# alu_seq

Fig. 1: alu_seq, cell density map
(4 px per µm) The die is cut into 8 by 8 equal tiles; white is low, dark blue is high, 0 to 100% covered.
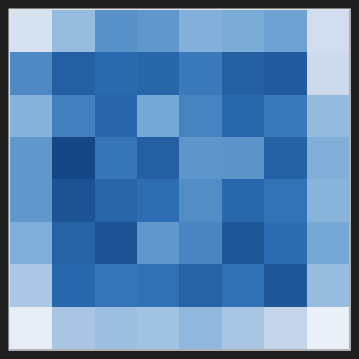

<file path="src/rtl/alu_pkg.sv">
// ============================================================================
// Module : alu_pkg
// Brief  : Opcode and FSM state encodings shared by the sequential ALU.
// Rev    : 1.0  initial release
// ============================================================================
`default_nettype none

package alu_pkg;

    localparam int ALU_WIDTH = 8;

    localparam logic [2:0] OP_FWD = 3'b000;
    localparam logic [2:0] OP_ADD = 3'b001;
    localparam logic [2:0] OP_AND = 3'b010;
    localparam logic [2:0] OP_OR  = 3'b011;
    localparam logic [2:0] OP_SUB = 3'b100;
    localparam logic [2:0] OP_MUL = 3'b101;
    localparam logic [2:0] OP_SLL = 3'b110;
    localparam logic [2:0] OP_SRA = 3'b111;

    localparam logic [1:0] ST_IDLE = 2'd0;
    localparam logic [1:0] ST_EXEC = 2'd1;
    localparam logic [1:0] ST_DONE = 2'd2;

    function automatic logic is_shift(input logic [2:0] op);
        return (op == OP_SLL) || (op == OP_SRA);
    endfunction

endpackage

`default_nettype wire

</file>
<file path="src/rtl/alu_mul_seq.sv">
// ============================================================================
// Module : alu_mul_seq
// Brief  : Shift-add multiplier, one partial product per cycle; the start
//          cycle already adds the first one. Present only with ALU_MUL_EN.
// Rev    : 1.0  initial release
// ============================================================================
`default_nettype none

`ifdef ALU_MUL_EN
module alu_mul_seq
    import alu_pkg::*;
#(
    parameter int WIDTH = ALU_WIDTH
) (
    input  logic                 clk,
    input  logic                 reset_n,
    input  logic                 start,
    input  logic                 step,
    input  logic [WIDTH-1:0]     a,
    input  logic [WIDTH-1:0]     b,
    output logic                 done,
    output logic [2*WIDTH-1:0]   product
);

    localparam int C_CW = $clog2(WIDTH);

    logic [2*WIDTH-1:0] r_acc;
    logic [2*WIDTH-1:0] r_mcand;
    logic [WIDTH-1:0]   r_mplier;
    logic [C_CW-1:0]    r_cnt;
    logic [2*WIDTH-1:0] w_pp;

    assign w_pp    = r_mplier[0] ? r_mcand : '0;
    // product is the accumulator value after the current step; the last step
    // is flagged by done so the caller captures it on that same edge
    assign product = r_acc + w_pp;
    assign done    = step && (r_cnt == C_CW'(1));

    always_ff @(posedge clk or negedge reset_n) begin
        if (!reset_n) begin
            r_acc    <= '0;
            r_mcand  <= '0;
            r_mplier <= '0;
            r_cnt    <= '0;
        end else if (start) begin
            r_acc    <= b[0] ? {{WIDTH{1'b0}}, a} : '0;
            r_mcand  <= {{(WIDTH-1){1'b0}}, a, 1'b0};
            r_mplier <= b >> 1;
            r_cnt    <= C_CW'(WIDTH-1);
        end else if (step) begin
            r_acc    <= product;
            r_mcand  <= r_mcand << 1;
            r_mplier <= r_mplier >> 1;
            r_cnt    <= r_cnt - C_CW'(1);
        end
    end

endmodule
`endif

`default_nettype wire

</file>
<file path="src/rtl/alu_seq.sv">
// ============================================================================
// Module : alu_seq
// Brief  : Multi-cycle ALU with valid/ready handshake; single-step logic ops,
//          iterative shifts and (with ALU_MUL_EN defined) shift-add multiply.
// Rev    : 1.0  initial release
// ============================================================================
`default_nettype none

module alu_seq
    import alu_pkg::*;
#(
    parameter int WIDTH = ALU_WIDTH
) (
    input  logic             clk,
    input  logic             reset_n,
    input  logic             in_valid,
    output logic             in_ready,
    input  logic [WIDTH-1:0] data1,
    input  logic [WIDTH-1:0] data2,
    input  logic [2:0]       select,
    output logic             out_valid,
    input  logic             out_ready,
    output logic [WIDTH-1:0] result,
    output logic             zero,
    output logic             neg,
    output logic             carry
);

    localparam int C_SHW = $clog2(WIDTH);

    logic [1:0]       r_state;
    logic [1:0]       w_next_state;
    logic [2:0]       r_op;
    logic [WIDTH-1:0] r_work;
    logic [C_SHW-1:0] r_cnt;
    logic [WIDTH-1:0] r_result;
    logic             r_zero;
    logic             r_neg;
    logic             r_carry;

    logic             w_accept;
    logic [C_SHW-1:0] w_amt;
    logic [WIDTH:0]   w_sum;
    logic [WIDTH:0]   w_dif;
    logic [WIDTH:0]   w_sh_in;
    logic [WIDTH:0]   w_sh_ex;
    logic             w_load;
    logic [WIDTH-1:0] w_res_d;
    logic             w_cy_d;

    // one-bit shift; the MSB of the return value is the bit shifted out
    function automatic logic [WIDTH:0] shift1(input logic [WIDTH-1:0] v, input logic arith);
        if (arith)
            return {v[0], v[WIDTH-1], v[WIDTH-1:1]};
        return {v[WIDTH-1], v[WIDTH-2:0], 1'b0};
    endfunction

    assign w_accept = (r_state == ST_IDLE) && in_valid;
    assign w_amt    = data2[C_SHW-1:0];
    assign w_sum    = {1'b0, data1} + {1'b0, data2};
    assign w_dif    = {1'b0, data1} + {1'b0, ~data2} + (WIDTH+1)'(1);
    assign w_sh_in  = shift1(data1, select == OP_SRA);
    assign w_sh_ex  = shift1(r_work, r_op == OP_SRA);

`ifdef ALU_MUL_EN
    logic                 w_mul_start;
    logic                 w_mul_step;
    logic                 w_mul_done;
    logic [2*WIDTH-1:0]   w_mul_prod;

    assign w_mul_start = w_accept && (select == OP_MUL);
    assign w_mul_step  = (r_state == ST_EXEC) && (r_op == OP_MUL);

    alu_mul_seq #(
        .WIDTH   (WIDTH)
    ) u_mul (
        .clk     (clk),
        .reset_n (reset_n),
        .start   (w_mul_start),
        .step    (w_mul_step),
        .a       (data1),
        .b       (data2),
        .done    (w_mul_done),
        .product (w_mul_prod)
    );
`endif

    // ---------------- FSM: state register ----------------
    always_ff @(posedge clk or negedge reset_n) begin
        if (!reset_n)
            r_state <= ST_IDLE;
        else
            r_state <= w_next_state;
    end

    // ---------------- FSM: next state ----------------
    always_comb begin
        w_next_state = r_state;
        case (r_state)
            ST_IDLE: begin
                if (in_valid) begin
                    if (select == OP_MUL) begin
`ifdef ALU_MUL_EN
                        w_next_state = ST_EXEC;
`else
                        w_next_state = ST_DONE;
`endif
                    end else if (is_shift(select) && (w_amt > C_SHW'(1))) begin
                        w_next_state = ST_EXEC;
                    end else begin
                        w_next_state = ST_DONE;
                    end
                end
            end
            ST_EXEC: begin
`ifdef ALU_MUL_EN
                if (r_op == OP_MUL) begin
                    if (w_mul_done)
                        w_next_state = ST_DONE;
                end else
`endif
                if (r_cnt == C_SHW'(1))
                    w_next_state = ST_DONE;
            end
            ST_DONE: begin
                if (out_ready)
                    w_next_state = ST_IDLE;
            end
            default: w_next_state = ST_IDLE;
        endcase
    end

    // ---------------- FSM: outputs ----------------
    always_comb begin
        in_ready  = (r_state == ST_IDLE);
        out_valid = (r_state == ST_DONE);
    end

    // result/carry update: loaded only on the edge that finishes an operation
    always_comb begin
        w_load  = 1'b0;
        w_res_d = r_result;
        w_cy_d  = r_carry;
        if (w_accept) begin
            case (select)
                OP_FWD: begin w_load = 1'b1; w_res_d = data2;         w_cy_d = 1'b0; end
                OP_ADD: begin w_load = 1'b1; {w_cy_d, w_res_d} = w_sum; end
                OP_AND: begin w_load = 1'b1; w_res_d = data1 & data2; w_cy_d = 1'b0; end
                OP_OR:  begin w_load = 1'b1; w_res_d = data1 | data2; w_cy_d = 1'b0; end
                OP_SUB: begin w_load = 1'b1; {w_cy_d, w_res_d} = w_dif; end
                OP_MUL: begin
`ifndef ALU_MUL_EN
                    w_load  = 1'b1;
                    w_res_d = '0;
                    w_cy_d  = 1'b1;
`endif
                end
                OP_SLL, OP_SRA: begin
                    if (w_amt == '0) begin
                        w_load  = 1'b1;
                        w_res_d = data1;
                        w_cy_d  = 1'b0;
                    end else if (w_amt == C_SHW'(1)) begin
                        w_load  = 1'b1;
                        {w_cy_d, w_res_d} = w_sh_in;
                    end
                end
                default: ;
            endcase
        end else if (r_state == ST_EXEC) begin
`ifdef ALU_MUL_EN
            if (r_op == OP_MUL) begin
                if (w_mul_done) begin
                    w_load  = 1'b1;
                    w_res_d = w_mul_prod[WIDTH-1:0];
                    w_cy_d  = |w_mul_prod[2*WIDTH-1:WIDTH];
                end
            end else
`endif
            if (r_cnt == C_SHW'(1)) begin
                w_load = 1'b1;
                {w_cy_d, w_res_d} = w_sh_ex;
            end
        end
    end

    // shift working register and remaining-step counter
    always_ff @(posedge clk or negedge reset_n) begin
        if (!reset_n) begin
            r_op   <= OP_FWD;
            r_work <= '0;
            r_cnt  <= '0;
        end else if (w_accept) begin
            r_op   <= select;
            r_work <= w_sh_in[WIDTH-1:0];
            r_cnt  <= w_amt - C_SHW'(1);
        end else if ((r_state == ST_EXEC) && is_shift(r_op)) begin
            r_work <= w_sh_ex[WIDTH-1:0];
            r_cnt  <= r_cnt - C_SHW'(1);
        end
    end

    always_ff @(posedge clk or negedge reset_n) begin
        if (!reset_n) begin
            r_result <= '0;
            r_zero   <= 1'b0;
            r_neg    <= 1'b0;
            r_carry  <= 1'b0;
        end else if (w_load) begin
            r_result <= w_res_d;
            r_zero   <= (w_res_d == '0);
            r_neg    <= w_res_d[WIDTH-1];
            r_carry  <= w_cy_d;
        end
    end

    assign result = r_result;
    assign zero   = r_zero;
    assign neg    = r_neg;
    assign carry  = r_carry;

endmodule

`default_nettype wire

</file>
<file path="config.mk">
export PLATFORM = sky130hd
export DESIGN_NAME = alu_seq
export DESIGN_NICKNAME = d
export VERILOG_FILES = /design/src/rtl/alu_pkg.sv /design/src/rtl/alu_mul_seq.sv /design/src/rtl/alu_seq.sv
export SDC_FILE = /design/constraint.sdc
export NUM_CORES = 1
export LEC_CHECK = 0
export CORE_MARGIN = 3
export CORE_UTILIZATION = 50
export DETAILED_ROUTE_END_ITERATION = 7
export HOLD_SLACK_MARGIN = 0.03
export PLACE_DENSITY = 0.72
export SLEW_MARGIN = 0
export SYNTH_ARGS = -nofsm -noshare
export SYNTH_HDL_FRONTEND = slang
export SYNTH_HIERARCHICAL = 1
export SYNTH_SLANG_ARGS = --single-unit
export TNS_END_PERCENT = 50
</file>
<file path="constraint.sdc">
create_clock -name clk -period 2.65 [get_ports clk]
set_input_delay 0.265 -clock clk [delete_from_list [all_inputs] [get_ports clk]]
set_output_delay 0.265 -clock clk [all_outputs]
set_load 0.02 [all_outputs]
</file>
# tmds_encoder_dc

===== src/rtl/tmds_encoder_dc.sv =====
// NCHAN-channel DVI TMDS encoder: 2-stage pipeline, transition minimisation + running-disparity DC balance.
// Define TMDS_TERC4_EN to add HDMI TERC4 data-island encoding; otherwise island/aux are ignored.
module tmds_encoder_dc #(
    parameter int unsigned NCHAN = 3,
    parameter int unsigned CNT_W = 5
) (
    input  logic                  clk,
    input  logic                  rst_n,
    input  logic                  de,
    input  logic                  island,
    input  logic [8*NCHAN-1:0]    data,
    input  logic [2*NCHAN-1:0]    ctrl,
    input  logic [4*NCHAN-1:0]    aux,
    output logic [10*NCHAN-1:0]   q,
    output logic                  de_q
);

    typedef enum logic [1:0] {MODE_CTRL, MODE_VIDEO, MODE_ISLAND} mode_t;

    localparam logic [9:0]              TOKEN_00  = 10'b1101010100;
    localparam logic signed [CNT_W-1:0] CNT_ZERO  = '0;
    localparam logic signed [CNT_W-1:0] CNT_TWO   = CNT_W'(2);
    localparam logic signed [CNT_W-1:0] CNT_EIGHT = CNT_W'(8);

    function automatic logic [3:0] popcount8(input logic [7:0] v);
        logic [3:0] s;
        s = '0;
        for (int unsigned i = 0; i < 8; i++) s = s + 4'(v[i]);
        return s;
    endfunction

    function automatic logic [8:0] min_transition(input logic [7:0] d);
        logic [8:0] m;
        logic [3:0] n1d;
        logic       use_xnor;
        n1d      = popcount8(d);
        use_xnor = (n1d > 4'd4) || ((n1d == 4'd4) && !d[0]);
        m[0]     = d[0];
        for (int unsigned i = 1; i < 8; i++)
            m[i] = use_xnor ? ~(m[i-1] ^ d[i]) : (m[i-1] ^ d[i]);
        m[8] = ~use_xnor;
        return m;
    endfunction

    function automatic logic [9:0] control_token(input logic [1:0] c);
        case (c)
            2'b00:   return 10'b1101010100;
            2'b01:   return 10'b0010101011;
            2'b10:   return 10'b0101010100;
            default: return 10'b1010101011;
        endcase
    endfunction

`ifdef TMDS_TERC4_EN
    function automatic logic [9:0] terc4(input logic [3:0] a);
        case (a)
            4'h0:    return 10'b1010011100;
            4'h1:    return 10'b1001100011;
            4'h2:    return 10'b1011100100;
            4'h3:    return 10'b1011100010;
            4'h4:    return 10'b0101110001;
            4'h5:    return 10'b0100011110;
            4'h6:    return 10'b0110001110;
            4'h7:    return 10'b0100111100;
            4'h8:    return 10'b1011001100;
            4'h9:    return 10'b0100111001;
            4'hA:    return 10'b0110011100;
            4'hB:    return 10'b1011000110;
            4'hC:    return 10'b1010001110;
            4'hD:    return 10'b1001110001;
            4'hE:    return 10'b0101100011;
            default: return 10'b1011000011;
        endcase
    endfunction
`endif

    // ---------------- Stage 1: transition minimisation ----------------
    mode_t              r_mode;
    logic [8:0]         r_qm [NCHAN];
    logic [3:0]         r_n1 [NCHAN];
    logic [2*NCHAN-1:0] r_ctrl;
    mode_t              w_mode;
    logic [8:0]         w_qm [NCHAN];
`ifdef TMDS_TERC4_EN
    logic [4*NCHAN-1:0] r_aux;
`else
    logic               w_unused;
    assign w_unused = ^{island, aux};
`endif

    always_comb begin
`ifdef TMDS_TERC4_EN
        if (de)          w_mode = MODE_VIDEO;
        else if (island) w_mode = MODE_ISLAND;
        else             w_mode = MODE_CTRL;
`else
        w_mode = de ? MODE_VIDEO : MODE_CTRL;
`endif
        for (int unsigned n = 0; n < NCHAN; n++)
            w_qm[n] = min_transition(data[8*n +: 8]);
    end

    always_ff @(posedge clk or negedge rst_n) begin
        if (!rst_n) begin
            r_mode <= MODE_CTRL;
            r_ctrl <= '0;
`ifdef TMDS_TERC4_EN
            r_aux  <= '0;
`endif
            for (int unsigned n = 0; n < NCHAN; n++) begin
                r_qm[n] <= '0;
                r_n1[n] <= '0;
            end
        end else begin
            r_mode <= w_mode;
            r_ctrl <= ctrl;
`ifdef TMDS_TERC4_EN
            r_aux  <= aux;
`endif
            for (int unsigned n = 0; n < NCHAN; n++) begin
                r_qm[n] <= w_qm[n];
                r_n1[n] <= popcount8(w_qm[n][7:0]);
            end
        end
    end

    // ---------------- Stage 2: DC balance / token insertion ----------------
    logic [9:0]              r_q       [NCHAN];
    logic signed [CNT_W-1:0] r_cnt     [NCHAN];
    logic                    r_de_q;
    logic [9:0]              w_q_nxt   [NCHAN];
    logic signed [CNT_W-1:0] w_cnt_nxt [NCHAN];
    logic signed [CNT_W-1:0] w_bal     [NCHAN];
    logic                    w_inv     [NCHAN];

    always_comb begin
        for (int unsigned n = 0; n < NCHAN; n++) begin
            // w_bal = N1 - N0 = 2*N1 - 8
            w_bal[n]     = $signed(CNT_W'({r_n1[n], 1'b0})) - CNT_EIGHT;
            w_inv[n]     = 1'b0;
            w_cnt_nxt[n] = CNT_ZERO;
            w_q_nxt[n]   = control_token(r_ctrl[2*n +: 2]);
            if (r_mode == MODE_VIDEO) begin
                if (r_cnt[n] == CNT_ZERO || w_bal[n] == CNT_ZERO) begin
                    w_inv[n]     = ~r_qm[n][8];
                    w_cnt_nxt[n] = r_qm[n][8] ? (r_cnt[n] + w_bal[n]) : (r_cnt[n] - w_bal[n]);
                end else if (r_cnt[n][CNT_W-1] == w_bal[n][CNT_W-1]) begin
                    w_inv[n]     = 1'b1;
                    w_cnt_nxt[n] = r_cnt[n] - w_bal[n] + (r_qm[n][8] ? CNT_TWO : CNT_ZERO);
                end else begin
                    w_inv[n]     = 1'b0;
                    w_cnt_nxt[n] = r_cnt[n] + w_bal[n] - (r_qm[n][8] ? CNT_ZERO : CNT_TWO);
                end
                w_q_nxt[n] = {w_inv[n], r_qm[n][8], w_inv[n] ? ~r_qm[n][7:0] : r_qm[n][7:0]};
            end
`ifdef TMDS_TERC4_EN
            else if (r_mode == MODE_ISLAND) begin
                w_q_nxt[n] = terc4(r_aux[4*n +: 4]);
            end
`endif
        end
    end

    always_ff @(posedge clk or negedge rst_n) begin
        if (!rst_n) begin
            r_de_q <= 1'b0;
            for (int unsigned n = 0; n < NCHAN; n++) begin
                r_q[n]   <= TOKEN_00;
                r_cnt[n] <= CNT_ZERO;
            end
        end else begin
            r_de_q <= (r_mode == MODE_VIDEO);
            for (int unsigned n = 0; n < NCHAN; n++) begin
                r_q[n]   <= w_q_nxt[n];
                r_cnt[n] <= w_cnt_nxt[n];
            end
        end
    end

    always_comb begin
        q = '0;
        for (int unsigned n = 0; n < NCHAN; n++)
            q[10*n +: 10] = r_q[n];
    end

    assign de_q = r_de_q;

endmodule


===== config.mk =====
export PLATFORM = sky130hd
export DESIGN_NAME = tmds_encoder_dc
export DESIGN_NICKNAME = d
export VERILOG_FILES = /design/src/rtl/tmds_encoder_dc.sv
export SDC_FILE = /design/constraint.sdc
export NUM_CORES = 1
export LEC_CHECK = 0
export CORE_UTILIZATION = 45
export DETAILED_ROUTE_END_ITERATION = 8
export PLACE_DENSITY = 0.71
export SYNTH_ARGS = -nofsm -noshare
export SYNTH_HDL_FRONTEND = slang
export SYNTH_SLANG_ARGS = --single-unit

===== constraint.sdc =====
create_clock -name clk -period 4.6 [get_ports clk]
set_clock_uncertainty 0.2 [all_clocks]
set_input_delay 0.92 -clock clk [delete_from_list [all_inputs] [get_ports clk]]
set_output_delay 0.92 -clock clk [all_outputs]
set_load 0.005 [all_outputs]

# voice_alloc

===== src/rtl/voice_pkg.sv =====
// Shared definitions for the polyphonic voice allocator: message layout,
// voice index width and the allocator FSM encoding.
package voice_pkg;

  localparam int NOTE_W = 7;
  localparam int MSG_ON = 7;
  localparam int IDX_W  = 3;

  typedef enum logic [1:0] {
    ST_IDLE   = 2'd0,
    ST_MATCH  = 2'd1,
    ST_UPDATE = 2'd2
  } state_e;

endpackage


===== src/rtl/voice_search.sv =====
// Combinational voice search: finds the matching gated voice, the first free
// voice and the oldest gated voice for the note being processed.
module voice_search
  import voice_pkg::*;
#(
  parameter int NUM_VOICES = 4,
  parameter int AGE_W      = 8
) (
  input  logic [NUM_VOICES*NOTE_W-1:0] notes_i,
  input  logic [NUM_VOICES-1:0]        gate_i,
  input  logic [NUM_VOICES*AGE_W-1:0]  ages_i,
  input  logic [NOTE_W-1:0]            note_i,
  output logic                         hitFound_o,
  output logic [IDX_W-1:0]             hitIdx_o,
  output logic                         freeFound_o,
  output logic [IDX_W-1:0]             freeIdx_o,
  output logic [IDX_W-1:0]             oldestIdx_o
);

  logic [AGE_W-1:0] bestAge;
  logic             oldFound;

  // Scanning from the top down lets the lowest matching index overwrite any higher one.
  always_comb begin
    hitFound_o  = 1'b0;
    hitIdx_o    = '0;
    freeFound_o = 1'b0;
    freeIdx_o   = '0;
    for (int i = NUM_VOICES - 1; i >= 0; i--) begin
      if (gate_i[i] && (notes_i[i*NOTE_W +: NOTE_W] == note_i)) begin
        hitFound_o = 1'b1;
        hitIdx_o   = IDX_W'(i);
      end
      if (!gate_i[i]) begin
        freeFound_o = 1'b1;
        freeIdx_o   = IDX_W'(i);
      end
    end
  end

  // Strict greater-than keeps the lowest index when ages tie.
  always_comb begin
    oldestIdx_o = '0;
    bestAge     = '0;
    oldFound    = 1'b0;
    for (int i = 0; i < NUM_VOICES; i++) begin
      if (gate_i[i] && (!oldFound || (ages_i[i*AGE_W +: AGE_W] > bestAge))) begin
        oldFound    = 1'b1;
        bestAge     = ages_i[i*AGE_W +: AGE_W];
        oldestIdx_o = IDX_W'(i);
      end
    end
  end

endmodule


===== src/rtl/voice_alloc.sv =====
// Polyphonic voice allocator: captures keyboard note-on/off messages and
// assigns them to voice slots, stealing the oldest voice when all are busy.
module voice_alloc
  import voice_pkg::*;
#(
  parameter int NUM_VOICES = 4,
  parameter int AGE_W      = 8
) (
  input  logic                         clk_scan_13x,
  input  logic                         rst,
  input  logic                         clk_msg,
  input  logic [7:0]                   msg,
  output logic [NUM_VOICES*NOTE_W-1:0] voice_note,
  output logic [NUM_VOICES-1:0]        voice_gate,
  output logic                         voice_chg,
  output logic [IDX_W-1:0]             voice_idx,
  output logic [7:0]                   drop_cnt
);

  localparam logic [AGE_W-1:0] AGE_MAX = '1;
  localparam logic [AGE_W-1:0] AGE_ONE = AGE_W'(1);

  state_e                        state_q, state_d;
  logic                          clkPrev_q;
  logic [7:0]                    msg_q, msg_d;
  logic [NUM_VOICES*NOTE_W-1:0]  notes_q, notes_d;
  logic [NUM_VOICES-1:0]         gate_q, gate_d;
  logic [NUM_VOICES*AGE_W-1:0]   ages_q, ages_d;
  logic                          chg_q, chg_d;
  logic [IDX_W-1:0]              idx_q, idx_d;
  logic [7:0]                    drop_q, drop_d;
  logic                          hit_q, hit_d, free_q, free_d;
  logic [IDX_W-1:0]              hitIdx_q, hitIdx_d, freeIdx_q, freeIdx_d;
  logic [IDX_W-1:0]              oldestIdx_q, oldestIdx_d;

  logic                          msgEdge;
  logic                          srcHit, srcFree;
  logic [IDX_W-1:0]              srcHitIdx, srcFreeIdx, srcOldestIdx;
  logic [IDX_W-1:0]              target;

  voice_search #(
    .NUM_VOICES(NUM_VOICES),
    .AGE_W     (AGE_W)
  ) u_search (
    .notes_i    (notes_q),
    .gate_i     (gate_q),
    .ages_i     (ages_q),
    .note_i     (msg_q[NOTE_W-1:0]),
    .hitFound_o (srcHit),
    .hitIdx_o   (srcHitIdx),
    .freeFound_o(srcFree),
    .freeIdx_o  (srcFreeIdx),
    .oldestIdx_o(srcOldestIdx)
  );

  assign msgEdge = clk_msg & ~clkPrev_q;
  assign target  = hit_q ? hitIdx_q : (free_q ? freeIdx_q : oldestIdx_q);

  always_comb begin
    state_d     = state_q;
    msg_d       = msg_q;
    notes_d     = notes_q;
    gate_d      = gate_q;
    ages_d      = ages_q;
    chg_d       = 1'b0;
    idx_d       = idx_q;
    drop_d      = drop_q;
    hit_d       = hit_q;
    hitIdx_d    = hitIdx_q;
    free_d      = free_q;
    freeIdx_d   = freeIdx_q;
    oldestIdx_d = oldestIdx_q;
    unique case (state_q)
      ST_IDLE: begin
        if (msgEdge) begin
          msg_d   = msg;
          state_d = ST_MATCH;
        end
      end
      ST_MATCH: begin
        state_d     = ST_UPDATE;
        hit_d       = srcHit;
        hitIdx_d    = srcHitIdx;
        free_d      = srcFree;
        freeIdx_d   = srcFreeIdx;
        oldestIdx_d = srcOldestIdx;
      end
      ST_UPDATE: begin
        state_d = ST_IDLE;
        if (msg_q[MSG_ON]) begin
          // A retrigger still ages the other voices but leaves the outputs untouched.
          for (int i = 0; i < NUM_VOICES; i++) begin
            if (IDX_W'(i) == target) begin
              ages_d[i*AGE_W +: AGE_W] = '0;
              if (!hit_q) begin
                notes_d[i*NOTE_W +: NOTE_W] = msg_q[NOTE_W-1:0];
                gate_d[i]                   = 1'b1;
              end
            end else if (gate_q[i] && (ages_q[i*AGE_W +: AGE_W] != AGE_MAX)) begin
              ages_d[i*AGE_W +: AGE_W] = ages_q[i*AGE_W +: AGE_W] + AGE_ONE;
            end
          end
          if (!hit_q) begin
            chg_d = 1'b1;
            idx_d = target;
          end
        end else if (hit_q) begin
          for (int i = 0; i < NUM_VOICES; i++) begin
            if (IDX_W'(i) == hitIdx_q) begin
              gate_d[i]                = 1'b0;
              ages_d[i*AGE_W +: AGE_W] = '0;
            end
          end
          chg_d = 1'b1;
          idx_d = hitIdx_q;
        end
      end
      default: state_d = ST_IDLE;
    endcase
    if (msgEdge && (state_q != ST_IDLE) && (drop_q != 8'hFF)) begin
      drop_d = drop_q + 8'd1;
    end
  end

  // History starts at 1 so a strobe already high when reset releases is not a new message.
  always_ff @(posedge clk_scan_13x or posedge rst) begin
    if (rst) begin
      state_q     <= ST_IDLE;
      clkPrev_q   <= 1'b1;
      msg_q       <= '0;
      notes_q     <= '0;
      gate_q      <= '0;
      ages_q      <= '0;
      chg_q       <= 1'b0;
      idx_q       <= '0;
      drop_q      <= '0;
      hit_q       <= 1'b0;
      hitIdx_q    <= '0;
      free_q      <= 1'b0;
      freeIdx_q   <= '0;
      oldestIdx_q <= '0;
    end else begin
      state_q     <= state_d;
      clkPrev_q   <= clk_msg;
      msg_q       <= msg_d;
      notes_q     <= notes_d;
      gate_q      <= gate_d;
      ages_q      <= ages_d;
      chg_q       <= chg_d;
      idx_q       <= idx_d;
      drop_q      <= drop_d;
      hit_q       <= hit_d;
      hitIdx_q    <= hitIdx_d;
      free_q      <= free_d;
      freeIdx_q   <= freeIdx_d;
      oldestIdx_q <= oldestIdx_d;
    end
  end

  assign voice_note = notes_q;
  assign voice_gate = gate_q;
  assign voice_chg  = chg_q;
  assign voice_idx  = idx_q;
  assign drop_cnt   = drop_q;

endmodule


===== config.mk =====
export PLATFORM = sky130hd
export DESIGN_NAME = voice_alloc
export DESIGN_NICKNAME = d
export VERILOG_FILES = /design/src/rtl/voice_pkg.sv /design/src/rtl/voice_search.sv /design/src/rtl/voice_alloc.sv
export SDC_FILE = /design/constraint.sdc
export NUM_CORES = 1
export LEC_CHECK = 0
export CAP_MARGIN = 20
export CORE_UTILIZATION = 35
export CTS_CLUSTER_DIAMETER = 150
export DETAILED_ROUTE_END_ITERATION = 12
export PLACE_DENSITY = 0.52
export SYNTH_ARGS = -nofsm -noshare
export SYNTH_HDL_FRONTEND = slang
export SYNTH_SLANG_ARGS = --single-unit

===== constraint.sdc =====
create_clock -name clk_scan_13x -period 7.05 [get_ports clk_scan_13x]
set_clock_uncertainty 0.2 [all_clocks]
set_input_delay 1.0575 -clock clk_scan_13x [delete_from_list [all_inputs] [get_ports clk_scan_13x]]
set_output_delay 1.0575 -clock clk_scan_13x [all_outputs]
set_load 0.03 [all_outputs]

Fig. 2: voice_alloc, cell density map
(3 px per µm) The die is cut into 13 by 13 equal tiles; white is low, dark blue is high, 0 to 100% covered.
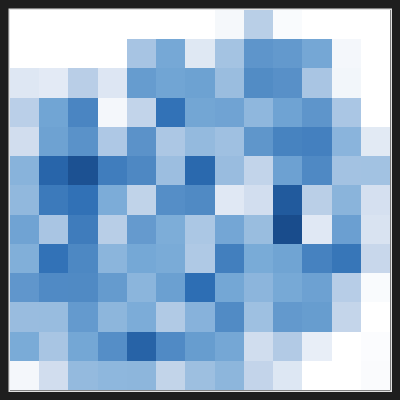
emptiest ninth of the die = top left
nearly empty tiles = 13%
tiles over 75% full = 4.1%
fullest tile = 89%
densest ninth of the die = left middle

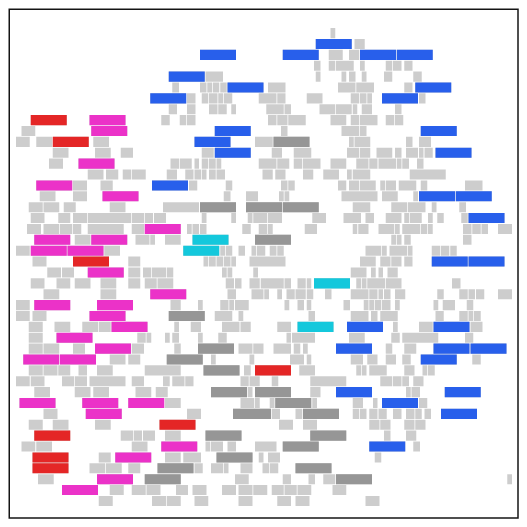
Fig. 3. Sequential cells grouped by signal name (voice_alloc).
(4 px per µm) Other sequential cells in the stronger gray, the rest of the logic in the fainter gray.
magenta -> `voice_note`  # placed flops 28
cyan -> `voice_gate`  # placed flops 4, where middle
blue -> `ages_q`  # placed flops 32
red -> `msg_q`  # placed flops 8
not colored = 22

==> run summary, voice_alloc <==
Observations from the implementation run.

Drt:
- Wires add up to between 10000 and 15000 µm.

Logic synthesis:
- In the post-synthesis netlist, the cell with the most instances is sky130_fd_sc_hd__dfrtp_1.
- The run gives the main logic family after synthesis as simple AND/OR/NAND/NOR gates.
- The synthesis report names the predominant flop master as sky130_fd_sc_hd__dfrtp_1.
- Yosys reports the multiplexer fraction of the synthesized area as 12.1%.
- The largest total area in the synthesized netlist belongs to sky130_fd_sc_hd__dfrtp_1.

Status:
- The flow ran to the end, and the final reports show no timing, DRC or antenna violations.

Finish:
- Per the cell usage report, the commonest logic cells after layout are sky130_fd_sc_hd__dfrtp_1 (93), sky130_fd_sc_hd__mux2_2 (54), sky130_fd_sc_hd__clkdlybuf4s50_1 (53).
- Between the synthesized netlist and the finished layout, the area growth was recorded as 18.3%.

Placed design:
- The run gives the count of placed standard cells including taps as 756.
- The run gives the pre-CTS setup slack as 1.49 ns.

Worst hold path:
- The run gives the start point of the worst hold path as freeIdx_q[0]$_DFFE_PP0N_.

Setup path:
- The run puts the longest individual stage delay on the worst path at about 0.72 ns.
- The worst register-to-register path depth is 20.
- In this run the critical register-to-register path is launched from voice_gate[0]$_DFFE_PP0P_.
- The run gives the data required time of the worst path as 7.09 ns.
- The run gives the worst-case register-to-register setup slack as 1.49 ns.

Clock tree:
- The run puts the number of buffers added by the clock tree synthesis step at 9.
- The run gives the CTS tree as yes.

Die:
- The total area inside the core boundary comes to 15200 µm².

Timing:
- The run gives the number of hold violations in the final report as 0.
voice_alloc: layout make-up:
class                           count  area (µm²)
Fill cell                        1461        8750
Multi-Input combinational cell    393        2920
Sequential cell                    94        2350
Timing Repair Buffer               54         538
Tap cell                          188         235
Clock buffer                        9         225
Inverter                           27         103
Clock inverter                      7        78.8
voice_alloc: flip-flops by register name (all words and copies together) (netlist names):
| name | flops |
|---|---|
| clkPrev_q | 1 |
| voice_note | 28 |
| voice_gate | 4 |
| ages_q | 32 |
| hitIdx_q | 2 |
| oldestIdx_q | 2 |
| freeIdx_q | 2 |
| free_q | 1 |
| state_q | 2 |
| voice_idx | 2 |
| voice_chg | 1 |
| hit_q | 1 |
| drop_cnt | 8 |
| msg_q | 8 |
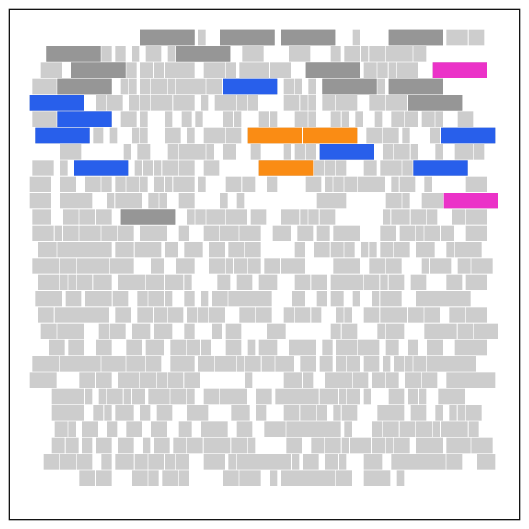
Fig. 4. Sequential cells grouped by signal name (alu_seq).
(6 px per µm) Other sequential cells in the stronger gray, the rest of the logic in the fainter gray.
magenta -> `r_state`  # placed flops 2
blue -> `result`  # placed flops 8
orange -> `r_op`  # placed flops 3
not colored = 13

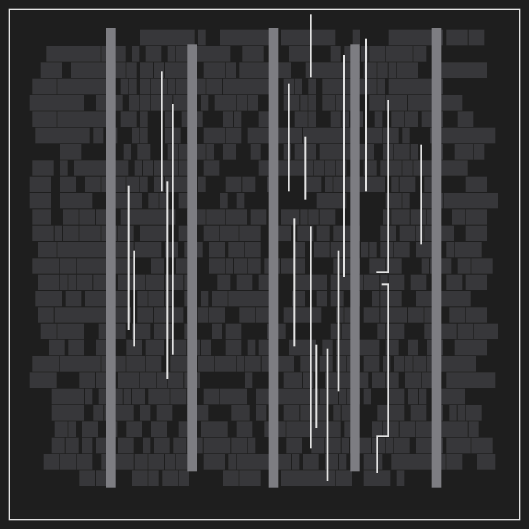
Fig. 5. Signal wires on met4 (alu_seq).
(6 px per µm) Supply wires on this layer in gray.
longest straight run = 41.5 µm
wire length on this layer = 430 µm
nets with wire on the layer = 18

About Fig. 1:
mean over tiles = 60%
tiles over 75% full = 33%
fullest tile = 91%

==> run summary, alu_seq <==
Observations from the implementation run.

Placed design:
- At the end of routability-driven placement, the weighted congestion stood at 0.966.

Die:
- The overall die size recorded for this design is 7200 µm².
- The run gives the count of pins on the block boundary as 36.
- Per the OpenROAD floorplan log, the area of the core is 5960 µm².

Setup path:
- The run gives the data arrival time at the worst-slack endpoint as approximately 2.8 ns.
- The run puts the maximum fanout along the worst path at 4.

Logic synthesis:
- The run gives the sequential element share of the synthesized area as 20.9%.
- sky130_fd_sc_hd__nand2_1 is the most common cell in the netlist.
- The mapped netlist covers 3110 µm².
- The run puts the area fraction in mux cells at 5.32%.

Status:
- The run finished with clean final reports.

Global routing:
- The first global-routing pass estimated 17700 µm of wire.
- Entering global routing, the biggest net connects 31 pins.

Finish:
- The run puts the post-route core utilization at 73.8%.
- The top cell type in the final layout, fill and taps aside, is sky130_fd_sc_hd__buf_4.
- The run puts the storage element area at approximately 650 µm².
- The run gives the share of layout cells above drive strength 1 as 27.7%.

Clock tree:
- The run puts the depth of the CTS H-tree at 1.
- The run puts the clock sink count at 26.

Drt:
- The first detailed-routing pass ran for 5 iterations.
- The final route contains between 3k and 4k vias.

Timing:
- The run puts the number of hold violations in the final report at 0.
- Summed over all failing endpoints, the final setup total negative slack is 0 ns.
## alu_seq: cell type report
class / instances / share of cell area, %
well taps: 75 / 2.14
inverters: 30 / 2.62
multi-input cells: 325 / 54.0
repair buffers: 132 / 25.2
clock buffers: 4 / 1.25
flip-flops and latches: 26 / 14.8
## alu_seq: worst max-delay path: stages
cell,delay (ns)
sky130_fd_sc_hd__clkdlybuf4s50_1,0.49
sky130_fd_sc_hd__inv_2,0.06
sky130_fd_sc_hd__ha_4,0.28
sky130_fd_sc_hd__buf_4,0.11
sky130_fd_sc_hd__inv_2,0.04
sky130_fd_sc_hd__or3_1,0.43
sky130_fd_sc_hd__nand3_1,0.14
sky130_fd_sc_hd__nand4_1,0.18
sky130_fd_sc_hd__a222oi_1,0.38
sky130_fd_sc_hd__nand4_1,0.16
sky130_fd_sc_hd__o31ai_2,0.21
## alu_seq: flip-flops by register name, summed over array words and instances, names as in the netlist
| register | flops |
|---|---|
| r_cnt | 3 |
| carry | 1 |
| r_state | 2 |
| r_op | 3 |
| r_work | 8 |
| result | 8 |
| zero | 1 |
## alu_seq: timing repair
item | CTS | global route
gates resized | 38 | 24
pin swaps | 12 | 10
setup endpoints to repair | 3 | 1
setup buffers | 4 | 3
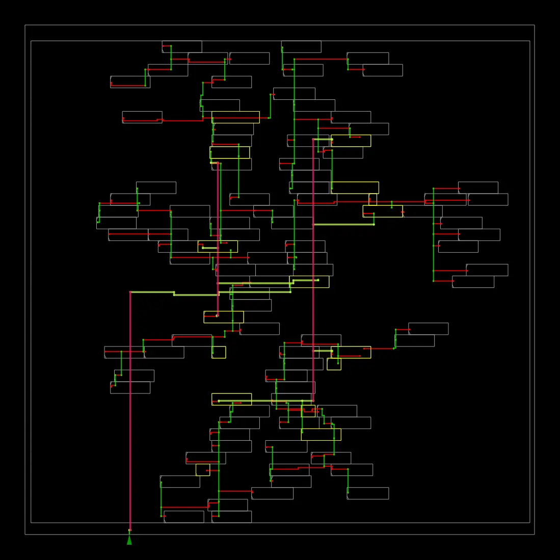
Fig. 6. Clock routing (tmds_encoder_dc).
Clock Buffer Count: 9
final sequential cell count: 89
clk sink count: 89
Num CTS Buffers: 9

==> run summary, tmds_encoder_dc <==
Observations from the implementation run.

Status:
- The run finished, with violations left.
- The checks that failed: setup timing.

Setup path:
- In the setup report, the worst path falls into the class input port to register.
- On the critical path, the stage with the largest delay is an instance of sky130_fd_sc_hd__fa_1.

Placed design:
- Timing analysis after detailed placement gives a worst setup slack of -2.40 ns.
- The run puts the weighted congestion at the end of routability-driven global placement at 0.860.

Timing:
- For this run, the final setup violation count is recorded as 12.
- The run puts the final critical-path setup slack at -1.59 ns.

Finish:
- The run gives the area of the multi-input gates as 3570 µm².

Worst hold path:
- The run puts the number of cells on the worst hold path at 2.
- The endpoint of the worst hold path is reported as q[12]$_DFF_PN1_.

Flow run:
- Warnings raised by the tools during the run amount to 63.

Drt:
- The run puts the violation count after the first detailed-routing iteration at 166.
- The run puts the per-cell routed wire length at 14.0 µm.

Logic synthesis:
- The run puts the number of enable flip-flop cells at 0.
- In the synthesized netlist the dominant register cell turns out to be sky130_fd_sc_hd__dfrtp_1.
[tmds_encoder_dc: area by class of cell]
type / instances / share of cell area, %
Clock inverter: 7 / 1.26
Timing Repair Buffer: 132 / 14.9
Multi-Input combinational cell: 348 / 45.0
Inverter: 100 / 5.03
Clock buffer: 9 / 2.84
Sequential cell: 89 / 28.3
Tap cell: 172 / 2.71
[tmds_encoder_dc: cells by family (layout without fill, tap and decap cells)]
kind of cell               after synthesis  count (layout)  synth area share [%]
adders and majority gates               96              96                  23.2
xor gates and xnor gates                92              92                  14.4
DFF                                     89              89                  37.1
and+or+nand+nor                         73              73                  6.52
AOI/OAI and AO/OA                       77              77                  9.56
buffers and inverters                  113             248                  7.08
muxes                                   10              10                  2.09
[tmds_encoder_dc: layer usage]
metal  routed length, µm  global-route usage [%]  share of wire (%)
met3                 354                    2.66                3.0
met4                 203                    6.81                1.7
met5                   0                       0                  0
met2                6210                    32.6                 52
met1                5220                    23.9                 44

==> screenshots <==
Signal wires by layer.
image #1
(4 px per µm)
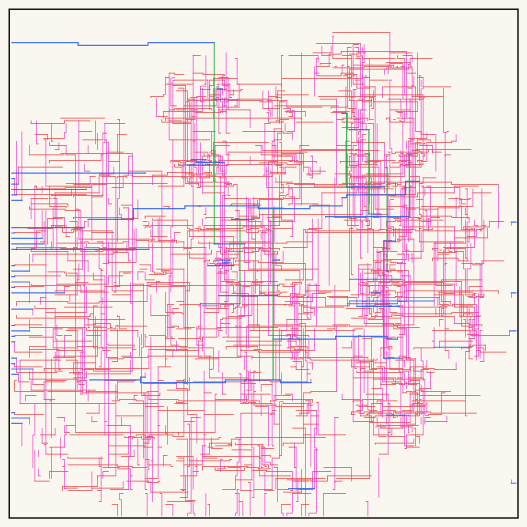
image #2
(6 px per µm)
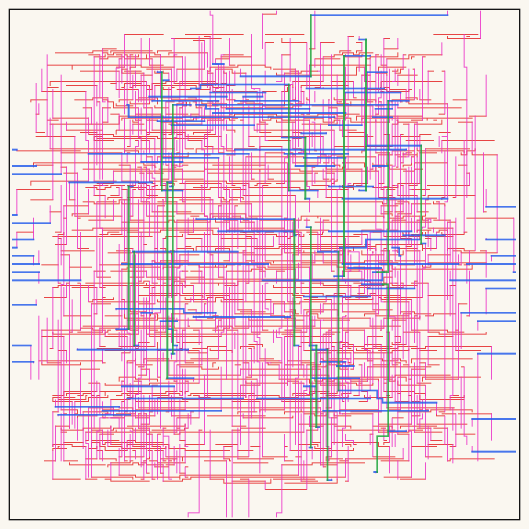
image #3
(4 px per µm)
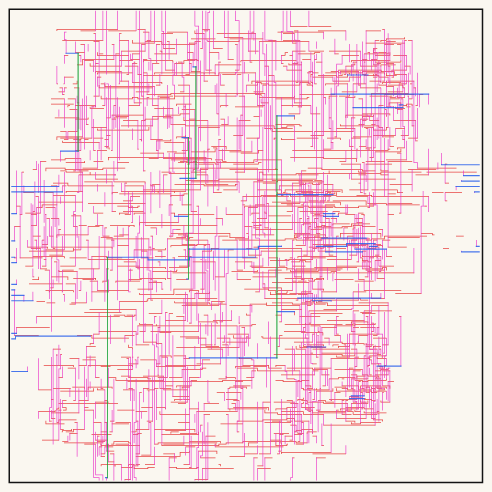
- tmds_encoder_dc = image #3
- alu_seq = image #2
- voice_alloc = image #1
- largest die: image #1
- smallest die: image #2


# div_steps

Fig. 7: div_steps, signal wires on met4
(2 px per µm) Supply wires on this layer in gray.
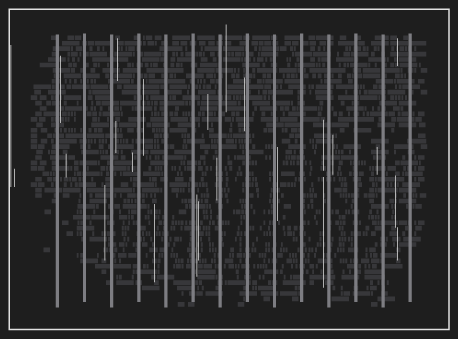

### config.mk
export PLATFORM = sky130hd
export DESIGN_NAME = div_steps
export DESIGN_NICKNAME = d
export VERILOG_FILES = /design/src/rtl/div_steps_pkg.sv /design/src/rtl/div_steps_slice.sv /design/src/rtl/div_steps.sv
export SDC_FILE = /design/constraint.sdc
export NUM_CORES = 1
export LEC_CHECK = 0
export ABC_AREA = 1
export CAP_MARGIN = 20
export CELL_PAD_IN_SITES_DETAIL_PLACEMENT = 0
export CELL_PAD_IN_SITES_GLOBAL_PLACEMENT = 1
export CORE_ASPECT_RATIO = 0.7
export CORE_MARGIN = 10
export CORE_UTILIZATION = 43
export CTS_BUF_LIST = sky130_fd_sc_hd__clkbuf_4
export DETAILED_ROUTE_END_ITERATION = 16
export GPL_TIMING_DRIVEN = 0
export MAX_ROUTING_LAYER = met4
export PLACE_DENSITY = 0.94
export SLEW_MARGIN = 10
export SYNTH_ARGS = -nofsm -noshare
export SYNTH_HDL_FRONTEND = slang
export SYNTH_SLANG_ARGS = --single-unit
### constraint.sdc
create_clock -name clk_i -period 9.73 [get_ports clk_i]
set_input_delay 0.973 -clock clk_i [delete_from_list [all_inputs] [get_ports clk_i]]
set_output_delay 0.973 -clock clk_i [all_outputs]
set_load 0.02 [all_outputs]
### src/rtl/div_steps_pkg.sv
// Shared widths, step count and FSM state type for the div_steps restoring divider.
package div_steps_pkg;

    localparam int OPERAND_W  = 32;
    localparam int RESULT_W   = 64;
    localparam int STEP_COUNT = 64;
    localparam int CNT_W      = $clog2(STEP_COUNT);
    localparam int REM_W      = OPERAND_W + 1;

    typedef enum logic {
        IDLE = 1'b0,
        BUSY = 1'b1
    } div_state_e;

    function automatic logic is_last_step(input logic [CNT_W-1:0] cnt);
        return cnt == CNT_W'(STEP_COUNT - 1);
    endfunction

endpackage

### src/rtl/div_steps_slice.sv
// One restoring-division step: shift a numerator bit into the remainder, then
// subtract the divisor when it fits.
module div_step_slice
    import div_steps_pkg::*;
(
    input  logic [REM_W-1:0]     rem_i,
    input  logic                 num_bit_i,
    input  logic [OPERAND_W-1:0] den_i,
    output logic [REM_W-1:0]     rem_o,
    output logic                 q_bit_o
);

    logic [REM_W-1:0] shifted;
    logic [REM_W-1:0] den_ext;
    logic             fits;

    // The restored remainder is always below D, so its top bit is zero and
    // dropping it in the shift loses nothing.
    always_comb begin
        shifted = {rem_i[REM_W-2:0], num_bit_i};
        den_ext = {1'b0, den_i};
        fits    = (shifted >= den_ext);
        q_bit_o = fits;
        rem_o   = fits ? (shifted - den_ext) : shifted;
    end

endmodule

### src/rtl/div_steps.sv
// Sequential 32.32 fixed-point unsigned divider: floor(dividend * 2^32 / divisor),
// one quotient bit per enabled clock.
module div_steps
    import div_steps_pkg::*;
(
    input  logic                 clk_i,
    input  logic                 rst_i,
    input  logic                 clk_en_i,
    input  logic                 divide_i,
    input  logic [OPERAND_W-1:0] dividend_i,
    input  logic [OPERAND_W-1:0] divisor_i,
    output logic [RESULT_W-1:0]  quotient_o,
    output logic                 done_o
);

    div_state_e           state_q,    state_d;
    logic [CNT_W-1:0]     cnt_q,      cnt_d;
    logic [RESULT_W-1:0]  num_q,      num_d;
    logic [OPERAND_W-1:0] den_q,      den_d;
    logic [REM_W-1:0]     rem_q,      rem_d;
    logic [RESULT_W-1:0]  acc_q,      acc_d;
    logic [RESULT_W-1:0]  quotient_q, quotient_d;
    logic                 done_q,     done_d;

    logic [REM_W-1:0]     slice_rem;
    logic                 slice_q_bit;

    // The numerator is shifted left each step, so its MSB is always the next bit.
    div_step_slice u_slice (
        .rem_i     (rem_q),
        .num_bit_i (num_q[RESULT_W-1]),
        .den_i     (den_q),
        .rem_o     (slice_rem),
        .q_bit_o   (slice_q_bit)
    );

    always_comb begin
        state_d    = state_q;
        cnt_d      = cnt_q;
        num_d      = num_q;
        den_d      = den_q;
        rem_d      = rem_q;
        acc_d      = acc_q;
        quotient_d = quotient_q;
        done_d     = done_q;

        if (clk_en_i) begin
            case (state_q)
                IDLE: begin
                    if (divide_i) begin
                        num_d   = {dividend_i, {OPERAND_W{1'b0}}};
                        den_d   = divisor_i;
                        rem_d   = '0;
                        cnt_d   = '0;
                        acc_d   = '0;
                        done_d  = 1'b0;
                        state_d = BUSY;
                    end
                end
                BUSY: begin
                    rem_d = slice_rem;
                    num_d = {num_q[RESULT_W-2:0], 1'b0};
                    acc_d = {acc_q[RESULT_W-2:0], slice_q_bit};
                    cnt_d = cnt_q + CNT_W'(1);
                    // The output register only moves once the full quotient exists.
                    if (is_last_step(cnt_q)) begin
                        quotient_d = acc_d;
                        done_d     = 1'b1;
                        state_d    = IDLE;
                    end
                end
                default: state_d = IDLE;
            endcase
        end
    end

    always_ff @(posedge clk_i or posedge rst_i) begin
        if (rst_i) begin
            state_q    <= IDLE;
            cnt_q      <= '0;
            num_q      <= '0;
            den_q      <= '0;
            rem_q      <= '0;
            acc_q      <= '0;
            quotient_q <= '0;
            done_q     <= 1'b0;
        end else begin
            state_q    <= state_d;
            cnt_q      <= cnt_d;
            num_q      <= num_d;
            den_q      <= den_d;
            rem_q      <= rem_d;
            acc_q      <= acc_d;
            quotient_q <= quotient_d;
            done_q     <= done_d;
        end
    end

    assign quotient_o = quotient_q;
    assign done_o     = done_q;

endmodule

# bus_arbiter_2to1

--- src/rtl/bus_arbiter_2to1.sv ---
`default_nettype none
// ============================================================================
//  Module      : bus_arbiter_2to1
//  Description : Shares one slave bus port between two masters. Grants one
//                request per cycle, records the master ID of every accepted
//                read in an ordering FIFO and routes in-order slave read
//                responses back to the issuing master.
//                Optional feature macro: ARB_ROUND_ROBIN_EN
//                  defined   -> round-robin between masters on conflict
//                  undefined -> fixed priority, master 0 always wins
//  Revision    : 1.0 - initial release
// ============================================================================
module bus_arbiter_2to1 #(
    parameter int FIFO_AW = 2
) (
    input  logic        clk_i,
    input  logic        rst_i,

    input  logic        m0_req_i,
    input  logic        m0_we_i,
    input  logic [31:0] m0_addr_bi,
    input  logic [3:0]  m0_be_bi,
    input  logic [31:0] m0_wdata_bi,
    output logic        m0_ack_o,
    output logic        m0_resp_o,
    output logic [31:0] m0_rdata_bo,

    input  logic        m1_req_i,
    input  logic        m1_we_i,
    input  logic [31:0] m1_addr_bi,
    input  logic [3:0]  m1_be_bi,
    input  logic [31:0] m1_wdata_bi,
    output logic        m1_ack_o,
    output logic        m1_resp_o,
    output logic [31:0] m1_rdata_bo,

    output logic        s_req_o,
    output logic        s_we_o,
    output logic [31:0] s_addr_bo,
    output logic [3:0]  s_be_bo,
    output logic [31:0] s_wdata_bo,
    input  logic        s_ack_i,
    input  logic        s_resp_i,
    input  logic [31:0] s_rdata_bi,

    output logic        err_o
);

    localparam int                c_DEPTH      = 1 << FIFO_AW;
    localparam logic [FIFO_AW:0]  c_FULL_COUNT = {1'b1, {FIFO_AW{1'b0}}};

    // ------------------------------------------------------------------
    // State: read-ordering FIFO (one ID bit per entry) and sticky error
    // ------------------------------------------------------------------
    logic [c_DEPTH-1:0]  ids_q,    ids_d;
    logic [FIFO_AW-1:0]  wr_ptr_q, wr_ptr_d;
    logic [FIFO_AW-1:0]  rd_ptr_q, rd_ptr_d;
    logic [FIFO_AW:0]    count_q,  count_d;
    logic                err_q,    err_d;

    // ------------------------------------------------------------------
    // Combinational wires
    // ------------------------------------------------------------------
    logic w_fifo_full;
    logic w_fifo_empty;
    logic w_m0_elig;
    logic w_m1_elig;
    logic w_grant_id;
    logic w_s_req;
    logic w_accept;
    logic w_push;
    logic w_pop;
    logic w_head_id;
    logic w_resp_orphan;

    assign w_fifo_full  = (count_q == c_FULL_COUNT);
    assign w_fifo_empty = (count_q == '0);

    // Reads are held off while the FIFO is full; writes never need a slot.
    // A pop in the same cycle does not free a slot for eligibility.
    assign w_m0_elig = m0_req_i & (m0_we_i | ~w_fifo_full);
    assign w_m1_elig = m1_req_i & (m1_we_i | ~w_fifo_full);

`ifdef ARB_ROUND_ROBIN_EN
    // ID of the master granted at the most recent accepted transfer.
    // Resets to 1 so that master 0 wins the first conflict.
    logic last_grant_q, last_grant_d;

    // Next last-grant: follow every accepted transfer.
    always_comb begin
        last_grant_d = last_grant_q;
        if (w_accept) begin
            last_grant_d = w_grant_id;
        end
    end

    // Last-grant register.
    always_ff @(posedge clk_i) begin
        if (rst_i) begin
            last_grant_q <= 1'b1;
        end else begin
            last_grant_q <= last_grant_d;
        end
    end
`endif

    // Grant selection: single eligible master wins; conflicts resolved
    // by fixed priority or by round-robin depending on the build.
    always_comb begin
        w_grant_id = 1'b0;
        if (w_m0_elig && w_m1_elig) begin
`ifdef ARB_ROUND_ROBIN_EN
            w_grant_id = ~last_grant_q;
`else
            w_grant_id = 1'b0;
`endif
        end else if (w_m1_elig) begin
            w_grant_id = 1'b1;
        end
    end

    // Slave request is suppressed during reset so nothing is issued.
    assign w_s_req  = (w_m0_elig | w_m1_elig) & ~rst_i;
    assign w_accept = w_s_req & s_ack_i;
    assign w_push   = w_accept & ~s_we_o;

    // Response routing: head of the ordering FIFO names the owner.
    assign w_head_id     = ids_q[rd_ptr_q];
    assign w_pop         = s_resp_i & ~w_fifo_empty & ~rst_i;
    assign w_resp_orphan = s_resp_i &  w_fifo_empty & ~rst_i;

    // Request-path mux: forward the granted master's fields to the slave.
    always_comb begin
        s_req_o    = w_s_req;
        s_we_o     = m0_we_i;
        s_addr_bo  = m0_addr_bi;
        s_be_bo    = m0_be_bi;
        s_wdata_bo = m0_wdata_bi;
        if (w_grant_id) begin
            s_we_o     = m1_we_i;
            s_addr_bo  = m1_addr_bi;
            s_be_bo    = m1_be_bi;
            s_wdata_bo = m1_wdata_bi;
        end
    end

    // Acknowledge only the granted master, in the cycle the slave accepts.
    always_comb begin
        m0_ack_o = 1'b0;
        m1_ack_o = 1'b0;
        if (w_accept) begin
            m0_ack_o = ~w_grant_id;
            m1_ack_o =  w_grant_id;
        end
    end

    // Response-path demux: data goes only to the owner, zero elsewhere.
    always_comb begin
        m0_resp_o   = 1'b0;
        m1_resp_o   = 1'b0;
        m0_rdata_bo = '0;
        m1_rdata_bo = '0;
        if (w_pop) begin
            if (w_head_id) begin
                m1_resp_o   = 1'b1;
                m1_rdata_bo = s_rdata_bi;
            end else begin
                m0_resp_o   = 1'b1;
                m0_rdata_bo = s_rdata_bi;
            end
        end
    end

    // FIFO and error next-state: push writes behind the head, pop
    // advances the head, simultaneous push/pop leaves count unchanged.
    always_comb begin
        ids_d    = ids_q;
        wr_ptr_d = wr_ptr_q;
        rd_ptr_d = rd_ptr_q;
        count_d  = count_q;
        err_d    = err_q | w_resp_orphan;
        if (w_push) begin
            ids_d[wr_ptr_q] = w_grant_id;
            wr_ptr_d        = wr_ptr_q + FIFO_AW'(1);
        end
        if (w_pop) begin
            rd_ptr_d = rd_ptr_q + FIFO_AW'(1);
        end
        case ({w_push, w_pop})
            2'b10:   count_d = count_q + (FIFO_AW + 1)'(1);
            2'b01:   count_d = count_q - (FIFO_AW + 1)'(1);
            default: count_d = count_q;
        endcase
    end

    // State registers with synchronous reset (FIFO flushed, error cleared).
    always_ff @(posedge clk_i) begin
        if (rst_i) begin
            ids_q    <= '0;
            wr_ptr_q <= '0;
            rd_ptr_q <= '0;
            count_q  <= '0;
            err_q    <= 1'b0;
        end else begin
            ids_q    <= ids_d;
            wr_ptr_q <= wr_ptr_d;
            rd_ptr_q <= rd_ptr_d;
            count_q  <= count_d;
            err_q    <= err_d;
        end
    end

    assign err_o = err_q;

endmodule
`default_nettype wire

--- config.mk ---
export PLATFORM = sky130hd
export DESIGN_NAME = bus_arbiter_2to1
export DESIGN_NICKNAME = d
export VERILOG_FILES = /design/src/rtl/bus_arbiter_2to1.sv
export SDC_FILE = /design/constraint.sdc
export NUM_CORES = 1
export LEC_CHECK = 0
export CORE_AREA = 2 2 124 126
export CTS_BUF_LIST = sky130_fd_sc_hd__clkbuf_4 sky130_fd_sc_hd__clkbuf_8
export CTS_CLUSTER_SIZE = 12
export DETAILED_ROUTE_END_ITERATION = 10
export DIE_AREA = 0 0 126 128
export PLACE_DENSITY_LB_ADDON = 0.25
export SYNTH_ARGS = -nofsm -noshare
export SYNTH_HDL_FRONTEND = slang
export SYNTH_SLANG_ARGS = --single-unit
--- constraint.sdc ---
create_clock -name clk_i -period 6.49 [get_ports clk_i]
set_input_delay 0.649 -clock clk_i [delete_from_list [all_inputs] [get_ports clk_i]]
set_output_delay 0.649 -clock clk_i [all_outputs]
set_load 0.02 [all_outputs]
# imem_loader

<file path="src/rtl/imem_pkg.sv">
// Shared definitions for the instruction memory and its byte-stream loader.
package imem_pkg;

   localparam int IMEM_DEPTH  = 256;
   localparam int IMEM_ADDR_W = 8;

   typedef logic [31:0] instr_t;

   typedef enum logic [1:0] {
      IDLE,
      LOAD,
      WRITE,
      DONE
   } loader_state_t;

endpackage

</file>
<file path="src/rtl/byte_packer.sv">
// Packs a byte stream into little-endian 32-bit words; byte k lands in bits [8k+7:8k].
module byte_packer
   import imem_pkg::*;
(
   input  logic       clk,
   input  logic       rst,
   input  logic       clear,
   input  logic       byte_en,
   input  logic [7:0] byte_in,
   output instr_t     word,
   output logic       word_full
);

   logic [1:0] idx;
   instr_t     word_q;

   // NOTE: state registers use non-blocking assignments so every flop samples pre-edge values.
   always_ff @(posedge clk or posedge rst) begin
      if (rst) begin
         idx    <= '0;
         word_q <= '0;
      end else if (clear) begin
         idx    <= '0;
         word_q <= '0;
      end else if (byte_en) begin
         word_q[{idx, 3'b000} +: 8] <= byte_in;
         idx                        <= idx + 2'd1;
      end
   end

   // The word including the byte being inserted this cycle, so the 4th byte needs no extra cycle.
   always_comb begin
      word                     = word_q;
      word[{idx, 3'b000} +: 8] = byte_in;
   end

   assign word_full = byte_en && (idx == 2'd3);

endmodule

</file>
<file path="src/rtl/imem_loader.sv">
// Loads a program from a byte stream into instruction memory while holding the core stalled.
module imem_loader
   import imem_pkg::*;
#(
   parameter int DEPTH  = IMEM_DEPTH,
   parameter int ADDR_W = IMEM_ADDR_W
) (
   input  logic              clk,
   input  logic              rst,
   input  logic              start,
   input  logic [ADDR_W:0]   load_len,
   input  logic              byte_valid,
   input  logic [7:0]        byte_data,
   output logic              byte_ready,
   output logic              mem_we,
   output logic [31:0]       mem_addr,
   output instr_t            mem_wdata,
   output logic              cpu_hold,
   output logic              done,
   output logic              len_err
);

   localparam logic [ADDR_W:0] DEPTH_W = (ADDR_W + 1)'(DEPTH);

   loader_state_t   state, state_nxt;
   logic [ADDR_W:0] len, word_cnt, word_cnt_inc, len_clamp;
   logic            start_ok, accept, word_full;
   instr_t          packed_word;

   assign start_ok     = start && ((state == IDLE) || (state == DONE));
   assign len_clamp    = (load_len > DEPTH_W) ? DEPTH_W : load_len;
   assign accept       = byte_valid && byte_ready;
   assign word_cnt_inc = word_cnt + (ADDR_W + 1)'(1);

   // Clearing on start discards any word left half-packed by an earlier abort.
   byte_packer u_packer (
      .clk       (clk),
      .rst       (rst),
      .clear     (start_ok),
      .byte_en   (accept),
      .byte_in   (byte_data),
      .word      (packed_word),
      .word_full (word_full)
   );

   always_ff @(posedge clk or posedge rst) begin
      if (rst) state <= IDLE;
      else     state <= state_nxt;
   end

   // NOTE: every always_comb output gets a default first so no path can infer a latch.
   always_comb begin
      state_nxt = state;
      case (state)
         IDLE, DONE: if (start_ok) state_nxt = (len_clamp == '0) ? DONE : LOAD;
         LOAD:       if (word_full) state_nxt = WRITE;
         WRITE:      state_nxt = (word_cnt_inc == len) ? DONE : LOAD;
         default:    state_nxt = IDLE;
      endcase
   end

   always_comb begin
      byte_ready = 1'b0;
      mem_we     = 1'b0;
      cpu_hold   = 1'b0;
      done       = 1'b0;
      case (state)
         LOAD:    begin byte_ready = 1'b1; cpu_hold = 1'b1; end
         WRITE:   begin mem_we     = 1'b1; cpu_hold = 1'b1; end
         DONE:    done = 1'b1;
         default: ;
      endcase
   end

   // Address and data are captured as the word completes and then held until the next word.
   always_ff @(posedge clk or posedge rst) begin
      if (rst) begin
         len       <= '0;
         word_cnt  <= '0;
         len_err   <= 1'b0;
         mem_addr  <= '0;
         mem_wdata <= '0;
      end else begin
         if (start_ok) begin
            len      <= len_clamp;
            len_err  <= (load_len > DEPTH_W);
            word_cnt <= '0;
         end
         if (word_full) begin
            mem_wdata <= packed_word;
            mem_addr  <= 32'({word_cnt[ADDR_W-1:0], 2'b00});
         end
         if (state == WRITE) word_cnt <= word_cnt_inc;
      end
   end

endmodule
</file>
<file path="config.mk">
export PLATFORM = sky130hd
export DESIGN_NAME = imem_loader
export DESIGN_NICKNAME = d
export VERILOG_FILES = /design/src/rtl/imem_pkg.sv /design/src/rtl/byte_packer.sv /design/src/rtl/imem_loader.sv
export SDC_FILE = /design/constraint.sdc
export NUM_CORES = 1
export LEC_CHECK = 0
export CORE_ASPECT_RATIO = 0.9
export CORE_MARGIN = 3
export CORE_UTILIZATION = 58
export CTS_BUF_LIST = sky130_fd_sc_hd__clkbuf_16
export CTS_CLUSTER_SIZE = 24
export DETAILED_ROUTE_END_ITERATION = 6
export DONT_BUFFER_PORTS = 1
export PLACE_DENSITY = 0.81
export SLEW_MARGIN = 15
export SYNTH_ARGS = -nofsm -noshare
export SYNTH_HDL_FRONTEND = slang
export SYNTH_HIERARCHICAL = 1
export SYNTH_SLANG_ARGS = --single-unit
</file>
<file path="constraint.sdc">
create_clock -name clk -period 3.7 [get_ports clk]
set_input_delay 0.74 -clock clk [delete_from_list [all_inputs] [get_ports clk]]
set_output_delay 0.74 -clock clk [all_outputs]
set_load 0.05 [all_outputs]
</file>
# array_multiplier

$ cat src/rtl/array_multiplier.sv
// rtl/array_multiplier.sv - registered unsigned structural array multiplier
//
// Purpose: full-precision unsigned product of two Width-bit operands. It is
// built from a partial-product AND array, carry-save rows of adder cells and
// a final ripple-carry row. The result is captured in a 2*Width register.
// Latency is one cycle, with one product per cycle.
//
// Ports:
//   clk_i       rising-edge clock
//   rst_i       synchronous active-high reset; clears data_out_o
//   data_in1_i  [Width-1:0]   unsigned multiplicand
//   data_in2_i  [Width-1:0]   unsigned multiplier
//   data_out_o  [2*Width-1:0] registered product

module array_multiplier_fa (
  input  logic a_i,
  input  logic b_i,
  input  logic c_i,
  output logic s_o,
  output logic co_o
);
  assign s_o  = a_i ^ b_i ^ c_i;
  assign co_o = (a_i & b_i) | (a_i & c_i) | (b_i & c_i);
endmodule

module array_multiplier_ha (
  input  logic a_i,
  input  logic b_i,
  output logic s_o,
  output logic co_o
);
  assign s_o  = a_i ^ b_i;
  assign co_o = a_i & b_i;
endmodule

module array_multiplier #(
  parameter int Width = 8
) (
  input  logic               clk_i,
  input  logic               rst_i,
  input  logic [Width-1:0]   data_in1_i,
  input  logic [Width-1:0]   data_in2_i,
  output logic [2*Width-1:0] data_out_o
);

  // pp[i][j] has weight i+j.
  // In row i, sum_w[i][j] has weight i+j and carry_w[i][j] has weight i+j+1.
  logic [Width-1:0][Width-1:0] pp;
  logic [Width-1:0][Width-1:0] sum_w;
  logic [Width-1:0][Width-1:0] carry_w;
  logic [Width-1:0]            rip_c;   // ripple carry into final-row bit k
  logic [2*Width-1:0]          product_d;
  logic [2*Width-1:0]          product_q;

  for (genvar i = 0; i < Width; i++) begin : g_pp_row
    for (genvar j = 0; j < Width; j++) begin : g_pp_col
      assign pp[i][j] = data_in1_i[j] & data_in2_i[i];
    end
  end

  // Row 0 is the first partial product itself and carries nothing.
  assign sum_w[0]   = pp[0];
  assign carry_w[0] = '0;

  // Each row adds its partial-product bit to the previous row's sum.
  // That sum comes from one column to the left, which has the same weight.
  // The previous row's carry from the same column is added as well.
  // The top column has no sum from the left, so a half adder is enough there.
  for (genvar i = 1; i < Width; i++) begin : g_row
    for (genvar j = 0; j < Width; j++) begin : g_col
      if (j < Width - 1) begin : g_fa
        array_multiplier_fa u_fa (
          .a_i (pp[i][j]),
          .b_i (sum_w[i-1][j+1]),
          .c_i (carry_w[i-1][j]),
          .s_o (sum_w[i][j]),
          .co_o(carry_w[i][j])
        );
      end else begin : g_ha
        array_multiplier_ha u_ha (
          .a_i (pp[i][j]),
          .b_i (carry_w[i-1][j]),
          .s_o (sum_w[i][j]),
          .co_o(carry_w[i][j])
        );
      end
    end
  end

  // Bit 0 of each row's sum is final, so it gives the low half of the product.
  for (genvar i = 0; i < Width; i++) begin : g_low
    assign product_d[i] = sum_w[i][0];
  end

  // Final ripple row resolves the carry-save remainder into the upper half.
  assign rip_c[0] = 1'b0;
  for (genvar k = 0; k < Width - 1; k++) begin : g_rip
    if (k == 0) begin : g_ha0
      array_multiplier_ha u_ha (
        .a_i (sum_w[Width-1][1]),
        .b_i (carry_w[Width-1][0]),
        .s_o (product_d[Width]),
        .co_o(rip_c[1])
      );
    end else begin : g_fak
      array_multiplier_fa u_fa (
        .a_i (sum_w[Width-1][k+1]),
        .b_i (carry_w[Width-1][k]),
        .c_i (rip_c[k]),
        .s_o (product_d[Width+k]),
        .co_o(rip_c[k+1])
      );
    end
  end

  // The product always fits in 2*Width bits.
  // The carry out of the top bit is therefore always zero and is not formed.
  assign product_d[2*Width-1] = carry_w[Width-1][Width-1] ^ rip_c[Width-1];

  always_ff @(posedge clk_i) begin
    if (rst_i) begin
      product_q <= '0;
    end else begin
      product_q <= product_d;
    end
  end

  assign data_out_o = product_q;

endmodule

$ cat config.mk
export PLATFORM = sky130hd
export DESIGN_NAME = array_multiplier
export DESIGN_NICKNAME = d
export VERILOG_FILES = /design/src/rtl/array_multiplier.sv
export SDC_FILE = /design/constraint.sdc
export NUM_CORES = 1
export LEC_CHECK = 0
export CORE_MARGIN = 2
export CORE_UTILIZATION = 25
export DETAILED_ROUTE_END_ITERATION = 12
export PLACE_DENSITY = 0.54
export SETUP_SLACK_MARGIN = 0.4
export SLEW_MARGIN = 20
export SYNTH_ARGS = -nofsm -noshare
export SYNTH_HDL_FRONTEND = slang
export SYNTH_SLANG_ARGS = --single-unit
$ cat constraint.sdc
create_clock -name clk_i -period 9.6 [get_ports clk_i]
set_input_delay 0.96 -clock clk_i [delete_from_list [all_inputs] [get_ports clk_i]]
set_output_delay 0.96 -clock clk_i [all_outputs]
set_load 0.03 [all_outputs]
# hdr_rr_arbiter

File: config.mk
export PLATFORM = sky130hd
export DESIGN_NAME = hdr_rr_arbiter
export DESIGN_NICKNAME = d
export VERILOG_FILES = /design/src/rtl/hdr_rr_arbiter.sv
export SDC_FILE = /design/constraint.sdc
export NUM_CORES = 1
export LEC_CHECK = 0
export ABC_AREA = 1
export CAP_MARGIN = 40
export CORE_ASPECT_RATIO = 1.1
export CORE_MARGIN = 2
export CORE_UTILIZATION = 38
export DETAILED_ROUTE_END_ITERATION = 8
export PLACE_DENSITY = 0.93
export SETUP_SLACK_MARGIN = 0.1
export SLEW_MARGIN = 20
export SYNTH_ARGS = -nofsm -noshare
export SYNTH_HDL_FRONTEND = slang
export SYNTH_SLANG_ARGS = --single-unit
export TNS_END_PERCENT = 50
File: constraint.sdc
create_clock -name clk -period 2.3 [get_ports clk]
set_input_delay 0.345 -clock clk [delete_from_list [all_inputs] [get_ports clk]]
set_output_delay 0.345 -clock clk [all_outputs]
set_load 0.02 [all_outputs]
File: src/rtl/hdr_rr_arbiter.sv
// hdr_rr_arbiter
//  Drains NUM_PROCS per-processor header latches into one registered output
//  stage. The source is picked round-robin. Each grant produces a single read
//  pulse. The captured header and port mask are presented with valid/ready,
//  and the block sustains one header per cycle while ready_i stays high.
//
//  Optional feature macro: HDR_ARB_DROP_EN.
//   Defined   : a winner with an all-zero port mask is still read, but it is
//               not forwarded, and drop_cnt_o counts it (saturating).
//   Undefined : zero-mask headers are forwarded normally; drop_cnt_o is 0.

`ifndef HDR_MAX_LEN
`define HDR_MAX_LEN 4
`endif
`ifndef BYTE_BUS
`define BYTE_BUS 8
`endif
`ifndef NUM_PORTS
`define NUM_PORTS 8
`endif
`ifndef ZERO_BYTE
`define ZERO_BYTE {`BYTE_BUS{1'b0}}
`endif

module hdr_rr_arbiter #(
    parameter int NUM_PROCS = 4,
    parameter int ID_W      = $clog2(NUM_PROCS)
) (
    input  logic                                               clk,
    input  logic                                               rst,
    input  logic [NUM_PROCS-1:0]                               empty_i,
    input  logic [0:NUM_PROCS-1][0:`HDR_MAX_LEN-1][`BYTE_BUS-1:0] pkt_hdr_i,
    input  logic [0:NUM_PROCS-1][`NUM_PORTS-1:0]               out_port_i,
    output logic [NUM_PROCS-1:0]                               rd_o,
    output logic                                               valid_o,
    input  logic                                               ready_i,
    output logic [0:`HDR_MAX_LEN-1][`BYTE_BUS-1:0]             pkt_hdr_o,
    output logic [`NUM_PORTS-1:0]                              out_port_o,
    output logic [ID_W-1:0]                                    src_id_o,
    output logic [15:0]                                        drop_cnt_o
);

    localparam logic [ID_W:0] NP_W = (ID_W+1)'(NUM_PROCS);

    logic [ID_W-1:0]                           ptr_r;
    logic                                      valid_r;
    logic [0:`HDR_MAX_LEN-1][`BYTE_BUS-1:0]    pkt_hdr_r;
    logic [`NUM_PORTS-1:0]                     out_port_r;
    logic [ID_W-1:0]                           src_id_r;

    logic                                      free_s;
    logic                                      found_s;
    logic [ID_W-1:0]                           win_s;
    logic [ID_W:0]                             cand_s;
    logic                                      grant_s;
    logic                                      drop_s;
    logic                                      load_s;

    // The stage can take a new header when it is empty or is being drained now.
    assign free_s  = !valid_r || ready_i;
    // Nothing is read while reset is asserted, so a pending latch is never lost.
    assign grant_s = !rst && free_s && found_s;
    assign load_s  = grant_s && !drop_s;

`ifdef HDR_ARB_DROP_EN
    assign drop_s = grant_s && (out_port_i[win_s] == {`NUM_PORTS{1'b0}});
`else
    assign drop_s = 1'b0;
`endif

    // Round-robin search: the first non-empty latch starting at the pointer, with wrap.
    always_comb begin
        found_s = 1'b0;
        win_s   = '0;
        cand_s  = '0;
        for (int i = 0; i < NUM_PROCS; i++) begin
            cand_s = {1'b0, ptr_r} + (ID_W+1)'(i);
            if (cand_s >= NP_W) begin
                cand_s = cand_s - NP_W;
            end else begin
                cand_s = cand_s;
            end
            if (!found_s && !empty_i[cand_s[ID_W-1:0]]) begin
                found_s = 1'b1;
                win_s   = cand_s[ID_W-1:0];
            end else begin
                found_s = found_s;
            end
        end
    end

    // One-hot read pulse to the granted latch; silent otherwise.
    always_comb begin
        rd_o = '0;
        if (grant_s) begin
            rd_o[win_s] = 1'b1;
        end else begin
            rd_o = '0;
        end
    end

    // Output stage and round-robin pointer.
    always_ff @(posedge clk) begin
        if (rst) begin
            valid_r    <= 1'b0;
            out_port_r <= '0;
            src_id_r   <= '0;
            ptr_r      <= '0;
            for (int b = 0; b < `HDR_MAX_LEN; b++) begin
                pkt_hdr_r[b] <= `ZERO_BYTE;
            end
        end else begin
            if (load_s) begin
                valid_r    <= 1'b1;
                pkt_hdr_r  <= pkt_hdr_i[win_s];
                out_port_r <= out_port_i[win_s];
                src_id_r   <= win_s;
            end else if (ready_i) begin
                // The consumer took the header and nothing replaces it; the data registers keep their old contents.
                valid_r <= 1'b0;
            end else begin
                valid_r <= valid_r;
            end
            if (grant_s) begin
                ptr_r <= (win_s == ID_W'(NUM_PROCS - 1)) ? '0 : win_s + ID_W'(1);
            end else begin
                ptr_r <= ptr_r;
            end
        end
    end

`ifdef HDR_ARB_DROP_EN
    logic [15:0] drop_cnt_r;

    // Saturating count of zero-mask headers that were read and discarded.
    always_ff @(posedge clk) begin
        if (rst) begin
            drop_cnt_r <= 16'h0000;
        end else if (drop_s && (drop_cnt_r != 16'hFFFF)) begin
            drop_cnt_r <= drop_cnt_r + 16'h0001;
        end else begin
            drop_cnt_r <= drop_cnt_r;
        end
    end

    assign drop_cnt_o = drop_cnt_r;
`else
    assign drop_cnt_o = 16'h0000;
`endif

    assign valid_o    = valid_r;
    assign pkt_hdr_o  = pkt_hdr_r;
    assign out_port_o = out_port_r;
    assign src_id_o   = src_id_r;

endmodule


==> gallery <==
Cell density map.
picture 1
(3 px per µm) The die is cut into 13 by 13 equal tiles; white is low, dark blue is high, 0 to 100% covered.
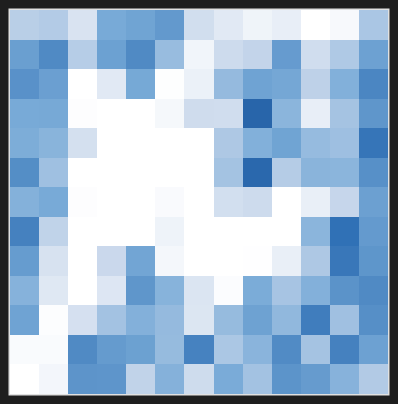
picture 2
(1.5 px per µm) The die is cut into 22 by 16 equal tiles; white is low, dark blue is high, 0 to 100% covered.
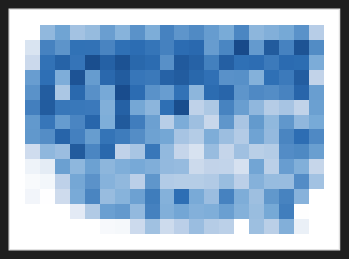
picture 3
(4 px per µm) The die is cut into 9 by 9 equal tiles; white is low, dark blue is high, 0 to 100% covered.
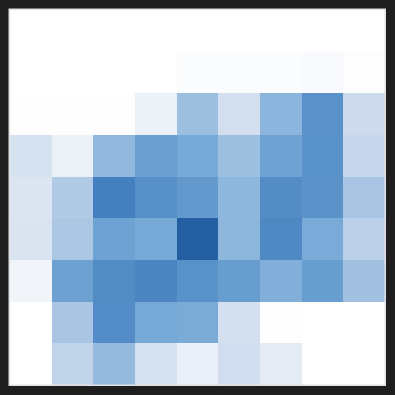
picture 4
(3 px per µm) The die is cut into 10 by 11 equal tiles; white is low, dark blue is high, 0 to 100% covered.
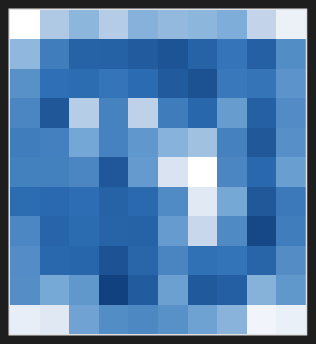
picture 5
(4 px per µm) The die is cut into 10 by 9 equal tiles; white is low, dark blue is high, 0 to 100% covered.
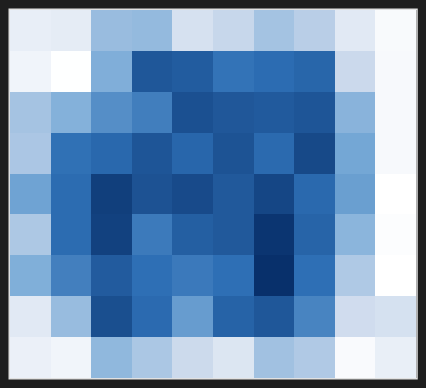
Picture 5 comes from imem_loader.
Picture 2 comes from div_steps.
Picture 3 comes from array_multiplier.
Picture 4 comes from hdr_rr_arbiter.
Picture 1 comes from bus_arbiter_2to1.
- largest die: picture 2

Fig. 8: array_multiplier, clock routing
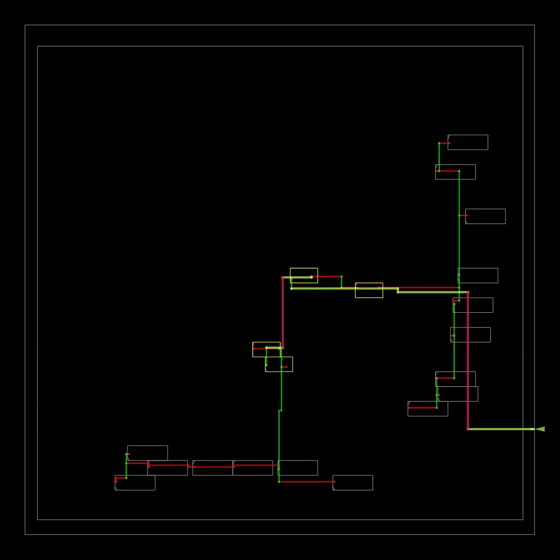
Num CTS Buffers: 3
Clock Buffer Count: 4
clk sink count: 16
Clock Power: 59.7 µW

==> run summary, array_multiplier <==
Observations from the implementation run.

Worst hold path:
- The worst hold path was traced through 2 stages.

Power:
- The share of total power dissipated in sequential elements is 20.5%.
- Across the VDD grid, the largest voltage drop is 0.0542 mV.
- The run gives the leakage dissipation as 0.00115 µW.

Setup path:
- The run gives the family with the most delay on the worst path as adder cells.
- The run gives the source of the critical timing path as data_in2_i[0].
- The run gives the maximum fanout along the worst path as 8.

Logic synthesis:
- The run puts the per-instance average area after synthesis at 10.6 µm².
- Summing the sequential cell areas from Yosys gives about 16% of the chip area.
- By area, the combinational part of the netlist is dominated by adder cells.
- The run gives the post-synth design cell area as 2010 µm².
- The run puts the gate count of the mapped netlist at 189.

Die:
- The run gives the die boundary width as 93.7 µm.
- The run puts the die height at 93.7 µm.
- The run puts the initial core utilization at between 20% and 30%.

Status:
- The run finished with clean final reports.

Finish:
- The number of multi-input combinational cells in the layout is 135.
- The run gives the area added between synthesis and finish as 25.0%.

Flow run:
- The run puts the number of warnings in the stage logs at 26.

Timing:
- The pin closest to its max-slew limit shows a slew of 0.661 ns.
- Across all setup checks in the final design, the least slack found is 1.80 ns.

Clock tree:
- The run puts the depth of the CTS H-tree at 1.
- The run puts the post-cts repair resize count at 0.

Placed design:
- The run puts the HPWL after detailed placement at 2970 µm.
[array_multiplier: layout by cell type (no fill, tap or decap)]
cell type and n:
sky130_fd_sc_hd__and2b_2 5, sky130_fd_sc_hd__inv_1 37, sky130_fd_sc_hd__nand2_1 20, sky130_fd_sc_hd__clkdlybuf4s50_1 33, sky130_fd_sc_hd__nor2b_2 7, sky130_fd_sc_hd__and2_1 43
sky130_fd_sc_hd__nor2b_1 3, sky130_fd_sc_hd__fa_1 48, sky130_fd_sc_hd__clkbuf_8 4, sky130_fd_sc_hd__and3b_2 1, sky130_fd_sc_hd__dfxtp_1 16, sky130_fd_sc_hd__ha_1 8
[array_multiplier: power groups by stage]
stage	clock, µW	combinational [µW]	sequential, µW
2_1_floorplan	0	182	135
3_3_place_gp	0	310	94.1
3_5_place_dp	0	309	94.4
4_1_cts	62.2	312	92.8
5_1_grt	64.5	353	94.3
6_report	59.7	299	92.4
[array_multiplier: synthesized netlist by cell type, drive strengths merged]
library cell   n  area share (%)
fa            48              48
and2b          5             2.2
dfxtp         16              16
and3b          1            0.50
and2          43              13
buf            1            0.56
inv           37             6.9
nand2         20             3.7
ha             8             5.0
nor2b         10             4.0
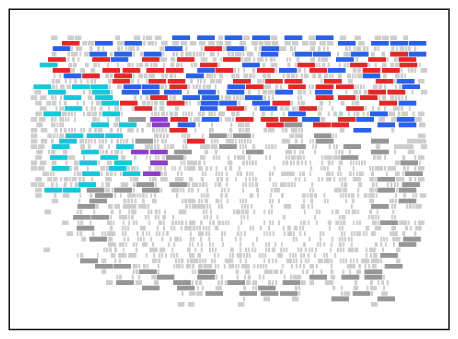
Fig. 9. Sequential cells grouped by signal name (div_steps).
(2 px per µm) Other sequential cells in the stronger gray, the rest of the logic in the fainter gray.
purple -> `cnt_q`  # placed flops 6
blue -> `quotient_o`  # placed flops 64, where a horizontal strip, top
cyan -> `num_q`  # placed flops 32
red -> `acc_q`  # placed flops 63
not colored = 66

## Picture notes: Fig. 7
main direction = vertical
nets with wire on the layer = 11

==> run summary, div_steps <==
Observations from the implementation run.

Status:
- The flow ran to the end, and the final reports show no timing, DRC or antenna violations.

Placed design:
- The congestion estimate from routability-driven global placement came to about 0.94.
- The run gives the HPWL after detailed placement as approximately 25000 µm.

Flow run:
- The run puts the total of max-cap violations at 0.

Die:
- The run puts the die boundary width at 219 µm.
- The run puts the number of well taps at 364.

Setup path:
- Walking the worst path, the cells encountered are clkdlybuf4s50_1.
- The run puts the number of buffers and inverters on the critical path at 1.
- The report shows a maximum critical-path fanout of 2.

Global routing:
- Across every metal layer, demand over resource in global routing totals about a fifth.

Clock tree:
- TritonCTS built the clock tree.
- In this run the deepest clock path goes through 3 buffers.
- Looking at the post-CTS report, the setup buffer insertion count equals 0.
- At the later pin of the worst-skew pair, clock insertion delay measures about 0.7 ns.

Logic synthesis:
- The run gives the post-synthesis share of cell area spent on and, or, nand and nor gates as about a quarter.
- The run gives the area fraction in mux cells as 0.0943%.
- In the synthesis report, Yosys lists the chip area as 11900 µm².
- The run puts the area fraction in compound gates after synthesis at 11.9%.
==> div_steps: cell usage after synthesis (all sizes together) <==
library cell    n  area (µm²)
nand3b         25         188
clkbuf         43         161
a21oi          16        83.8
o21ai         137         686
o211ai         31         233
nor4            2        12.5
inv           271        1020
nand2         506        1950
nand4           8        50.1
buf            18         133
o21bai          2        15.0
fa              1        20.0
xnor2          13         114
and2            2        12.5
mux2            1        11.3
dlygate4sd1     1        8.76
nor2           49         235
o22ai          63         394
ha             33         413
xor2            2        17.5
o31ai           1        7.51
or2             2        12.5
nand3          60         345
dfrtp         231        5780
nor3            6        35.0
==> div_steps: worst min-delay path, cell delays in order (launching register included) <==
cell and delay (ns):
sky130_fd_sc_hd__dfrtp_1 0.34, sky130_fd_sc_hd__nand2_1 0.05, sky130_fd_sc_hd__o21ai_0 0.06
==> div_steps: metal layers <==
metal	up-vias	routed length, µm	track usage (%)
li1	5196	-	-
met5	-	0	-
met4	0	669	5.38
met2	258	13300	26.1
met1	4846	17200	29.3
met3	54	1860	3.75
==> div_steps: where the power goes <==
group	switching [µW]	internal (µW)
clock	386	370
sequential	93.2	1170
combinational	1470	778
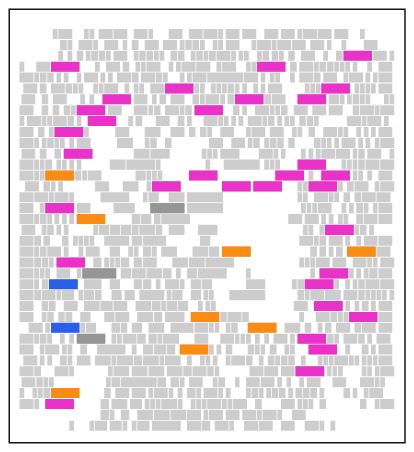
Fig. 10. Sequential cells grouped by signal name (hdr_rr_arbiter).
(4 px per µm) Other sequential cells in the stronger gray, the rest of the logic in the fainter gray.
blue -> `src_id_o`  # placed flops 2
orange -> `out_port_o`  # placed flops 8
magenta -> `pkt_hdr_o`  # placed flops 32

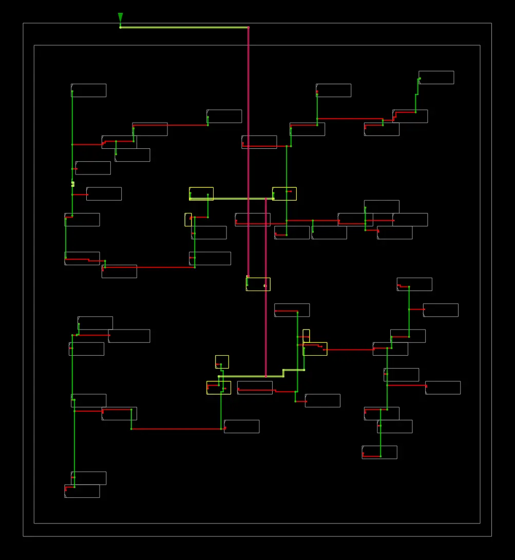
Fig. 11. Clock routing (hdr_rr_arbiter).
Layout Skew: 0.00878 ns
Clock Latency Late Sink: 0.30 ns
Clock Buffer Count: 7
final sequential cell count: 45

==> run summary, hdr_rr_arbiter <==
Observations from the implementation run.

Setup path:
- The worst setup path is launched from a register.
- In the setup report, the worst path falls into the class register to output port.
- On the critical path, the stage with the largest delay is an instance of sky130_fd_sc_hd__dfxtp_4.
- The run gives the maximum fanout along the worst path as 4.

Flow run:
- The tool flagged a number of max-cap violations equal to 0.

Timing:
- On the final layout, the worst hold slack is 0.517 ns.
- The final critical path takes up 101% of the cycle.
- The last timing report of the flow puts the setup violation total at 3.
- In the post-route analysis, the smallest setup slack over all paths is -0.0260 ns.

Die:
- The run gives the area of the core region as between 9000 and 10000 µm².
- The run gives the count of pins on the block boundary as 230.
- The run puts the number of placement rows at 37.

Logic synthesis:
- The run puts the proportion of synthesized flip-flops having asynchronous set or reset at 0%.
- The run gives the adder and majority gate portion of the synthesized area as less than 1%.
- The run gives the sequential element share of the synthesized area as 24.1%.
- During synthesis, Yosys emitted a total of 0 warnings.

Global routing:
- Entering global routing, the biggest net connects 67 pins.

Drt:
- The run puts the met3 routed wirelength at 1140 µm.
- The run puts the via density per instance at around 5.0.
- The run gives the violation count after the first detailed-routing iteration as around 250.

Power:
- For the sequential group, total power comes out at 1450 µW.

Finish:
- Fill cells in the final layout number 790.
- The run puts the multi-input combinational area share at between 30% and 40%.
- The run puts the share of layout cells above drive strength 1 at 13.5%.

Status:
- The flow ran to the end, but the final reports show violations.
- The checks that failed: setup timing.
hdr_rr_arbiter: routing by layer:
metal / track usage [%] / up-vias
met4: 8.41 / 0
met3: 4.91 / 45
met2: 46.0 / 248
met1: 28.3 / 2337
li1: - / 2529
met5: 0 / -
hdr_rr_arbiter: worst max-delay path: cells and delay by family (launching register included):
kind	cells	cell delay [ns]
adder cells (fa/ha/maj)	1	0.15
buffers and inverters	3	0.35
flip-flops	1	0.39
AND/OR/NAND/NOR	8	0.80
hdr_rr_arbiter: metrics by stage:
stage | area [µm²] | cells
final | 6630 | 1030
after global routing | 6630 | 1030
after CTS | 6170 | 1020
after detailed placement | 5980 | 1009
after global placement | 5960 | 1008
after floorplan | 3790 | 703
hdr_rr_arbiter: path summary, 6_finish.rpt:
kind,start,slack (ns),depth (start not counted),to
worst max register to register,ptr_r[0]$_SDFFE_PP0P_,0.09,14,src_id_o[0]$_SDFFE_PP0P_
worst min-delay path,src_id_o[1]$_SDFFE_PP0P_,0.52,2,src_id_o[1]$_SDFFE_PP0P_
worst min register to register,src_id_o[1]$_SDFFE_PP0P_,0.52,2,src_id_o[1]$_SDFFE_PP0P_
worst max-delay path,ptr_r[0]$_SDFFE_PP0P_,-0.03,12,rd_o[3]
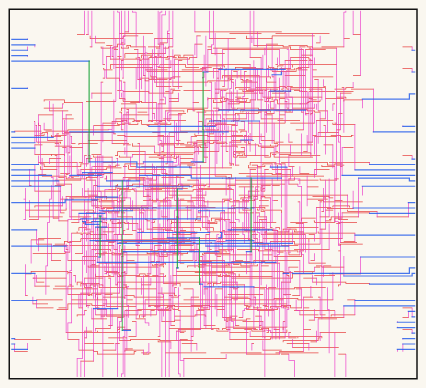
Fig. 12. Signal wires by layer (imem_loader).
(4 px per µm)
blue -> M3  # wire length 1020 µm
magenta -> M2  # wire length 4850 µm
red -> M1  # wire length 4240 µm
green -> M4  # wire length 145 µm

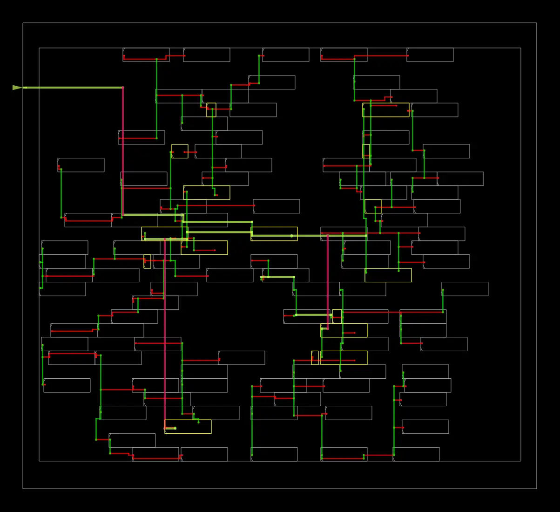
Fig. 13. Clock routing (imem_loader).
Num CTS Buffers: 9
final sequential cell count: 95
Clock Buffer Count: 9
clk sink count: 95
Clock Latency Late Sink: 0.33 ns

==> run summary, imem_loader <==
Observations from the implementation run.

Flow run:
- The run puts the total of max-cap violations at 0.
- The run puts the number of warnings in the stage logs at 33.

Setup path:
- The report shows a maximum critical-path fanout of 17.
- The run gives the end of the worst register-to-register path as state[1]$_DFFE_PP0P_.

Power:
- The run puts the power dissipated in the clock network at around 830 µW.

Placed design:
- The run gives the cell area after placement as 4740 µm².

Die:
- The floorplan step defined a core boundary enclosing 7770 µm².
- The run gives the initial core utilization as 61.4%.
- The run puts the die boundary width at 102 µm.

Logic synthesis:
- The run gives the proportion of synthesized flip-flops having asynchronous set or reset as 100%.

Global routing:
- The global routing report lists met2 layer usage as about 34%.

Drt:
- The run puts the violation count after the first detailed-routing iteration at slightly below 200.

Finish:
- The run gives the share of layout cells above drive strength 1 as 14.8%.

Clock tree:
- TritonCTS built the clock tree.

Status:
- The run finished with clean final reports.
imem_loader: cell type report:
type / count / area [µm²]
clock buffer: 9 / 225
clock inverter: 7 / 38.8
fill: 595 / 2760
inverter: 21 / 78.8
multi-input combinational: 315 / 2120
sequential: 95 / 2380
tap: 96 / 120
timing repair buffer: 5 / 50.0
imem_loader: worst max-delay path, stage by stage (launching register included):
cell and delay (ns):
sky130_fd_sc_hd__dfrtp_1 0.42, sky130_fd_sc_hd__inv_1 0.09, sky130_fd_sc_hd__ha_1 0.15, sky130_fd_sc_hd__buf_4 0.21, sky130_fd_sc_hd__and2_1 0.41, sky130_fd_sc_hd__nand2_1 0.44
sky130_fd_sc_hd__inv_1 0.66, sky130_fd_sc_hd__nor2b_1 0.14, sky130_fd_sc_hd__a21oi_1 0.24, sky130_fd_sc_hd__o32a_1 0.20, sky130_fd_sc_hd__o31a_1 0.12
imem_loader: logic make-up after synthesis:
family / share of synthesized area, %
buffers and inverters: 7.51
adders and majority gates: 2.62
muxes: 10.3
and+or+nand+nor: 13.3
AOI/OAI and AO/OA: 13.9
other: 0.0787
DFF: 49.9
xor gates and xnor gates: 2.39
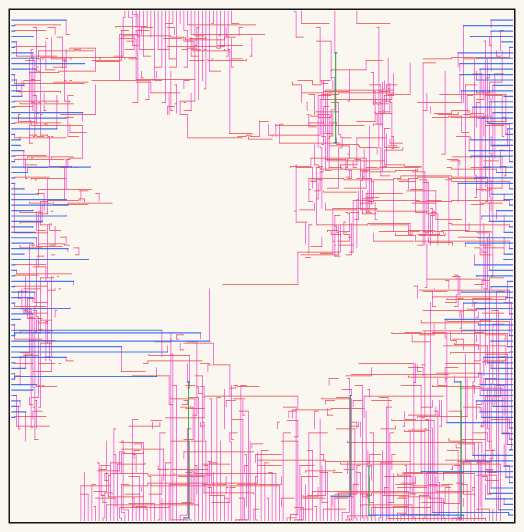
Fig. 14. Signal wires by layer (bus_arbiter_2to1).
(4 px per µm)
red -> M1  # wire length 3820 µm
green -> M4  # wire length 128 µm
blue -> M3  # wire length 1230 µm
magenta -> M2  # wire length 5570 µm

==> run summary, bus_arbiter_2to1 <==
Observations from the implementation run.

Status:
- The run finished with clean final reports.

Die:
- The run gives the overall chip area as 16100 µm².
- The die is roughly 130 µm tall.

Logic synthesis:
- The run gives the post-synth design cell area as 2000 µm².
- For this run, asynchronously set or reset flops after synthesis account for 0%.
- The run gives the number of enable flip-flop cells as 0.
- Sorting the synthesis cell report by count puts at the top sky130_fd_sc_hd__and2_1.
- Yosys mapped the design onto 29 distinct sky130hd cell types.
- For this run, the register share of the synthesized area comes to 12.0%.
- Yosys shows that the main logic family after synthesis is multiplexers.

Clock tree:
- The post-CTS hold buffer count recorded in the log is 0.
- The run gives the number of buffers added by the clock tree synthesis step as 3.
- The run gives the depth of the CTS H-tree as 1.
- TritonCTS built the clock tree.

Setup path:
- On the critical path the largest part of the delay comes from buffers and inverters.
- According to the timing report, the critical path is captured at s_addr_bo[30].
- STA classifies the critical path endpoint as an output port.
- The run gives the critical-path cell with the highest stage delay as sky130_fd_sc_hd__nor4b_1.

Power:
- The worst VDD IR drop from the latest analysis is just under 0.03 mV.
- The run puts the switching power at 144 µW.
- Net switching is 31.2% of the power.
- Sequential cells account for 17.3% of the total power.
- For this design the ratio of total power to cell area is about 86 nW/µm².

Worst hold path:
- The run gives the start point of the worst hold path as err_o$_SDFF_PP0_.
- Hold analysis lists the worst path endpoint as err_o$_SDFF_PP0_.

Finish:
- Per the cell usage report, the commonest logic cells after layout are sky130_fd_sc_hd__clkdlybuf4s50_1 (314), sky130_fd_sc_hd__and2_1 (64), sky130_fd_sc_hd__mux2_1 (55).

Global routing:
- The first global-routing pass estimated between 15000 and 20000 µm of wire.
- Global routing finished with a remaining overflow of 0.
-- bus_arbiter_2to1: stage by stage --
stage / cells / hold WS (ns) / area, µm² / setup slack, ns / util (%)
after floorplan: 225 / 0.449 / 2000 / 4.00 / -
after global placement: 714 / 0.470 / 5320 / 2.35 / 35.8
after detailed placement: 714 / 0.475 / 5320 / 2.22 / 35.8
after CTS: 718 / 0.488 / 5370 / 2.21 / 36.1
after global routing: 718 / 0.513 / 5370 / 2.08 / 36.1
final: 718 / 0.480 / 5370 / 2.26 / 36.1
-- bus_arbiter_2to1: layer usage --
layer / GRT usage [%] / vias up
li1: - / 1386
met1: 12.5 / 1216
met2: 23.2 / 176
met3: 4.42 / 10
met4: 2.39 / 0
met5: 0 / -
-- bus_arbiter_2to1: cell type report --
class                   count  area [µm²]  share of cell area (%)
inverters                   6        22.5                   0.419
well taps                 188         235                    4.38
flip-flops and latches     12         240                    4.47
repair buffers            318        3170                    59.1
multi-input cells         190        1650                    30.6
clock buffers               4        55.1                    1.02
-- bus_arbiter_2to1: sequential cells by signal, indices dropped and copies added, names as in the netlist --
register	flops
ids_q	4
wr_ptr_q	2
rd_ptr_q	2
count_q	3
err_o	1

# chakra_epoch_scheduler

## config.mk

```make
export PLATFORM = sky130hd
export DESIGN_NAME = chakra_epoch_scheduler
export DESIGN_NICKNAME = d
export VERILOG_FILES = /design/src/rtl/chakra_epoch_scheduler.sv
export SDC_FILE = /design/constraint.sdc
export NUM_CORES = 1
export LEC_CHECK = 0
export CAP_MARGIN = 10
export CORE_MARGIN = 1
export CORE_UTILIZATION = 52
export CTS_CLUSTER_SIZE = 28
export DETAILED_ROUTE_END_ITERATION = 6
export HOLD_SLACK_MARGIN = 0.1
export PLACE_DENSITY = 0.81
export SLEW_MARGIN = 15
export SYNTH_ARGS = -nofsm -noshare
export SYNTH_HDL_FRONTEND = slang
export SYNTH_SLANG_ARGS = --single-unit
export TNS_END_PERCENT = 30
```

## constraint.sdc

```tcl
create_clock -name clk -period 3.6 [get_ports clk]
set_input_delay 0.72 -clock clk [delete_from_list [all_inputs] [get_ports clk]]
set_output_delay 0.72 -clock clk [all_outputs]
set_load 0.03 [all_outputs]
```

## src/rtl/chakra_epoch_scheduler.sv

```systemverilog
`default_nettype none
// ============================================================================
// Module   : chakra_epoch_scheduler
// Brief    : Presents one sample to the SNN, drains, scans spike counts and
//            reports the winning class; decays the STDP rate in train mode.
// Revision : 1.0
// ============================================================================
module chakra_epoch_scheduler #(
    parameter int NEURONS        = 8,
    parameter int PRESENT_CYCLES = 64,
    parameter int REST_CYCLES    = 16,
    parameter int CNT_WIDTH      = 8,
    parameter int LR_INIT        = 128,
    parameter int LR_MIN         = 16,
    parameter int DECAY_SAMPLES  = 32
) (
    input  logic                       clk,
    input  logic                       rst_n,
    input  logic                       sample_valid,
    output logic                       sample_ready,
    input  logic [NEURONS-1:0]         sample_spikes,
    input  logic [8*NEURONS-1:0]       sample_current,
    input  logic                       train_mode,
    input  logic                       abort,
    output logic [NEURONS-1:0]         snn_input_spikes,
    output logic [8*NEURONS-1:0]       snn_input_current,
    output logic                       snn_learning_enable,
    output logic [7:0]                 snn_learning_rate,
    input  logic [NEURONS-1:0]         snn_output_spikes,
    output logic                       result_valid,
    input  logic                       result_ready,
    output logic [$clog2(NEURONS)-1:0] result_class,
    output logic [CNT_WIDTH-1:0]       result_count,
    output logic                       result_tie,
    output logic                       busy
);

    localparam int c_IDX_W  = $clog2(NEURONS);
    localparam int c_PH_A   = (PRESENT_CYCLES > REST_CYCLES) ? PRESENT_CYCLES : REST_CYCLES;
    localparam int c_PH_MAX = (c_PH_A > NEURONS + 1) ? c_PH_A : NEURONS + 1;
    localparam int c_PH_W   = $clog2(c_PH_MAX + 1);
    localparam int c_TR_W   = $clog2(DECAY_SAMPLES + 1);

    localparam logic [c_PH_W-1:0] c_PRES_LAST = c_PH_W'(PRESENT_CYCLES - 1);
    localparam logic [c_PH_W-1:0] c_REST_LAST = c_PH_W'((REST_CYCLES > 0) ? REST_CYCLES - 1 : 0);
    localparam logic [c_PH_W-1:0] c_SCAN_DONE = c_PH_W'(NEURONS);
    localparam logic [c_TR_W-1:0] c_TR_LAST   = c_TR_W'(DECAY_SAMPLES - 1);
    localparam logic [7:0]        c_LR_INIT   = 8'(LR_INIT);
    localparam logic [7:0]        c_LR_MIN    = 8'(LR_MIN);

    typedef enum logic [2:0] {
        S_IDLE    = 3'd0,
        S_PRESENT = 3'd1,
        S_REST    = 3'd2,
        S_SCAN    = 3'd3,
        S_REPORT  = 3'd4
    } state_t;

    state_t               r_state;
    state_t               w_next;
    logic [c_PH_W-1:0]    r_phase;
    logic                 r_train;
    logic [CNT_WIDTH-1:0] r_cnt [NEURONS];
    logic [c_IDX_W-1:0]   r_best_idx;
    logic [CNT_WIDTH-1:0] r_best_cnt;
    logic                 r_best_tie;
    logic [c_TR_W-1:0]    r_trained;
    logic [7:0]           r_lr;

    logic                 w_accept;
    logic                 w_abort;
    logic                 w_handshake;
    logic                 w_count_en;
    logic                 w_present_last;
    logic                 w_rest_last;
    logic                 w_scan_done;
    logic [c_IDX_W-1:0]   w_scan_idx;
    logic [CNT_WIDTH-1:0] w_scan_cnt;
    logic [7:0]           w_lr_half;

    assign w_accept       = (r_state == S_IDLE) & sample_valid & sample_ready;
    assign w_abort        = abort & (r_state != S_IDLE);
    assign w_handshake    = (r_state == S_REPORT) & result_valid & result_ready;
    assign w_count_en     = (r_state == S_PRESENT) | (r_state == S_REST);
    assign w_present_last = (r_state == S_PRESENT) & (r_phase == c_PRES_LAST);
    assign w_rest_last    = (r_state == S_REST) & (r_phase == c_REST_LAST);
    assign w_scan_done    = (r_state == S_SCAN) & (r_phase == c_SCAN_DONE);
    assign w_scan_idx     = r_phase[c_IDX_W-1:0];
    assign w_scan_cnt     = r_cnt[w_scan_idx];
    assign w_lr_half      = r_lr >> 1;

    always_comb begin
        w_next = r_state;
        if (w_abort) begin
            w_next = S_IDLE;
        end else begin
            case (r_state)
                S_IDLE:    if (w_accept) w_next = S_PRESENT;
                S_PRESENT: if (w_present_last) w_next = (REST_CYCLES == 0) ? S_SCAN : S_REST;
                S_REST:    if (w_rest_last) w_next = S_SCAN;
                S_SCAN:    if (w_scan_done) w_next = S_REPORT;
                S_REPORT:  if (w_handshake) w_next = S_IDLE;
                default:   w_next = S_IDLE;
            endcase
        end
    end

    always_ff @(posedge clk or negedge rst_n) begin
        if (!rst_n) begin
            r_state <= S_IDLE;
            r_phase <= '0;
        end else begin
            r_state <= w_next;
            if (w_accept || w_abort || (w_next != r_state))
                r_phase <= '0;
            else if (w_count_en || (r_state == S_SCAN))
                r_phase <= r_phase + 1'b1;
        end
    end

    // Saturating per-neuron spike counters, live during PRESENT and REST
    generate
        for (genvar gi = 0; gi < NEURONS; gi++) begin : g_cnt
            always_ff @(posedge clk or negedge rst_n) begin
                if (!rst_n)
                    r_cnt[gi] <= '0;
                else if (w_accept || w_abort)
                    r_cnt[gi] <= '0;
                else if (w_count_en && snn_output_spikes[gi] && (r_cnt[gi] != '1))
                    r_cnt[gi] <= r_cnt[gi] + 1'b1;
            end
        end
    endgenerate

    // Linear scan: lowest index wins ties, tie flag only for a nonzero best
    always_ff @(posedge clk or negedge rst_n) begin
        if (!rst_n) begin
            r_best_idx <= '0;
            r_best_cnt <= '0;
            r_best_tie <= 1'b0;
        end else if ((r_state == S_SCAN) && !w_scan_done) begin
            if (r_phase == '0) begin
                r_best_idx <= w_scan_idx;
                r_best_cnt <= w_scan_cnt;
                r_best_tie <= 1'b0;
            end else if (w_scan_cnt > r_best_cnt) begin
                r_best_idx <= w_scan_idx;
                r_best_cnt <= w_scan_cnt;
                r_best_tie <= 1'b0;
            end else if ((w_scan_cnt == r_best_cnt) && (r_best_cnt != '0)) begin
                r_best_tie <= 1'b1;
            end
        end
    end

    always_ff @(posedge clk or negedge rst_n) begin
        if (!rst_n) begin
            sample_ready        <= 1'b1;
            busy                <= 1'b0;
            snn_input_spikes    <= '0;
            snn_input_current   <= '0;
            snn_learning_enable <= 1'b0;
            r_train             <= 1'b0;
            result_valid        <= 1'b0;
            result_class        <= '0;
            result_count        <= '0;
            result_tie          <= 1'b0;
            r_trained           <= '0;
            r_lr                <= c_LR_INIT;
        end else if (w_abort) begin
            sample_ready        <= 1'b1;
            busy                <= 1'b0;
            snn_input_spikes    <= '0;
            snn_input_current   <= '0;
            snn_learning_enable <= 1'b0;
            result_valid        <= 1'b0;
        end else begin
            if (w_accept) begin
                sample_ready        <= 1'b0;
                busy                <= 1'b1;
                snn_input_spikes    <= sample_spikes;
                snn_input_current   <= sample_current;
                snn_learning_enable <= train_mode;
                r_train             <= train_mode;
            end
            if (w_present_last) begin
                snn_input_spikes    <= '0;
                snn_input_current   <= '0;
                snn_learning_enable <= 1'b0;
            end
            if (w_scan_done) begin
                result_valid <= 1'b1;
                result_class <= r_best_idx;
                result_count <= r_best_cnt;
                result_tie   <= r_best_tie;
            end
            if (w_handshake) begin
                result_valid <= 1'b0;
                sample_ready <= 1'b1;
                busy         <= 1'b0;
                if (r_train) begin
                    if (r_trained == c_TR_LAST) begin
                        r_trained <= '0;
                        r_lr      <= (w_lr_half < c_LR_MIN) ? c_LR_MIN : w_lr_half;
                    end else begin
                        r_trained <= r_trained + 1'b1;
                    end
                end
            end
        end
    end

    assign snn_learning_rate = r_lr;

endmodule
`default_nettype wire

```

# vga_sprite_mux

**src/rtl/vga_sprite_mux.sv**
```systemverilog
// Pipelined VGA pixel compositor: background window plus NSPR colour-keyed sprites.
// Shadow sprite attributes are committed at frame start; collisions are reported per frame.
module vga_sprite_mux #(
   parameter int unsigned NSPR = 4,
   parameter int unsigned IDXW = 2,
   parameter int unsigned SW   = 16,
   parameter int unsigned SH   = 16,
   parameter int unsigned BG_X = 1,
   parameter int unsigned BG_Y = 1,
   parameter int unsigned BG_W = 240,
   parameter int unsigned BG_H = 180,
   parameter int unsigned HBP  = 144,
   parameter int unsigned VBP  = 31,
   parameter logic [7:0]  KEY  = 8'h00
) (
   input  logic                 i_clk,
   input  logic                 i_clr,
   input  logic                 i_vidon,
   input  logic [9:0]           i_hc,
   input  logic [9:0]           i_vc,
   input  logic                 i_wr_en,
   input  logic [IDXW-1:0]      i_wr_idx,
   input  logic [10:0]          i_wr_x,
   input  logic [10:0]          i_wr_y,
   input  logic                 i_wr_vis,
   output logic [15:0]          o_bg_addr,
   input  logic [7:0]           i_bg_pix,
   output logic [16*NSPR-1:0]   o_spr_addr,
   input  logic [8*NSPR-1:0]    i_spr_pix,
   output logic [NSPR-1:0]      o_coll_mask,
   output logic                 o_frame_tick,
   output logic [2:0]           o_red,
   output logic [2:0]           o_green,
   output logic [1:0]           o_blue
);

   localparam int unsigned CW = 12;

   logic [10:0]        r_sh_x   [NSPR];
   logic [10:0]        r_sh_y   [NSPR];
   logic [NSPR-1:0]    r_sh_vis;
   logic [10:0]        r_act_x  [NSPR];
   logic [10:0]        r_act_y  [NSPR];
   logic [NSPR-1:0]    r_act_vis;

   logic [15:0]        r_bg_addr;
   logic [16*NSPR-1:0] r_spr_addr;
   logic               r_bg_in1;
   logic [NSPR-1:0]    r_hit1;
   logic               r_vid1;

   logic [7:0]         r_rgb;
   logic [NSPR-1:0]    r_coll_acc;
   logic [NSPR-1:0]    r_coll_mask;
   logic               r_frame_tick;

   logic               w_commit;
   logic [CW-1:0]      w_px;
   logic [CW-1:0]      w_py;
   logic               w_bg_in;
   logic [NSPR-1:0]    w_hit;
   logic [15:0]        w_bg_addr;
   logic [15:0]        w_spr_addr [NSPR];
   logic [NSPR-1:0]    w_opaque;
   logic [NSPR-1:0]    w_coll_new;
   logic [7:0]         w_colour;

   assign w_commit = (i_hc == 10'd0) && (i_vc == 10'd0);

   // Stage 0: window/sprite hit tests and ROM addresses (constant multiplies reduce to shift-add)
   always_comb begin
      w_px      = CW'(i_hc) - CW'(HBP);
      w_py      = CW'(i_vc) - CW'(VBP);
      w_bg_in   = (w_px >= CW'(BG_X)) && (w_px < CW'(BG_X + BG_W)) &&
                  (w_py >= CW'(BG_Y)) && (w_py < CW'(BG_Y + BG_H));
      w_bg_addr = 16'(w_py - CW'(BG_Y)) * 16'(BG_W) + 16'(w_px - CW'(BG_X));
      w_hit     = '0;
      for (int i = 0; i < NSPR; i++) begin
         w_hit[i] = r_act_vis[i] && w_bg_in &&
                    (w_px >= CW'(r_act_x[i])) && (w_px < CW'(r_act_x[i]) + CW'(SW)) &&
                    (w_py >= CW'(r_act_y[i])) && (w_py < CW'(r_act_y[i]) + CW'(SH));
         w_spr_addr[i] = 16'(w_py - CW'(r_act_y[i])) * 16'(SW) + 16'(w_px - CW'(r_act_x[i]));
      end
   end

   // Stage 1: transparency, priority (highest index wins) and collision detection
   always_comb begin
      w_opaque = '0;
      w_colour = r_bg_in1 ? i_bg_pix : 8'h00;
      for (int i = 0; i < NSPR; i++) begin
         w_opaque[i] = r_hit1[i] && (i_spr_pix[8*i +: 8] != KEY);
         if (w_opaque[i]) w_colour = i_spr_pix[8*i +: 8];
      end
      w_coll_new = ($countones(w_opaque) > 1) ? w_opaque : '0;
   end

   always_ff @(posedge i_clk) begin
      if (i_clr) begin
         for (int i = 0; i < NSPR; i++) begin
            r_sh_x[i]  <= '0;
            r_sh_y[i]  <= '0;
            r_act_x[i] <= '0;
            r_act_y[i] <= '0;
         end
         r_sh_vis     <= '0;
         r_act_vis    <= '0;
         r_bg_addr    <= '0;
         r_spr_addr   <= '0;
         r_bg_in1     <= 1'b0;
         r_hit1       <= '0;
         r_vid1       <= 1'b0;
         r_rgb        <= '0;
         r_coll_acc   <= '0;
         r_coll_mask  <= '0;
         r_frame_tick <= 1'b0;
      end else begin
         // A write coinciding with commit only reaches the shadow copy
         for (int i = 0; i < NSPR; i++) begin
            if (i_wr_en && (i_wr_idx == IDXW'(i))) begin
               r_sh_x[i]   <= i_wr_x;
               r_sh_y[i]   <= i_wr_y;
               r_sh_vis[i] <= i_wr_vis;
            end
            if (w_commit) begin
               r_act_x[i]   <= r_sh_x[i];
               r_act_y[i]   <= r_sh_y[i];
               r_act_vis[i] <= r_sh_vis[i];
            end
            r_spr_addr[16*i +: 16] <= w_hit[i] ? w_spr_addr[i] : 16'h0000;
         end
         r_frame_tick <= w_commit;

         r_bg_addr <= w_bg_in ? w_bg_addr : 16'h0000;
         r_bg_in1  <= w_bg_in;
         r_hit1    <= w_hit;
         r_vid1    <= i_vidon;

         r_rgb <= r_vid1 ? w_colour : 8'h00;

         if (w_commit) begin
            r_coll_mask <= r_coll_acc | w_coll_new;
            r_coll_acc  <= '0;
         end else begin
            r_coll_acc  <= r_coll_acc | w_coll_new;
         end
      end
   end

   assign o_bg_addr    = r_bg_addr;
   assign o_spr_addr   = r_spr_addr;
   assign o_coll_mask  = r_coll_mask;
   assign o_frame_tick = r_frame_tick;
   assign o_red        = r_rgb[7:5];
   assign o_green      = r_rgb[4:2];
   assign o_blue       = r_rgb[1:0];

endmodule

```
**config.mk**
```make
export PLATFORM = sky130hd
export DESIGN_NAME = vga_sprite_mux
export DESIGN_NICKNAME = d
export VERILOG_FILES = /design/src/rtl/vga_sprite_mux.sv
export SDC_FILE = /design/constraint.sdc
export NUM_CORES = 1
export LEC_CHECK = 0
export CORE_MARGIN = 2
export CORE_UTILIZATION = 45
export CTS_BUF_LIST = sky130_fd_sc_hd__clkbuf_2
export DETAILED_ROUTE_END_ITERATION = 12
export PLACE_DENSITY = 0.67
export SYNTH_ARGS = -nofsm -noshare
export SYNTH_HDL_FRONTEND = slang
export SYNTH_SLANG_ARGS = --single-unit
```
**constraint.sdc**
```tcl
create_clock -name i_clk -period 7.37 [get_ports i_clk]
set_input_delay 1.1055 -clock i_clk [delete_from_list [all_inputs] [get_ports i_clk]]
set_output_delay 1.1055 -clock i_clk [all_outputs]
set_load 0.005 [all_outputs]
```
# wptr_full_lvl_flat

[config.mk]
export PLATFORM = sky130hd
export DESIGN_NAME = wptr_full_lvl_flat
export DESIGN_NICKNAME = d
export VERILOG_FILES = /design/src/rtl/wptr_full_lvl_if.sv /design/src/rtl/wptr_full_lvl.sv /design/src/flat_wrapper.sv
export SDC_FILE = /design/constraint.sdc
export NUM_CORES = 1
export LEC_CHECK = 0
export ABC_CLOCK_PERIOD_IN_PS = 7000
export CAP_MARGIN = 40
export CORE_MARGIN = 5
export CORE_UTILIZATION = 52
export DETAILED_ROUTE_END_ITERATION = 8
export GPL_TIMING_DRIVEN = 0
export PLACE_DENSITY = 0.85
export SETUP_SLACK_MARGIN = 0.3
export SYNTH_ARGS = -nofsm -noshare
export SYNTH_HDL_FRONTEND = slang
export SYNTH_SLANG_ARGS = --single-unit
[constraint.sdc]
create_clock -name wclk -period 7 [get_ports wclk]
set_input_delay 1.05 -clock wclk [delete_from_list [all_inputs] [get_ports wclk]]
set_output_delay 1.05 -clock wclk [all_outputs]
set_load 0.02 [all_outputs]
[src/rtl/wptr_full_lvl_if.sv]
// Write-side bus of the async FIFO write-pointer controller.
// The master is the write agent; the slave is wptr_full_lvl.
interface wptr_full_lvl_if #(
    parameter int ADDR_WIDTH = 7
);
    logic                  winc;
    logic [ADDR_WIDTH:0]   wq2_rptr;
    logic                  wovf_clr;
    logic [ADDR_WIDTH-1:0] waddr;
    logic [ADDR_WIDTH:0]   wptr;
    logic                  wfull;
    logic                  wafull;
    logic [ADDR_WIDTH:0]   wlevel;
    logic                  woverflow;

    modport master (
        output winc, wq2_rptr, wovf_clr,
        input  waddr, wptr, wfull, wafull, wlevel, woverflow
    );

    modport slave (
        input  winc, wq2_rptr, wovf_clr,
        output waddr, wptr, wfull, wafull, wlevel, woverflow
    );
endinterface

[src/rtl/wptr_full_lvl.sv]
// Write-domain pointer/flag controller for the async FIFO.
// Keeps binary and Gray write pointers, derives registered full, almost-full,
// fill level and a sticky overflow flag from the synchronised Gray read pointer.
module wptr_full_lvl #(
    parameter int ADDR_WIDTH  = 7,
    parameter int AFULL_LEVEL = 2**ADDR_WIDTH - 2
) (
    input logic             wclk,
    input logic             wrst_n,
    wptr_full_lvl_if.slave  bus
);
    localparam int AW = ADDR_WIDTH;
    localparam logic [AW:0] AFULL_L = AFULL_LEVEL[AW:0];

    logic [AW:0] wbin;
    logic [AW:0] wgray;
    logic [AW:0] wlevel;
    logic        wfull;
    logic        wafull;
    logic        woverflow;

    logic        wen;
    logic [AW:0] wbin_nxt;
    logic [AW:0] wgray_nxt;
    logic [AW:0] rbin;
    logic [AW:0] lvl_nxt;
    logic [AW:0] full_cmp;
    logic        ovf_set;

    // Next-pointer, read-pointer decode and level arithmetic, all from the same lvl_nxt
    always_comb begin
        wen       = bus.winc & ~wfull;
        wbin_nxt  = wbin + {{AW{1'b0}}, wen};
        wgray_nxt = (wbin_nxt >> 1) ^ wbin_nxt;
        rbin      = '0;
        // Gray-to-binary: bit i is the XOR of all Gray bits at or above i
        for (int i = 0; i <= AW; i++) begin
            rbin[i] = ^(bus.wq2_rptr >> i);
        end
        lvl_nxt   = wbin_nxt - rbin;
        // Full when the write pointer is one lap ahead: top two Gray bits inverted
        full_cmp  = {~bus.wq2_rptr[AW:AW-1], bus.wq2_rptr[AW-2:0]};
        ovf_set   = bus.winc & wfull;
    end

    // Pointer and flag registers
    always_ff @(posedge wclk or negedge wrst_n) begin
        if (!wrst_n) begin
            wbin   <= '0;
            wgray  <= '0;
            wlevel <= '0;
            wfull  <= 1'b0;
            wafull <= 1'b0;
        end else begin
            wbin   <= wbin_nxt;
            wgray  <= wgray_nxt;
            wlevel <= lvl_nxt;
            wfull  <= (wgray_nxt == full_cmp);
            wafull <= (lvl_nxt >= AFULL_L);
        end
    end

    // Sticky overflow; a new overflow beats a simultaneous clear
    always_ff @(posedge wclk or negedge wrst_n) begin
        if (!wrst_n)           woverflow <= 1'b0;
        else if (ovf_set)      woverflow <= 1'b1;
        else if (bus.wovf_clr) woverflow <= 1'b0;
    end

    assign bus.waddr     = wbin[AW-1:0];
    assign bus.wptr      = wgray;
    assign bus.wfull     = wfull;
    assign bus.wafull    = wafull;
    assign bus.wlevel    = wlevel;
    assign bus.woverflow = woverflow;
endmodule

[src/flat_wrapper.sv]
// flat-port wrapper written by rule: the top's interface ports become plain ports
module wptr_full_lvl_flat 
#(
    parameter int ADDR_WIDTH  = 7,
    parameter int AFULL_LEVEL = 2**ADDR_WIDTH - 2
)
  (wclk, wrst_n, bus_winc, bus_wq2_rptr, bus_wovf_clr, bus_waddr, bus_wptr, bus_wfull, bus_wafull, bus_wlevel, bus_woverflow);
  wptr_full_lvl_if #(.ADDR_WIDTH(ADDR_WIDTH)) bus_i ();
  input logic wclk;
  input logic wrst_n;
  input wire logic [$bits(bus_i.winc)-1:0] bus_winc;
  input wire logic [$bits(bus_i.wq2_rptr)-1:0] bus_wq2_rptr;
  input wire logic [$bits(bus_i.wovf_clr)-1:0] bus_wovf_clr;
  output wire logic [$bits(bus_i.waddr)-1:0] bus_waddr;
  output wire logic [$bits(bus_i.wptr)-1:0] bus_wptr;
  output wire logic [$bits(bus_i.wfull)-1:0] bus_wfull;
  output wire logic [$bits(bus_i.wafull)-1:0] bus_wafull;
  output wire logic [$bits(bus_i.wlevel)-1:0] bus_wlevel;
  output wire logic [$bits(bus_i.woverflow)-1:0] bus_woverflow;
  assign bus_i.winc = bus_winc;
  assign bus_i.wq2_rptr = bus_wq2_rptr;
  assign bus_i.wovf_clr = bus_wovf_clr;
  assign bus_waddr = bus_i.waddr;
  assign bus_wptr = bus_i.wptr;
  assign bus_wfull = bus_i.wfull;
  assign bus_wafull = bus_i.wafull;
  assign bus_wlevel = bus_i.wlevel;
  assign bus_woverflow = bus_i.woverflow;
  wptr_full_lvl #(.ADDR_WIDTH(ADDR_WIDTH), .AFULL_LEVEL(AFULL_LEVEL)) u_core (.wclk(wclk), .wrst_n(wrst_n), .bus(bus_i));
endmodule
# ifetch_queue

[src/rtl/ifetch_queue.sv]
// Instruction fetch front end. It issues single-word reads to the memory
// controller, predicts the next PC from each fetched word, and buffers
// {ins, pc, pred_pc} entries in a small FIFO that feeds the decoder.
// A ROB mispredict flush empties the FIFO, redirects the fetch PC and
// drops any read still in flight.
module ifetch_queue #(
   parameter int          QUEUE_DEPTH = 4,
   parameter logic [31:0] RESET_PC    = 32'h0
) (
   input  logic        clk_in,
   input  logic        rst_in,
   output logic        mem_req,
   output logic [31:0] mem_addr,
   input  logic        mem_done,
   input  logic [31:0] mem_data,
   input  logic        flush_in,
   input  logic [31:0] flush_pc,
   output logic        decode_flag,
   output logic [31:0] ins,
   output logic [31:0] ins_pc,
   output logic [31:0] ins_pred_pc,
   input  logic        decode_ok
);

   localparam int               PTR_W    = $clog2(QUEUE_DEPTH);
   localparam int               CNT_W    = PTR_W + 1;
   localparam logic [CNT_W-1:0] FULL_CNT = CNT_W'(QUEUE_DEPTH);

   localparam logic [6:0] OP_JAL    = 7'b1101111;
   localparam logic [6:0] OP_BRANCH = 7'b1100011;

   typedef enum logic [1:0] {
      S_IDLE,
      S_WAIT,
      S_DISCARD
   } state_t;

   state_t           state;
   logic [31:0]      fetch_pc;
   logic [PTR_W-1:0] head;
   logic [PTR_W-1:0] tail;
   logic [CNT_W-1:0] count;

   // FIFO storage: data only, never reset; validity is tracked by count
   logic [31:0] ins_q  [QUEUE_DEPTH];
   logic [31:0] pc_q   [QUEUE_DEPTH];
   logic [31:0] pred_q [QUEUE_DEPTH];

   logic        not_empty;
   logic        push;
   logic        pop;
   logic [31:0] pred_next;

   // Static next-PC prediction: JAL and backward branches are taken,
   // everything else (JALR, forward branches, non-control) falls through.
   function automatic logic [31:0] predict_pc(input logic [31:0] pc,
                                              input logic [31:0] word);
      logic signed [31:0] j_imm;
      logic signed [31:0] b_imm;
      logic [31:0]        target;
      j_imm = {{11{word[31]}}, word[31], word[19:12], word[20], word[30:21], 1'b0};
      b_imm = {{19{word[31]}}, word[31], word[7], word[30:25], word[11:8], 1'b0};
      if (word[6:0] == OP_JAL) begin
         target = $unsigned($signed(pc) + j_imm);
      end else if ((word[6:0] == OP_BRANCH) && word[31]) begin
         target = $unsigned($signed(pc) + b_imm);
      end else begin
         target = pc + 32'd4;
      end
      return target;
   endfunction

   assign not_empty   = (count != '0);
   assign decode_flag = not_empty && !flush_in;
   assign ins         = not_empty ? ins_q[head]  : 32'h0;
   assign ins_pc      = not_empty ? pc_q[head]   : 32'h0;
   assign ins_pred_pc = not_empty ? pred_q[head] : 32'h0;

   // A flush suppresses both FIFO ports; a push only completes a live read
   assign push      = (state == S_WAIT) && mem_done && !flush_in;
   assign pop       = decode_ok && decode_flag;
   assign pred_next = predict_pc(fetch_pc, mem_data);

   // Write the returned word and its prediction into the tail slot
   always_ff @(posedge clk_in) begin
      if (push) begin
         ins_q[tail]  <= mem_data;
         pc_q[tail]   <= fetch_pc;
         pred_q[tail] <= pred_next;
      end
   end

   // Fetch FSM plus FIFO pointers; flush overrides every other event
   always_ff @(posedge clk_in or negedge rst_in) begin
      if (!rst_in) begin
         state    <= S_IDLE;
         fetch_pc <= RESET_PC;
         head     <= '0;
         tail     <= '0;
         count    <= '0;
         mem_req  <= 1'b0;
         mem_addr <= 32'h0;
      end else begin
         mem_req <= 1'b0;
         if (flush_in) begin
            head     <= '0;
            tail     <= '0;
            count    <= '0;
            fetch_pc <= flush_pc;
            case (state)
               S_WAIT:    state <= mem_done ? S_IDLE : S_DISCARD;
               S_DISCARD: state <= mem_done ? S_IDLE : S_DISCARD;
               default:   state <= S_IDLE;
            endcase
         end else begin
            if (push) begin
               tail <= tail + PTR_W'(1);
            end
            if (pop) begin
               head <= head + PTR_W'(1);
            end
            case ({push, pop})
               2'b10:   count <= count + CNT_W'(1);
               2'b01:   count <= count - CNT_W'(1);
               default: count <= count;
            endcase
            case (state)
               S_IDLE: begin
                  // Only issue when a slot is guaranteed for the reply
                  if (count < FULL_CNT) begin
                     mem_req  <= 1'b1;
                     mem_addr <= fetch_pc;
                     state    <= S_WAIT;
                  end
               end
               S_WAIT: begin
                  if (mem_done) begin
                     fetch_pc <= pred_next;
                     state    <= S_IDLE;
                  end
               end
               S_DISCARD: begin
                  // Stale reply from before a flush: swallow it
                  if (mem_done) begin
                     state <= S_IDLE;
                  end
               end
               default: state <= S_IDLE;
            endcase
         end
      end
   end

endmodule

[config.mk]
export PLATFORM = sky130hd
export DESIGN_NAME = ifetch_queue
export DESIGN_NICKNAME = d
export VERILOG_FILES = /design/src/rtl/ifetch_queue.sv
export SDC_FILE = /design/constraint.sdc
export NUM_CORES = 1
export LEC_CHECK = 0
export CAP_MARGIN = 20
export CORE_ASPECT_RATIO = 1.5
export CORE_MARGIN = 1.5
export CORE_UTILIZATION = 50
export CTS_CLUSTER_DIAMETER = 150
export CTS_CLUSTER_SIZE = 28
export DETAILED_ROUTE_END_ITERATION = 12
export PLACE_DENSITY = 0.74
export SLEW_MARGIN = 15
export SYNTH_ARGS = -nofsm -noshare
export SYNTH_HDL_FRONTEND = slang
export SYNTH_SLANG_ARGS = --single-unit
[constraint.sdc]
create_clock -name clk_in -period 5.1 [get_ports clk_in]
set_input_delay 1.275 -clock clk_in [delete_from_list [all_inputs] [get_ports clk_in]]
set_output_delay 1.275 -clock clk_in [all_outputs]
set_load 0.01 [all_outputs]

==> gallery <==
Sequential cells grouped by signal name.
shot_01.png
(2 px per µm) Other sequential cells in the stronger gray, the rest of the logic in the fainter gray.
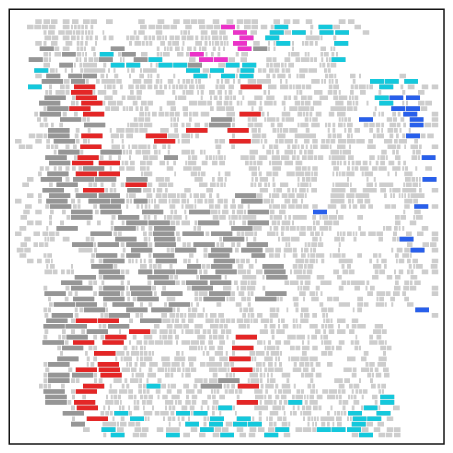
shot_02.png
(2 px per µm) Other sequential cells in the stronger gray, the rest of the logic in the fainter gray.
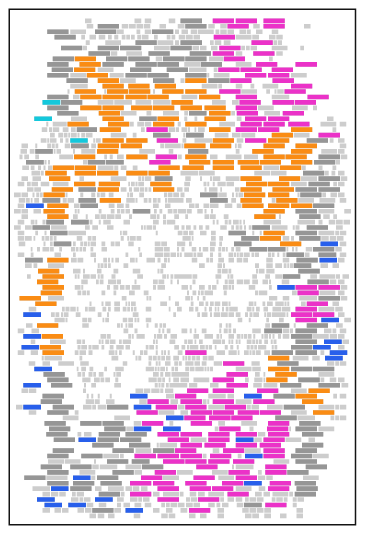
shot_03.png
(4 px per µm) Other sequential cells in the stronger gray, the rest of the logic in the fainter gray.
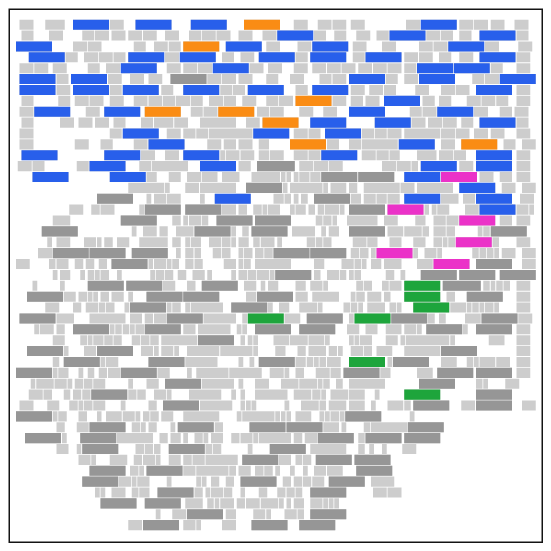
shot_04.png
(8 px per µm) Other sequential cells in the stronger gray, the rest of the logic in the fainter gray.
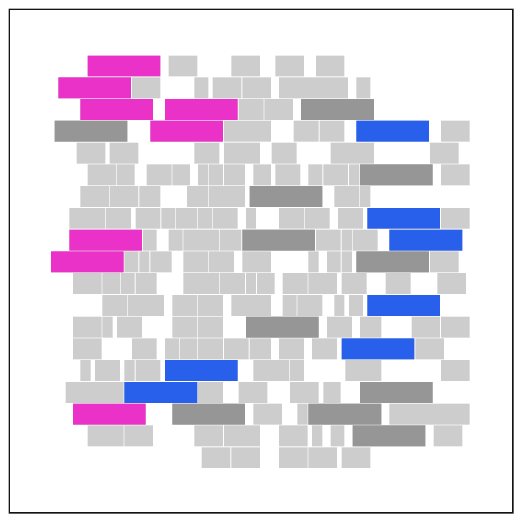
- smallest die: shot_04.png
- chakra_epoch_scheduler = shot_03.png
- vga_sprite_mux = shot_01.png
- ifetch_queue = shot_02.png
- wptr_full_lvl_flat = shot_04.png

Fig. 15: ifetch_queue, signal wires by layer
(2 px per µm)
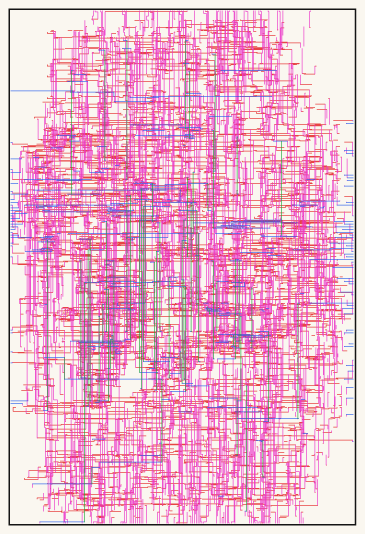
green -> M4  # wire length 2780 µm
red -> M1  # wire length 20.7 mm
magenta -> M2  # wire length 30.6 mm
blue -> M3  # wire length 2330 µm

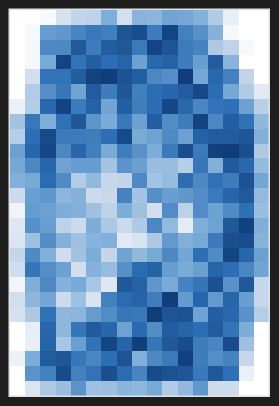
Fig. 16. Cell density map (ifetch_queue).
(1.5 px per µm) The die is cut into 17 by 26 equal tiles; white is low, dark blue is high, 0 to 100% covered.
fullest tile = 95%
mean over tiles = 55%
nearly empty tiles = 5.7%

==> run summary, ifetch_queue <==
Observations from the implementation run.

Drt:
- For this sky-water flow run, the detailed-routed wirelength per cell is reported as 25.0 µm.
- The run puts the total routed wirelength at 56400 µm.

Timing:
- The run puts the number of hold violations in the final report at 0.

Power:
- Per the summary, power density relative to cell area is 452 nW/µm².

Finish:
- The run puts the antenna cell count at 0.
- The run puts the number of non-clock inverters in the layout at 22.
- The run gives the final cell area excluding filler cells as 25000 µm².

Global routing:
- The run gives the remaining global-route overflow as 0.

Logic synthesis:
- Among the non-sequential cells, multiplexers take the most area.
- Per the synth stats, the proportion of register bits with asynchronous set or reset is 16.3%.
- The run puts the floorplan net count at around 1.6k.
- The most used flip-flop cell after synthesis is sky130_fd_sc_hd__edfxtp_1.

Clock tree:
- Buffers inserted during clock tree synthesis total 20.

Die:
- just under 200 I/O pins were placed.

Setup path:
- The run puts the longest individual stage delay on the worst path at 0.77 ns.

Status:
- The flow ran to the end, and the final reports show no timing, DRC or antenna violations.
-- ifetch_queue: power by group through the flow --
stage                     logic (µW)  clock network, µW  registers, µW
after floorplan                 2520                  0           4760
after global placement          4580                  0           4870
after detailed placement        4640                  0           4890
after CTS                       4660               1940           4810
after global routing            4940               2060           4840
final                           4600               1890           4800
-- ifetch_queue: per-layer routing --
layer	up-vias	track usage, %	routed length [µm]
li1	6167	-	-
met4	0	11.9	2780
met2	512	46.8	30600
met3	125	2.37	2330
met5	-	0	0
met1	7036	30.4	20700
-- ifetch_queue: registers in the layout, indices dropped and copies added, names as in the netlist --
register and flops:
fetch_pc 32, tail 2, ins_q 128, count 3, mem_addr 32, pred_q 124
head 2, state 2, mem_req 1, pc_q 128
-- ifetch_queue: per-stage QoR --
stage	hold slack, ns	std cells	setup WS [ns]	total power [µW]	util (%)
6_report	0.510	2260	0.609	11300	59.2
5_1_grt	0.533	2260	0.526	11800	59.2
4_1_cts	0.517	2260	0.688	11400	59.2
3_5_place_dp	0.495	2224	0.154	9530	57.7
3_3_place_gp	0.489	2224	0.185	9450	57.7
2_1_floorplan	0.487	1495	0.492	7280	-
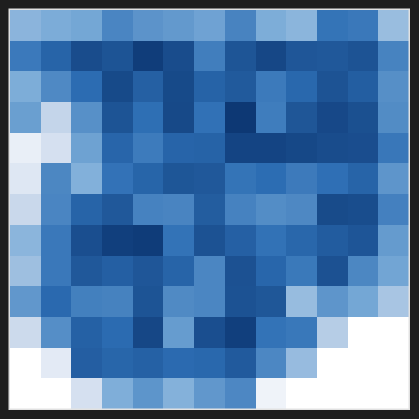
Fig. 17. Cell density map (chakra_epoch_scheduler).
(3 px per µm) The die is cut into 13 by 13 equal tiles; white is low, dark blue is high, 0 to 100% covered.
nearly empty tiles = 7.1%
mean over tiles = 64%
emptiest ninth of the die = bottom right
fullest tile = 97%
tiles over 75% full = 43%

==> run summary, chakra_epoch_scheduler <==
Observations from the implementation run.

Logic synthesis:
- The run puts the gate count of the mapped netlist at 795.
- The run gives the area fraction in mux cells as 7.90%.
- Once synthesis finished, the tally of register bits stood at 189.
- The stat command in Yosys gives a chip area of approximately 8900 µm².

Clock tree:
- The run puts the post-cts repair resize count at 0.
- Per the CTS log, the buffer count on the longest clock path is 2.
- The run gives the CTS tree as yes.
- The run puts the clock latency on the worst-skew pair at 0.44 ns.

Finish:
- In this run the layout overhead on the synthesized area is reported as 30.4%.
- Sequential cells placed in the final layout were counted as between 150 and 200.
- After the flow finishes, the layout carries non-filler instances totaling 1203.
- The run puts the net total in the final layout at 1075.
- After layout, the buffer instance count without clock buffers stands at slightly below 200.
- Per the final layout report, the fraction of cells sized above drive strength 1 comes to 10.1%.

Setup path:
- The timing report shows the most common cell along the critical path to be sky130_fd_sc_hd__nand2_1.
- The capture point of the worst register-to-register path is recorded as r_best_idx[0]$_DFFE_PN0P_.
- The worst setup path is launched from a register.
- The run puts the worst-case register-to-register setup slack at approximately 0.46 ns.

Power:
- The run puts the power per standard cell area at between 700 and 800 nW/µm².

Placed design:
- Per the placement report, the placed cell count is between 1k and 1.5k.

Drt:
- The run puts the via density per instance at approximately 6.
- The run gives the per-cell routed wire length as about 19 µm.
- The highest layer touched by signal routing is met4.

Global routing:
- On met2, the global router reports a usage of 44.1%.

Status:
- The run finished with clean final reports.

Flow run:
- The run puts the total of max-cap violations at 0.

Timing:
- The run gives the number of slew-limit violations in the final report as 0.
- The run puts the slew at the pin closest to its max-slew limit at 1.01 ns.
- The end-of-flow timing check tallies setup violations at 0.
chakra_epoch_scheduler: cell usage after synthesis (11+ instances only):
cell	instances	share of area [%]
sky130_fd_sc_hd__mux4_2	16	4.0
sky130_fd_sc_hd__clkbuf_1	26	1.1
sky130_fd_sc_hd__a21oi_1	17	0.96
sky130_fd_sc_hd__inv_1	18	0.76
sky130_fd_sc_hd__mux2_2	18	2.3
sky130_fd_sc_hd__nand4_1	46	3.2
sky130_fd_sc_hd__o21ai_0	17	0.96
sky130_fd_sc_hd__buf_2	14	0.79
sky130_fd_sc_hd__nand2_1	75	3.2
sky130_fd_sc_hd__mux2i_1	14	1.6
sky130_fd_sc_hd__nor2_1	70	3.0
sky130_fd_sc_hd__nor3_1	11	0.62
sky130_fd_sc_hd__and3_1	31	2.2
sky130_fd_sc_hd__nand3_1	20	1.1
sky130_fd_sc_hd__a22o_1	73	7.2
sky130_fd_sc_hd__xnor2_1	16	1.6
sky130_fd_sc_hd__dfrtp_1	187	53
sky130_fd_sc_hd__xor2_1	41	4.0
sky130_fd_sc_hd__ha_1	19	2.7
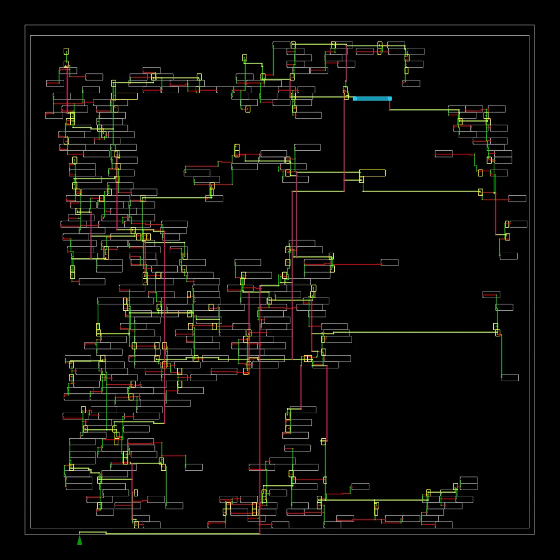
Fig. 18. Clock routing (vga_sprite_mux).
Clock Buffer Count: 116
clk sink count: 287
Num CTS Buffers: 78
Clock Latency Late Sink: 1.05 ns

==> run summary, vga_sprite_mux <==
Observations from the implementation run.

Logic synthesis:
- The run puts the number of enable flip-flop cells at 176.
- The run gives the synthesis area per yosys as 20300 µm².
- The run gives the proportion of synthesized flip-flops having asynchronous set or reset as 0%.
- The run puts the flop and latch count out of synthesis at 287.
- Synthesis produced a netlist whose cell count is ~2.1k.
- In the synthesized netlist the dominant register cell turns out to be sky130_fd_sc_hd__edfxtp_1.
- The run gives the cell taking the most area after synthesis as sky130_fd_sc_hd__edfxtp_1.

Clock tree:
- The run puts the buffer count from post-CTS setup fixing at 0.
- TritonCTS built the clock tree.

Timing:
- The run puts the tightest slew margin relative to the limit at 36.5%.

Setup path:
- The critical path maximum fanout is 9.
- The run puts the longest individual stage delay on the worst path at 0.72 ns.
- The run gives the family with the most delay on the worst path as simple AND/OR/NAND/NOR gates.
- The run puts the cell depth of the worst flop-to-flop path at 17.

Status:
- The run finished with clean final reports.

Finish:
- The run gives the count of buffers not belonging to the clock network in the layout as ~220.
- The class occupying the most area after layout is reported as combinational gates.

Die:
- The die covers 46900 µm².
## vga_sprite_mux: cells by family (layout without fill, tap and decap cells)
group	count (synthesis)	count (layout)	share of synthesized area, %
compound gates	380	380	12.4
xor+xnor	205	205	9.04
fa+ha+maj	272	272	17.4
buf+inv	246	564	4.72
flops	287	287	36.9
mux	8	8	0.406
other cells	0	4	0
simple gates	734	734	19.1
## vga_sprite_mux: through the flow
| stage | total power (µW) | cells | setup slack [ns] |
|---|---|---|---|
| after floorplan | 3390 | 2132 | 1.22 |
| final | 5050 | 3046 | 1.44 |
| after global routing | 5430 | 3044 | 0.960 |
| after global placement | 3840 | 2899 | 0.462 |
| after detailed placement | 3890 | 2899 | 0.457 |
| after CTS | 5090 | 3042 | 1.52 |
## vga_sprite_mux: registers in the layout, summed over array words and instances (netlist names), 4 cells and up
signal,cells
r_coll_acc,4
r_sh_vis,4
r_rgb,8
r_sh_y,44
o_spr_addr,64
r_hit1,4
o_bg_addr,16
r_sh_x,44
r_act_vis,4
r_act_y,44
o_coll_mask,4
r_act_x,44
## vga_sprite_mux: power breakdown
part           switching, µW  internal, µW  total, µW
clock                    684           494       1180
sequential              23.4          1750       1780
combinational           1170           928       2100
total                   1880          3170       5050
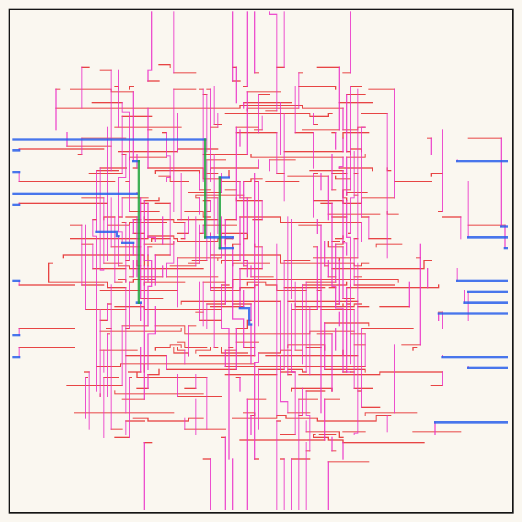
Fig. 19. Signal wires by layer (wptr_full_lvl_flat).
(8 px per µm)
blue -> M3  # wire length 117 µm
red -> M1  # wire length 1270 µm
magenta -> M2  # wire length 1570 µm
green -> M4  # wire length 38.8 µm

==> run summary, wptr_full_lvl_flat <==
Observations from the implementation run.

Power:
- The run puts the power per standard cell area at around 540 nW/µm².
- The run gives the cell internal power dissipation as 575 µW.
- The run gives the final total power as a little over 1000 µW.
- Per report_power, the Clock row totals 77.5 µW.
- The run gives the top power consumer group as combinational cells.
- The run puts the power drawn by the combinational cells at 690 µW.
- Combinational cells account for roughly 67% of the total power.

Finish:
- The run puts the post-route core utilization at 70.9%.
- The run gives the share of layout cells above drive strength 1 as 5.36%.
- The count of cells in the finished layout, fillers not included, comes to roughly 200.
- The run gives the multi-input combinational area share as 39.7%.
- Measured on the final layout, buffering overhead outside the clock network stands at 21.1%.

Logic synthesis:
- The run gives the number of distinct library cells after synthesis as 33.
- The synth_stat.txt file lists the number of cells as ~130.
- After synthesis, flip-flops and latches occupy 44.9% of the total area.

Timing:
- The run puts the highest clock rate at ~230 MHz.
- Setup repair after global routing left no endpoint under its margin.

Clock tree:
- The run gives the depth of the CTS H-tree as 1.
- TritonCTS built the clock tree.
- The run puts the post-cts repair resize count at 0.
- The run gives the clock latency on the worst-skew pair as approximately 0.32 ns.

Worst hold path:
- The type recorded for the worst min-delay path is register to register.

Placed design:
- Detailed placement ended at an HPWL of 2460 µm.
- The run gives the weighted congestion at the end of routability-driven global placement as 0.824.

Setup path:
- The run gives the kind of end point of the critical path as a register.
- In this run the worst setup path terminates at u_core.bus.wafull$_DFF_PN0_.
- The run puts the data arrival time at the worst-slack endpoint at 4.66 ns.
- For flop-to-flop paths, the worst setup slack is 3.89 ns.
- The run puts the maximum fanout along the worst path at 4.

Status:
- The flow ran to the end, and the final reports show no timing, DRC or antenna violations.

Die:
- The run gives the number of well taps as 31.
- The run gives the initial core utilization as 53.4%.
- The run puts the count of pins on the block boundary at 38.

Flow run:
- The run gives the number of warnings in the stage logs as 26.
-- wptr_full_lvl_flat: layer usage --
layer / wire, µm / GRT usage, %
met5: 0 / 0
met4: 38 / 7.16
met3: 117 / 3.06
met2: 1570 / 28.9
met1: 1270 / 18.7
-- wptr_full_lvl_flat: cells in the final DEF, fill, tap and decap left out, types with 3 or more instances in the layout --
master and count:
sky130_fd_sc_hd__clkdlybuf4s50_1 37, sky130_fd_sc_hd__dfrtp_1 26, sky130_fd_sc_hd__xor2_1 18, sky130_fd_sc_hd__xnor2_1 17, sky130_fd_sc_hd__ha_1 9, sky130_fd_sc_hd__inv_1 7
sky130_fd_sc_hd__nand3_1 5, sky130_fd_sc_hd__o21ai_0 5, sky130_fd_sc_hd__a21oi_1 5, sky130_fd_sc_hd__nand2_1 4, sky130_fd_sc_hd__nor2_1 4, sky130_fd_sc_hd__nor2b_1 3
sky130_fd_sc_hd__clkbuf_4 3
-- wptr_full_lvl_flat: sequential cells by signal (all words and copies together), names as in the netlist --
signal and count:
u_core.bus.wlevel 8, u_core.wbin 8, u_core.bus.wptr 7, u_core.bus.wafull 1, u_core.bus.wfull 1, u_core.bus.woverflow 1

# instr_fetch_unit

Fig. 20: instr_fetch_unit, cell density map
(3 px per µm) The die is cut into 13 by 13 equal tiles; white is low, dark blue is high, 0 to 100% covered.
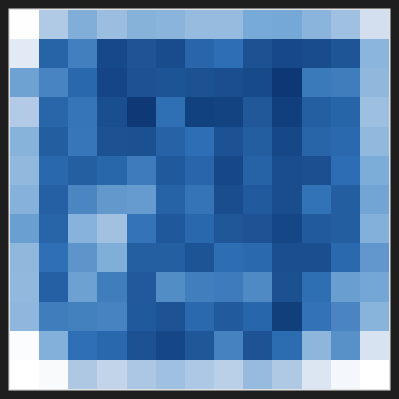

`config.mk`:
```
export PLATFORM = sky130hd
export DESIGN_NAME = instr_fetch_unit
export DESIGN_NICKNAME = d
export VERILOG_FILES = /design/src/rtl/instr_fetch_unit.sv
export SDC_FILE = /design/constraint.sdc
export NUM_CORES = 1
export LEC_CHECK = 0
export ABC_AREA = 1
export CAP_MARGIN = 30
export CORE_MARGIN = 3
export CORE_UTILIZATION = 58
export DETAILED_ROUTE_END_ITERATION = 10
export GPL_TIMING_DRIVEN = 0
export PLACE_DENSITY_LB_ADDON = 0.2
export RECOVER_POWER = 25
export SLEW_MARGIN = 20
export SYNTH_ARGS = -nofsm -noshare
export SYNTH_HDL_FRONTEND = slang
export SYNTH_SLANG_ARGS = --single-unit
```
`constraint.sdc`:
```
create_clock -name clock -period 17.6 [get_ports clock]
set_input_delay 3.52 -clock clock [delete_from_list [all_inputs] [get_ports clock]]
set_output_delay 3.52 -clock clock [all_outputs]
set_load 0.02 [all_outputs]
```
`src/rtl/instr_fetch_unit.sv`:
```
// Instruction fetch sequencer: fetch PC, memory req/ack handshake,
// a small prefetch FIFO of {pc, word} pairs, and single-cycle redirect.
module instr_fetch_unit #(
    parameter int unsigned          DataWidth   = 32,
    parameter int unsigned          AddrWidth   = 24,
    parameter int unsigned          FifoDepth   = 2,
    parameter logic [AddrWidth-1:0] ResetVector = '0
) (
    input  logic                          clock,
    input  logic                          reset,
    input  logic                          FetchEn,
    input  logic                          IRReady,
    input  logic                          Redirect,
    input  logic [AddrWidth-1:0]          RedirectAddr,
    input  logic                          MemAck,
    input  logic [DataWidth-1:0]          MemDataIn,
    output logic                          MemRdReq,
    output logic [AddrWidth-1:0]          MemAddr,
    output logic                          IRInEn,
    output logic [DataWidth-1:0]          IRDataOut,
    output logic [AddrWidth-1:0]          InstrPC,
    output logic [$clog2(FifoDepth):0]    FifoCount
);

    localparam int unsigned PtrW = $clog2(FifoDepth);
    localparam int unsigned CntW = PtrW + 1;
    localparam logic [CntW-1:0] DepthC = CntW'(FifoDepth);

    typedef enum logic [1:0] {
        IDLE  = 2'd0,
        REQ   = 2'd1,
        FLUSH = 2'd2
    } state_e;

    state_e                 state_q, state_d;
    logic [AddrWidth-1:0]   pc_q, pc_d;
    logic [AddrWidth-1:0]   mem_addr_q, mem_addr_d;
    logic [PtrW-1:0]        wr_ptr_q, wr_ptr_d;
    logic [PtrW-1:0]        rd_ptr_q, rd_ptr_d;
    logic [CntW-1:0]        count_q, count_d;
    logic [DataWidth-1:0]   fifo_data_q [FifoDepth];
    logic [AddrWidth-1:0]   fifo_pc_q   [FifoDepth];

    logic                   push;
    logic                   pop;
    logic                   room_after;

    // Handshake and delivery decode from registered state
    assign MemRdReq  = (state_q == REQ) || (state_q == FLUSH);
    assign MemAddr   = mem_addr_q;
    assign FifoCount = count_q;
    assign IRDataOut = fifo_data_q[rd_ptr_q];
    assign InstrPC   = fifo_pc_q[rd_ptr_q];
    assign pop       = (count_q != '0) && IRReady && !Redirect;
    assign IRInEn    = pop;
    assign push      = (state_q == REQ) && MemAck && !Redirect;

    // FIFO pointer/count update; redirect empties the buffer
    always_comb begin
        wr_ptr_d = wr_ptr_q;
        rd_ptr_d = rd_ptr_q;
        count_d  = count_q;
        if (Redirect) begin
            wr_ptr_d = '0;
            rd_ptr_d = '0;
            count_d  = '0;
        end else begin
            if (push) begin
                wr_ptr_d = wr_ptr_q + PtrW'(1);
            end
            if (pop) begin
                rd_ptr_d = rd_ptr_q + PtrW'(1);
            end
            count_d = count_q + CntW'(push) - CntW'(pop);
        end
    end

    // Capacity after this edge, used to decide back-to-back requests
    assign room_after = (count_d < DepthC);

    // Next-state, fetch PC and request address
    always_comb begin
        state_d = state_q;
        pc_d    = pc_q;
        case (state_q)
            IDLE: begin
                if (Redirect) begin
                    pc_d    = RedirectAddr;
                    state_d = FetchEn ? REQ : IDLE;
                end else if (FetchEn && (count_q < DepthC)) begin
                    state_d = REQ;
                end
            end
            REQ: begin
                if (Redirect) begin
                    pc_d = RedirectAddr;
                    if (MemAck) begin
                        state_d = FetchEn ? REQ : IDLE;
                    end else begin
                        state_d = FLUSH;
                    end
                end else if (MemAck) begin
                    pc_d    = pc_q + AddrWidth'(1);
                    state_d = (FetchEn && room_after) ? REQ : IDLE;
                end
            end
            FLUSH: begin
                if (Redirect) begin
                    pc_d = RedirectAddr;
                end
                if (MemAck) begin
                    state_d = FetchEn ? REQ : IDLE;
                end
            end
            default: begin
                state_d = IDLE;
            end
        endcase
        // A discarded request keeps its original address on the bus
        mem_addr_d = (state_d == FLUSH) ? mem_addr_q : pc_d;
    end

    // State, PC and FIFO control registers
    always_ff @(posedge clock or posedge reset) begin
        if (reset) begin
            state_q    <= IDLE;
            pc_q       <= ResetVector;
            mem_addr_q <= ResetVector;
            wr_ptr_q   <= '0;
            rd_ptr_q   <= '0;
            count_q    <= '0;
        end else begin
            state_q    <= state_d;
            pc_q       <= pc_d;
            mem_addr_q <= mem_addr_d;
            wr_ptr_q   <= wr_ptr_d;
            rd_ptr_q   <= rd_ptr_d;
            count_q    <= count_d;
        end
    end

    // FIFO storage: each entry pairs the returned word with its address
    always_ff @(posedge clock or posedge reset) begin
        if (reset) begin
            for (int i = 0; i < int'(FifoDepth); i++) begin
                fifo_data_q[i] <= '0;
                fifo_pc_q[i]   <= '0;
            end
        end else if (push) begin
            fifo_data_q[wr_ptr_q] <= MemDataIn;
            fifo_pc_q[wr_ptr_q]   <= mem_addr_q;
        end
    end

endmodule

```
# tile_scheduler

## config.mk

```make
export PLATFORM = sky130hd
export DESIGN_NAME = tile_scheduler
export DESIGN_NICKNAME = d
export VERILOG_FILES = /design/src/rtl/tile_scheduler.sv
export SDC_FILE = /design/constraint.sdc
export NUM_CORES = 1
export LEC_CHECK = 0
export CAP_MARGIN = 5
export CORE_MARGIN = 10
export CORE_UTILIZATION = 55
export CTS_CLUSTER_DIAMETER = 150
export DETAILED_ROUTE_END_ITERATION = 8
export HOLD_SLACK_MARGIN = 0.06
export PLACE_DENSITY = 0.81
export SETUP_SLACK_MARGIN = 0.02
export SYNTH_ARGS = -nofsm -noshare
export SYNTH_HDL_FRONTEND = slang
export SYNTH_SLANG_ARGS = --single-unit
```

## constraint.sdc

```tcl
create_clock -name clk -period 6.1 [get_ports clk]
set_clock_uncertainty 0.1 [all_clocks]
set_input_delay 1.22 -clock clk [delete_from_list [all_inputs] [get_ports clk]]
set_output_delay 1.22 -clock clk [all_outputs]
set_load 0.01 [all_outputs]
```

## src/rtl/tile_scheduler.sv

```systemverilog
// Walks one layer's K/N/D tile space and issues tile commands over valid/ready.
// Optional TILE_SCHED_PERF_EN adds stall_cycles and cmd_count performance counters.
module tile_scheduler #(
   parameter int unsigned CNT_W = 16
) (
   input  logic             clk,
   input  logic             rst_n,
   input  logic             start,
   input  logic [1:0]       layer_type,
   input  logic [7:0]       in_C,
   input  logic [7:0]       out_C,
   input  logic [7:0]       tile_D,
   input  logic [7:0]       tile_K,
   input  logic [31:0]      tile_n,
   input  logic [CNT_W-1:0] total_n,
   output logic             cmd_valid,
   input  logic             cmd_ready,
   output logic [7:0]       cmd_k_base,
   output logic [7:0]       cmd_k_len,
   output logic [7:0]       cmd_d_base,
   output logic [7:0]       cmd_d_len,
   output logic [CNT_W-1:0] cmd_n_base,
   output logic [CNT_W-1:0] cmd_n_len,
   output logic             cmd_first_d,
   output logic             cmd_last_d,
   output logic             busy,
   output logic             done,
`ifdef TILE_SCHED_PERF_EN
   output logic [31:0]      stall_cycles,
   output logic [31:0]      cmd_count,
`endif
   output logic             err
);

   typedef enum logic [1:0] {StIdle, StCheck, StIssue, StDone} state_e;

   state_e state_q, state_d;

   logic             dw_q;
   logic [7:0]       in_c_q, out_c_q, tile_d_q, tile_k_q;
   logic [31:0]      tile_n_raw_q;
   logic [CNT_W-1:0] tile_n_q, total_n_q;
   logic [7:0]       k_base_q, d_base_q;
   logic [CNT_W-1:0] n_base_q;
   logic             err_q;

   logic [8:0]       k_sum, d_sum;
   logic [CNT_W:0]   n_sum;
   logic             k_wrap, d_end, d_wrap, n_wrap;
   logic [7:0]       k_rem, d_rem, k_len, d_len;
   logic [CNT_W-1:0] n_rem, n_len, tile_n_clamp;
   logic             issue, accept, launch, param_zero;

   // One bit wider than the bases so a sum past the limit cannot alias below it.
   assign k_sum  = {1'b0, k_base_q} + {1'b0, tile_k_q};
   assign d_sum  = {1'b0, d_base_q} + {1'b0, tile_d_q};
   assign n_sum  = {1'b0, n_base_q} + {1'b0, tile_n_q};
   assign k_wrap = k_sum >= {1'b0, out_c_q};
   assign d_end  = d_sum >= {1'b0, in_c_q};
   assign d_wrap = dw_q | d_end;
   assign n_wrap = n_sum >= {1'b0, total_n_q};

   assign k_rem = out_c_q - k_base_q;
   assign d_rem = in_c_q - d_base_q;
   assign n_rem = total_n_q - n_base_q;
   assign k_len = (tile_k_q < k_rem) ? tile_k_q : k_rem;
   assign d_len = (tile_d_q < d_rem) ? tile_d_q : d_rem;
   assign n_len = (tile_n_q < n_rem) ? tile_n_q : n_rem;

   assign issue  = (state_q == StIssue);
   assign accept = issue & cmd_ready;
   assign launch = (state_q == StIdle) & start;

   assign param_zero = (tile_n_raw_q == 32'd0) | (tile_d_q == 8'd0) | (tile_k_q == 8'd0) |
                       (in_c_q == 8'd0) | (out_c_q == 8'd0) | (total_n_q == '0);
   assign tile_n_clamp = (tile_n_raw_q > 32'(total_n_q)) ? total_n_q
                                                         : tile_n_raw_q[CNT_W-1:0];

   always_comb begin
      state_d = state_q;
      unique case (state_q)
         StIdle:  if (start) state_d = StCheck;
         StCheck: state_d = param_zero ? StDone : StIssue;
         StIssue: if (accept && d_wrap && n_wrap && k_wrap) state_d = StDone;
         StDone:  state_d = StIdle;
         default: state_d = StIdle;
      endcase
   end

   always_ff @(posedge clk or negedge rst_n) begin
      if (!rst_n) begin
         state_q <= StIdle;
      end else begin
         state_q <= state_d;
      end
   end

   always_ff @(posedge clk or negedge rst_n) begin
      if (!rst_n) begin
         dw_q         <= 1'b0;
         in_c_q       <= '0;
         out_c_q      <= '0;
         tile_d_q     <= '0;
         tile_k_q     <= '0;
         tile_n_raw_q <= '0;
         tile_n_q     <= '0;
         total_n_q    <= '0;
         k_base_q     <= '0;
         d_base_q     <= '0;
         n_base_q     <= '0;
         err_q        <= 1'b0;
      end else begin
         if (launch) begin
            dw_q         <= (layer_type == 2'd1);
            in_c_q       <= in_C;
            out_c_q      <= out_C;
            tile_d_q     <= tile_D;
            tile_k_q     <= tile_K;
            tile_n_raw_q <= tile_n;
            total_n_q    <= total_n;
            err_q        <= 1'b0;
         end
         if (state_q == StCheck) begin
            tile_n_q <= tile_n_clamp;
            k_base_q <= '0;
            d_base_q <= '0;
            n_base_q <= '0;
            if (param_zero) err_q <= 1'b1;
         end
         // Odometer: D innermost (skipped for depthwise), then N, then K.
         if (accept) begin
            if (!d_wrap) begin
               d_base_q <= d_sum[7:0];
            end else begin
               d_base_q <= '0;
               if (!n_wrap) begin
                  n_base_q <= n_sum[CNT_W-1:0];
               end else begin
                  n_base_q <= '0;
                  if (!k_wrap) k_base_q <= k_sum[7:0];
               end
            end
         end
      end
   end

   always_comb begin
      cmd_valid   = 1'b0;
      cmd_k_base  = '0;
      cmd_k_len   = '0;
      cmd_d_base  = '0;
      cmd_d_len   = '0;
      cmd_n_base  = '0;
      cmd_n_len   = '0;
      cmd_first_d = 1'b0;
      cmd_last_d  = 1'b0;
      if (issue) begin
         cmd_valid   = 1'b1;
         cmd_k_base  = k_base_q;
         cmd_k_len   = k_len;
         cmd_n_base  = n_base_q;
         cmd_n_len   = n_len;
         cmd_d_base  = dw_q ? k_base_q : d_base_q;
         cmd_d_len   = dw_q ? k_len : d_len;
         cmd_first_d = dw_q | (d_base_q == 8'd0);
         cmd_last_d  = dw_q | d_end;
      end
   end

   assign busy = (state_q != StIdle);
   assign done = (state_q == StDone);
   assign err  = err_q;

`ifdef TILE_SCHED_PERF_EN
   always_ff @(posedge clk or negedge rst_n) begin
      if (!rst_n) begin
         stall_cycles <= '0;
         cmd_count    <= '0;
      end else if (launch) begin
         stall_cycles <= '0;
         cmd_count    <= '0;
      end else begin
         if (issue && !cmd_ready && (stall_cycles != '1)) stall_cycles <= stall_cycles + 32'd1;
         if (accept && (cmd_count != '1)) cmd_count <= cmd_count + 32'd1;
      end
   end
`endif

endmodule

```

# if_fetch

**src/rtl/if_fetch_pkg.sv**
```systemverilog
// Shared constants for the instruction-fetch front end.
//   PC_WIDTH   : program counter / address width
//   WORD_WIDTH : instruction word width
//   RESET_PC   : default PC after reset
//   CTR_*      : 2-bit saturating branch counter encodings
package if_fetch_pkg;

    localparam int unsigned PC_WIDTH   = 32;
    localparam int unsigned WORD_WIDTH = 32;
    localparam logic [31:0] RESET_PC   = 32'h0000_0000;

    localparam logic [1:0] CTR_SNT = 2'd0;  // strong not-taken
    localparam logic [1:0] CTR_WNT = 2'd1;  // weak not-taken
    localparam logic [1:0] CTR_WT  = 2'd2;  // weak taken
    localparam logic [1:0] CTR_ST  = 2'd3;  // strong taken

endpackage

```
**src/rtl/if_btb.sv**
```systemverilog
// Direct-mapped branch target buffer.
//   clk, rst_n          : clock, asynchronous active-low reset
//   cpu_en              : update enable (state frozen when low)
//   lkp_pc              : combinational lookup address
//   lkp_hit/taken/target: lookup result (taken = hit && ctr[1])
//   upd_valid/pc/taken/target : registered training port from EX
module if_btb #(
    parameter int unsigned PC_WIDTH    = 32,
    parameter int unsigned BTB_ENTRIES = 16
) (
    input  logic                clk,
    input  logic                rst_n,
    input  logic                cpu_en,
    input  logic [PC_WIDTH-1:0] lkp_pc,
    output logic                lkp_hit,
    output logic                lkp_taken,
    output logic [PC_WIDTH-1:0] lkp_target,
    input  logic                upd_valid,
    input  logic [PC_WIDTH-1:0] upd_pc,
    input  logic                upd_taken,
    input  logic [PC_WIDTH-1:0] upd_target
);
    import if_fetch_pkg::*;

    localparam int unsigned IDX_W = $clog2(BTB_ENTRIES);
    localparam int unsigned TAG_W = PC_WIDTH - IDX_W - 2;

    logic                valid_q  [BTB_ENTRIES];
    logic [TAG_W-1:0]    tag_q    [BTB_ENTRIES];
    logic [PC_WIDTH-3:0] target_q [BTB_ENTRIES];  // word address, low two bits implied 0
    logic [1:0]          ctr_q    [BTB_ENTRIES];

    logic [IDX_W-1:0] lkp_idx;
    logic [TAG_W-1:0] lkp_tag;
    logic [IDX_W-1:0] upd_idx;
    logic [TAG_W-1:0] upd_tag;
    logic             upd_hit;

    assign lkp_idx = lkp_pc[IDX_W+1:2];
    assign lkp_tag = lkp_pc[PC_WIDTH-1:IDX_W+2];
    assign upd_idx = upd_pc[IDX_W+1:2];
    assign upd_tag = upd_pc[PC_WIDTH-1:IDX_W+2];

    // Lookup reads the registered arrays, so a same-cycle update is seen next cycle.
    assign lkp_hit    = valid_q[lkp_idx] && (tag_q[lkp_idx] == lkp_tag);
    assign lkp_taken  = lkp_hit && ctr_q[lkp_idx][1];
    assign lkp_target = {target_q[lkp_idx], 2'b00};

    assign upd_hit = valid_q[upd_idx] && (tag_q[upd_idx] == upd_tag);

    always_ff @(posedge clk or negedge rst_n) begin
        if (!rst_n) begin
            for (int i = 0; i < int'(BTB_ENTRIES); i++) begin
                valid_q[i]  <= 1'b0;
                tag_q[i]    <= '0;
                target_q[i] <= '0;
                ctr_q[i]    <= CTR_SNT;
            end
        end else if (upd_valid && cpu_en) begin
            if (upd_hit) begin
                if (upd_taken) begin
                    target_q[upd_idx] <= upd_target[PC_WIDTH-1:2];
                    if (ctr_q[upd_idx] != CTR_ST) begin
                        ctr_q[upd_idx] <= ctr_q[upd_idx] + 2'd1;
                    end
                end else if (ctr_q[upd_idx] != CTR_SNT) begin
                    ctr_q[upd_idx] <= ctr_q[upd_idx] - 2'd1;
                end
            end else if (upd_taken) begin
                // Allocate weak-taken, evicting whatever aliased here.
                valid_q[upd_idx]  <= 1'b1;
                tag_q[upd_idx]    <= upd_tag;
                target_q[upd_idx] <= upd_target[PC_WIDTH-1:2];
                ctr_q[upd_idx]    <= CTR_WT;
            end
        end
    end

    logic unused_bits;
    assign unused_bits = ^{lkp_pc[1:0], upd_pc[1:0], upd_target[1:0], CTR_WNT};

endmodule

```
**src/rtl/if_fetch.sv**
```systemverilog
// Instruction-fetch front end: PC register, next-PC mux and BTB prediction.
//   clk, rst_n       : clock, asynchronous active-low reset
//   cpu_en           : global run enable; all state frozen when low
//   if_stall         : hold PC
//   if_flush         : load redirect_pc (overrides stall)
//   redirect_pc      : corrected next PC
//   upd_*            : BTB training from EX
//   imem_en          : instruction memory read enable (= cpu_en)
//   imem_addr        : instruction memory address (= pc)
//   pc               : current fetch PC
//   predt_br_taken   : BTB prediction for pc
module if_fetch #(
    parameter int unsigned          PC_WIDTH    = if_fetch_pkg::PC_WIDTH,
    parameter logic [PC_WIDTH-1:0]  RESET_PC    = if_fetch_pkg::RESET_PC,
    parameter int unsigned          BTB_ENTRIES = 16
) (
    input  logic                clk,
    input  logic                rst_n,
    input  logic                cpu_en,
    input  logic                if_stall,
    input  logic                if_flush,
    input  logic [PC_WIDTH-1:0] redirect_pc,
    input  logic                upd_valid,
    input  logic [PC_WIDTH-1:0] upd_pc,
    input  logic                upd_taken,
    input  logic [PC_WIDTH-1:0] upd_target,
    output logic                imem_en,
    output logic [PC_WIDTH-1:0] imem_addr,
    output logic [PC_WIDTH-1:0] pc,
    output logic                predt_br_taken
);
    logic [PC_WIDTH-1:0] pc_q;
    logic [PC_WIDTH-1:0] pc_d;
    logic [PC_WIDTH-1:0] pc_plus4;
    logic                btb_hit;
    logic                btb_taken;
    logic [PC_WIDTH-1:0] btb_target;

    if_btb #(
        .PC_WIDTH    (PC_WIDTH),
        .BTB_ENTRIES (BTB_ENTRIES)
    ) u_btb (
        .clk        (clk),
        .rst_n      (rst_n),
        .cpu_en     (cpu_en),
        .lkp_pc     (pc_q),
        .lkp_hit    (btb_hit),
        .lkp_taken  (btb_taken),
        .lkp_target (btb_target),
        .upd_valid  (upd_valid),
        .upd_pc     (upd_pc),
        .upd_taken  (upd_taken),
        .upd_target (upd_target)
    );

    assign pc_plus4 = pc_q + {{(PC_WIDTH-3){1'b0}}, 3'd4};

    always_comb begin
        pc_d = pc_q;
        if (if_flush) begin
            pc_d = {redirect_pc[PC_WIDTH-1:2], 2'b00};
        end else if (if_stall) begin
            pc_d = pc_q;
        end else if (btb_taken) begin
            pc_d = btb_target;
        end else begin
            pc_d = pc_plus4;
        end
    end

    always_ff @(posedge clk or negedge rst_n) begin
        if (!rst_n) begin
            pc_q <= {RESET_PC[PC_WIDTH-1:2], 2'b00};
        end else if (cpu_en) begin
            pc_q <= pc_d;
        end
    end

    assign pc             = pc_q;
    assign imem_addr      = pc_q;
    assign imem_en        = cpu_en;
    assign predt_br_taken = btb_taken;

    logic unused_bits;
    assign unused_bits = ^{redirect_pc[1:0], btb_hit};

endmodule
```
**config.mk**
```make
export PLATFORM = sky130hd
export DESIGN_NAME = if_fetch
export DESIGN_NICKNAME = d
export VERILOG_FILES = /design/src/rtl/if_fetch_pkg.sv /design/src/rtl/if_btb.sv /design/src/rtl/if_fetch.sv
export SDC_FILE = /design/constraint.sdc
export NUM_CORES = 2
export LEC_CHECK = 0
export CAP_MARGIN = 40
export CORE_MARGIN = 1.5
export CORE_UTILIZATION = 30
export DETAILED_ROUTE_END_ITERATION = 10
export HOLD_SLACK_MARGIN = 0.05
export PLACE_DENSITY_LB_ADDON = 0.05
export SKIP_LAST_GASP = 1
export SLEW_MARGIN = 40
export SYNTH_ARGS = -nofsm -noshare
export SYNTH_HDL_FRONTEND = slang
export SYNTH_SLANG_ARGS = --single-unit
```
**constraint.sdc**
```tcl
create_clock -name clk -period 3.5 [get_ports clk]
set_input_delay 0.525 -clock clk [delete_from_list [all_inputs] [get_ports clk]]
set_output_delay 0.525 -clock clk [all_outputs]
set_load 0.1 [all_outputs]
```

==> notes/layouts.md <==
Pictures saved along the way, in no particular order.

Clock routing.
(a)
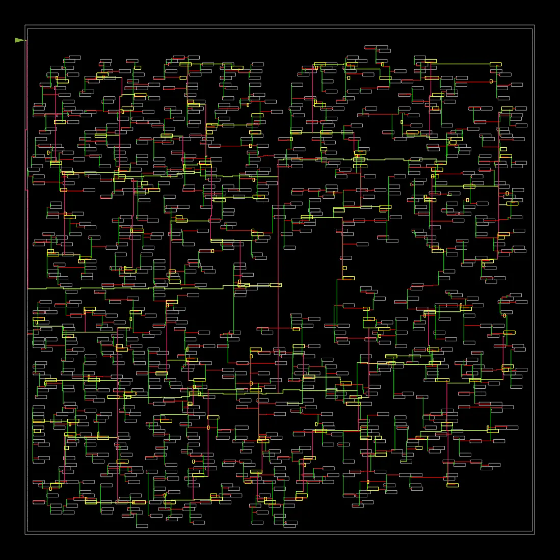
(b)
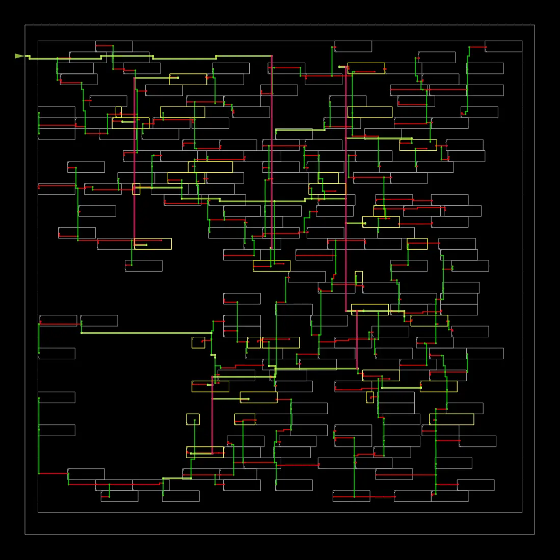
(c)
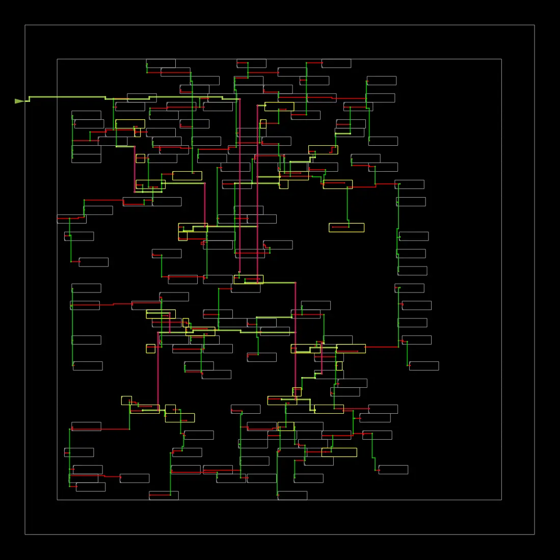
The one with the fewest sequential cells is (c).
The one with the most sequential cells is (a).
instr_fetch_unit -> (b)
if_fetch -> (a)
tile_scheduler -> (c)

Fig. 21: if_fetch, signal wires by layer
(1 px per µm)
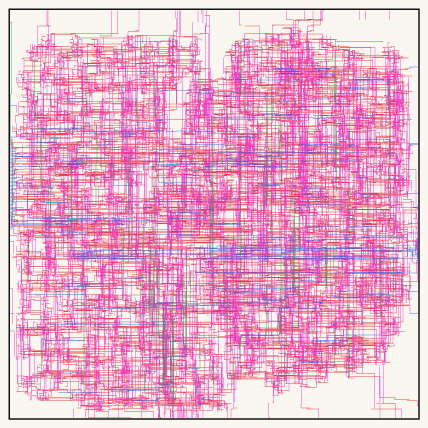
magenta -> M2  # wire length 88.5 mm
red -> M1  # wire length 85.6 mm
blue -> M3  # wire length 9270 µm
green -> M4  # wire length 5200 µm
cyan -> M5  # wire length 53.4 µm

==> run summary, if_fetch <==
Observations from the implementation run.

Die:
- Per the OpenROAD floorplan log, the area of the core is 163000 µm².

Timing:
- The run puts the final critical-path setup slack at -1.09 ns.
- The run puts the setup violation total in the final timing report at between 400 and 500.

Status:
- The final reports fail on setup timing.
- The run finished, with violations left.

Flow run:
- The run gives the total of max-cap violations as 0.

Global routing:
- Summed over all layers, the global routing overflow is 0.

Placed design:
- The run puts the pre-CTS setup slack at -0.991 ns.

Clock tree:
- The run gives the depth of the CTS H-tree as 3.
- The root buffer cell chosen for the clock tree is sky130_fd_sc_hd__clkbuf_16.

Logic synthesis:
- Summing every instance area after synthesis gives 49300 µm².
- Per the synth stats, the flop cell with the highest instance count is sky130_fd_sc_hd__dfrtp_1.
- The run puts the adder and majority gate portion of the synthesized area at 0.0762%.
- In the Yosys stats the netlist draws on 63 distinct library cells.

Drt:
- The run puts the length of the first detailed-routing pass in iterations at 5.

Setup path:
- The run gives the number of cells on the critical path as 12.
- Among all stages on the critical path, the largest delay is contributed by sky130_fd_sc_hd__mux4_2.

Finish:
- By instance count after routing, the leading logic cell types are sky130_fd_sc_hd__dfrtp_1 (970), sky130_fd_sc_hd__mux2_2 (464), sky130_fd_sc_hd__mux2_4 (431).
==> if_fetch: layer usage <==
layer	part of all wire (%)	global-route usage (%)	vias to the layer above
met5	0.028	0	-
met4	2.8	6.57	10
met3	4.9	4.75	240
met2	47	35.2	830
met1	45	30.7	17900
li1	-	-	13700
==> if_fetch: timing repair <==
action	CTS	global route
setup buffers	34	41
endpoints found under the hold margin	32	0
endpoints found under the setup margin	494	493
gates resized	75	199
pin swaps	22	34
cloned	14	10
hold buffers	1	0
==> if_fetch: cell usage after synthesis, drive strengths merged, types with 4 or more instances <==
library cell and count:
a21oi 56, a221oi 12, a22o 15, a22oi 41, a2bb2oi 7, and2 5, and3 22, buf 141
clkbuf 199, dfrtp 974, inv 26, mux2 895, mux2i 92, mux4 361, nand2 179, nand2b 31
nand3 32, nand4 7, nor2 44, nor2b 12, nor3 16, nor4 23, o2111ai 4, o21ai 32
o221ai 4, o22ai 14, o2bb2ai 4, or3 5, xnor2 42, xor2 41
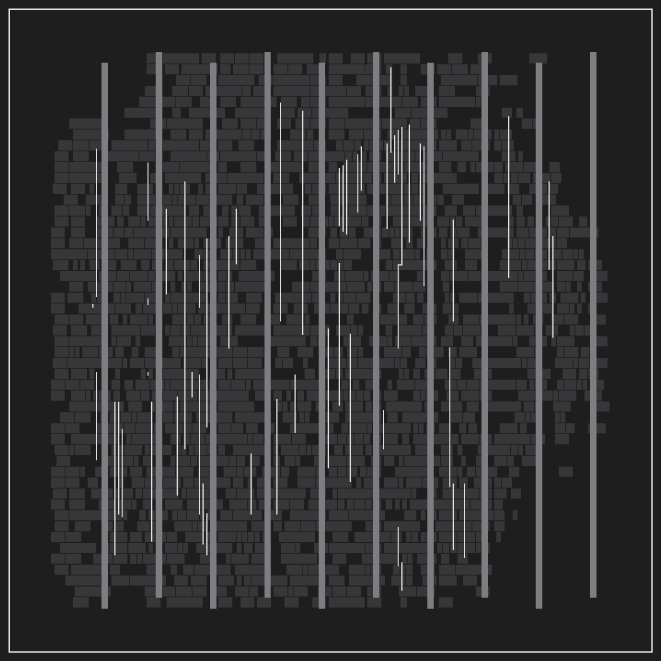
Fig. 22. Signal wires on met4 (tile_scheduler).
(4 px per µm) Supply wires on this layer in gray.
wire length on this layer = 1240 µm
longest straight run = 66.6 µm
share of all routed wire = 3.8%
main direction = vertical

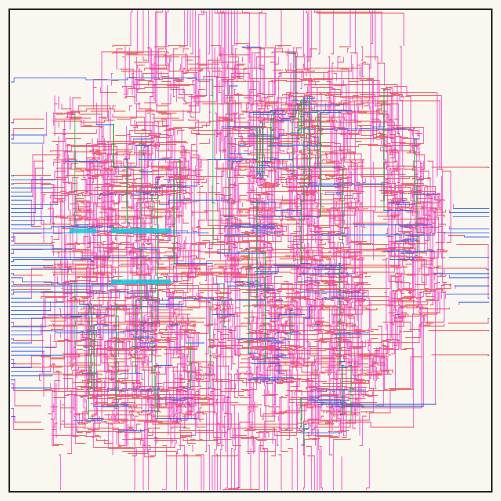
Fig. 23. Signal wires by layer (tile_scheduler).
(3 px per µm)
cyan -> M5  # wire length 44.2 µm
green -> M4  # wire length 1240 µm
magenta -> M2  # wire length 16300 µm
blue -> M3  # wire length 2520 µm
red -> M1  # wire length 12900 µm

==> run summary, tile_scheduler <==
Observations from the implementation run.

Status:
- The run finished with clean final reports.

Logic synthesis:
- The run gives the flop and latch count out of synthesis as between 100 and 150.
- In the post-synthesis netlist, the cell with the most instances is sky130_fd_sc_hd__ha_1.
- The run puts the number of enable flip-flop cells at 0.
- Yosys reports the multiplexer fraction of the synthesized area as roughly an eighth.

Setup path:
- The run gives the critical-path cell with the highest stage delay as sky130_fd_sc_hd__dfrtp_1.
- The run gives the number of cells on the critical path as 20.
- The run gives the data required time of the worst path as around 4.8 ns.

Die:
- The floorplan step records an initial core utilization of 55.8%.

Clock tree:
- The run puts the number of buffers inserted by hold repair at cts at 0.
- The run gives the clock sink count as 132.
- The run puts the buffer count from post-CTS setup fixing at 0.

Finish:
- The run gives the net total in the final layout as 1551.
- Leaving out fill and tap cells, the most frequent cells in the layout are sky130_fd_sc_hd__ha_1 (142), sky130_fd_sc_hd__clkdlybuf4s50_1 (138), sky130_fd_sc_hd__dfrtp_1 (131).
[tile_scheduler: worst reg2reg max path, stage by stage, from the launching register on]
cell and delay (ns):
sky130_fd_sc_hd__dfrtp_1 0.45, sky130_fd_sc_hd__ha_1 0.42, sky130_fd_sc_hd__and2_4 0.20, sky130_fd_sc_hd__a31o_1 0.20, sky130_fd_sc_hd__a311oi_2 0.33, sky130_fd_sc_hd__nor2_2 0.09
sky130_fd_sc_hd__a41o_1 0.28, sky130_fd_sc_hd__nor4b_4 0.14, sky130_fd_sc_hd__or3_1 0.40, sky130_fd_sc_hd__ha_1 0.34, sky130_fd_sc_hd__o21ai_0 0.09, sky130_fd_sc_hd__nor2_1 0.23
sky130_fd_sc_hd__o21ai_0 0.15, sky130_fd_sc_hd__a2111o_1 0.44, sky130_fd_sc_hd__o311ai_2 0.15, sky130_fd_sc_hd__nand3b_1 0.49, sky130_fd_sc_hd__mux2_1 0.48
[tile_scheduler: layer usage]
metal  up-vias  wire [µm]  GRT usage (%)
met3       114       2520           6.72
met4         6       1240           9.68
li1       4543          -              -
met5         -         44              0
met2       452      16300           43.0
met1      4691      12900           29.2
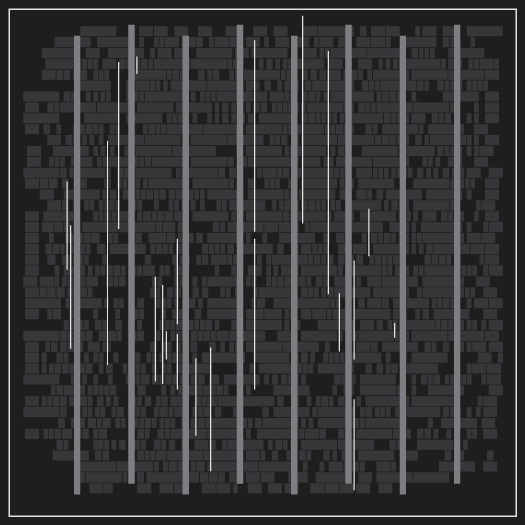
Fig. 24. Signal wires on met4 (instr_fetch_unit).
(4 px per µm) Supply wires on this layer in gray.
main direction = vertical
nets with wire on the layer = 18
share of all routed wire = 2.4%
wire length on this layer = 569 µm
longest straight run = 60.5 µm

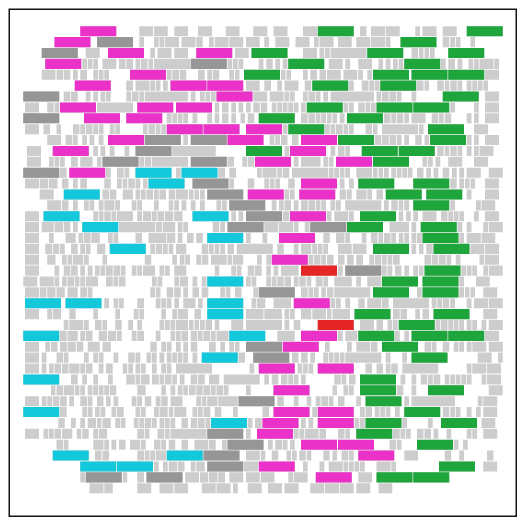
Fig. 25. Sequential cells grouped by signal name (instr_fetch_unit).
(4 px per µm) Other sequential cells in the stronger gray, the rest of the logic in the fainter gray.
green -> `fifo_data_q`  # placed flops 64
red -> `FifoCount`  # placed flops 2
cyan -> `pc_q`  # placed flops 24
magenta -> `fifo_pc_q`  # placed flops 48

About Fig. 20:
mean over tiles = 66%
nearly empty tiles = 1.8%
fullest tile = 97%

==> run summary, instr_fetch_unit <==
Observations from the implementation run.

Clock tree:
- Looking at the clock tree report, the maximum root-to-sink buffer count equals 2.
- The run gives the clock slew at the register clock pins of the worst setup and hold paths as around 0.06 ns.
- The run gives the depth of the CTS H-tree as 4.

Status:
- The checks that failed: capacitance limit, slew limit.
- The run finished, with violations left.

Die:
- The run gives the area of the core region as 14000 µm².
- The run gives the count of pins on the block boundary as approximately 150.

Flow run:
- The run gives the total of max-cap violations as 2.

Timing:
- The run gives the number of slew-limit violations in the final report as 169.

Finish:
- The finished layout holds 1490 standard cells, fillers aside.
- The run gives the share of layout cells above drive strength 1 as under 10%.

Drt:
- The run gives the length of the first detailed-routing pass in iterations as 6.

Setup path:
- Tracing the worst setup path back leads to its startpoint at reset.
- The run gives the end of the worst register-to-register path as MemAddr[2]$_DFFE_PP0P_.

Placed design:
- The run puts the weighted congestion at the end of routability-driven global placement at ~0.95.
- The run puts the pre-CTS setup slack at ~8.5 ns.

Global routing:
- The run puts the overall fraction of global-route tracks in use at between 30% and 40%.

Logic synthesis:
- The synthesized netlist contains 36 unique library cells.
==> instr_fetch_unit: metal layers <==
| metal | global-route usage [%] | share of wire [%] |
|---|---|---|
| met1 | 40.9 | 41 |
| met2 | 50.8 | 49 |
| met3 | 5.39 | 7.7 |
| met4 | 9.84 | 2.4 |
| met5 | 0 | 0 |
==> instr_fetch_unit: cells by family (layout without fill, tap and decap cells) <==
logic type | after synthesis | after routing | share of synthesized area [%]
flops | 166 | 166 | 49.4
simple gates | 546 | 546 | 25.9
fa+ha+maj | 7 | 7 | 1.04
compound gates | 217 | 217 | 13.7
xor+xnor | 9 | 9 | 0.938
buf+inv | 187 | 365 | 8.96
==> instr_fetch_unit: sequential cells by signal, summed over array words and instances (netlist names) <==
name / cells
fifo_data_q: 64
fifo_pc_q: 48
MemAddr: 24
pc_q: 24
FifoCount: 2
state_q: 2
rd_ptr_q: 1
wr_ptr_q: 1
==> instr_fetch_unit: worst max-delay path: cells and delay by family <==
kind / cells / cell delay (ns)
buffers and inverters: 3 / 5.84

# stream_init_ctrl

### src/rtl/stream_pkg.sv
// Shared types and constants for the stream-cipher init sequencer and its helpers.
// Latency: n/a (package only).
// Backpressure: n/a.
package stream_pkg;

  localparam int KEY_W       = 189;
  localparam int WORD_W      = 32;
  localparam int N_KEY_WORDS = 6;
  localparam int ROT_S       = 3;
  localparam int ROT_L       = 2;

  typedef enum logic [1:0] {
    ST_IDLE   = 2'd0,
    ST_SEED   = 2'd1,
    ST_WARMUP = 2'd2,
    ST_RUN    = 2'd3
  } state_e;

  // Rotate left by n (0 < n < WORD_W).
  function automatic logic [WORD_W-1:0] rotl(input logic [WORD_W-1:0] v, input int unsigned n);
    return (v << n) | (v >> (WORD_W - n));
  endfunction

endpackage

### src/rtl/seed_mix.sv
// Combinational key/IV mixing into the three chaotic-map seeds.
// Latency: 0 cycles (pure combinational).
// Backpressure: none.
// Ports: key_lo = key bits [95:0]; iv = 32-bit IV; xp0/xs0/xl0 = piecewise, skew-tent, logistic seeds.
module seed_mix
  import stream_pkg::*;
(
  input  logic [3*WORD_W-1:0] key_lo,
  input  logic [WORD_W-1:0]   iv,
  output logic [WORD_W-1:0]   xp0,
  output logic [WORD_W-1:0]   xs0,
  output logic [WORD_W-1:0]   xl0
);

  assign xp0 = key_lo[WORD_W-1:0]          ^ iv;
  assign xs0 = key_lo[2*WORD_W-1:WORD_W]   ^ rotl(iv, ROT_S);
  assign xl0 = key_lo[3*WORD_W-1:2*WORD_W] ^ rotl(iv, ROT_L);

endmodule

### src/rtl/stream_init_ctrl.sv
// Stream-cipher init sequencer: key/IV capture, seed derivation, seed load, warm-up, keystream gating.
// Latency: seeds registered on start accept; SEED 1 cycle; WARMUP cycles; ks_valid trails iter_en by 1 cycle.
// Backpressure: consumer paces keystream with gen_en; writes and starts are dropped while busy.
// Ports: clk/rst (sync, active-high); key_we/key_addr/key_wdata and iv_we/iv_wdata host writes;
//        start init request; gen_en keystream request; Xp0/Xs0/Xl0 seeds; seed_load/iter_en/ks_valid
//        map control; busy (SEED|WARMUP); ready (RUN); start_err one-cycle reject pulse.
module stream_init_ctrl
  import stream_pkg::*;
#(
  parameter int WARMUP = 64,
  parameter int CW     = 16
) (
  input  logic        clk,
  input  logic        rst,
  input  logic        key_we,
  input  logic [2:0]  key_addr,
  input  logic [31:0] key_wdata,
  input  logic        iv_we,
  input  logic [31:0] iv_wdata,
  input  logic        start,
  input  logic        gen_en,
  output logic [31:0] Xp0,
  output logic [31:0] Xs0,
  output logic [31:0] Xl0,
  output logic        seed_load,
  output logic        iter_en,
  output logic        ks_valid,
  output logic        busy,
  output logic        ready,
  output logic        start_err
);

  localparam int TOP_LSB = (N_KEY_WORDS - 1) * WORD_W;  // first bit of the short top word
  localparam int TOP_W   = KEY_W - TOP_LSB;             // 29 valid bits in word 5

  state_e                  state_q, state_d;
  logic [CW-1:0]           counter_q, counter_d;
  logic [KEY_W-1:0]        key_reg_q, key_reg_d;
  logic [N_KEY_WORDS-1:0]  key_mask_q, key_mask_d, key_mask_w;
  logic [WORD_W-1:0]       iv_reg_q, iv_reg_d;
  logic                    iv_ok_q, iv_ok_d, iv_ok_w;
  logic [WORD_W-1:0]       xp0_q, xp0_d, xs0_q, xs0_d, xl0_q, xl0_d;
  logic                    ks_valid_q, ks_valid_d;
  logic                    start_err_q, start_err_d;
  logic                    wr_open;
  logic                    start_ok;
  logic [WORD_W-1:0]       mix_xp0, mix_xs0, mix_xl0;

  // Upper key words are held for other consumers; nothing here reads them.
  logic unused_key_hi;
  assign unused_key_hi = ^key_reg_q[KEY_W-1:3*WORD_W];

  assign wr_open = (state_q == ST_IDLE) || (state_q == ST_RUN);

  // Host writes, then the start check against the post-write mask/iv_ok so a
  // write and start in the same cycle behave as write-then-start.
  always_comb begin
    key_reg_d  = key_reg_q;
    key_mask_w = key_mask_q;
    iv_reg_d   = iv_reg_q;
    iv_ok_w    = iv_ok_q;
    if (wr_open && key_we) begin
      for (int w = 0; w < N_KEY_WORDS - 1; w++) begin
        if (key_addr == 3'(w)) begin
          key_reg_d[w*WORD_W +: WORD_W] = key_wdata;
          key_mask_w[w]                 = 1'b1;
        end
      end
      if (key_addr == 3'(N_KEY_WORDS - 1)) begin
        key_reg_d[KEY_W-1:TOP_LSB]   = key_wdata[TOP_W-1:0];
        key_mask_w[N_KEY_WORDS-1]    = 1'b1;
      end
    end
    if (wr_open && iv_we) begin
      iv_reg_d = iv_wdata;
      iv_ok_w  = 1'b1;
    end
    start_ok   = wr_open && start && (key_mask_w == '1) && iv_ok_w;
    // A consumed start needs a fresh IV and a full key rewrite next time.
    key_mask_d = start_ok ? '0   : key_mask_w;
    iv_ok_d    = start_ok ? 1'b0 : iv_ok_w;
  end

  seed_mix u_seed_mix (
    .key_lo (key_reg_d[3*WORD_W-1:0]),
    .iv     (iv_reg_d),
    .xp0    (mix_xp0),
    .xs0    (mix_xs0),
    .xl0    (mix_xl0)
  );

  always_comb begin
    state_d     = state_q;
    counter_d   = counter_q;
    xp0_d       = xp0_q;
    xs0_d       = xs0_q;
    xl0_d       = xl0_q;
    ks_valid_d  = 1'b0;
    start_err_d = 1'b0;
    seed_load   = 1'b0;
    iter_en     = 1'b0;

    if (start_ok) begin
      xp0_d = mix_xp0;
      xs0_d = mix_xs0;
      xl0_d = mix_xl0;
    end

    case (state_q)
      ST_IDLE: begin
        if (start_ok)   state_d     = ST_SEED;
        else if (start) start_err_d = 1'b1;
      end
      ST_SEED: begin
        seed_load   = 1'b1;
        counter_d   = CW'(WARMUP);
        state_d     = (WARMUP == 0) ? ST_RUN : ST_WARMUP;
        start_err_d = start;
      end
      ST_WARMUP: begin
        iter_en     = 1'b1;
        counter_d   = counter_q - CW'(1);
        if (counter_q == CW'(1)) state_d = ST_RUN;
        start_err_d = start;
      end
      ST_RUN: begin
        iter_en    = gen_en;
        // A rekey kills the in-flight keystream word.
        ks_valid_d = gen_en && !start_ok;
        if (start_ok)   state_d     = ST_SEED;
        else if (start) start_err_d = 1'b1;
      end
      default: state_d = ST_IDLE;
    endcase
  end

  always_ff @(posedge clk) begin
    if (rst) begin
      state_q     <= ST_IDLE;
      counter_q   <= '0;
      key_reg_q   <= '0;
      key_mask_q  <= '0;
      iv_reg_q    <= '0;
      iv_ok_q     <= 1'b0;
      xp0_q       <= '0;
      xs0_q       <= '0;
      xl0_q       <= '0;
      ks_valid_q  <= 1'b0;
      start_err_q <= 1'b0;
    end else begin
      state_q     <= state_d;
      counter_q   <= counter_d;
      key_reg_q   <= key_reg_d;
      key_mask_q  <= key_mask_d;
      iv_reg_q    <= iv_reg_d;
      iv_ok_q     <= iv_ok_d;
      xp0_q       <= xp0_d;
      xs0_q       <= xs0_d;
      xl0_q       <= xl0_d;
      ks_valid_q  <= ks_valid_d;
      start_err_q <= start_err_d;
    end
  end

  assign Xp0       = xp0_q;
  assign Xs0       = xs0_q;
  assign Xl0       = xl0_q;
  assign ks_valid  = ks_valid_q;
  assign start_err = start_err_q;
  assign busy      = (state_q == ST_SEED) || (state_q == ST_WARMUP);
  assign ready     = (state_q == ST_RUN);

endmodule

### config.mk
export PLATFORM = sky130hd
export DESIGN_NAME = stream_init_ctrl
export DESIGN_NICKNAME = d
export VERILOG_FILES = /design/src/rtl/stream_pkg.sv /design/src/rtl/seed_mix.sv /design/src/rtl/stream_init_ctrl.sv
export SDC_FILE = /design/constraint.sdc
export NUM_CORES = 1
export LEC_CHECK = 0
export CAP_MARGIN = 40
export CORE_MARGIN = 8
export CORE_UTILIZATION = 49
export DETAILED_ROUTE_END_ITERATION = 8
export GPL_TIMING_DRIVEN = 0
export PLACE_DENSITY = 0.71
export SLEW_MARGIN = 20
export SYNTH_ARGS = -nofsm -noshare
export SYNTH_HDL_FRONTEND = slang
export SYNTH_SLANG_ARGS = --single-unit
### constraint.sdc
create_clock -name clk -period 2.8 [get_ports clk]
set_input_delay 0.28 -clock clk [delete_from_list [all_inputs] [get_ports clk]]
set_output_delay 0.28 -clock clk [all_outputs]
set_load 0.02 [all_outputs]
# dff_pipe

[src/rtl/dff_pkg.sv]
// Shared definitions for the dff_pipe delay line: default geometry,
// the packed stage record and the occupancy-counter width helper.
package dff_pkg;

    localparam int DFF_WIDTH_DEF = 8;
    localparam int DFF_DEPTH_DEF = 3;

    // One pipeline stage at the default width: data plus its valid flag.
    typedef struct packed {
        logic                     valid;
        logic [DFF_WIDTH_DEF-1:0] data;
    } dff_rec_t;

    // Width needed to count 0..depth valid stages without wrapping.
    function automatic int dff_occ_width(input int depth);
        return (depth < 1) ? 1 : $clog2(depth + 1);
    endfunction

endpackage

[src/rtl/dff_stage.sv]
// Single pipeline stage: WIDTH-bit data register plus valid bit.
// Asynchronous active-low reset, synchronous clear, clock enable.
module dff_stage #(
    parameter int               WIDTH     = 8,
    parameter logic [WIDTH-1:0] RESET_VAL = '0
) (
    input  logic             clk,
    input  logic             reset_n,
    input  logic             en,
    input  logic             clr,
    input  logic [WIDTH-1:0] d,
    input  logic             d_valid,
    output logic [WIDTH-1:0] q,
    output logic             q_valid
);

    logic [WIDTH-1:0] data_reg;
    logic             valid_reg;

    // Stage register: reset/clear load RESET_VAL and drop valid; en advances; else hold.
    always_ff @(posedge clk or negedge reset_n) begin
        if (!reset_n) begin
            data_reg  <= RESET_VAL;
            valid_reg <= 1'b0;
        end else if (clr) begin
            data_reg  <= RESET_VAL;
            valid_reg <= 1'b0;
        end else if (en) begin
            data_reg  <= d;
            valid_reg <= d_valid;
        end
    end

    assign q       = data_reg;
    assign q_valid = valid_reg;

endmodule

[src/rtl/dff_pipe.sv]
// Parametrised stallable D flip-flop pipeline with per-stage valid,
// synchronous clear, occupancy counter and true/complement outputs.
// Optional build macro DFF_PIPE_TAPS_EN exposes every stage on taps/tap_valid.
module dff_pipe
    import dff_pkg::*;
#(
    parameter int               WIDTH     = DFF_WIDTH_DEF,
    parameter int               DEPTH     = DFF_DEPTH_DEF,
    parameter logic [WIDTH-1:0] RESET_VAL = '0
) (
    input  logic                             clk,
    input  logic                             reset_n,
    input  logic                             en,
    input  logic                             clr,
    input  logic [WIDTH-1:0]                 d,
    input  logic                             d_valid,
    output logic [WIDTH-1:0]                 q,
    output logic [WIDTH-1:0]                 qb,
    output logic                             q_valid,
    output logic [dff_occ_width(DEPTH)-1:0]  occ
`ifdef DFF_PIPE_TAPS_EN
    ,
    output logic [DEPTH*WIDTH-1:0]           taps,
    output logic [DEPTH-1:0]                 tap_valid
`endif
);

    localparam int OCC_W = dff_occ_width(DEPTH);

    typedef struct packed {
        logic             valid;
        logic [WIDTH-1:0] data;
    } stage_t;

    stage_t           stage_in  [DEPTH];
    stage_t           stage_out [DEPTH];
    logic [DEPTH-1:0] stage_valid;

    logic [OCC_W-1:0] occ_reg;
    logic [OCC_W-1:0] occ_next;

    genvar gi;
    generate
        for (gi = 0; gi < DEPTH; gi++) begin : g_stage
            if (gi == 0) begin : g_head
                // Invalid input is replaced by RESET_VAL so X data never enters the pipe.
                assign stage_in[gi].data  = d_valid ? d : RESET_VAL;
                assign stage_in[gi].valid = d_valid;
            end else begin : g_body
                assign stage_in[gi] = stage_out[gi-1];
            end

            dff_stage #(
                .WIDTH     (WIDTH),
                .RESET_VAL (RESET_VAL)
            ) u_stage (
                .clk     (clk),
                .reset_n (reset_n),
                .en      (en),
                .clr     (clr),
                .d       (stage_in[gi].data),
                .d_valid (stage_in[gi].valid),
                .q       (stage_out[gi].data),
                .q_valid (stage_out[gi].valid)
            );

            assign stage_valid[gi] = stage_out[gi].valid;

`ifdef DFF_PIPE_TAPS_EN
            assign taps[gi*WIDTH +: WIDTH] = stage_out[gi].data;
            assign tap_valid[gi]           = stage_out[gi].valid;
`endif
        end
    endgenerate

    // Occupancy next-state: clear empties, an enabled edge adds entering and removes leaving samples.
    always_comb begin
        occ_next = occ_reg;
        if (clr) begin
            occ_next = '0;
        end else if (en) begin
            occ_next = occ_reg + OCC_W'(d_valid) - OCC_W'(stage_valid[DEPTH-1]);
        end
    end

    // Occupancy register, tracks the popcount of stage valids.
    always_ff @(posedge clk or negedge reset_n) begin
        if (!reset_n) begin
            occ_reg <= '0;
        end else begin
            occ_reg <= occ_next;
        end
    end

    assign q       = stage_out[DEPTH-1].data;
    assign qb      = ~stage_out[DEPTH-1].data;
    assign q_valid = stage_out[DEPTH-1].valid;
    assign occ     = occ_reg;

endmodule

[config.mk]
export PLATFORM = sky130hd
export DESIGN_NAME = dff_pipe
export DESIGN_NICKNAME = d
export VERILOG_FILES = /design/src/rtl/dff_pkg.sv /design/src/rtl/dff_stage.sv /design/src/rtl/dff_pipe.sv
export SDC_FILE = /design/constraint.sdc
export NUM_CORES = 1
export LEC_CHECK = 0
export ABC_AREA = 0
export CORE_ASPECT_RATIO = 0.8
export CORE_MARGIN = 4
export CORE_UTILIZATION = 30
export DETAILED_ROUTE_END_ITERATION = 8
export SLEW_MARGIN = 40
export SYNTH_ARGS = -nofsm -noshare
export SYNTH_HDL_FRONTEND = slang
export SYNTH_HIERARCHICAL = 1
export SYNTH_SLANG_ARGS = --single-unit
[constraint.sdc]
create_clock -name clk -period 1.9 [get_ports clk]
set_input_delay 0.38 -clock clk [delete_from_list [all_inputs] [get_ports clk]]
set_output_delay 0.38 -clock clk [all_outputs]
set_load 0.01 [all_outputs]
# io_port_responder

## src/rtl/io_port_responder.sv

```systemverilog
// Memory-mapped I/O slave for the CPU io_* bus. It holds the LED and ready
// registers, captures debounced switch input with a valid/ack handshake, and
// scans a 32-bit word onto an 8-digit hex display.
module io_port_responder #(
   parameter int DEBOUNCE_CYCLES = 1000000,
   parameter int SCAN_DIV        = 100000
) (
   input  logic        clk,
   input  logic        rst,
   input  logic [7:0]  io_addr,
   input  logic [31:0] io_dout,
   input  logic        io_we,
   output logic [31:0] io_din,
   input  logic        valid,
   input  logic [4:0]  in,
   output logic [4:0]  out0,
   output logic        ready,
   output logic [2:0]  an,
   output logic [3:0]  seg
);

   localparam int DW = $clog2(DEBOUNCE_CYCLES);
   localparam int SW = $clog2(SCAN_DIV);
   localparam logic [DW-1:0] DB_LAST = DW'(DEBOUNCE_CYCLES - 1);
   localparam logic [SW-1:0] SC_LAST = SW'(SCAN_DIV - 1);

   localparam logic [7:0] A_OUT0  = 8'h00;
   localparam logic [7:0] A_READY = 8'h04;
   localparam logic [7:0] A_OUT1  = 8'h08;
   localparam logic [7:0] A_STAT  = 8'h10;
   localparam logic [7:0] A_DATA  = 8'h14;

   typedef struct packed {
      logic        we;
      logic [7:0]  addr;
      logic [31:0] data;
   } io_req_t;

   io_req_t          req;
   logic [1:0]       valid_sync;
   logic [1:0][4:0]  in_sync;
   logic             db_level;
   logic [DW-1:0]    db_cnt;
   logic [SW-1:0]    scan_cnt;
   logic [31:0]      out1;
   logic [4:0]       in_data;
   logic             in_vld;
   logic             overrun;
   logic             db_diff;
   logic             db_flip;
   logic             rise;
   logic             ack;

   assign req     = '{we: io_we, addr: io_addr, data: io_dout};
   assign db_diff = valid_sync[1] ^ db_level;
   assign db_flip = db_diff && (db_cnt == DB_LAST);
   // a flip while the synced level is 1 can only be a 0->1 transition
   assign rise    = db_flip && valid_sync[1];
   assign ack     = req.we && (req.addr == A_STAT);

   // two-flop synchronizers for the asynchronous switch inputs
   always_ff @(posedge clk) begin
      if (rst) begin
         valid_sync <= '0;
         in_sync    <= '0;
      end else begin
         valid_sync <= {valid_sync[0], valid};
         in_sync    <= {in_sync[0], in};
      end
   end

   // debounce: level follows sync only after DEBOUNCE_CYCLES consecutive differing cycles
   always_ff @(posedge clk) begin
      if (rst) begin
         db_level <= 1'b0;
         db_cnt   <= '0;
      end else if (db_flip) begin
         db_level <= valid_sync[1];
         db_cnt   <= '0;
      end else if (db_diff) begin
         db_cnt   <= db_cnt + 1'b1;
      end else begin
         db_cnt   <= '0;
      end
   end

   // capture on debounced rise; a simultaneous ack loses to the capture but clears overrun
   always_ff @(posedge clk) begin
      if (rst) begin
         in_data <= '0;
         in_vld  <= 1'b0;
         overrun <= 1'b0;
      end else if (rise) begin
         in_data <= in_sync[1];
         in_vld  <= 1'b1;
         overrun <= ack ? 1'b0 : (overrun | in_vld);
      end else if (ack) begin
         in_vld  <= 1'b0;
         overrun <= 1'b0;
      end
   end

   // CPU-writable output registers
   always_ff @(posedge clk) begin
      if (rst) begin
         out0  <= '0;
         ready <= 1'b0;
         out1  <= '0;
      end else if (req.we) begin
         case (req.addr)
            A_OUT0:  out0  <= req.data[4:0];
            A_READY: ready <= req.data[0];
            A_OUT1:  out1  <= req.data;
            default: ;
         endcase
      end
   end

   // display scan: advance digit every SCAN_DIV cycles, an wraps naturally at 8
   always_ff @(posedge clk) begin
      if (rst) begin
         scan_cnt <= '0;
         an       <= '0;
      end else if (scan_cnt == SC_LAST) begin
         scan_cnt <= '0;
         an       <= an + 3'd1;
      end else begin
         scan_cnt <= scan_cnt + 1'b1;
      end
   end

   assign seg = out1[{an, 2'b00} +: 4];

   // read mux, combinational from address and current registers
   always_comb begin
      io_din = '0;
      case (req.addr)
         A_OUT0:  io_din = {27'b0, out0};
         A_READY: io_din = {31'b0, ready};
         A_OUT1:  io_din = out1;
         A_STAT:  io_din = {30'b0, overrun, in_vld};
         A_DATA:  io_din = {27'b0, in_data};
         default: io_din = '0;
      endcase
   end

endmodule

```

## config.mk

```make
export PLATFORM = sky130hd
export DESIGN_NAME = io_port_responder
export DESIGN_NICKNAME = d
export VERILOG_FILES = /design/src/rtl/io_port_responder.sv
export SDC_FILE = /design/constraint.sdc
export NUM_CORES = 1
export LEC_CHECK = 0
export ABC_CLOCK_PERIOD_IN_PS = 5180
export CORE_UTILIZATION = 55
export DETAILED_ROUTE_END_ITERATION = 12
export GPL_ROUTABILITY_DRIVEN = 1
export PLACE_DENSITY_LB_ADDON = 0.05
export SLEW_MARGIN = 20
export SYNTH_ARGS = -nofsm -noshare
export SYNTH_HDL_FRONTEND = slang
export SYNTH_SLANG_ARGS = --single-unit
```

## constraint.sdc

```tcl
create_clock -name clk -period 5.18 [get_ports clk]
set_input_delay 1.036 -clock clk [delete_from_list [all_inputs] [get_ports clk]]
set_output_delay 1.036 -clock clk [all_outputs]
set_load 0.05 [all_outputs]
```

# bram_stream_ctrl

$ cat src/rtl/bram_stream_ctrl.sv
// rtl/bram_stream_ctrl.sv - sequences an external simple dual-port BRAM as a stream FIFO with a 2-entry output stage
// Optional almost_full output is enabled by defining BRAM_STREAM_CTRL_AFULL_EN.
module bram_stream_ctrl #(
    parameter int DWIDTH       = 32,
    parameter int AWIDTH       = 10,
    parameter int AFULL_THRESH = 2**AWIDTH - 16
) (
    input  logic              clk,
    input  logic              rst,
    input  logic [DWIDTH-1:0] s_tdata,
    input  logic              s_tvalid,
    output logic              s_tready,
    output logic [DWIDTH-1:0] m_tdata,
    output logic              m_tvalid,
    input  logic              m_tready,
    output logic              bram_wen,
    output logic [AWIDTH-1:0] bram_waddr,
    output logic [DWIDTH-1:0] bram_din,
    output logic              bram_ren,
    output logic [AWIDTH-1:0] bram_raddr,
    input  logic [DWIDTH-1:0] bram_dout,
`ifdef BRAM_STREAM_CTRL_AFULL_EN
    output logic              almost_full,
`endif
    output logic [AWIDTH+1:0] fill_count
);

    localparam logic [AWIDTH:0] DEPTH = (AWIDTH+1)'(2**AWIDTH);

    if (AFULL_THRESH < 0 || AFULL_THRESH > 2**AWIDTH + 2) begin : g_bad_thresh
        $error("AFULL_THRESH outside 0..DEPTH+2");
    end

    logic [AWIDTH-1:0] wptr_q, wptr_d;
    logic [AWIDTH-1:0] rptr_q, rptr_d;
    logic [AWIDTH:0]   bram_cnt_q, bram_cnt_d;
    logic              inflight_q, inflight_d;
    logic [1:0]        out_occ_q, out_occ_d;
    logic [DWIDTH-1:0] stage0_q, stage0_d;
    logic [DWIDTH-1:0] stage1_q, stage1_d;
    logic [AWIDTH+1:0] fill_count_q, fill_count_d;

    logic       push;
    logic       pop;
    logic       issue;
    logic [2:0] slots_used;

    // Space is judged on the registered count only, so a read this cycle frees nothing until next cycle.
    assign s_tready = !rst && (bram_cnt_q < DEPTH);
    assign m_tvalid = (out_occ_q != 2'd0);
    assign m_tdata  = stage0_q;
    assign push     = s_tvalid && s_tready;
    assign pop      = m_tvalid && m_tready;

    assign slots_used = {1'b0, out_occ_q} + {2'b00, inflight_q} - {2'b00, pop};
    assign issue      = (bram_cnt_q != '0) && (slots_used < 3'd2);

    assign bram_wen   = push;
    assign bram_waddr = wptr_q;
    assign bram_din   = s_tdata;
    assign bram_ren   = issue;
    assign bram_raddr = rptr_q;
    assign fill_count = fill_count_q;

    always_comb begin
        wptr_d     = push  ? wptr_q + AWIDTH'(1) : wptr_q;
        rptr_d     = issue ? rptr_q + AWIDTH'(1) : rptr_q;
        bram_cnt_d = bram_cnt_q;
        if (push && !issue) begin
            bram_cnt_d = bram_cnt_q + (AWIDTH+1)'(1);
        end else if (!push && issue) begin
            bram_cnt_d = bram_cnt_q - (AWIDTH+1)'(1);
        end
        inflight_d = issue;
        out_occ_d  = out_occ_q + {1'b0, inflight_q} - {1'b0, pop};

        // Entry 0 is always the oldest; a returning read lands in the first free slot after any pop.
        stage0_d = pop ? stage1_q : stage0_q;
        stage1_d = stage1_q;
        if (inflight_q) begin
            if (out_occ_q == 2'd0 || (out_occ_q == 2'd1 && pop)) begin
                stage0_d = bram_dout;
            end else begin
                stage1_d = bram_dout;
            end
        end

        fill_count_d = {1'b0, bram_cnt_d}
                     + {{(AWIDTH+1){1'b0}}, inflight_d}
                     + {{AWIDTH{1'b0}}, out_occ_d};
    end

    always_ff @(posedge clk or posedge rst) begin
        if (rst) begin
            wptr_q       <= '0;
            rptr_q       <= '0;
            bram_cnt_q   <= '0;
            inflight_q   <= 1'b0;
            out_occ_q    <= 2'd0;
            stage0_q     <= '0;
            stage1_q     <= '0;
            fill_count_q <= '0;
        end else begin
            wptr_q       <= wptr_d;
            rptr_q       <= rptr_d;
            bram_cnt_q   <= bram_cnt_d;
            inflight_q   <= inflight_d;
            out_occ_q    <= out_occ_d;
            stage0_q     <= stage0_d;
            stage1_q     <= stage1_d;
            fill_count_q <= fill_count_d;
        end
    end

`ifdef BRAM_STREAM_CTRL_AFULL_EN
    localparam logic [AWIDTH+1:0] AFULL_LVL = (AWIDTH+2)'(AFULL_THRESH);

    logic almost_full_q;

    always_ff @(posedge clk or posedge rst) begin
        if (rst) begin
            almost_full_q <= 1'b0;
        end else begin
            almost_full_q <= (fill_count_q >= AFULL_LVL);
        end
    end

    assign almost_full = almost_full_q;
`endif

endmodule

$ cat config.mk
export PLATFORM = sky130hd
export DESIGN_NAME = bram_stream_ctrl
export DESIGN_NICKNAME = d
export VERILOG_FILES = /design/src/rtl/bram_stream_ctrl.sv
export SDC_FILE = /design/constraint.sdc
export NUM_CORES = 1
export LEC_CHECK = 0
export CORE_MARGIN = 2
export CORE_UTILIZATION = 50
export DETAILED_ROUTE_END_ITERATION = 8
export GPL_ROUTABILITY_DRIVEN = 0
export PLACE_DENSITY = 0.95
export RECOVER_POWER = 25
export SLEW_MARGIN = 5
export SYNTH_ARGS = -nofsm -noshare
export SYNTH_HDL_FRONTEND = slang
export SYNTH_SLANG_ARGS = --single-unit
$ cat constraint.sdc
create_clock -name clk -period 11.5 [get_ports clk]
set_input_delay 1.725 -clock clk [delete_from_list [all_inputs] [get_ports clk]]
set_output_delay 1.725 -clock clk [all_outputs]
set_load 0.01 [all_outputs]
Fig. 26: io_port_responder, cell density map
(4 px per µm) The die is cut into 9 by 9 equal tiles; white is low, dark blue is high, 0 to 100% covered.
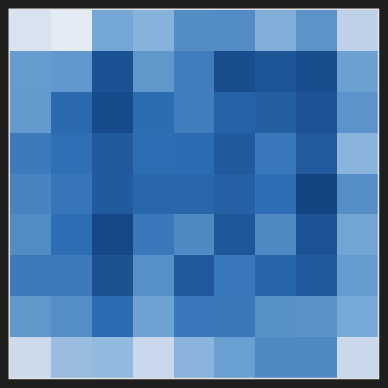
fullest tile = 92%
mean over tiles = 65%
tiles over 75% full = 36%

==> run summary, io_port_responder <==
Observations from the implementation run.

Status:
- The flow ran to the end, and the final reports show no timing, DRC or antenna violations.

Setup path:
- The run puts the data arrival time at the worst-slack endpoint at 3.49 ns.
- The run gives the data required time of the worst path as 4.14 ns.

Timing:
- The run gives the number of hold violations in the final report as 0.
- The run gives the highest clock rate as 221 MHz.

Die:
- The run gives the number of placement rows as 32.
- The run gives the count of pins on the block boundary as 94.
- The run puts the die boundary width at ~92 µm.

Finish:
- More flip-flops sit in one register than any other, and that register is out1.
- The registers reported with the highest flop counts are out1: 32 flops, db_cnt: 20 flops, scan_cnt: 17 flops.
- The run gives the count of placed standard cells in the final layout, fillers left out as 699.
- The run puts the post-route core utilization at 72.8%.

Power:
- The run gives the share of total power consumed by net switching as 20.4%.

Logic synthesis:
- By instance count, the leading cell after synthesis is sky130_fd_sc_hd__dfxtp_1.
- The run gives the post-synthesis cell count from yosys as just over 500.
- The run gives the synthesis area per yosys as 4450 µm².

Clock tree:
- The run puts the buffer count from post-CTS setup fixing at 0.
- The run gives the post-cts repair resize count as 0.

Placed design:
- The run puts the pre-CTS setup slack at 0.679 ns.

Global routing:
- The run gives the global routing met3 resource utilization as 4.06%.
==> io_port_responder: path summary, 6_finish.rpt <==
kind                     startpoint                 endpoint  depth (start not counted)  slack, ns
max                      io_addr[3]                io_din[4]                          6       0.65
min reg2reg   in_sync[3]$_SDFF_PP0_    in_sync[8]$_SDFF_PP0_                          1       0.45
max reg2reg  scan_cnt[0]$_SDFF_PP0_  scan_cnt[10]$_SDFF_PP0_                          5       3.06
min           in_sync[3]$_SDFF_PP0_    in_sync[8]$_SDFF_PP0_                          1       0.45
==> io_port_responder: final cells by class <==
| type | count | area (µm²) | share of cell area, % |
|---|---|---|---|
| sequential | 98 | 1960 | 34.7 |
| clock inverter | 4 | 72.6 | 1.28 |
| inverter | 15 | 56.3 | 0.996 |
| multi-input combinational | 370 | 2310 | 40.8 |
| tap | 102 | 128 | 2.26 |
| timing repair buffer | 98 | 963 | 17.0 |
| clock buffer | 12 | 165 | 2.92 |
==> io_port_responder: worst reg2reg max path: cells and delay by family (launching register included) <==
family	cells	cell delay, ns
simple gates	3	0.81
compound gates	1	0.53
flops	1	0.40
fa+ha+maj	1	0.26
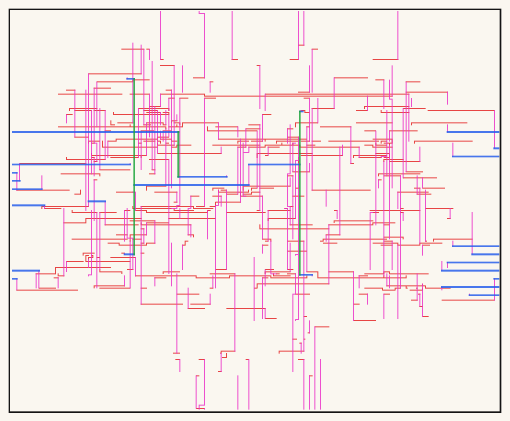
Fig. 27. Signal wires by layer (dff_pipe).
(6 px per µm)
blue -> M3  # wire length 169 µm
green -> M4  # wire length 63.9 µm
red -> M1  # wire length 1140 µm
magenta -> M2  # wire length 1300 µm

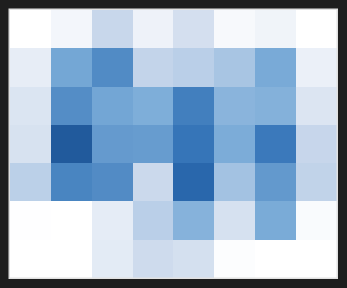
Fig. 28. Cell density map (dff_pipe).
(4 px per µm) The die is cut into 8 by 7 equal tiles; white is low, dark blue is high, 0 to 100% covered.
densest ninth of the die = middle
mean over tiles = 31%
tiles over 75% full = 3.6%

==> run summary, dff_pipe <==
Observations from the implementation run.

Status:
- The run finished with clean final reports.

Die:
- In this run the vertical extent of the chip is 66.9 µm.

Timing:
- The run puts the minimum clock period after layout at 1.64 ns.
- Setup repair after global routing left no endpoint under its margin.

Finish:
- In the final layout, the share of cells above drive strength 1 is 7.28%.
- The run gives the number of flip-flops in the largest register as 24.
- The run gives the count of sequential standard cells as 29.
- The run gives the post-route core utilization as a little over two fifths.

Placed design:
- The run gives the weighted congestion at the end of routability-driven global placement as 0.723.
- The placement stage leaves a total instance area of between 1500 and 2000 µm².

Logic synthesis:
- The run gives the cell taking the most area after synthesis as sky130_fd_sc_hd__dfrtp_1.
- The run puts the per-instance average area after synthesis at 11.2 µm².
- Sorting the synthesized cells by area gives the leading types as sky130_fd_sc_hd__dfrtp_1 (56%), sky130_fd_sc_hd__mux2i_1 (22%), sky130_fd_sc_hd__nor2_1 (8.4%), sky130_fd_sc_hd__and2_1 (3.8%), sky130_fd_sc_hd__inv_1 (2.9%).
- The run gives the floorplan net count as 131.
- After synthesis the netlist holds a flip-flop and latch count of 29.
- The run puts the area fraction in mux cells at 21.5%.
- The run gives the number of distinct library cells after synthesis as 12.
- The run gives the main logic family after synthesis as multiplexers.
- The run puts the post-synthesis cell count from yosys at 116.
- The run gives the area fraction in compound gates after synthesis as 1.06%.
- In this run, synthesis inferred 0 flip-flops with an integrated enable.

Setup path:
- The run gives the source of the critical timing path as g_stage[2].u_stage/q[2]$_DFFE_PN0P_.
- Looking at the reg2reg group, the worst path ends at occ[1]$_DFFE_PN0P_.
- In this run the worst setup path terminates at qb[2].

Global routing:
- The run gives the overall fraction of global-route tracks in use as 11.2%.

Clock tree:
- The run gives the number of buffers inserted by hold repair at cts as 0.
- The run puts the depth of the CTS H-tree at 2.
- The run puts the clock sink count at 29.

Drt:
- The first routing iteration left 52 violations.
dff_pipe: worst max-delay path: stages, from the launching register on:
cell and delay, ns:
sky130_fd_sc_hd__dfrtp_1 0.40, sky130_fd_sc_hd__inv_1 0.06, sky130_fd_sc_hd__clkdlybuf4s50_1 0.53
dff_pipe: kinds of logic (layout without fill, tap and decap cells):
family,after synthesis,count (layout)
compound gates,2,2
xor+xnor,1,1
simple gates,38,38
buf+inv,16,51
fa+ha+maj,2,2
mux,28,28
flops,29,29
dff_pipe: placed cells by master (no fill, tap or decap), drive strengths merged:
cell and instances:
a21oi 1, a31o 1, and2 8, buf 5, clkbuf 5, clkdlybuf4s50 30, clkinv 1, dfrtp 29
ha 2, inv 10, mux2i 28, nand2b 1, nor2 29, xor2 1
dff_pipe: power by group:
group / internal (µW) / total [µW] / switching, µW
clock: 240 / 459 / 219
sequential: 635 / 645 / 10.8
combinational: 72.0 / 140 / 68.0
total: 946 / 1240 / 298
dff_pipe: layer usage:
metal	vias up	track usage [%]	wire length [µm]
met3	8	4.32	169
met2	26	17.8	1300
met5	-	0	0
met4	0	7.05	63
met1	447	12.6	1140
li1	437	-	-
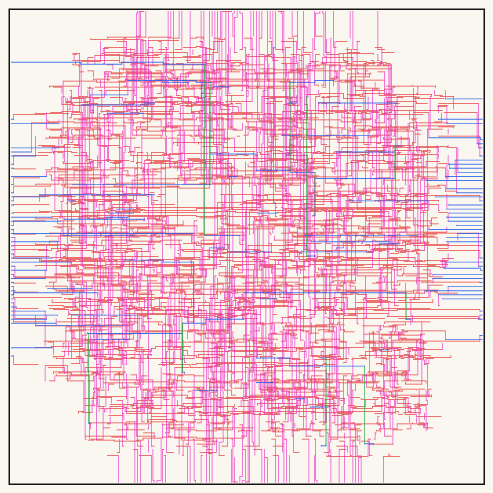
Fig. 29. Signal wires by layer (stream_init_ctrl).
(3 px per µm)
green -> M4  # wire length 439 µm
blue -> M3  # wire length 1700 µm
magenta -> M2  # wire length 12900 µm
red -> M1  # wire length 13100 µm

==> run summary, stream_init_ctrl <==
Observations from the implementation run.

Status:
- The flow ran to the end, and the final reports show no timing, DRC or antenna violations.

Finish:
- The run gives the number of inserted filler cells in the final layout as 1687.
- The run puts the net total in the final layout at 1263.
- Sequential cells placed in the final layout were counted as 251.
- The area taken by sequential standard cells is reported as 5020 µm².

Clock tree:
- CTS added clock buffers totalling 26.
- The run gives the clock sink count as 251.
- The tree is rooted in a sky130_fd_sc_hd__clkbuf_16.
- The run gives the CTS tree as yes.

Logic synthesis:
- The run gives the floorplan net count as between 1k and 1.5k.
- The run gives the gate count of the mapped netlist as 980.
- The run puts the number of enable flip-flop cells at 0.

Power:
- Per report_power, the combinational group accounts for 20.2% of the total.
- The run puts the part of the total power dissipated in the clock network at 36.7%.

Global routing:
- Per the GRT log, the top usage layer is met2.
- The run gives the met1 track demand over resource as 29.8%.

Drt:
- The run gives the top routing layer in use as met4.
- The run gives the total routed wirelength as 28100 µm.
- The run gives the post-route DRC violation count as 0.
- Per the detail_route log, met2 wirelength is ~13000 µm.
- In this run the remaining antenna-violating nets after routing total 0.

Setup path:
- Max fanout on the critical path was recorded as 10.
- The worst setup path is launched from a register.
- The run puts the data arrival time at the worst-slack endpoint at roughly 3.1 ns.
- STA lists the endpoint of the worst register-to-register path as Xs0[12]$_SDFFE_PP0P_.
- Following the worst setup path forward leads to its endpoint at Xs0[12]$_SDFFE_PP0P_.

Placed design:
- The run gives the HPWL after detailed placement as 20300 µm.
- In this run the cell area measured after placement is around 12000 µm².

Timing:
- The highest clock rate this design can be run at is 372 MHz.
- The run gives the final critical-path setup slack as 0.109 ns.

Worst hold path:
- For the worst min-delay path, the startpoint reported by OpenROAD is start.

Die:
- The run puts the initial core utilization at 49.3%.
-- stream_init_ctrl: per-stage QoR --
stage	TNS, ns	hold WS, ns
finish	0	0.373
global route	-1.36	0.378
CTS	-0.487	0.366
detailed placement	-20.14	0.469
global placement	-17.16	0.452
floorplan	0	0.402
-- stream_init_ctrl: critical path: stages (launching register included) --
cell                       delay (ns)
sky130_fd_sc_hd__dfxtp_1         0.38
sky130_fd_sc_hd__inv_1           0.07
sky130_fd_sc_hd__ha_1            0.35
sky130_fd_sc_hd__buf_2           0.21
sky130_fd_sc_hd__nand2_1         0.29
sky130_fd_sc_hd__clkbuf_4        0.42
sky130_fd_sc_hd__mux2i_2         0.50
sky130_fd_sc_hd__xnor2_1         0.13
sky130_fd_sc_hd__a211oi_1        0.23
-- stream_init_ctrl: logic make-up (layout without fill, tap and decap cells) --
kind of cell,count (synthesis),count (layout),synth area share [%]
adder cells (fa/ha/maj),6,6,0.762
AND/OR/NAND/NOR,189,189,8.38
XOR/XNOR,108,108,9.60
buffers and inverters,79,301,3.33
AND-OR/OR-AND,219,219,14.0
multiplexers,128,128,13.0
flip-flops,251,251,51.0
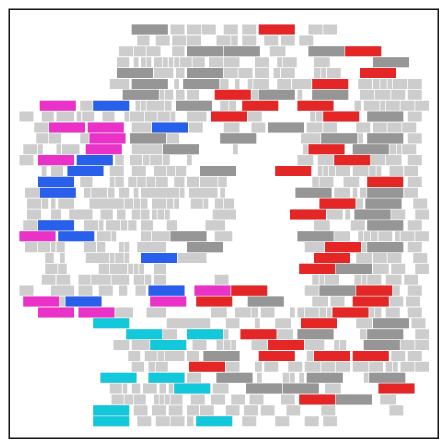
Fig. 30. Sequential cells grouped by signal name (bram_stream_ctrl).
(4 px per µm) Other sequential cells in the stronger gray, the rest of the logic in the fainter gray.
red -> `stage1_q`  # placed flops 32
blue -> `bram_cnt_q`  # placed flops 11
magenta -> `fill_count`  # placed flops 12
cyan -> `bram_raddr`  # placed flops 10

==> run summary, bram_stream_ctrl <==
Observations from the implementation run.

Setup path:
- The worst setup path is launched from an input port.
- Among the stages of the critical path, the cell type that occurs most often is sky130_fd_sc_hd__clkdlybuf4s50_1.
- The run gives the family with the most delay on the worst path as buffers and inverters.
- The run gives the classification of the worst setup path as input port to output port.
- The run puts the number of cells on the critical path at 11.

Logic synthesis:
- The run gives the floorplan net count as 533.
- In this run, synthesis produced a sequential element count of 110.

Finish:
- The run puts the share of layout cells above drive strength 1 at roughly an eighth.

Power:
- The run gives the switching power as 686 µW.

Drt:
- Dividing the detail-routed wire length by the instance count gives 16.6 µm.

Timing:
- The run puts the number of slew-limit violations in the final report at about 58.
- The run gives the tightest slew margin relative to the limit as -64.0%.
- Setup repair after global routing left no endpoint under its margin.

Flow run:
- The run puts the total of max-cap violations at 1.

Status:
- The run finished, with violations left.
- The checks that failed: capacitance limit, slew limit.
## bram_stream_ctrl: cell families (layout without fill, tap and decap cells)
family / after synthesis / after routing / share of synthesized area [%]
buf+inv: 56 / 127 / 6.43
flops: 110 / 110 / 52.0
xor+xnor: 39 / 39 / 6.88
simple gates: 120 / 120 / 11.9
fa+ha+maj: 10 / 10 / 2.79
compound gates: 50 / 50 / 5.93
mux: 70 / 70 / 14.1
## bram_stream_ctrl: layer usage
layer	vias to the layer above	routed length (µm)	global-route usage [%]	share of wire [%]
met5	-	0	0	0
met4	0	237	7.79	2.2
met3	30	589	3.95	5.4
met2	132	5560	33.8	51
met1	1748	4580	24.8	42
li1	1676	-	-	-
## bram_stream_ctrl: state kept, by name, summed over array words and instances, names as in the netlist
register,cells
bram_raddr,10
fill_count,12
bram_waddr,10
m_tdata,32
bram_cnt_q,11
stage1_q,32
inflight_q,1
out_occ_q,2
## bram_stream_ctrl: through the flow
stage,instance area [µm²],utilization [%],instances
CTS,6410,62.1,662
global placement,6220,60.3,648
finish,6410,62.1,662
detailed placement,6220,60.3,648
floorplan,5290,-,455
global route,6410,62.1,662

# puf_ro_evaluator

===== config.mk =====
export PLATFORM = sky130hd
export DESIGN_NAME = puf_ro_evaluator
export DESIGN_NICKNAME = d
export VERILOG_FILES = /design/src/rtl/puf_ro_evaluator.sv
export SDC_FILE = /design/constraint.sdc
export NUM_CORES = 1
export LEC_CHECK = 0
export ABC_AREA = 1
export CORE_UTILIZATION = 52
export CTS_BUF_LIST = sky130_fd_sc_hd__clkbuf_8 sky130_fd_sc_hd__clkbuf_16
export DETAILED_ROUTE_END_ITERATION = 6
export GPL_TIMING_DRIVEN = 0
export PLACE_DENSITY = 0.89
export SKIP_LAST_GASP = 1
export SLEW_MARGIN = 20
export SYNTH_ARGS = -nofsm -noshare
export SYNTH_HDL_FRONTEND = slang
export SYNTH_SLANG_ARGS = --single-unit

===== constraint.sdc =====
create_clock -name clk -period 5.4 [get_ports clk]
set_input_delay 0.54 -clock clk [delete_from_list [all_inputs] [get_ports clk]]
set_output_delay 0.54 -clock clk [all_outputs]
set_load 0.02 [all_outputs]

===== src/rtl/puf_ro_evaluator.sv =====
// Ring-oscillator PUF evaluation engine: timed RO-pair comparisons packed into response bytes.
// Optional macro PUF_MAJORITY_VOTE_EN: each bit is the 2-of-3 majority of three identical passes.
module puf_ro_evaluator #(
    parameter int unsigned RESP_WORDS    = 4,
    parameter int unsigned EVAL_CYCLES   = 1024,
    parameter int unsigned SETTLE_CYCLES = 4,
    parameter int unsigned COUNT_WIDTH   = 16
) (
    input  logic                   clk,
    input  logic                   reset,
    input  logic                   puf_reset,
    input  logic                   puf_enable,
    input  logic [7:0]             challenge,
    input  logic [COUNT_WIDTH-1:0] count_a,
    input  logic [COUNT_WIDTH-1:0] count_b,
    input  logic                   fifo_full,
    output logic [3:0]             ro_sel_a,
    output logic [3:0]             ro_sel_b,
    output logic                   ro_en,
    output logic                   ro_clear,
    output logic                   fifo_we,
    output logic [7:0]             fifo_din,
    output logic                   puf_done
);

    localparam int unsigned TimerMax = (EVAL_CYCLES > SETTLE_CYCLES) ? EVAL_CYCLES : SETTLE_CYCLES;
    localparam int unsigned TimerW   = $clog2(TimerMax + 1);
    localparam logic [7:0]  LastK    = 8'(RESP_WORDS * 8);

    typedef enum logic [2:0] {
        StIdle,
        StClear,
        StRun,
        StSettle,
        StCompare,
        StWrite,
        StDone,
        StRearm
    } state_e;

    state_e            state_q, state_d;
    logic [7:0]        chal_q, chal_d;
    logic [7:0]        k_q, k_d;
    logic [7:0]        shift_q, shift_d;
    logic [TimerW-1:0] timer_q, timer_d;
    logic [3:0]        sel_a_q, sel_a_d;
    logic [3:0]        sel_b_q, sel_b_d;
    logic              ro_en_q, ro_en_d;
    logic              ro_clear_q, ro_clear_d;
    logic              fifo_we_q, fifo_we_d;
    logic [7:0]        fifo_din_q, fifo_din_d;
    logic              puf_done_q, puf_done_d;
    logic              cmp;
    logic              commit;
    logic              bit_val;
`ifdef PUF_MAJORITY_VOTE_EN
    logic [1:0]        pass_q, pass_d;
    logic [1:0]        votes_q, votes_d;
`endif

    assign cmp = (count_a > count_b);

    always_comb begin
        state_d    = state_q;
        chal_d     = chal_q;
        k_d        = k_q;
        shift_d    = shift_q;
        timer_d    = timer_q;
        sel_a_d    = sel_a_q;
        sel_b_d    = sel_b_q;
        fifo_din_d = fifo_din_q;
        fifo_we_d  = 1'b0;
        commit     = 1'b0;
        bit_val    = 1'b0;
`ifdef PUF_MAJORITY_VOTE_EN
        pass_d     = pass_q;
        votes_d    = votes_q;
`endif

        unique case (state_q)
            StIdle: begin
                if (puf_enable) begin
                    chal_d  = challenge;
                    k_d     = 8'd0;
                    shift_d = 8'd0;
`ifdef PUF_MAJORITY_VOTE_EN
                    pass_d  = 2'd0;
                    votes_d = 2'd0;
`endif
                    state_d = StClear;
                end
            end
            StClear: begin
                timer_d = TimerW'(EVAL_CYCLES - 1);
                state_d = StRun;
            end
            StRun: begin
                if (timer_q == '0) begin
                    timer_d = TimerW'(SETTLE_CYCLES - 1);
                    state_d = StSettle;
                end else begin
                    timer_d = timer_q - 1'b1;
                end
            end
            StSettle: begin
                if (timer_q == '0) begin
                    state_d = StCompare;
                end else begin
                    timer_d = timer_q - 1'b1;
                end
            end
            StCompare: begin
`ifdef PUF_MAJORITY_VOTE_EN
                if (pass_q == 2'd2) begin
                    commit  = 1'b1;
                    bit_val = (({1'b0, votes_q} + {2'b00, cmp}) >= 3'd2);
                    pass_d  = 2'd0;
                    votes_d = 2'd0;
                end else begin
                    pass_d  = pass_q + 2'd1;
                    votes_d = votes_q + {1'b0, cmp};
                    state_d = StClear;
                end
`else
                commit  = 1'b1;
                bit_val = cmp;
`endif
                if (commit) begin
                    shift_d = {shift_q[6:0], bit_val};
                    k_d     = k_q + 8'd1;
                    if (k_d[2:0] == 3'd0) begin
                        // fifo_full is sampled one cycle ahead so the strobe can be registered
                        fifo_we_d = ~fifo_full;
                        state_d   = StWrite;
                    end else begin
                        state_d = StClear;
                    end
                end
            end
            StWrite: begin
                if (fifo_we_q) begin
                    state_d = (k_q == LastK) ? StDone : StClear;
                end else begin
                    fifo_we_d = ~fifo_full;
                end
            end
            StDone: begin
                state_d = StRearm;
            end
            StRearm: begin
                if (!puf_enable) begin
                    state_d = StIdle;
                end
            end
            default: begin
                state_d = StIdle;
            end
        endcase

        // Outputs are registered, so decode them from the next state.
        ro_en_d    = (state_d == StRun);
        ro_clear_d = (state_d == StClear);
        puf_done_d = (state_d == StDone);
        if (state_d == StClear) begin
            sel_a_d = chal_d[3:0] + k_d[3:0];
            sel_b_d = sel_a_d ^ (chal_d[7:4] | 4'b0001);
        end
        if (fifo_we_d) begin
            fifo_din_d = shift_d;
        end
    end

    always_ff @(posedge clk) begin
        if (reset || puf_reset) begin
            state_q    <= StIdle;
            chal_q     <= 8'd0;
            k_q        <= 8'd0;
            shift_q    <= 8'd0;
            timer_q    <= '0;
            sel_a_q    <= 4'd0;
            sel_b_q    <= 4'd0;
            ro_en_q    <= 1'b0;
            ro_clear_q <= 1'b0;
            fifo_we_q  <= 1'b0;
            fifo_din_q <= 8'd0;
            puf_done_q <= 1'b0;
`ifdef PUF_MAJORITY_VOTE_EN
            pass_q     <= 2'd0;
            votes_q    <= 2'd0;
`endif
        end else begin
            state_q    <= state_d;
            chal_q     <= chal_d;
            k_q        <= k_d;
            shift_q    <= shift_d;
            timer_q    <= timer_d;
            sel_a_q    <= sel_a_d;
            sel_b_q    <= sel_b_d;
            ro_en_q    <= ro_en_d;
            ro_clear_q <= ro_clear_d;
            fifo_we_q  <= fifo_we_d;
            fifo_din_q <= fifo_din_d;
            puf_done_q <= puf_done_d;
`ifdef PUF_MAJORITY_VOTE_EN
            pass_q     <= pass_d;
            votes_q    <= votes_d;
`endif
        end
    end

    assign ro_sel_a = sel_a_q;
    assign ro_sel_b = sel_b_q;
    assign ro_en    = ro_en_q;
    assign ro_clear = ro_clear_q;
    assign fifo_we  = fifo_we_q;
    assign fifo_din = fifo_din_q;
    assign puf_done = puf_done_q;

endmodule


# mealy_pattern_multi

`src/rtl/mealy_pattern_multi.sv`:
```
// Multi-pattern serial Mealy detector. A shared bit history feeds N_PAT independent
// lanes. Each lane holds its own pattern, a non-overlap guard and a saturating hit counter.

module mealy_pattern_lane #(
  parameter int               PAT_LEN = 3,
  parameter int               CNT_W   = 8,
  parameter logic [PAT_LEN-1:0] INIT  = '0
) (
  input  logic               clock,
  input  logic               reset,
  input  logic               valid_i,
  input  logic               overlap_i,
  input  logic               filled_i,
  input  logic [PAT_LEN-1:0] win_i,
  input  logic               we_i,
  input  logic [PAT_LEN-1:0] pat_i,
  input  logic               clr_i,
  output logic               hit_o,
  output logic [CNT_W-1:0]   cnt_o
);
  localparam int GW = $clog2(PAT_LEN);

  logic [PAT_LEN-1:0] pat_q, pat_d;
  logic [GW-1:0]      guard_q, guard_d;
  logic [CNT_W-1:0]   cnt_q, cnt_d;

  assign hit_o = valid_i & filled_i & (win_i == pat_q) & (guard_q == '0);
  assign cnt_o = cnt_q;

  always_comb begin
    pat_d   = we_i ? pat_i : pat_q;
    guard_d = guard_q;
    if (we_i || overlap_i)               guard_d = '0;
    else if (hit_o)                      guard_d = GW'(PAT_LEN-1);
    else if (valid_i && guard_q != '0)   guard_d = guard_q - 1'b1;
    // A clear (write or cnt_clr) beats a same-cycle hit.
    cnt_d = cnt_q;
    if (we_i || clr_i)                   cnt_d = '0;
    else if (hit_o && cnt_q != '1)       cnt_d = cnt_q + 1'b1;
  end

  always_ff @(posedge clock) begin
    if (reset) begin
      pat_q   <= INIT;
      guard_q <= '0;
      cnt_q   <= '0;
    end else begin
      pat_q   <= pat_d;
      guard_q <= guard_d;
      cnt_q   <= cnt_d;
    end
  end
endmodule

module mealy_pattern_multi #(
  parameter int                         N_PAT    = 2,
  parameter int                         PAT_LEN  = 3,
  parameter int                         CNT_W    = 8,
  parameter logic [N_PAT*PAT_LEN-1:0]   PAT_INIT = {3'b001, 3'b110}
) (
  input  logic                     clock,
  input  logic                     reset,
  input  logic                     i,
  input  logic                     i_valid,
  input  logic                     overlap,
  input  logic                     cfg_we,
  input  logic [$clog2(N_PAT)-1:0] cfg_sel,
  input  logic [PAT_LEN-1:0]       cfg_pat,
  input  logic                     cnt_clr,
  input  logic [$clog2(N_PAT)-1:0] cnt_sel,
  output logic [N_PAT-1:0]         o,
  output logic [CNT_W-1:0]         cnt
);
  localparam int FW = $clog2(PAT_LEN);

  logic [PAT_LEN-2:0] hist_q, hist_d;
  logic [FW-1:0]      fill_q, fill_d;
  logic [PAT_LEN-1:0] win;
  logic               filled;
  logic [N_PAT-1:0][CNT_W-1:0] cnts;

  assign win    = {hist_q, i};
  assign filled = (fill_q == FW'(PAT_LEN-1));

  always_comb begin
    hist_d = i_valid ? win[PAT_LEN-2:0] : hist_q;
    fill_d = (i_valid && !filled) ? fill_q + 1'b1 : fill_q;
  end

  always_ff @(posedge clock) begin
    if (reset) begin
      hist_q <= '0;
      fill_q <= '0;
    end else begin
      hist_q <= hist_d;
      fill_q <= fill_d;
    end
  end

  for (genvar k = 0; k < N_PAT; k++) begin : g_lane
    // Out-of-range cfg_sel never matches any lane, so the write is dropped.
    mealy_pattern_lane #(
      .PAT_LEN (PAT_LEN),
      .CNT_W   (CNT_W),
      .INIT    (PAT_INIT[k*PAT_LEN +: PAT_LEN])
    ) u_lane (
      .clock     (clock),
      .reset     (reset),
      .valid_i   (i_valid),
      .overlap_i (overlap),
      .filled_i  (filled),
      .win_i     (win),
      .we_i      (cfg_we && (int'(cfg_sel) == k)),
      .pat_i     (cfg_pat),
      .clr_i     (cnt_clr),
      .hit_o     (o[k]),
      .cnt_o     (cnts[k])
    );
  end

  always_comb begin
    cnt = '0;
    for (int k = 0; k < N_PAT; k++)
      if (int'(cnt_sel) == k) cnt = cnts[k];
  end
endmodule

```
`config.mk`:
```
export PLATFORM = sky130hd
export DESIGN_NAME = mealy_pattern_multi
export DESIGN_NICKNAME = d
export VERILOG_FILES = /design/src/rtl/mealy_pattern_multi.sv
export SDC_FILE = /design/constraint.sdc
export NUM_CORES = 1
export LEC_CHECK = 0
export CAP_MARGIN = 20
export CORE_MARGIN = 1.5
export CORE_UTILIZATION = 59
export DETAILED_ROUTE_END_ITERATION = 7
export GPL_TIMING_DRIVEN = 0
export PLACE_DENSITY = 0.91
export SYNTH_ARGS = -nofsm -noshare
export SYNTH_HDL_FRONTEND = slang
export SYNTH_SLANG_ARGS = --single-unit
```
`constraint.sdc`:
```
create_clock -name clock -period 3.75 [get_ports clock]
set_input_delay 0.75 -clock clock [delete_from_list [all_inputs] [get_ports clock]]
set_output_delay 0.75 -clock clock [all_outputs]
set_load 0.02 [all_outputs]
```
# controller

## src/rtl/veririsc_pkg.sv

```systemverilog
// VeriRISC shared types: ISA opcodes and the 8-phase instruction cycle.
// Imported by the controller, ALU, IR decode and CPU top level.
package veririsc_pkg;

    typedef enum logic [2:0] {
        HLT = 3'd0,
        SKZ = 3'd1,
        ADD = 3'd2,
        AND = 3'd3,
        XOR = 3'd4,
        LDA = 3'd5,
        STO = 3'd6,
        JMP = 3'd7
    } opcode_t;

    typedef enum logic [2:0] {
        INST_ADDR  = 3'd0,
        INST_FETCH = 3'd1,
        INST_LOAD  = 3'd2,
        IDLE       = 3'd3,
        OP_ADDR    = 3'd4,
        OP_FETCH   = 3'd5,
        ALU_OP     = 3'd6,
        STORE      = 3'd7
    } state_t;

    // Opcodes that read a memory operand and load the accumulator.
    function automatic logic is_aluop(opcode_t op);
        return (op == ADD) || (op == AND) ||
               (op == XOR) || (op == LDA);
    endfunction

endpackage

```

## src/rtl/controller.sv

```systemverilog
// VeriRISC instruction-cycle sequencer: 8-phase counter with sticky halt.
// Ports: clk, reset (sync, active-high), opcode, zero in;
//        sel, mem_rd, load_ir, halt, inc_pc, load_ac, load_pc,
//        mem_wr, data_e, phase out (combinational decode of phase).
module controller
    import veririsc_pkg::*;
(
    input  logic    clk,
    input  logic    reset,
    input  opcode_t opcode,
    input  logic    zero,
    output logic    sel,
    output logic    mem_rd,
    output logic    load_ir,
    output logic    halt,
    output logic    inc_pc,
    output logic    load_ac,
    output logic    load_pc,
    output logic    mem_wr,
    output logic    data_e,
    output state_t  phase
);

    state_t r_phase;
    logic   r_halted;
    state_t w_phase_nxt;
    logic   w_halted_nxt;
    logic   w_aluop;

    assign w_aluop = is_aluop(opcode);
    assign phase   = r_phase;

    always_ff @(posedge clk) begin
        if (reset) begin
            r_phase  <= INST_ADDR;
            r_halted <= 1'b0;
        end else begin
            r_phase  <= w_phase_nxt;
            r_halted <= w_halted_nxt;
        end
    end

    // HLT seen in OP_ADDR freezes the phase there until reset.
    always_comb begin
        w_phase_nxt  = r_phase;
        w_halted_nxt = r_halted;
        if (!r_halted) begin
            if (r_phase == OP_ADDR && opcode == HLT) begin
                w_halted_nxt = 1'b1;
            end else begin
                w_phase_nxt = state_t'(r_phase + 3'd1);
            end
        end
    end

    always_comb begin
        sel     = 1'b0;
        mem_rd  = 1'b0;
        load_ir = 1'b0;
        halt    = 1'b0;
        inc_pc  = 1'b0;
        load_ac = 1'b0;
        load_pc = 1'b0;
        mem_wr  = 1'b0;
        data_e  = 1'b0;
        if (r_halted) begin
            halt = 1'b1;
        end else begin
            unique case (r_phase)
                INST_ADDR: begin
                    sel = 1'b1;
                end
                INST_FETCH: begin
                    sel    = 1'b1;
                    mem_rd = 1'b1;
                end
                INST_LOAD, IDLE: begin
                    sel     = 1'b1;
                    mem_rd  = 1'b1;
                    load_ir = 1'b1;
                end
                OP_ADDR: begin
                    inc_pc = 1'b1;
                    halt   = (opcode == HLT);
                end
                OP_FETCH: begin
                    mem_rd = w_aluop;
                end
                ALU_OP: begin
                    mem_rd  = w_aluop;
                    load_ac = w_aluop;
                    inc_pc  = (opcode == SKZ) && zero;
                    load_pc = (opcode == JMP);
                    data_e  = (opcode == STO);
                end
                STORE: begin
                    mem_rd  = w_aluop;
                    load_ac = w_aluop;
                    inc_pc  = (opcode == JMP);
                    load_pc = (opcode == JMP);
                    mem_wr  = (opcode == STO);
                    data_e  = (opcode == STO);
                end
            endcase
        end
    end

endmodule

```

## config.mk

```make
export PLATFORM = sky130hd
export DESIGN_NAME = controller
export DESIGN_NICKNAME = d
export VERILOG_FILES = /design/src/rtl/veririsc_pkg.sv /design/src/rtl/controller.sv
export SDC_FILE = /design/constraint.sdc
export NUM_CORES = 1
export LEC_CHECK = 0
export CAP_MARGIN = 20
export CORE_AREA = 2 2 39 41
export DETAILED_ROUTE_END_ITERATION = 8
export DIE_AREA = 0 0 41 43
export SLEW_MARGIN = 20
export SYNTH_ARGS = -nofsm -noshare
export SYNTH_HDL_FRONTEND = slang
export SYNTH_SLANG_ARGS = --single-unit
```

## constraint.sdc

```tcl
create_clock -name clk -period 1.8 [get_ports clk]
set_clock_uncertainty 0.2 [all_clocks]
set_input_delay 0.27 -clock clk [delete_from_list [all_inputs] [get_ports clk]]
set_output_delay 0.27 -clock clk [all_outputs]
set_load 0.1 [all_outputs]
```

Fig. 31: controller, supply network
(8 px per µm) Pins as bars on the die edge. Tap cells in gray.
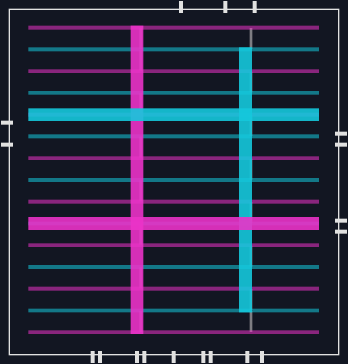
magenta -> VSS
cyan -> VDD
rows = 14
met1 rails = 15
tap cells = 16

==> run summary, controller <==
Observations from the implementation run.

Status:
- The run finished, with violations left.
- The checks that failed: setup timing.

Logic synthesis:
- Yosys stat counts approximately 56 cells in the synthesized netlist.
- The synthesis report lists the Yosys warning total as 0.
- Of the synthesized area, sequential elements account for 18.2%.

Power:
- The run puts the part of the total power dissipated in the clock network at under 10%.
- The internal power of the cells totals 952 µW.

Timing:
- The final report lists the setup-violating endpoint count as 9.
- The run gives the number of slew-limit violations in the final report as 0.
- In the post-route analysis, the smallest setup slack over all paths is -0.272 ns.
- The worst path in the final design needs a cycle of 2.07 ns, including I/O delays and setup.

Finish:
- Leaving out the clock tree, the finished layout contains a buffer count of between 40 and 50.
- The run puts the storage element area at 91.3 µm².

Setup path:
- The run puts the maximum fanout along the worst path at 4.

Drt:
- Once detail routing completed, the nets flagged for antenna violations numbered 0.

Die:
- The run gives the number of placement rows as 14.
- The run puts the die boundary width at 41 µm.
-- controller: sequential cells by signal, summed over array words and instances, names as in the netlist --
signal / cells
phase: 3
r_halted: 1
-- controller: per-layer routing --
layer	GRT usage [%]	routed length, µm	vias up
li1	-	-	298
met1	27.2	726	286
met2	42.8	965	10
met3	3.66	33	2
met4	6.00	21	0
met5	0	0	-
-- controller: worst max-delay path, delay by kind of cell, from the launching register on --
kind	cells	cell delay (ns)
and+or+nand+nor	1	0.15
buffers and inverters	2	0.30
AOI/OAI and AO/OA	1	0.22
DFF	1	0.37
adders and majority gates	2	0.31
-- controller: path summary, 6_finish.rpt --
path / start / end / slack (ns) / cells after the start
setup reg to reg: phase[1]$_SDFFE_PP0P_ / phase[1]$_SDFFE_PP0P_ / 0.10 / 5
setup / recovery: phase[1]$_SDFFE_PP0P_ / inc_pc / -0.27 / 6
hold / removal: phase[2]$_SDFFE_PP0P_ / phase[2]$_SDFFE_PP0P_ / 0.57 / 3
hold reg to reg: phase[2]$_SDFFE_PP0P_ / phase[2]$_SDFFE_PP0P_ / 0.57 / 3
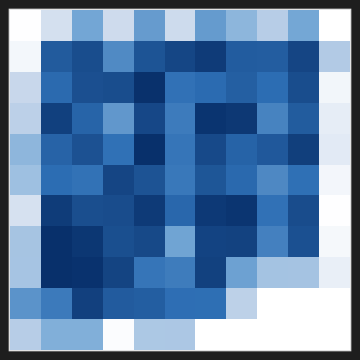
Fig. 32. Cell density map (mealy_pattern_multi).
(6 px per µm) The die is cut into 11 by 11 equal tiles; white is low, dark blue is high, 0 to 100% covered.
tiles over 75% full = 46%
fullest tile = 100%
mean over tiles = 61%
emptiest ninth of the die = bottom right
densest ninth of the die = middle

==> run summary, mealy_pattern_multi <==
Observations from the implementation run.

Finish:
- The run puts the net total in the final layout at 235.
- The run puts the number of clock buffer instances in the layout at 7.
- The run puts the area added between synthesis and finish at 17.0%.

Global routing:
- The run gives the met2 track demand over resource in global routing as roughly 42%.
- The run puts the number of antenna violations at the first check in global routing at 0.

Setup path:
- The run gives the cell seen most often among critical-path stages as sky130_fd_sc_hd__clkdlybuf4s50_1.

Logic synthesis:
- The run puts the post-synthesis cell count from yosys at 192.
- After synthesis, the most frequently instantiated cells are sky130_fd_sc_hd__dfxtp_1 (30), sky130_fd_sc_hd__a21oi_1 (17), sky130_fd_sc_hd__nand2_1 (13), sky130_fd_sc_hd__inv_1 (11), sky130_fd_sc_hd__nand3_1 (9).
- The run gives the flop and latch count out of synthesis as 30.
- The run gives the floorplan net count as 209.
- The run gives the number of warnings issued by yosys as 0.

Timing:
- In the finished design, the share of the clock period the worst path needs comes to about 96%.
- The run puts the worst setup skew after layout at 0.00362 ns.
- The run gives the number of slew-limit violations in the final report as 0.
- Setup repair after global routing left no endpoint under its margin.

Clock tree:
- The run gives the clock latency on the worst-skew pair as 0.33 ns.

Flow run:
- The run gives the total of max-cap violations as 0.

Status:
- The run finished with clean final reports.

Power:
- The run puts the leakage dissipation at around 0.00069 µW.

Worst hold path:
- The startpoint identified for the worst hold timing path is g_lane[0].u_lane.cnt_o[4]$_SDFFE_PP0P_.

Drt:
- After detailed routing, the number of remaining DRC violations is 0.
## mealy_pattern_multi: cell families after synthesis
| family | Yosys count | synth area share (%) |
|---|---|---|
| buffers and inverters | 21 | 5.45 |
| muxes | 9 | 5.75 |
| DFF | 30 | 35.4 |
| adders and majority gates | 5 | 3.68 |
| AOI/OAI and AO/OA | 44 | 16.1 |
| and+or+nand+nor | 74 | 25.6 |
| xor gates and xnor gates | 9 | 7.96 |
## mealy_pattern_multi: metrics by stage
stage | cells | util (%) | instance area, µm² | power, µW | setup WS (ns)
5_1_grt | 250 | 72.7 | 1990 | 636 | 0.0750
4_1_cts | 250 | 72.7 | 1990 | 614 | 0.176
2_1_floorplan | 192 | - | 1700 | 391 | 1.45
6_report | 250 | 72.7 | 1990 | 608 | 0.153
3_3_place_gp | 242 | 70.5 | 1930 | 411 | 0.237
3_5_place_dp | 242 | 70.5 | 1930 | 415 | 0.199
## mealy_pattern_multi: state kept, by name, summed over array words and instances (netlist names)
register / flops
hist_q: 2
g_lane.u_lane.cnt_o: 16
g_lane.u_lane.guard_q: 4
g_lane.u_lane.pat_q: 6
fill_q: 2
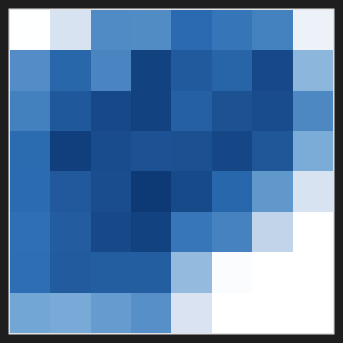
Fig. 33. Cell density map (puf_ro_evaluator).
(4 px per µm) The die is cut into 8 by 8 equal tiles; white is low, dark blue is high, 0 to 100% covered.
mean over tiles = 62%
tiles over 75% full = 48%
nearly empty tiles = 13%

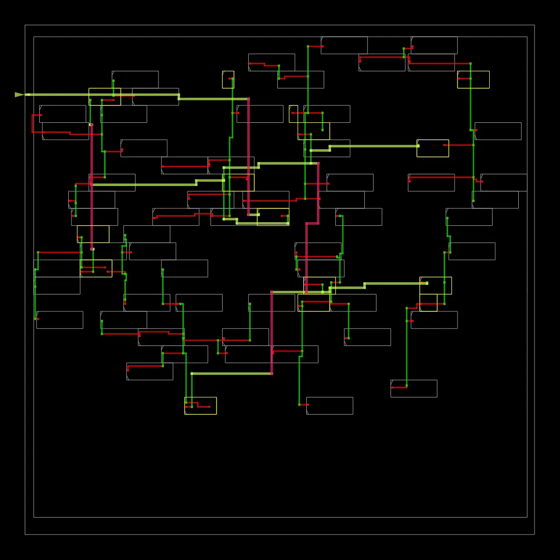
Fig. 34. Clock routing (puf_ro_evaluator).
Clock Latency Late Sink: 0.34 ns
Clock Buffer Count: 12
Layout Skew: 0.00909 ns

==> run summary, puf_ro_evaluator <==
Observations from the implementation run.

Status:
- The run finished with clean final reports.

Logic synthesis:
- The run gives the proportion of synthesized flip-flops having asynchronous set or reset as 0%.
- The run puts the area share of xor/xnor cells in the synthesized design at 2.72%.

Flow run:
- The run gives the total of max-cap violations as 0.
- The run puts the number of warnings in the stage logs at 29.

Global routing:
- The number of antenna violations at the first check in global routing was 0.

Finish:
- The run gives the relative area of clock buffers and inverters in the final design as 4.39%.
- The run gives the count of sequential standard cells as 57.
- The final layout report lists a non-clock inverter count of 69.
- The run gives the count of buffers not belonging to the clock network in the layout as 74.

Setup path:
- In this run the register-to-register setup slack is 2.60 ns.
- The run gives the cell depth of the worst flop-to-flop path as 12.

Drt:
- The run gives the met2 wirelength from detailed routing as 3880 µm.
- The run puts the violation count after the first detailed-routing iteration at 130.

Power:
- In this run, power in flip-flops and latches comes to between 400 and 500 µW.
## puf_ro_evaluator: registers in the layout, summed over array words and instances, names as in the netlist
name / count
fifo_we: 1
k_q: 8
fifo_din: 8
ro_clear: 1
timer_q: 11
ro_en: 1
chal_q: 7
state_q: 3
ro_sel_b: 4
shift_q: 8
ro_sel_a: 4
puf_done: 1
## puf_ro_evaluator: critical path: stages
cell,delay (ns)
sky130_fd_sc_hd__clkdlybuf4s50_1,0.47
sky130_fd_sc_hd__nand3_2,0.15
sky130_fd_sc_hd__inv_1,0.13
sky130_fd_sc_hd__buf_2,0.21
sky130_fd_sc_hd__a211oi_1,0.46
sky130_fd_sc_hd__ha_1,0.34
sky130_fd_sc_hd__nand3_1,0.07
sky130_fd_sc_hd__nand3_1,0.09
sky130_fd_sc_hd__inv_1,0.06
sky130_fd_sc_hd__nand2_1,0.06
sky130_fd_sc_hd__nand2_1,0.07
sky130_fd_sc_hd__nand3_1,0.10
sky130_fd_sc_hd__nand2_1,0.13
sky130_fd_sc_hd__nand2_1,0.06
sky130_fd_sc_hd__nand2_1,0.08
sky130_fd_sc_hd__nor2_1,0.04
sky130_fd_sc_hd__nor2_1,0.12

# conv_addr_gen

Fig. 35: conv_addr_gen, sequential cells grouped by signal name
(4 px per µm) Other sequential cells in the stronger gray, the rest of the logic in the fainter gray.
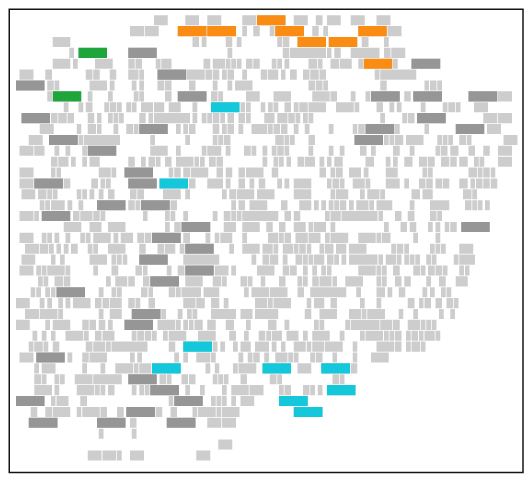

<file path="src/rtl/conv_addr_gen.sv">
// Address generator for z[i] = sum_j x[j]*y[i-j]: walks every i and only the valid j window,
// emitting one (j, i-j, i) tuple per ready/valid transfer with accumulator first/last flags.
`timescale 1ns/1ps

module conv_addr_gen #(
  parameter int DATA_WIDTH  = 8,
  parameter int ZADDR_WIDTH = DATA_WIDTH + 1
) (
  input  logic                   clk,
  input  logic                   rst,
  input  logic                   start_i,
  input  logic [DATA_WIDTH-1:0]  sizeX_i,
  input  logic [DATA_WIDTH-1:0]  sizeY_i,
  input  logic                   ready_i,
  output logic                   valid_o,
  output logic [DATA_WIDTH-1:0]  memX_addr_o,
  output logic [DATA_WIDTH-1:0]  memY_addr_o,
  output logic [ZADDR_WIDTH-1:0] memZ_addr_o,
  output logic                   first_o,
  output logic                   last_o,
  output logic                   busy_o,
  output logic                   done_o
);

  typedef enum logic [1:0] {IDLE, RUN, DONE} state_t;

  state_t                 state_reg;
  logic [ZADDR_WIDTH-1:0] i_reg, j_reg;
  logic [ZADDR_WIDTH-1:0] xm1_reg, ym1_reg, end_reg;
  logic [DATA_WIDTH-1:0]  y_reg;
  logic                   valid_reg, first_reg, last_reg, busy_reg, done_reg;

  logic [ZADDR_WIDTH-1:0] i_next, j_next;
  logic [DATA_WIDTH-1:0]  y_next;
  logic                   first_next, last_next, job_end;

  // Compare before subtracting so the lower bound never goes negative.
  function automatic logic [ZADDR_WIDTH-1:0] jmin_f(input logic [ZADDR_WIDTH-1:0] i,
                                                    input logic [ZADDR_WIDTH-1:0] ym1);
    return (i > ym1) ? (i - ym1) : '0;
  endfunction

  function automatic logic [ZADDR_WIDTH-1:0] jmax_f(input logic [ZADDR_WIDTH-1:0] i,
                                                    input logic [ZADDR_WIDTH-1:0] xm1);
    return (i < xm1) ? i : xm1;
  endfunction

  always_comb begin
    i_next  = i_reg;
    j_next  = j_reg;
    job_end = 1'b0;
    if (!last_reg) begin
      j_next = j_reg + ZADDR_WIDTH'(1);
    end else if (i_reg < end_reg) begin
      i_next = i_reg + ZADDR_WIDTH'(1);
      j_next = jmin_f(i_reg + ZADDR_WIDTH'(1), ym1_reg);
    end else begin
      job_end = 1'b1;
    end
    first_next = (j_next == jmin_f(i_next, ym1_reg));
    last_next  = (j_next == jmax_f(i_next, xm1_reg));
    // i-j < sizeY, so the low bits of the difference carry the whole result.
    y_next     = i_next[DATA_WIDTH-1:0] - j_next[DATA_WIDTH-1:0];
  end

  always_ff @(posedge clk) begin
    if (rst) begin
      state_reg <= IDLE;
      i_reg     <= '0;
      j_reg     <= '0;
      y_reg     <= '0;
      xm1_reg   <= '0;
      ym1_reg   <= '0;
      end_reg   <= '0;
      valid_reg <= 1'b0;
      first_reg <= 1'b0;
      last_reg  <= 1'b0;
      busy_reg  <= 1'b0;
      done_reg  <= 1'b0;
    end else begin
      case (state_reg)
        IDLE: begin
          done_reg <= 1'b0;
          if (start_i) begin
            xm1_reg  <= ZADDR_WIDTH'(sizeX_i) - ZADDR_WIDTH'(1);
            ym1_reg  <= ZADDR_WIDTH'(sizeY_i) - ZADDR_WIDTH'(1);
            end_reg  <= ZADDR_WIDTH'(sizeX_i) + ZADDR_WIDTH'(sizeY_i) - ZADDR_WIDTH'(2);
            i_reg    <= '0;
            j_reg    <= '0;
            y_reg    <= '0;
            busy_reg <= 1'b1;
            if (sizeX_i != '0 && sizeY_i != '0) begin
              // z[0] always has exactly one term, so the first tuple is both first and last.
              state_reg <= RUN;
              valid_reg <= 1'b1;
              first_reg <= 1'b1;
              last_reg  <= 1'b1;
            end else begin
              state_reg <= DONE;
            end
          end
        end
        RUN: begin
          if (valid_reg && ready_i) begin
            if (job_end) begin
              state_reg <= DONE;
              valid_reg <= 1'b0;
              first_reg <= 1'b0;
              last_reg  <= 1'b0;
              done_reg  <= 1'b1;
            end else begin
              i_reg     <= i_next;
              j_reg     <= j_next;
              y_reg     <= y_next;
              first_reg <= first_next;
              last_reg  <= last_next;
            end
          end
        end
        DONE: begin
          // Entered with done already raised after a run, or still low after an empty job.
          if (done_reg) begin
            done_reg  <= 1'b0;
            busy_reg  <= 1'b0;
            state_reg <= IDLE;
          end else begin
            done_reg <= 1'b1;
          end
        end
        default: state_reg <= IDLE;
      endcase
    end
  end

  assign valid_o     = valid_reg;
  assign memX_addr_o = j_reg[DATA_WIDTH-1:0];
  assign memY_addr_o = y_reg;
  assign memZ_addr_o = i_reg;
  assign first_o     = first_reg;
  assign last_o      = last_reg;
  assign busy_o      = busy_reg;
  assign done_o      = done_reg;

endmodule

</file>
<file path="config.mk">
export PLATFORM = sky130hd
export DESIGN_NAME = conv_addr_gen
export DESIGN_NICKNAME = d
export VERILOG_FILES = /design/src/rtl/conv_addr_gen.sv
export SDC_FILE = /design/constraint.sdc
export NUM_CORES = 1
export LEC_CHECK = 0
export ABC_AREA = 1
export CAP_MARGIN = 20
export CORE_ASPECT_RATIO = 0.9
export CORE_MARGIN = 1
export CORE_UTILIZATION = 40
export DETAILED_ROUTE_END_ITERATION = 12
export GPL_ROUTABILITY_DRIVEN = 0
export PLACE_DENSITY = 0.63
export SLEW_MARGIN = 15
export SYNTH_ARGS = -nofsm -noshare
export SYNTH_HDL_FRONTEND = slang
export SYNTH_SLANG_ARGS = --single-unit
export TNS_END_PERCENT = 1
</file>
<file path="constraint.sdc">
create_clock -name clk -period 9.3 [get_ports clk]
set_clock_uncertainty 0.1 [all_clocks]
set_input_delay 1.86 -clock clk [delete_from_list [all_inputs] [get_ports clk]]
set_output_delay 1.86 -clock clk [all_outputs]
set_load 0.05 [all_outputs]
</file>
# req_arbiter_flat

[config.mk]
export PLATFORM = sky130hd
export DESIGN_NAME = req_arbiter_flat
export DESIGN_NICKNAME = d
export VERILOG_FILES = /design/src/rtl/req_arbiter_if.sv /design/src/rtl/req_arbiter.sv /design/src/flat_wrapper.sv
export SDC_FILE = /design/constraint.sdc
export NUM_CORES = 1
export LEC_CHECK = 0
export CORE_MARGIN = 1.5
export CORE_UTILIZATION = 30
export CTS_BUF_LIST = sky130_fd_sc_hd__clkbuf_8
export DETAILED_ROUTE_END_ITERATION = 10
export GPL_TIMING_DRIVEN = 1
export PLACE_DENSITY = 0.52
export SLEW_MARGIN = 20
export SYNTH_ARGS = -nofsm -noshare
export SYNTH_HDL_FRONTEND = slang
export SYNTH_SLANG_ARGS = --single-unit
[constraint.sdc]
create_clock -name clk -period 4.45 [get_ports clk]
set_input_delay 0.6675 -clock clk [delete_from_list [all_inputs] [get_ports clk]]
set_output_delay 0.6675 -clock clk [all_outputs]
set_load 0.1 [all_outputs]
[src/rtl/req_arbiter_if.sv]
// Request/grant bundle between the request sources and the arbiter.
// The master drives enable/mode/requests; the slave (arbiter) returns the grant.
interface req_arbiter_if;
    logic       enable;
    logic       rr_mode;
    logic [7:0] req;
    logic [7:0] gnt;
    logic [2:0] gnt_id;
    logic       gnt_valid;
    logic       timeout;

    modport master (
        output enable, rr_mode, req,
        input  gnt, gnt_id, gnt_valid, timeout
    );

    modport slave (
        input  enable, rr_mode, req,
        output gnt, gnt_id, gnt_valid, timeout
    );
endinterface

[src/rtl/req_arbiter.sv]
// Eight-way grant controller: highest-index-wins or round-robin arbitration,
// registered one-hot grant held until release or hold timeout.
module req_arbiter #(
    parameter int HOLD_W   = 4,
    parameter int MAX_HOLD = 15
) (
    input  logic         clk,
    input  logic         rst_n,
    req_arbiter_if.slave bus
);
    localparam logic [0:0]        ST_IDLE   = 1'b0;
    localparam logic [0:0]        ST_GRANT  = 1'b1;
    localparam logic [HOLD_W-1:0] HOLD_LAST = HOLD_W'(MAX_HOLD - 1);

    logic [0:0]        state_q, state_d;
    logic [HOLD_W-1:0] cnt_q, cnt_d;
    logic [2:0]        last_id_q, last_id_d;
    logic [7:0]        mask_q, mask_d;
    logic [7:0]        gnt_q, gnt_d;
    logic [2:0]        gnt_id_q, gnt_id_d;
    logic              gnt_valid_q, gnt_valid_d;
    logic              timeout_q, timeout_d;

    logic [7:0] eligible;
    logic [2:0] search_base;
    logic [2:0] cand;
    logic [2:0] winner;
    logic       winner_found;

    assign eligible = bus.req & ~mask_q;

    // Search downward from base-1, wrapping, so base itself is tried last;
    // a base of 0 gives the plain 7..0 fixed-priority order.
    always_comb begin
        winner       = 3'd0;
        winner_found = 1'b0;
        cand         = 3'd0;
        search_base  = bus.rr_mode ? last_id_q : 3'd0;
        for (int k = 1; k <= 8; k++) begin
            cand = search_base - 3'(k);
            if (!winner_found && eligible[cand]) begin
                winner       = cand;
                winner_found = 1'b1;
            end
        end
    end

    always_comb begin
        state_d     = state_q;
        cnt_d       = cnt_q;
        last_id_d   = last_id_q;
        mask_d      = mask_q;
        gnt_d       = gnt_q;
        gnt_id_d    = gnt_id_q;
        gnt_valid_d = gnt_valid_q;
        timeout_d   = 1'b0;

        case (state_q)
            ST_IDLE: begin
                if (bus.enable) begin
                    mask_d = 8'h00;
                    if (winner_found) begin
                        state_d     = ST_GRANT;
                        cnt_d       = '0;
                        last_id_d   = winner;
                        gnt_d       = 8'd1 << winner;
                        gnt_id_d    = winner;
                        gnt_valid_d = 1'b1;
                    end
                end
            end
            ST_GRANT: begin
                if (!bus.enable || !bus.req[gnt_id_q] || (cnt_q == HOLD_LAST)) begin
                    state_d     = ST_IDLE;
                    cnt_d       = '0;
                    gnt_d       = 8'h00;
                    gnt_id_d    = 3'd0;
                    gnt_valid_d = 1'b0;
                    // Forced release: shut the hog out of the next arbitration only.
                    if (bus.enable && bus.req[gnt_id_q]) begin
                        timeout_d = 1'b1;
                        mask_d    = 8'd1 << gnt_id_q;
                    end
                end else begin
                    cnt_d = cnt_q + 1'b1;
                end
            end
            default: state_d = ST_IDLE;
        endcase
    end

    always_ff @(posedge clk or negedge rst_n) begin
        if (!rst_n) begin
            state_q     <= ST_IDLE;
            cnt_q       <= '0;
            last_id_q   <= 3'd0;
            mask_q      <= 8'h00;
            gnt_q       <= 8'h00;
            gnt_id_q    <= 3'd0;
            gnt_valid_q <= 1'b0;
            timeout_q   <= 1'b0;
        end else begin
            state_q     <= state_d;
            cnt_q       <= cnt_d;
            last_id_q   <= last_id_d;
            mask_q      <= mask_d;
            gnt_q       <= gnt_d;
            gnt_id_q    <= gnt_id_d;
            gnt_valid_q <= gnt_valid_d;
            timeout_q   <= timeout_d;
        end
    end

    assign bus.gnt       = gnt_q;
    assign bus.gnt_id    = gnt_id_q;
    assign bus.gnt_valid = gnt_valid_q;
    assign bus.timeout   = timeout_q;
endmodule

[src/flat_wrapper.sv]
// flat-port wrapper written by rule: the top's interface ports become plain ports
module req_arbiter_flat 
#(
    parameter int HOLD_W   = 4,
    parameter int MAX_HOLD = 15
)
  (clk, rst_n, bus_enable, bus_rr_mode, bus_req, bus_gnt, bus_gnt_id, bus_gnt_valid, bus_timeout);
  req_arbiter_if bus_i ();
  input  logic clk;
  input  logic rst_n;
  input wire logic [$bits(bus_i.enable)-1:0] bus_enable;
  input wire logic [$bits(bus_i.rr_mode)-1:0] bus_rr_mode;
  input wire logic [$bits(bus_i.req)-1:0] bus_req;
  output wire logic [$bits(bus_i.gnt)-1:0] bus_gnt;
  output wire logic [$bits(bus_i.gnt_id)-1:0] bus_gnt_id;
  output wire logic [$bits(bus_i.gnt_valid)-1:0] bus_gnt_valid;
  output wire logic [$bits(bus_i.timeout)-1:0] bus_timeout;
  assign bus_i.enable = bus_enable;
  assign bus_i.rr_mode = bus_rr_mode;
  assign bus_i.req = bus_req;
  assign bus_gnt = bus_i.gnt;
  assign bus_gnt_id = bus_i.gnt_id;
  assign bus_gnt_valid = bus_i.gnt_valid;
  assign bus_timeout = bus_i.timeout;
  req_arbiter #(.HOLD_W(HOLD_W), .MAX_HOLD(MAX_HOLD)) u_core (.clk(clk), .rst_n(rst_n), .bus(bus_i));
endmodule

## Gallery

Cell density map.
panel A
(3 px per µm) The die is cut into 13 by 12 equal tiles; white is low, dark blue is high, 0 to 100% covered.
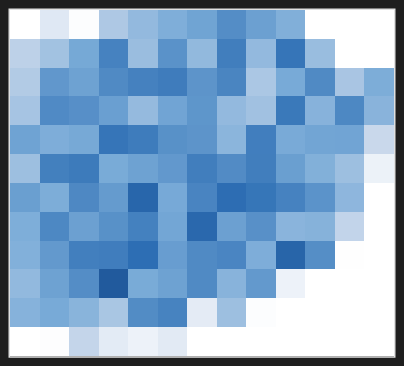
panel B
(4 px per µm) The die is cut into 9 by 9 equal tiles; white is low, dark blue is high, 0 to 100% covered.
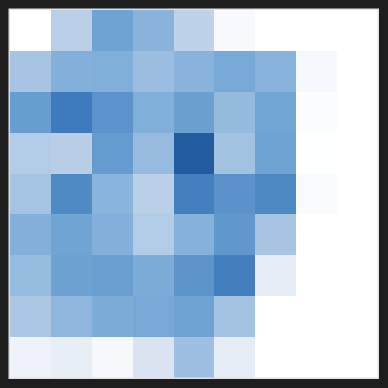
Panel A is conv_addr_gen.
Panel B is req_arbiter_flat.
- highest utilization: panel A

Fig. 36: conv_addr_gen, signal wires by layer
(4 px per µm)
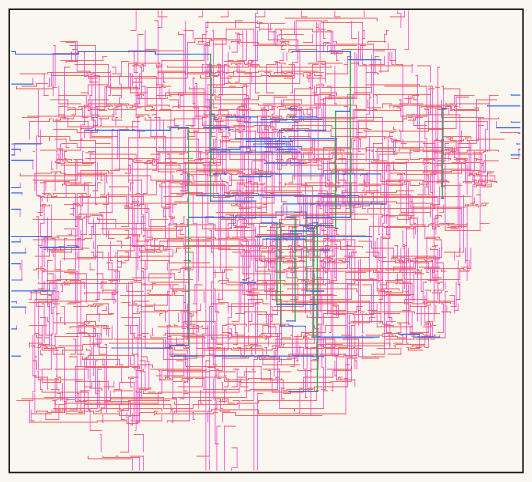
red -> M1  # wire length 7660 µm
green -> M4  # wire length 342 µm
blue -> M3  # wire length 723 µm
magenta -> M2  # wire length 7020 µm

About Fig. 35:
green -> `state_reg`  # placed flops 2
orange -> `memY_addr_o`  # placed flops 8, where top middle
cyan -> `memZ_addr_o`  # placed flops 9

==> run summary, conv_addr_gen <==
Observations from the implementation run.

Finish:
- The library cells used most frequently in the layout, excluding fill and tap cells, are sky130_fd_sc_hd__nand2_1 (189), sky130_fd_sc_hd__inv_1 (163), sky130_fd_sc_hd__a21oi_1 (88).
- The run gives the share of layout cells above drive strength 1 as 6.18%.
- Among logic cells in the layout, the one with the most instances is sky130_fd_sc_hd__nand2_1.
- The count of cells in the finished layout, fillers not included, comes to 1116.
- The run gives the net total in the final layout as 1006.

Clock tree:
- Looking at the post-CTS report, the setup buffer insertion count equals 0.
- The run puts the number of buffers inserted by hold repair at cts at 0.

Power:
- The run puts the switching power at 1060 µW.
- The run puts the final total power at 2020 µW.
- For this design the ratio of total power to cell area is 308 nW/µm².

Flow run:
- The run puts the number of warnings in the stage logs at 29.

Timing:
- The worst path uses 49.7% of the clock period.
- The run gives the total negative slack as 0 ns.
- The run gives the minimum clock period after layout as 4.62 ns.
- Per the slew report, the remaining headroom to the max-slew limit stands at 35.2%.
- The run gives the slew at the pin closest to its max-slew limit as 0.972 ns.

Logic synthesis:
- The run gives the post-synth design cell area as 5720 µm².

Status:
- The run finished with clean final reports.
-- conv_addr_gen: power groups by stage --
stage	Sequential, µW	Combinational (µW)	Clock [µW]
3_3_place_gp	370	1310	0
4_1_cts	365	1330	322
2_1_floorplan	408	999	0
5_1_grt	373	1500	332
6_report	366	1340	316
3_5_place_dp	370	1320	0
-- conv_addr_gen: metrics by stage --
stage	hold WS [ns]	cell area [µm²]	utilization, %	worst slack (ns)
2_1_floorplan	0.333	5720	-	5.04
3_3_place_gp	0.356	6290	44.9	4.73
3_5_place_dp	0.354	6290	44.9	4.72
4_1_cts	0.361	6560	46.8	4.70
5_1_grt	0.383	6560	46.8	4.31
6_report	0.359	6560	46.8	4.68
-- conv_addr_gen: logic make-up after synthesis --
logic type | after synthesis | share of synthesized area, %
compound gates | 179 | 17.5
xor+xnor | 29 | 4.44
fa+ha+maj | 68 | 15.4
buf+inv | 199 | 14.4
flops | 60 | 21.0
simple gates | 350 | 27.3
-- conv_addr_gen: layer usage --
metal	vias to the layer above	global-route usage, %	routed length (µm)	share of wire [%]
li1	2901	-	-	-
met1	2543	29.9	7660	49
met2	120	37.1	7020	45
met3	24	4.25	723	4.6
met4	0	8.78	342	2.2
met5	-	0	0	0
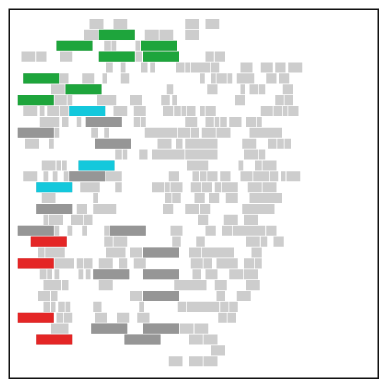
Fig. 37. Sequential cells grouped by signal name (req_arbiter_flat).
(4 px per µm) Other sequential cells in the stronger gray, the rest of the logic in the fainter gray.
red -> `u_core.cnt_q`  # placed flops 4, where bottom left
green -> `u_core.bus.gnt`  # placed flops 8
cyan -> `u_core.bus.gnt_id`  # placed flops 3
not colored = 14

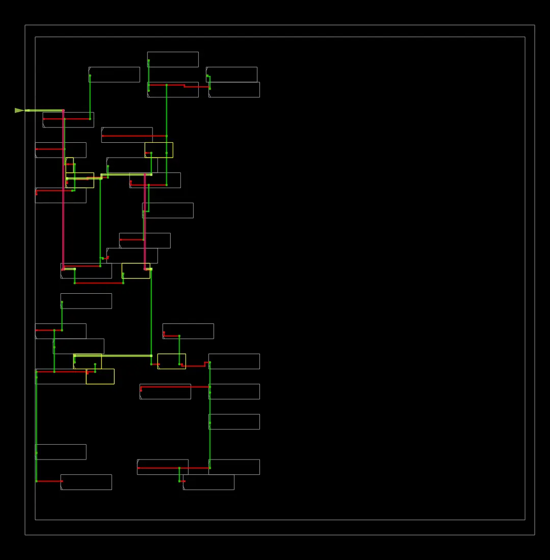
Fig. 38. Clock routing (req_arbiter_flat).
Layout Skew: 0.00542 ns
clk sink count: 29

==> run summary, req_arbiter_flat <==
Observations from the implementation run.

Status:
- The run finished with clean final reports.

Placed design:
- The final weighted congestion recorded by global placement is approximately 0.9.

Power:
- The run gives the combinational cell fraction of total power as approximately two thirds.
- In this run, the clock network consumes 10.9% of the power.

Logic synthesis:
- The run puts the flop and latch count out of synthesis at 29.

Setup path:
- The run gives the critical-path cell with the highest stage delay as sky130_fd_sc_hd__mux4_2.
- STA classifies the critical path endpoint as a register.
- STA classifies the critical path startpoint as an input port.
- In this run the critical path is formed by clkdlybuf4s50_1 -> and2_1 -> inv_1 -> ha_1 -> nand3b_1 -> nand2_1 -> mux4_2 -> and3_1 -> a32oi_1 -> o22ai_1 -> nor2b_1 -> a22o_1.

Global routing:
- The run gives the pin count of the biggest net entering global routing as 30.
- The run puts the met1 track demand over resource at between 20% and 30%.

Timing:
- The run gives the period utilization as 82.9%.

Finish:
- The run puts the multi-input combinational gate total at 199.

Drt:
- The run gives the met2 wirelength from detailed routing as 3010 µm.
- The run gives the length of the first detailed-routing pass in iterations as 5.
-- req_arbiter_flat: sequential cells by signal (all words and copies together), names as in the netlist --
signal	flops
u_core.state_q	1
u_core.bus.gnt_id	3
u_core.cnt_q	4
u_core.bus.gnt_valid	1
u_core.bus.gnt	8
u_core.mask_q	8
u_core.last_id_q	3
u_core.bus.timeout	1
-- req_arbiter_flat: metrics by stage --
step | cells | worst slack [ns] | hold WS, ns | instance area, µm²
after floorplan | 248 | 0.828 | 0.372 | 2370
after global placement | 367 | 0.542 | 0.465 | 2710
after detailed placement | 367 | 0.515 | 0.474 | 2710
after CTS | 374 | 0.786 | 0.493 | 2800
after global routing | 374 | 0.523 | 0.503 | 2800
final | 374 | 0.760 | 0.485 | 2800
-- req_arbiter_flat: cells in the mapped netlist, drive strengths merged (2+ instances only) --
cell type  count
a211oi         3
a21bo          2
a21boi         2
a21oi          9
a22o          11
a32o           2
and2           5
and3           3
buf            6
clkbuf         7
dfrtp         29
ha             3
inv            6
mux2i         17
mux4          11
nand2         29
nand2b        10
nand3          2
nand4b         5
nor2           8
nor2b          8
nor3           4
o2111ai        2
o211ai        10
o21a           6
o21ai         19
o221ai         2
o22ai          5
o32ai          2
xor2           3


==> notes/layouts.md <==
Pictures saved along the way, in no particular order.

Sequential cells grouped by signal name.
Plate I
(3 px per µm) Other sequential cells in the stronger gray, the rest of the logic in the fainter gray.
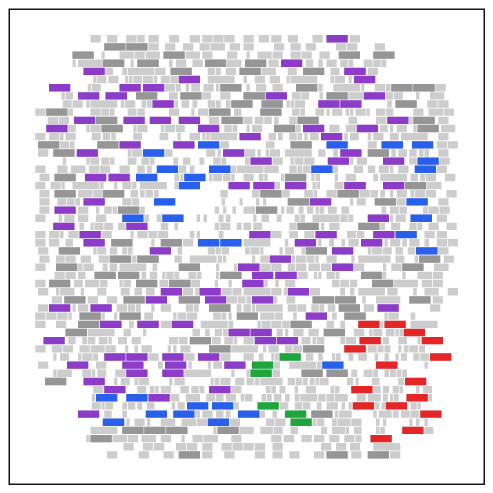
Plate II
(4 px per µm) Other sequential cells in the stronger gray, the rest of the logic in the fainter gray.
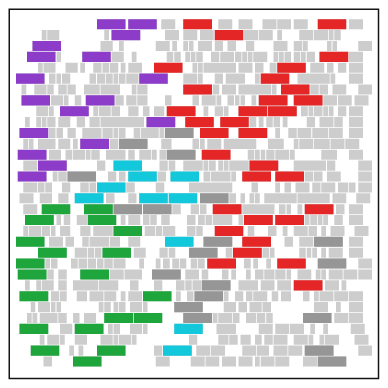
Plate III
(4 px per µm) Other sequential cells in the stronger gray, the rest of the logic in the fainter gray.
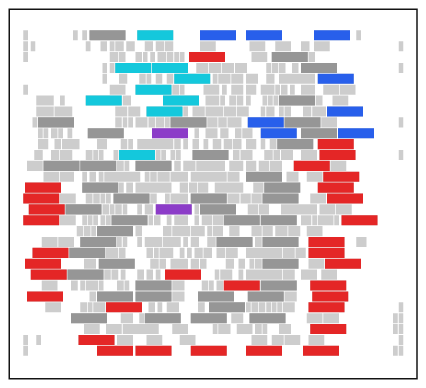
Plate IV
(6 px per µm) Other cells in gray.
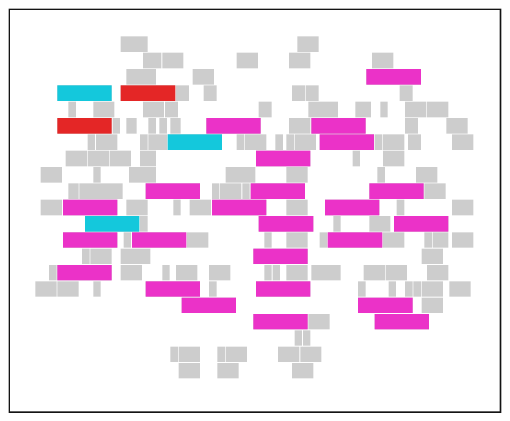
Plate V
(8 px per µm) Other sequential cells in the stronger gray, the rest of the logic in the fainter gray.
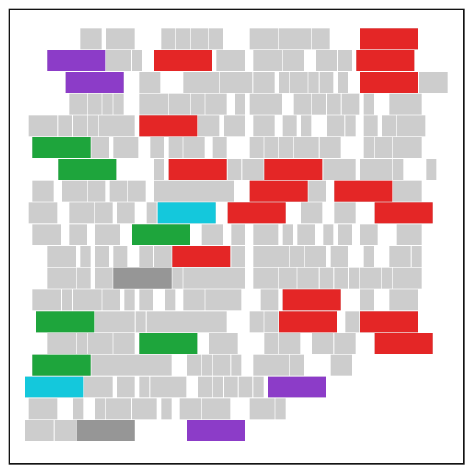
Plate VI
(4 px per µm) Other sequential cells in the stronger gray, the rest of the logic in the fainter gray.
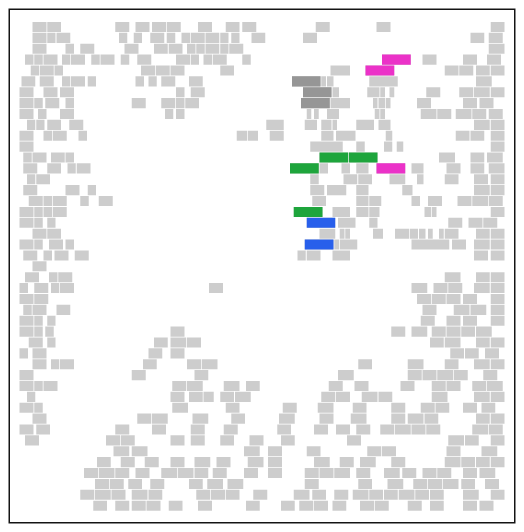
For imem_loader, see Plate III.
For io_port_responder, see Plate II.
For dff_pipe, see Plate IV.
For bus_arbiter_2to1, see Plate VI.
For mealy_pattern_multi, see Plate V.
For stream_init_ctrl, see Plate I.
The one with the most cells is Plate I.


==> screenshots <==
Cell density map.
picture 1
(1 px per µm) The die is cut into 20 by 20 equal tiles; white is low, dark blue is high, 0 to 100% covered.
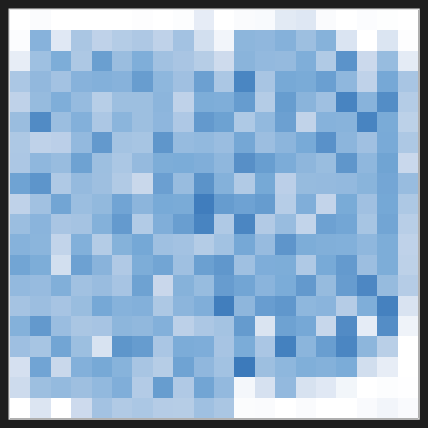
picture 2
(6 px per µm) The die is cut into 6 by 6 equal tiles; white is low, dark blue is high, 0 to 100% covered.
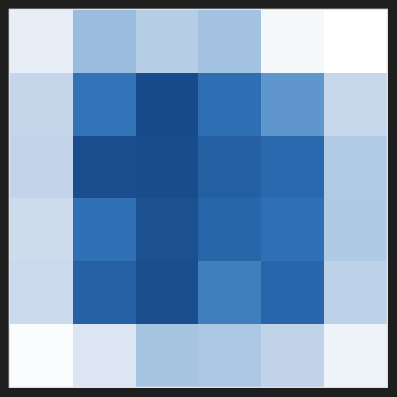
picture 3
(3 px per µm) The die is cut into 12 by 12 equal tiles; white is low, dark blue is high, 0 to 100% covered.
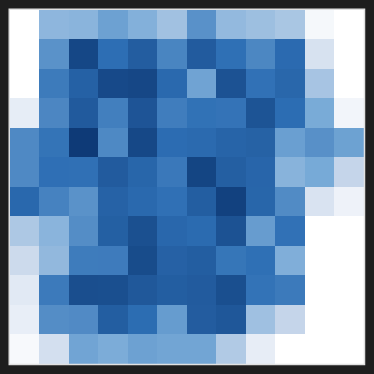
picture 4
(1.5 px per µm) The die is cut into 22 by 22 equal tiles; white is low, dark blue is high, 0 to 100% covered.
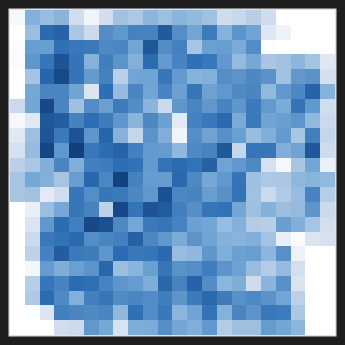
picture 5
(2 px per µm) The die is cut into 16 by 16 equal tiles; white is low, dark blue is high, 0 to 100% covered.
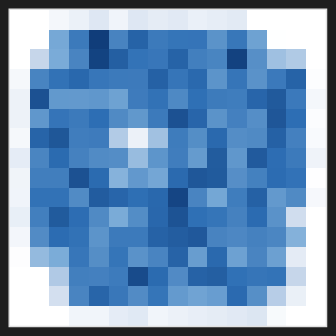
picture 6
(4 px per µm) The die is cut into 11 by 11 equal tiles; white is low, dark blue is high, 0 to 100% covered.
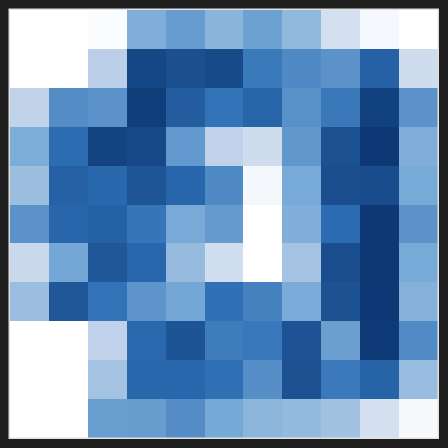
Of these, smallest die: picture 2
Of these, lowest utilization: picture 1
| picture | from |
|---|---|
| picture 2 | wptr_full_lvl_flat |
| picture 5 | stream_init_ctrl |
| picture 1 | if_fetch |
| picture 4 | vga_sprite_mux |
| picture 3 | tmds_encoder_dc |
| picture 6 | bram_stream_ctrl |

No activity file was given, so power comes from the tool's default toggle rates.
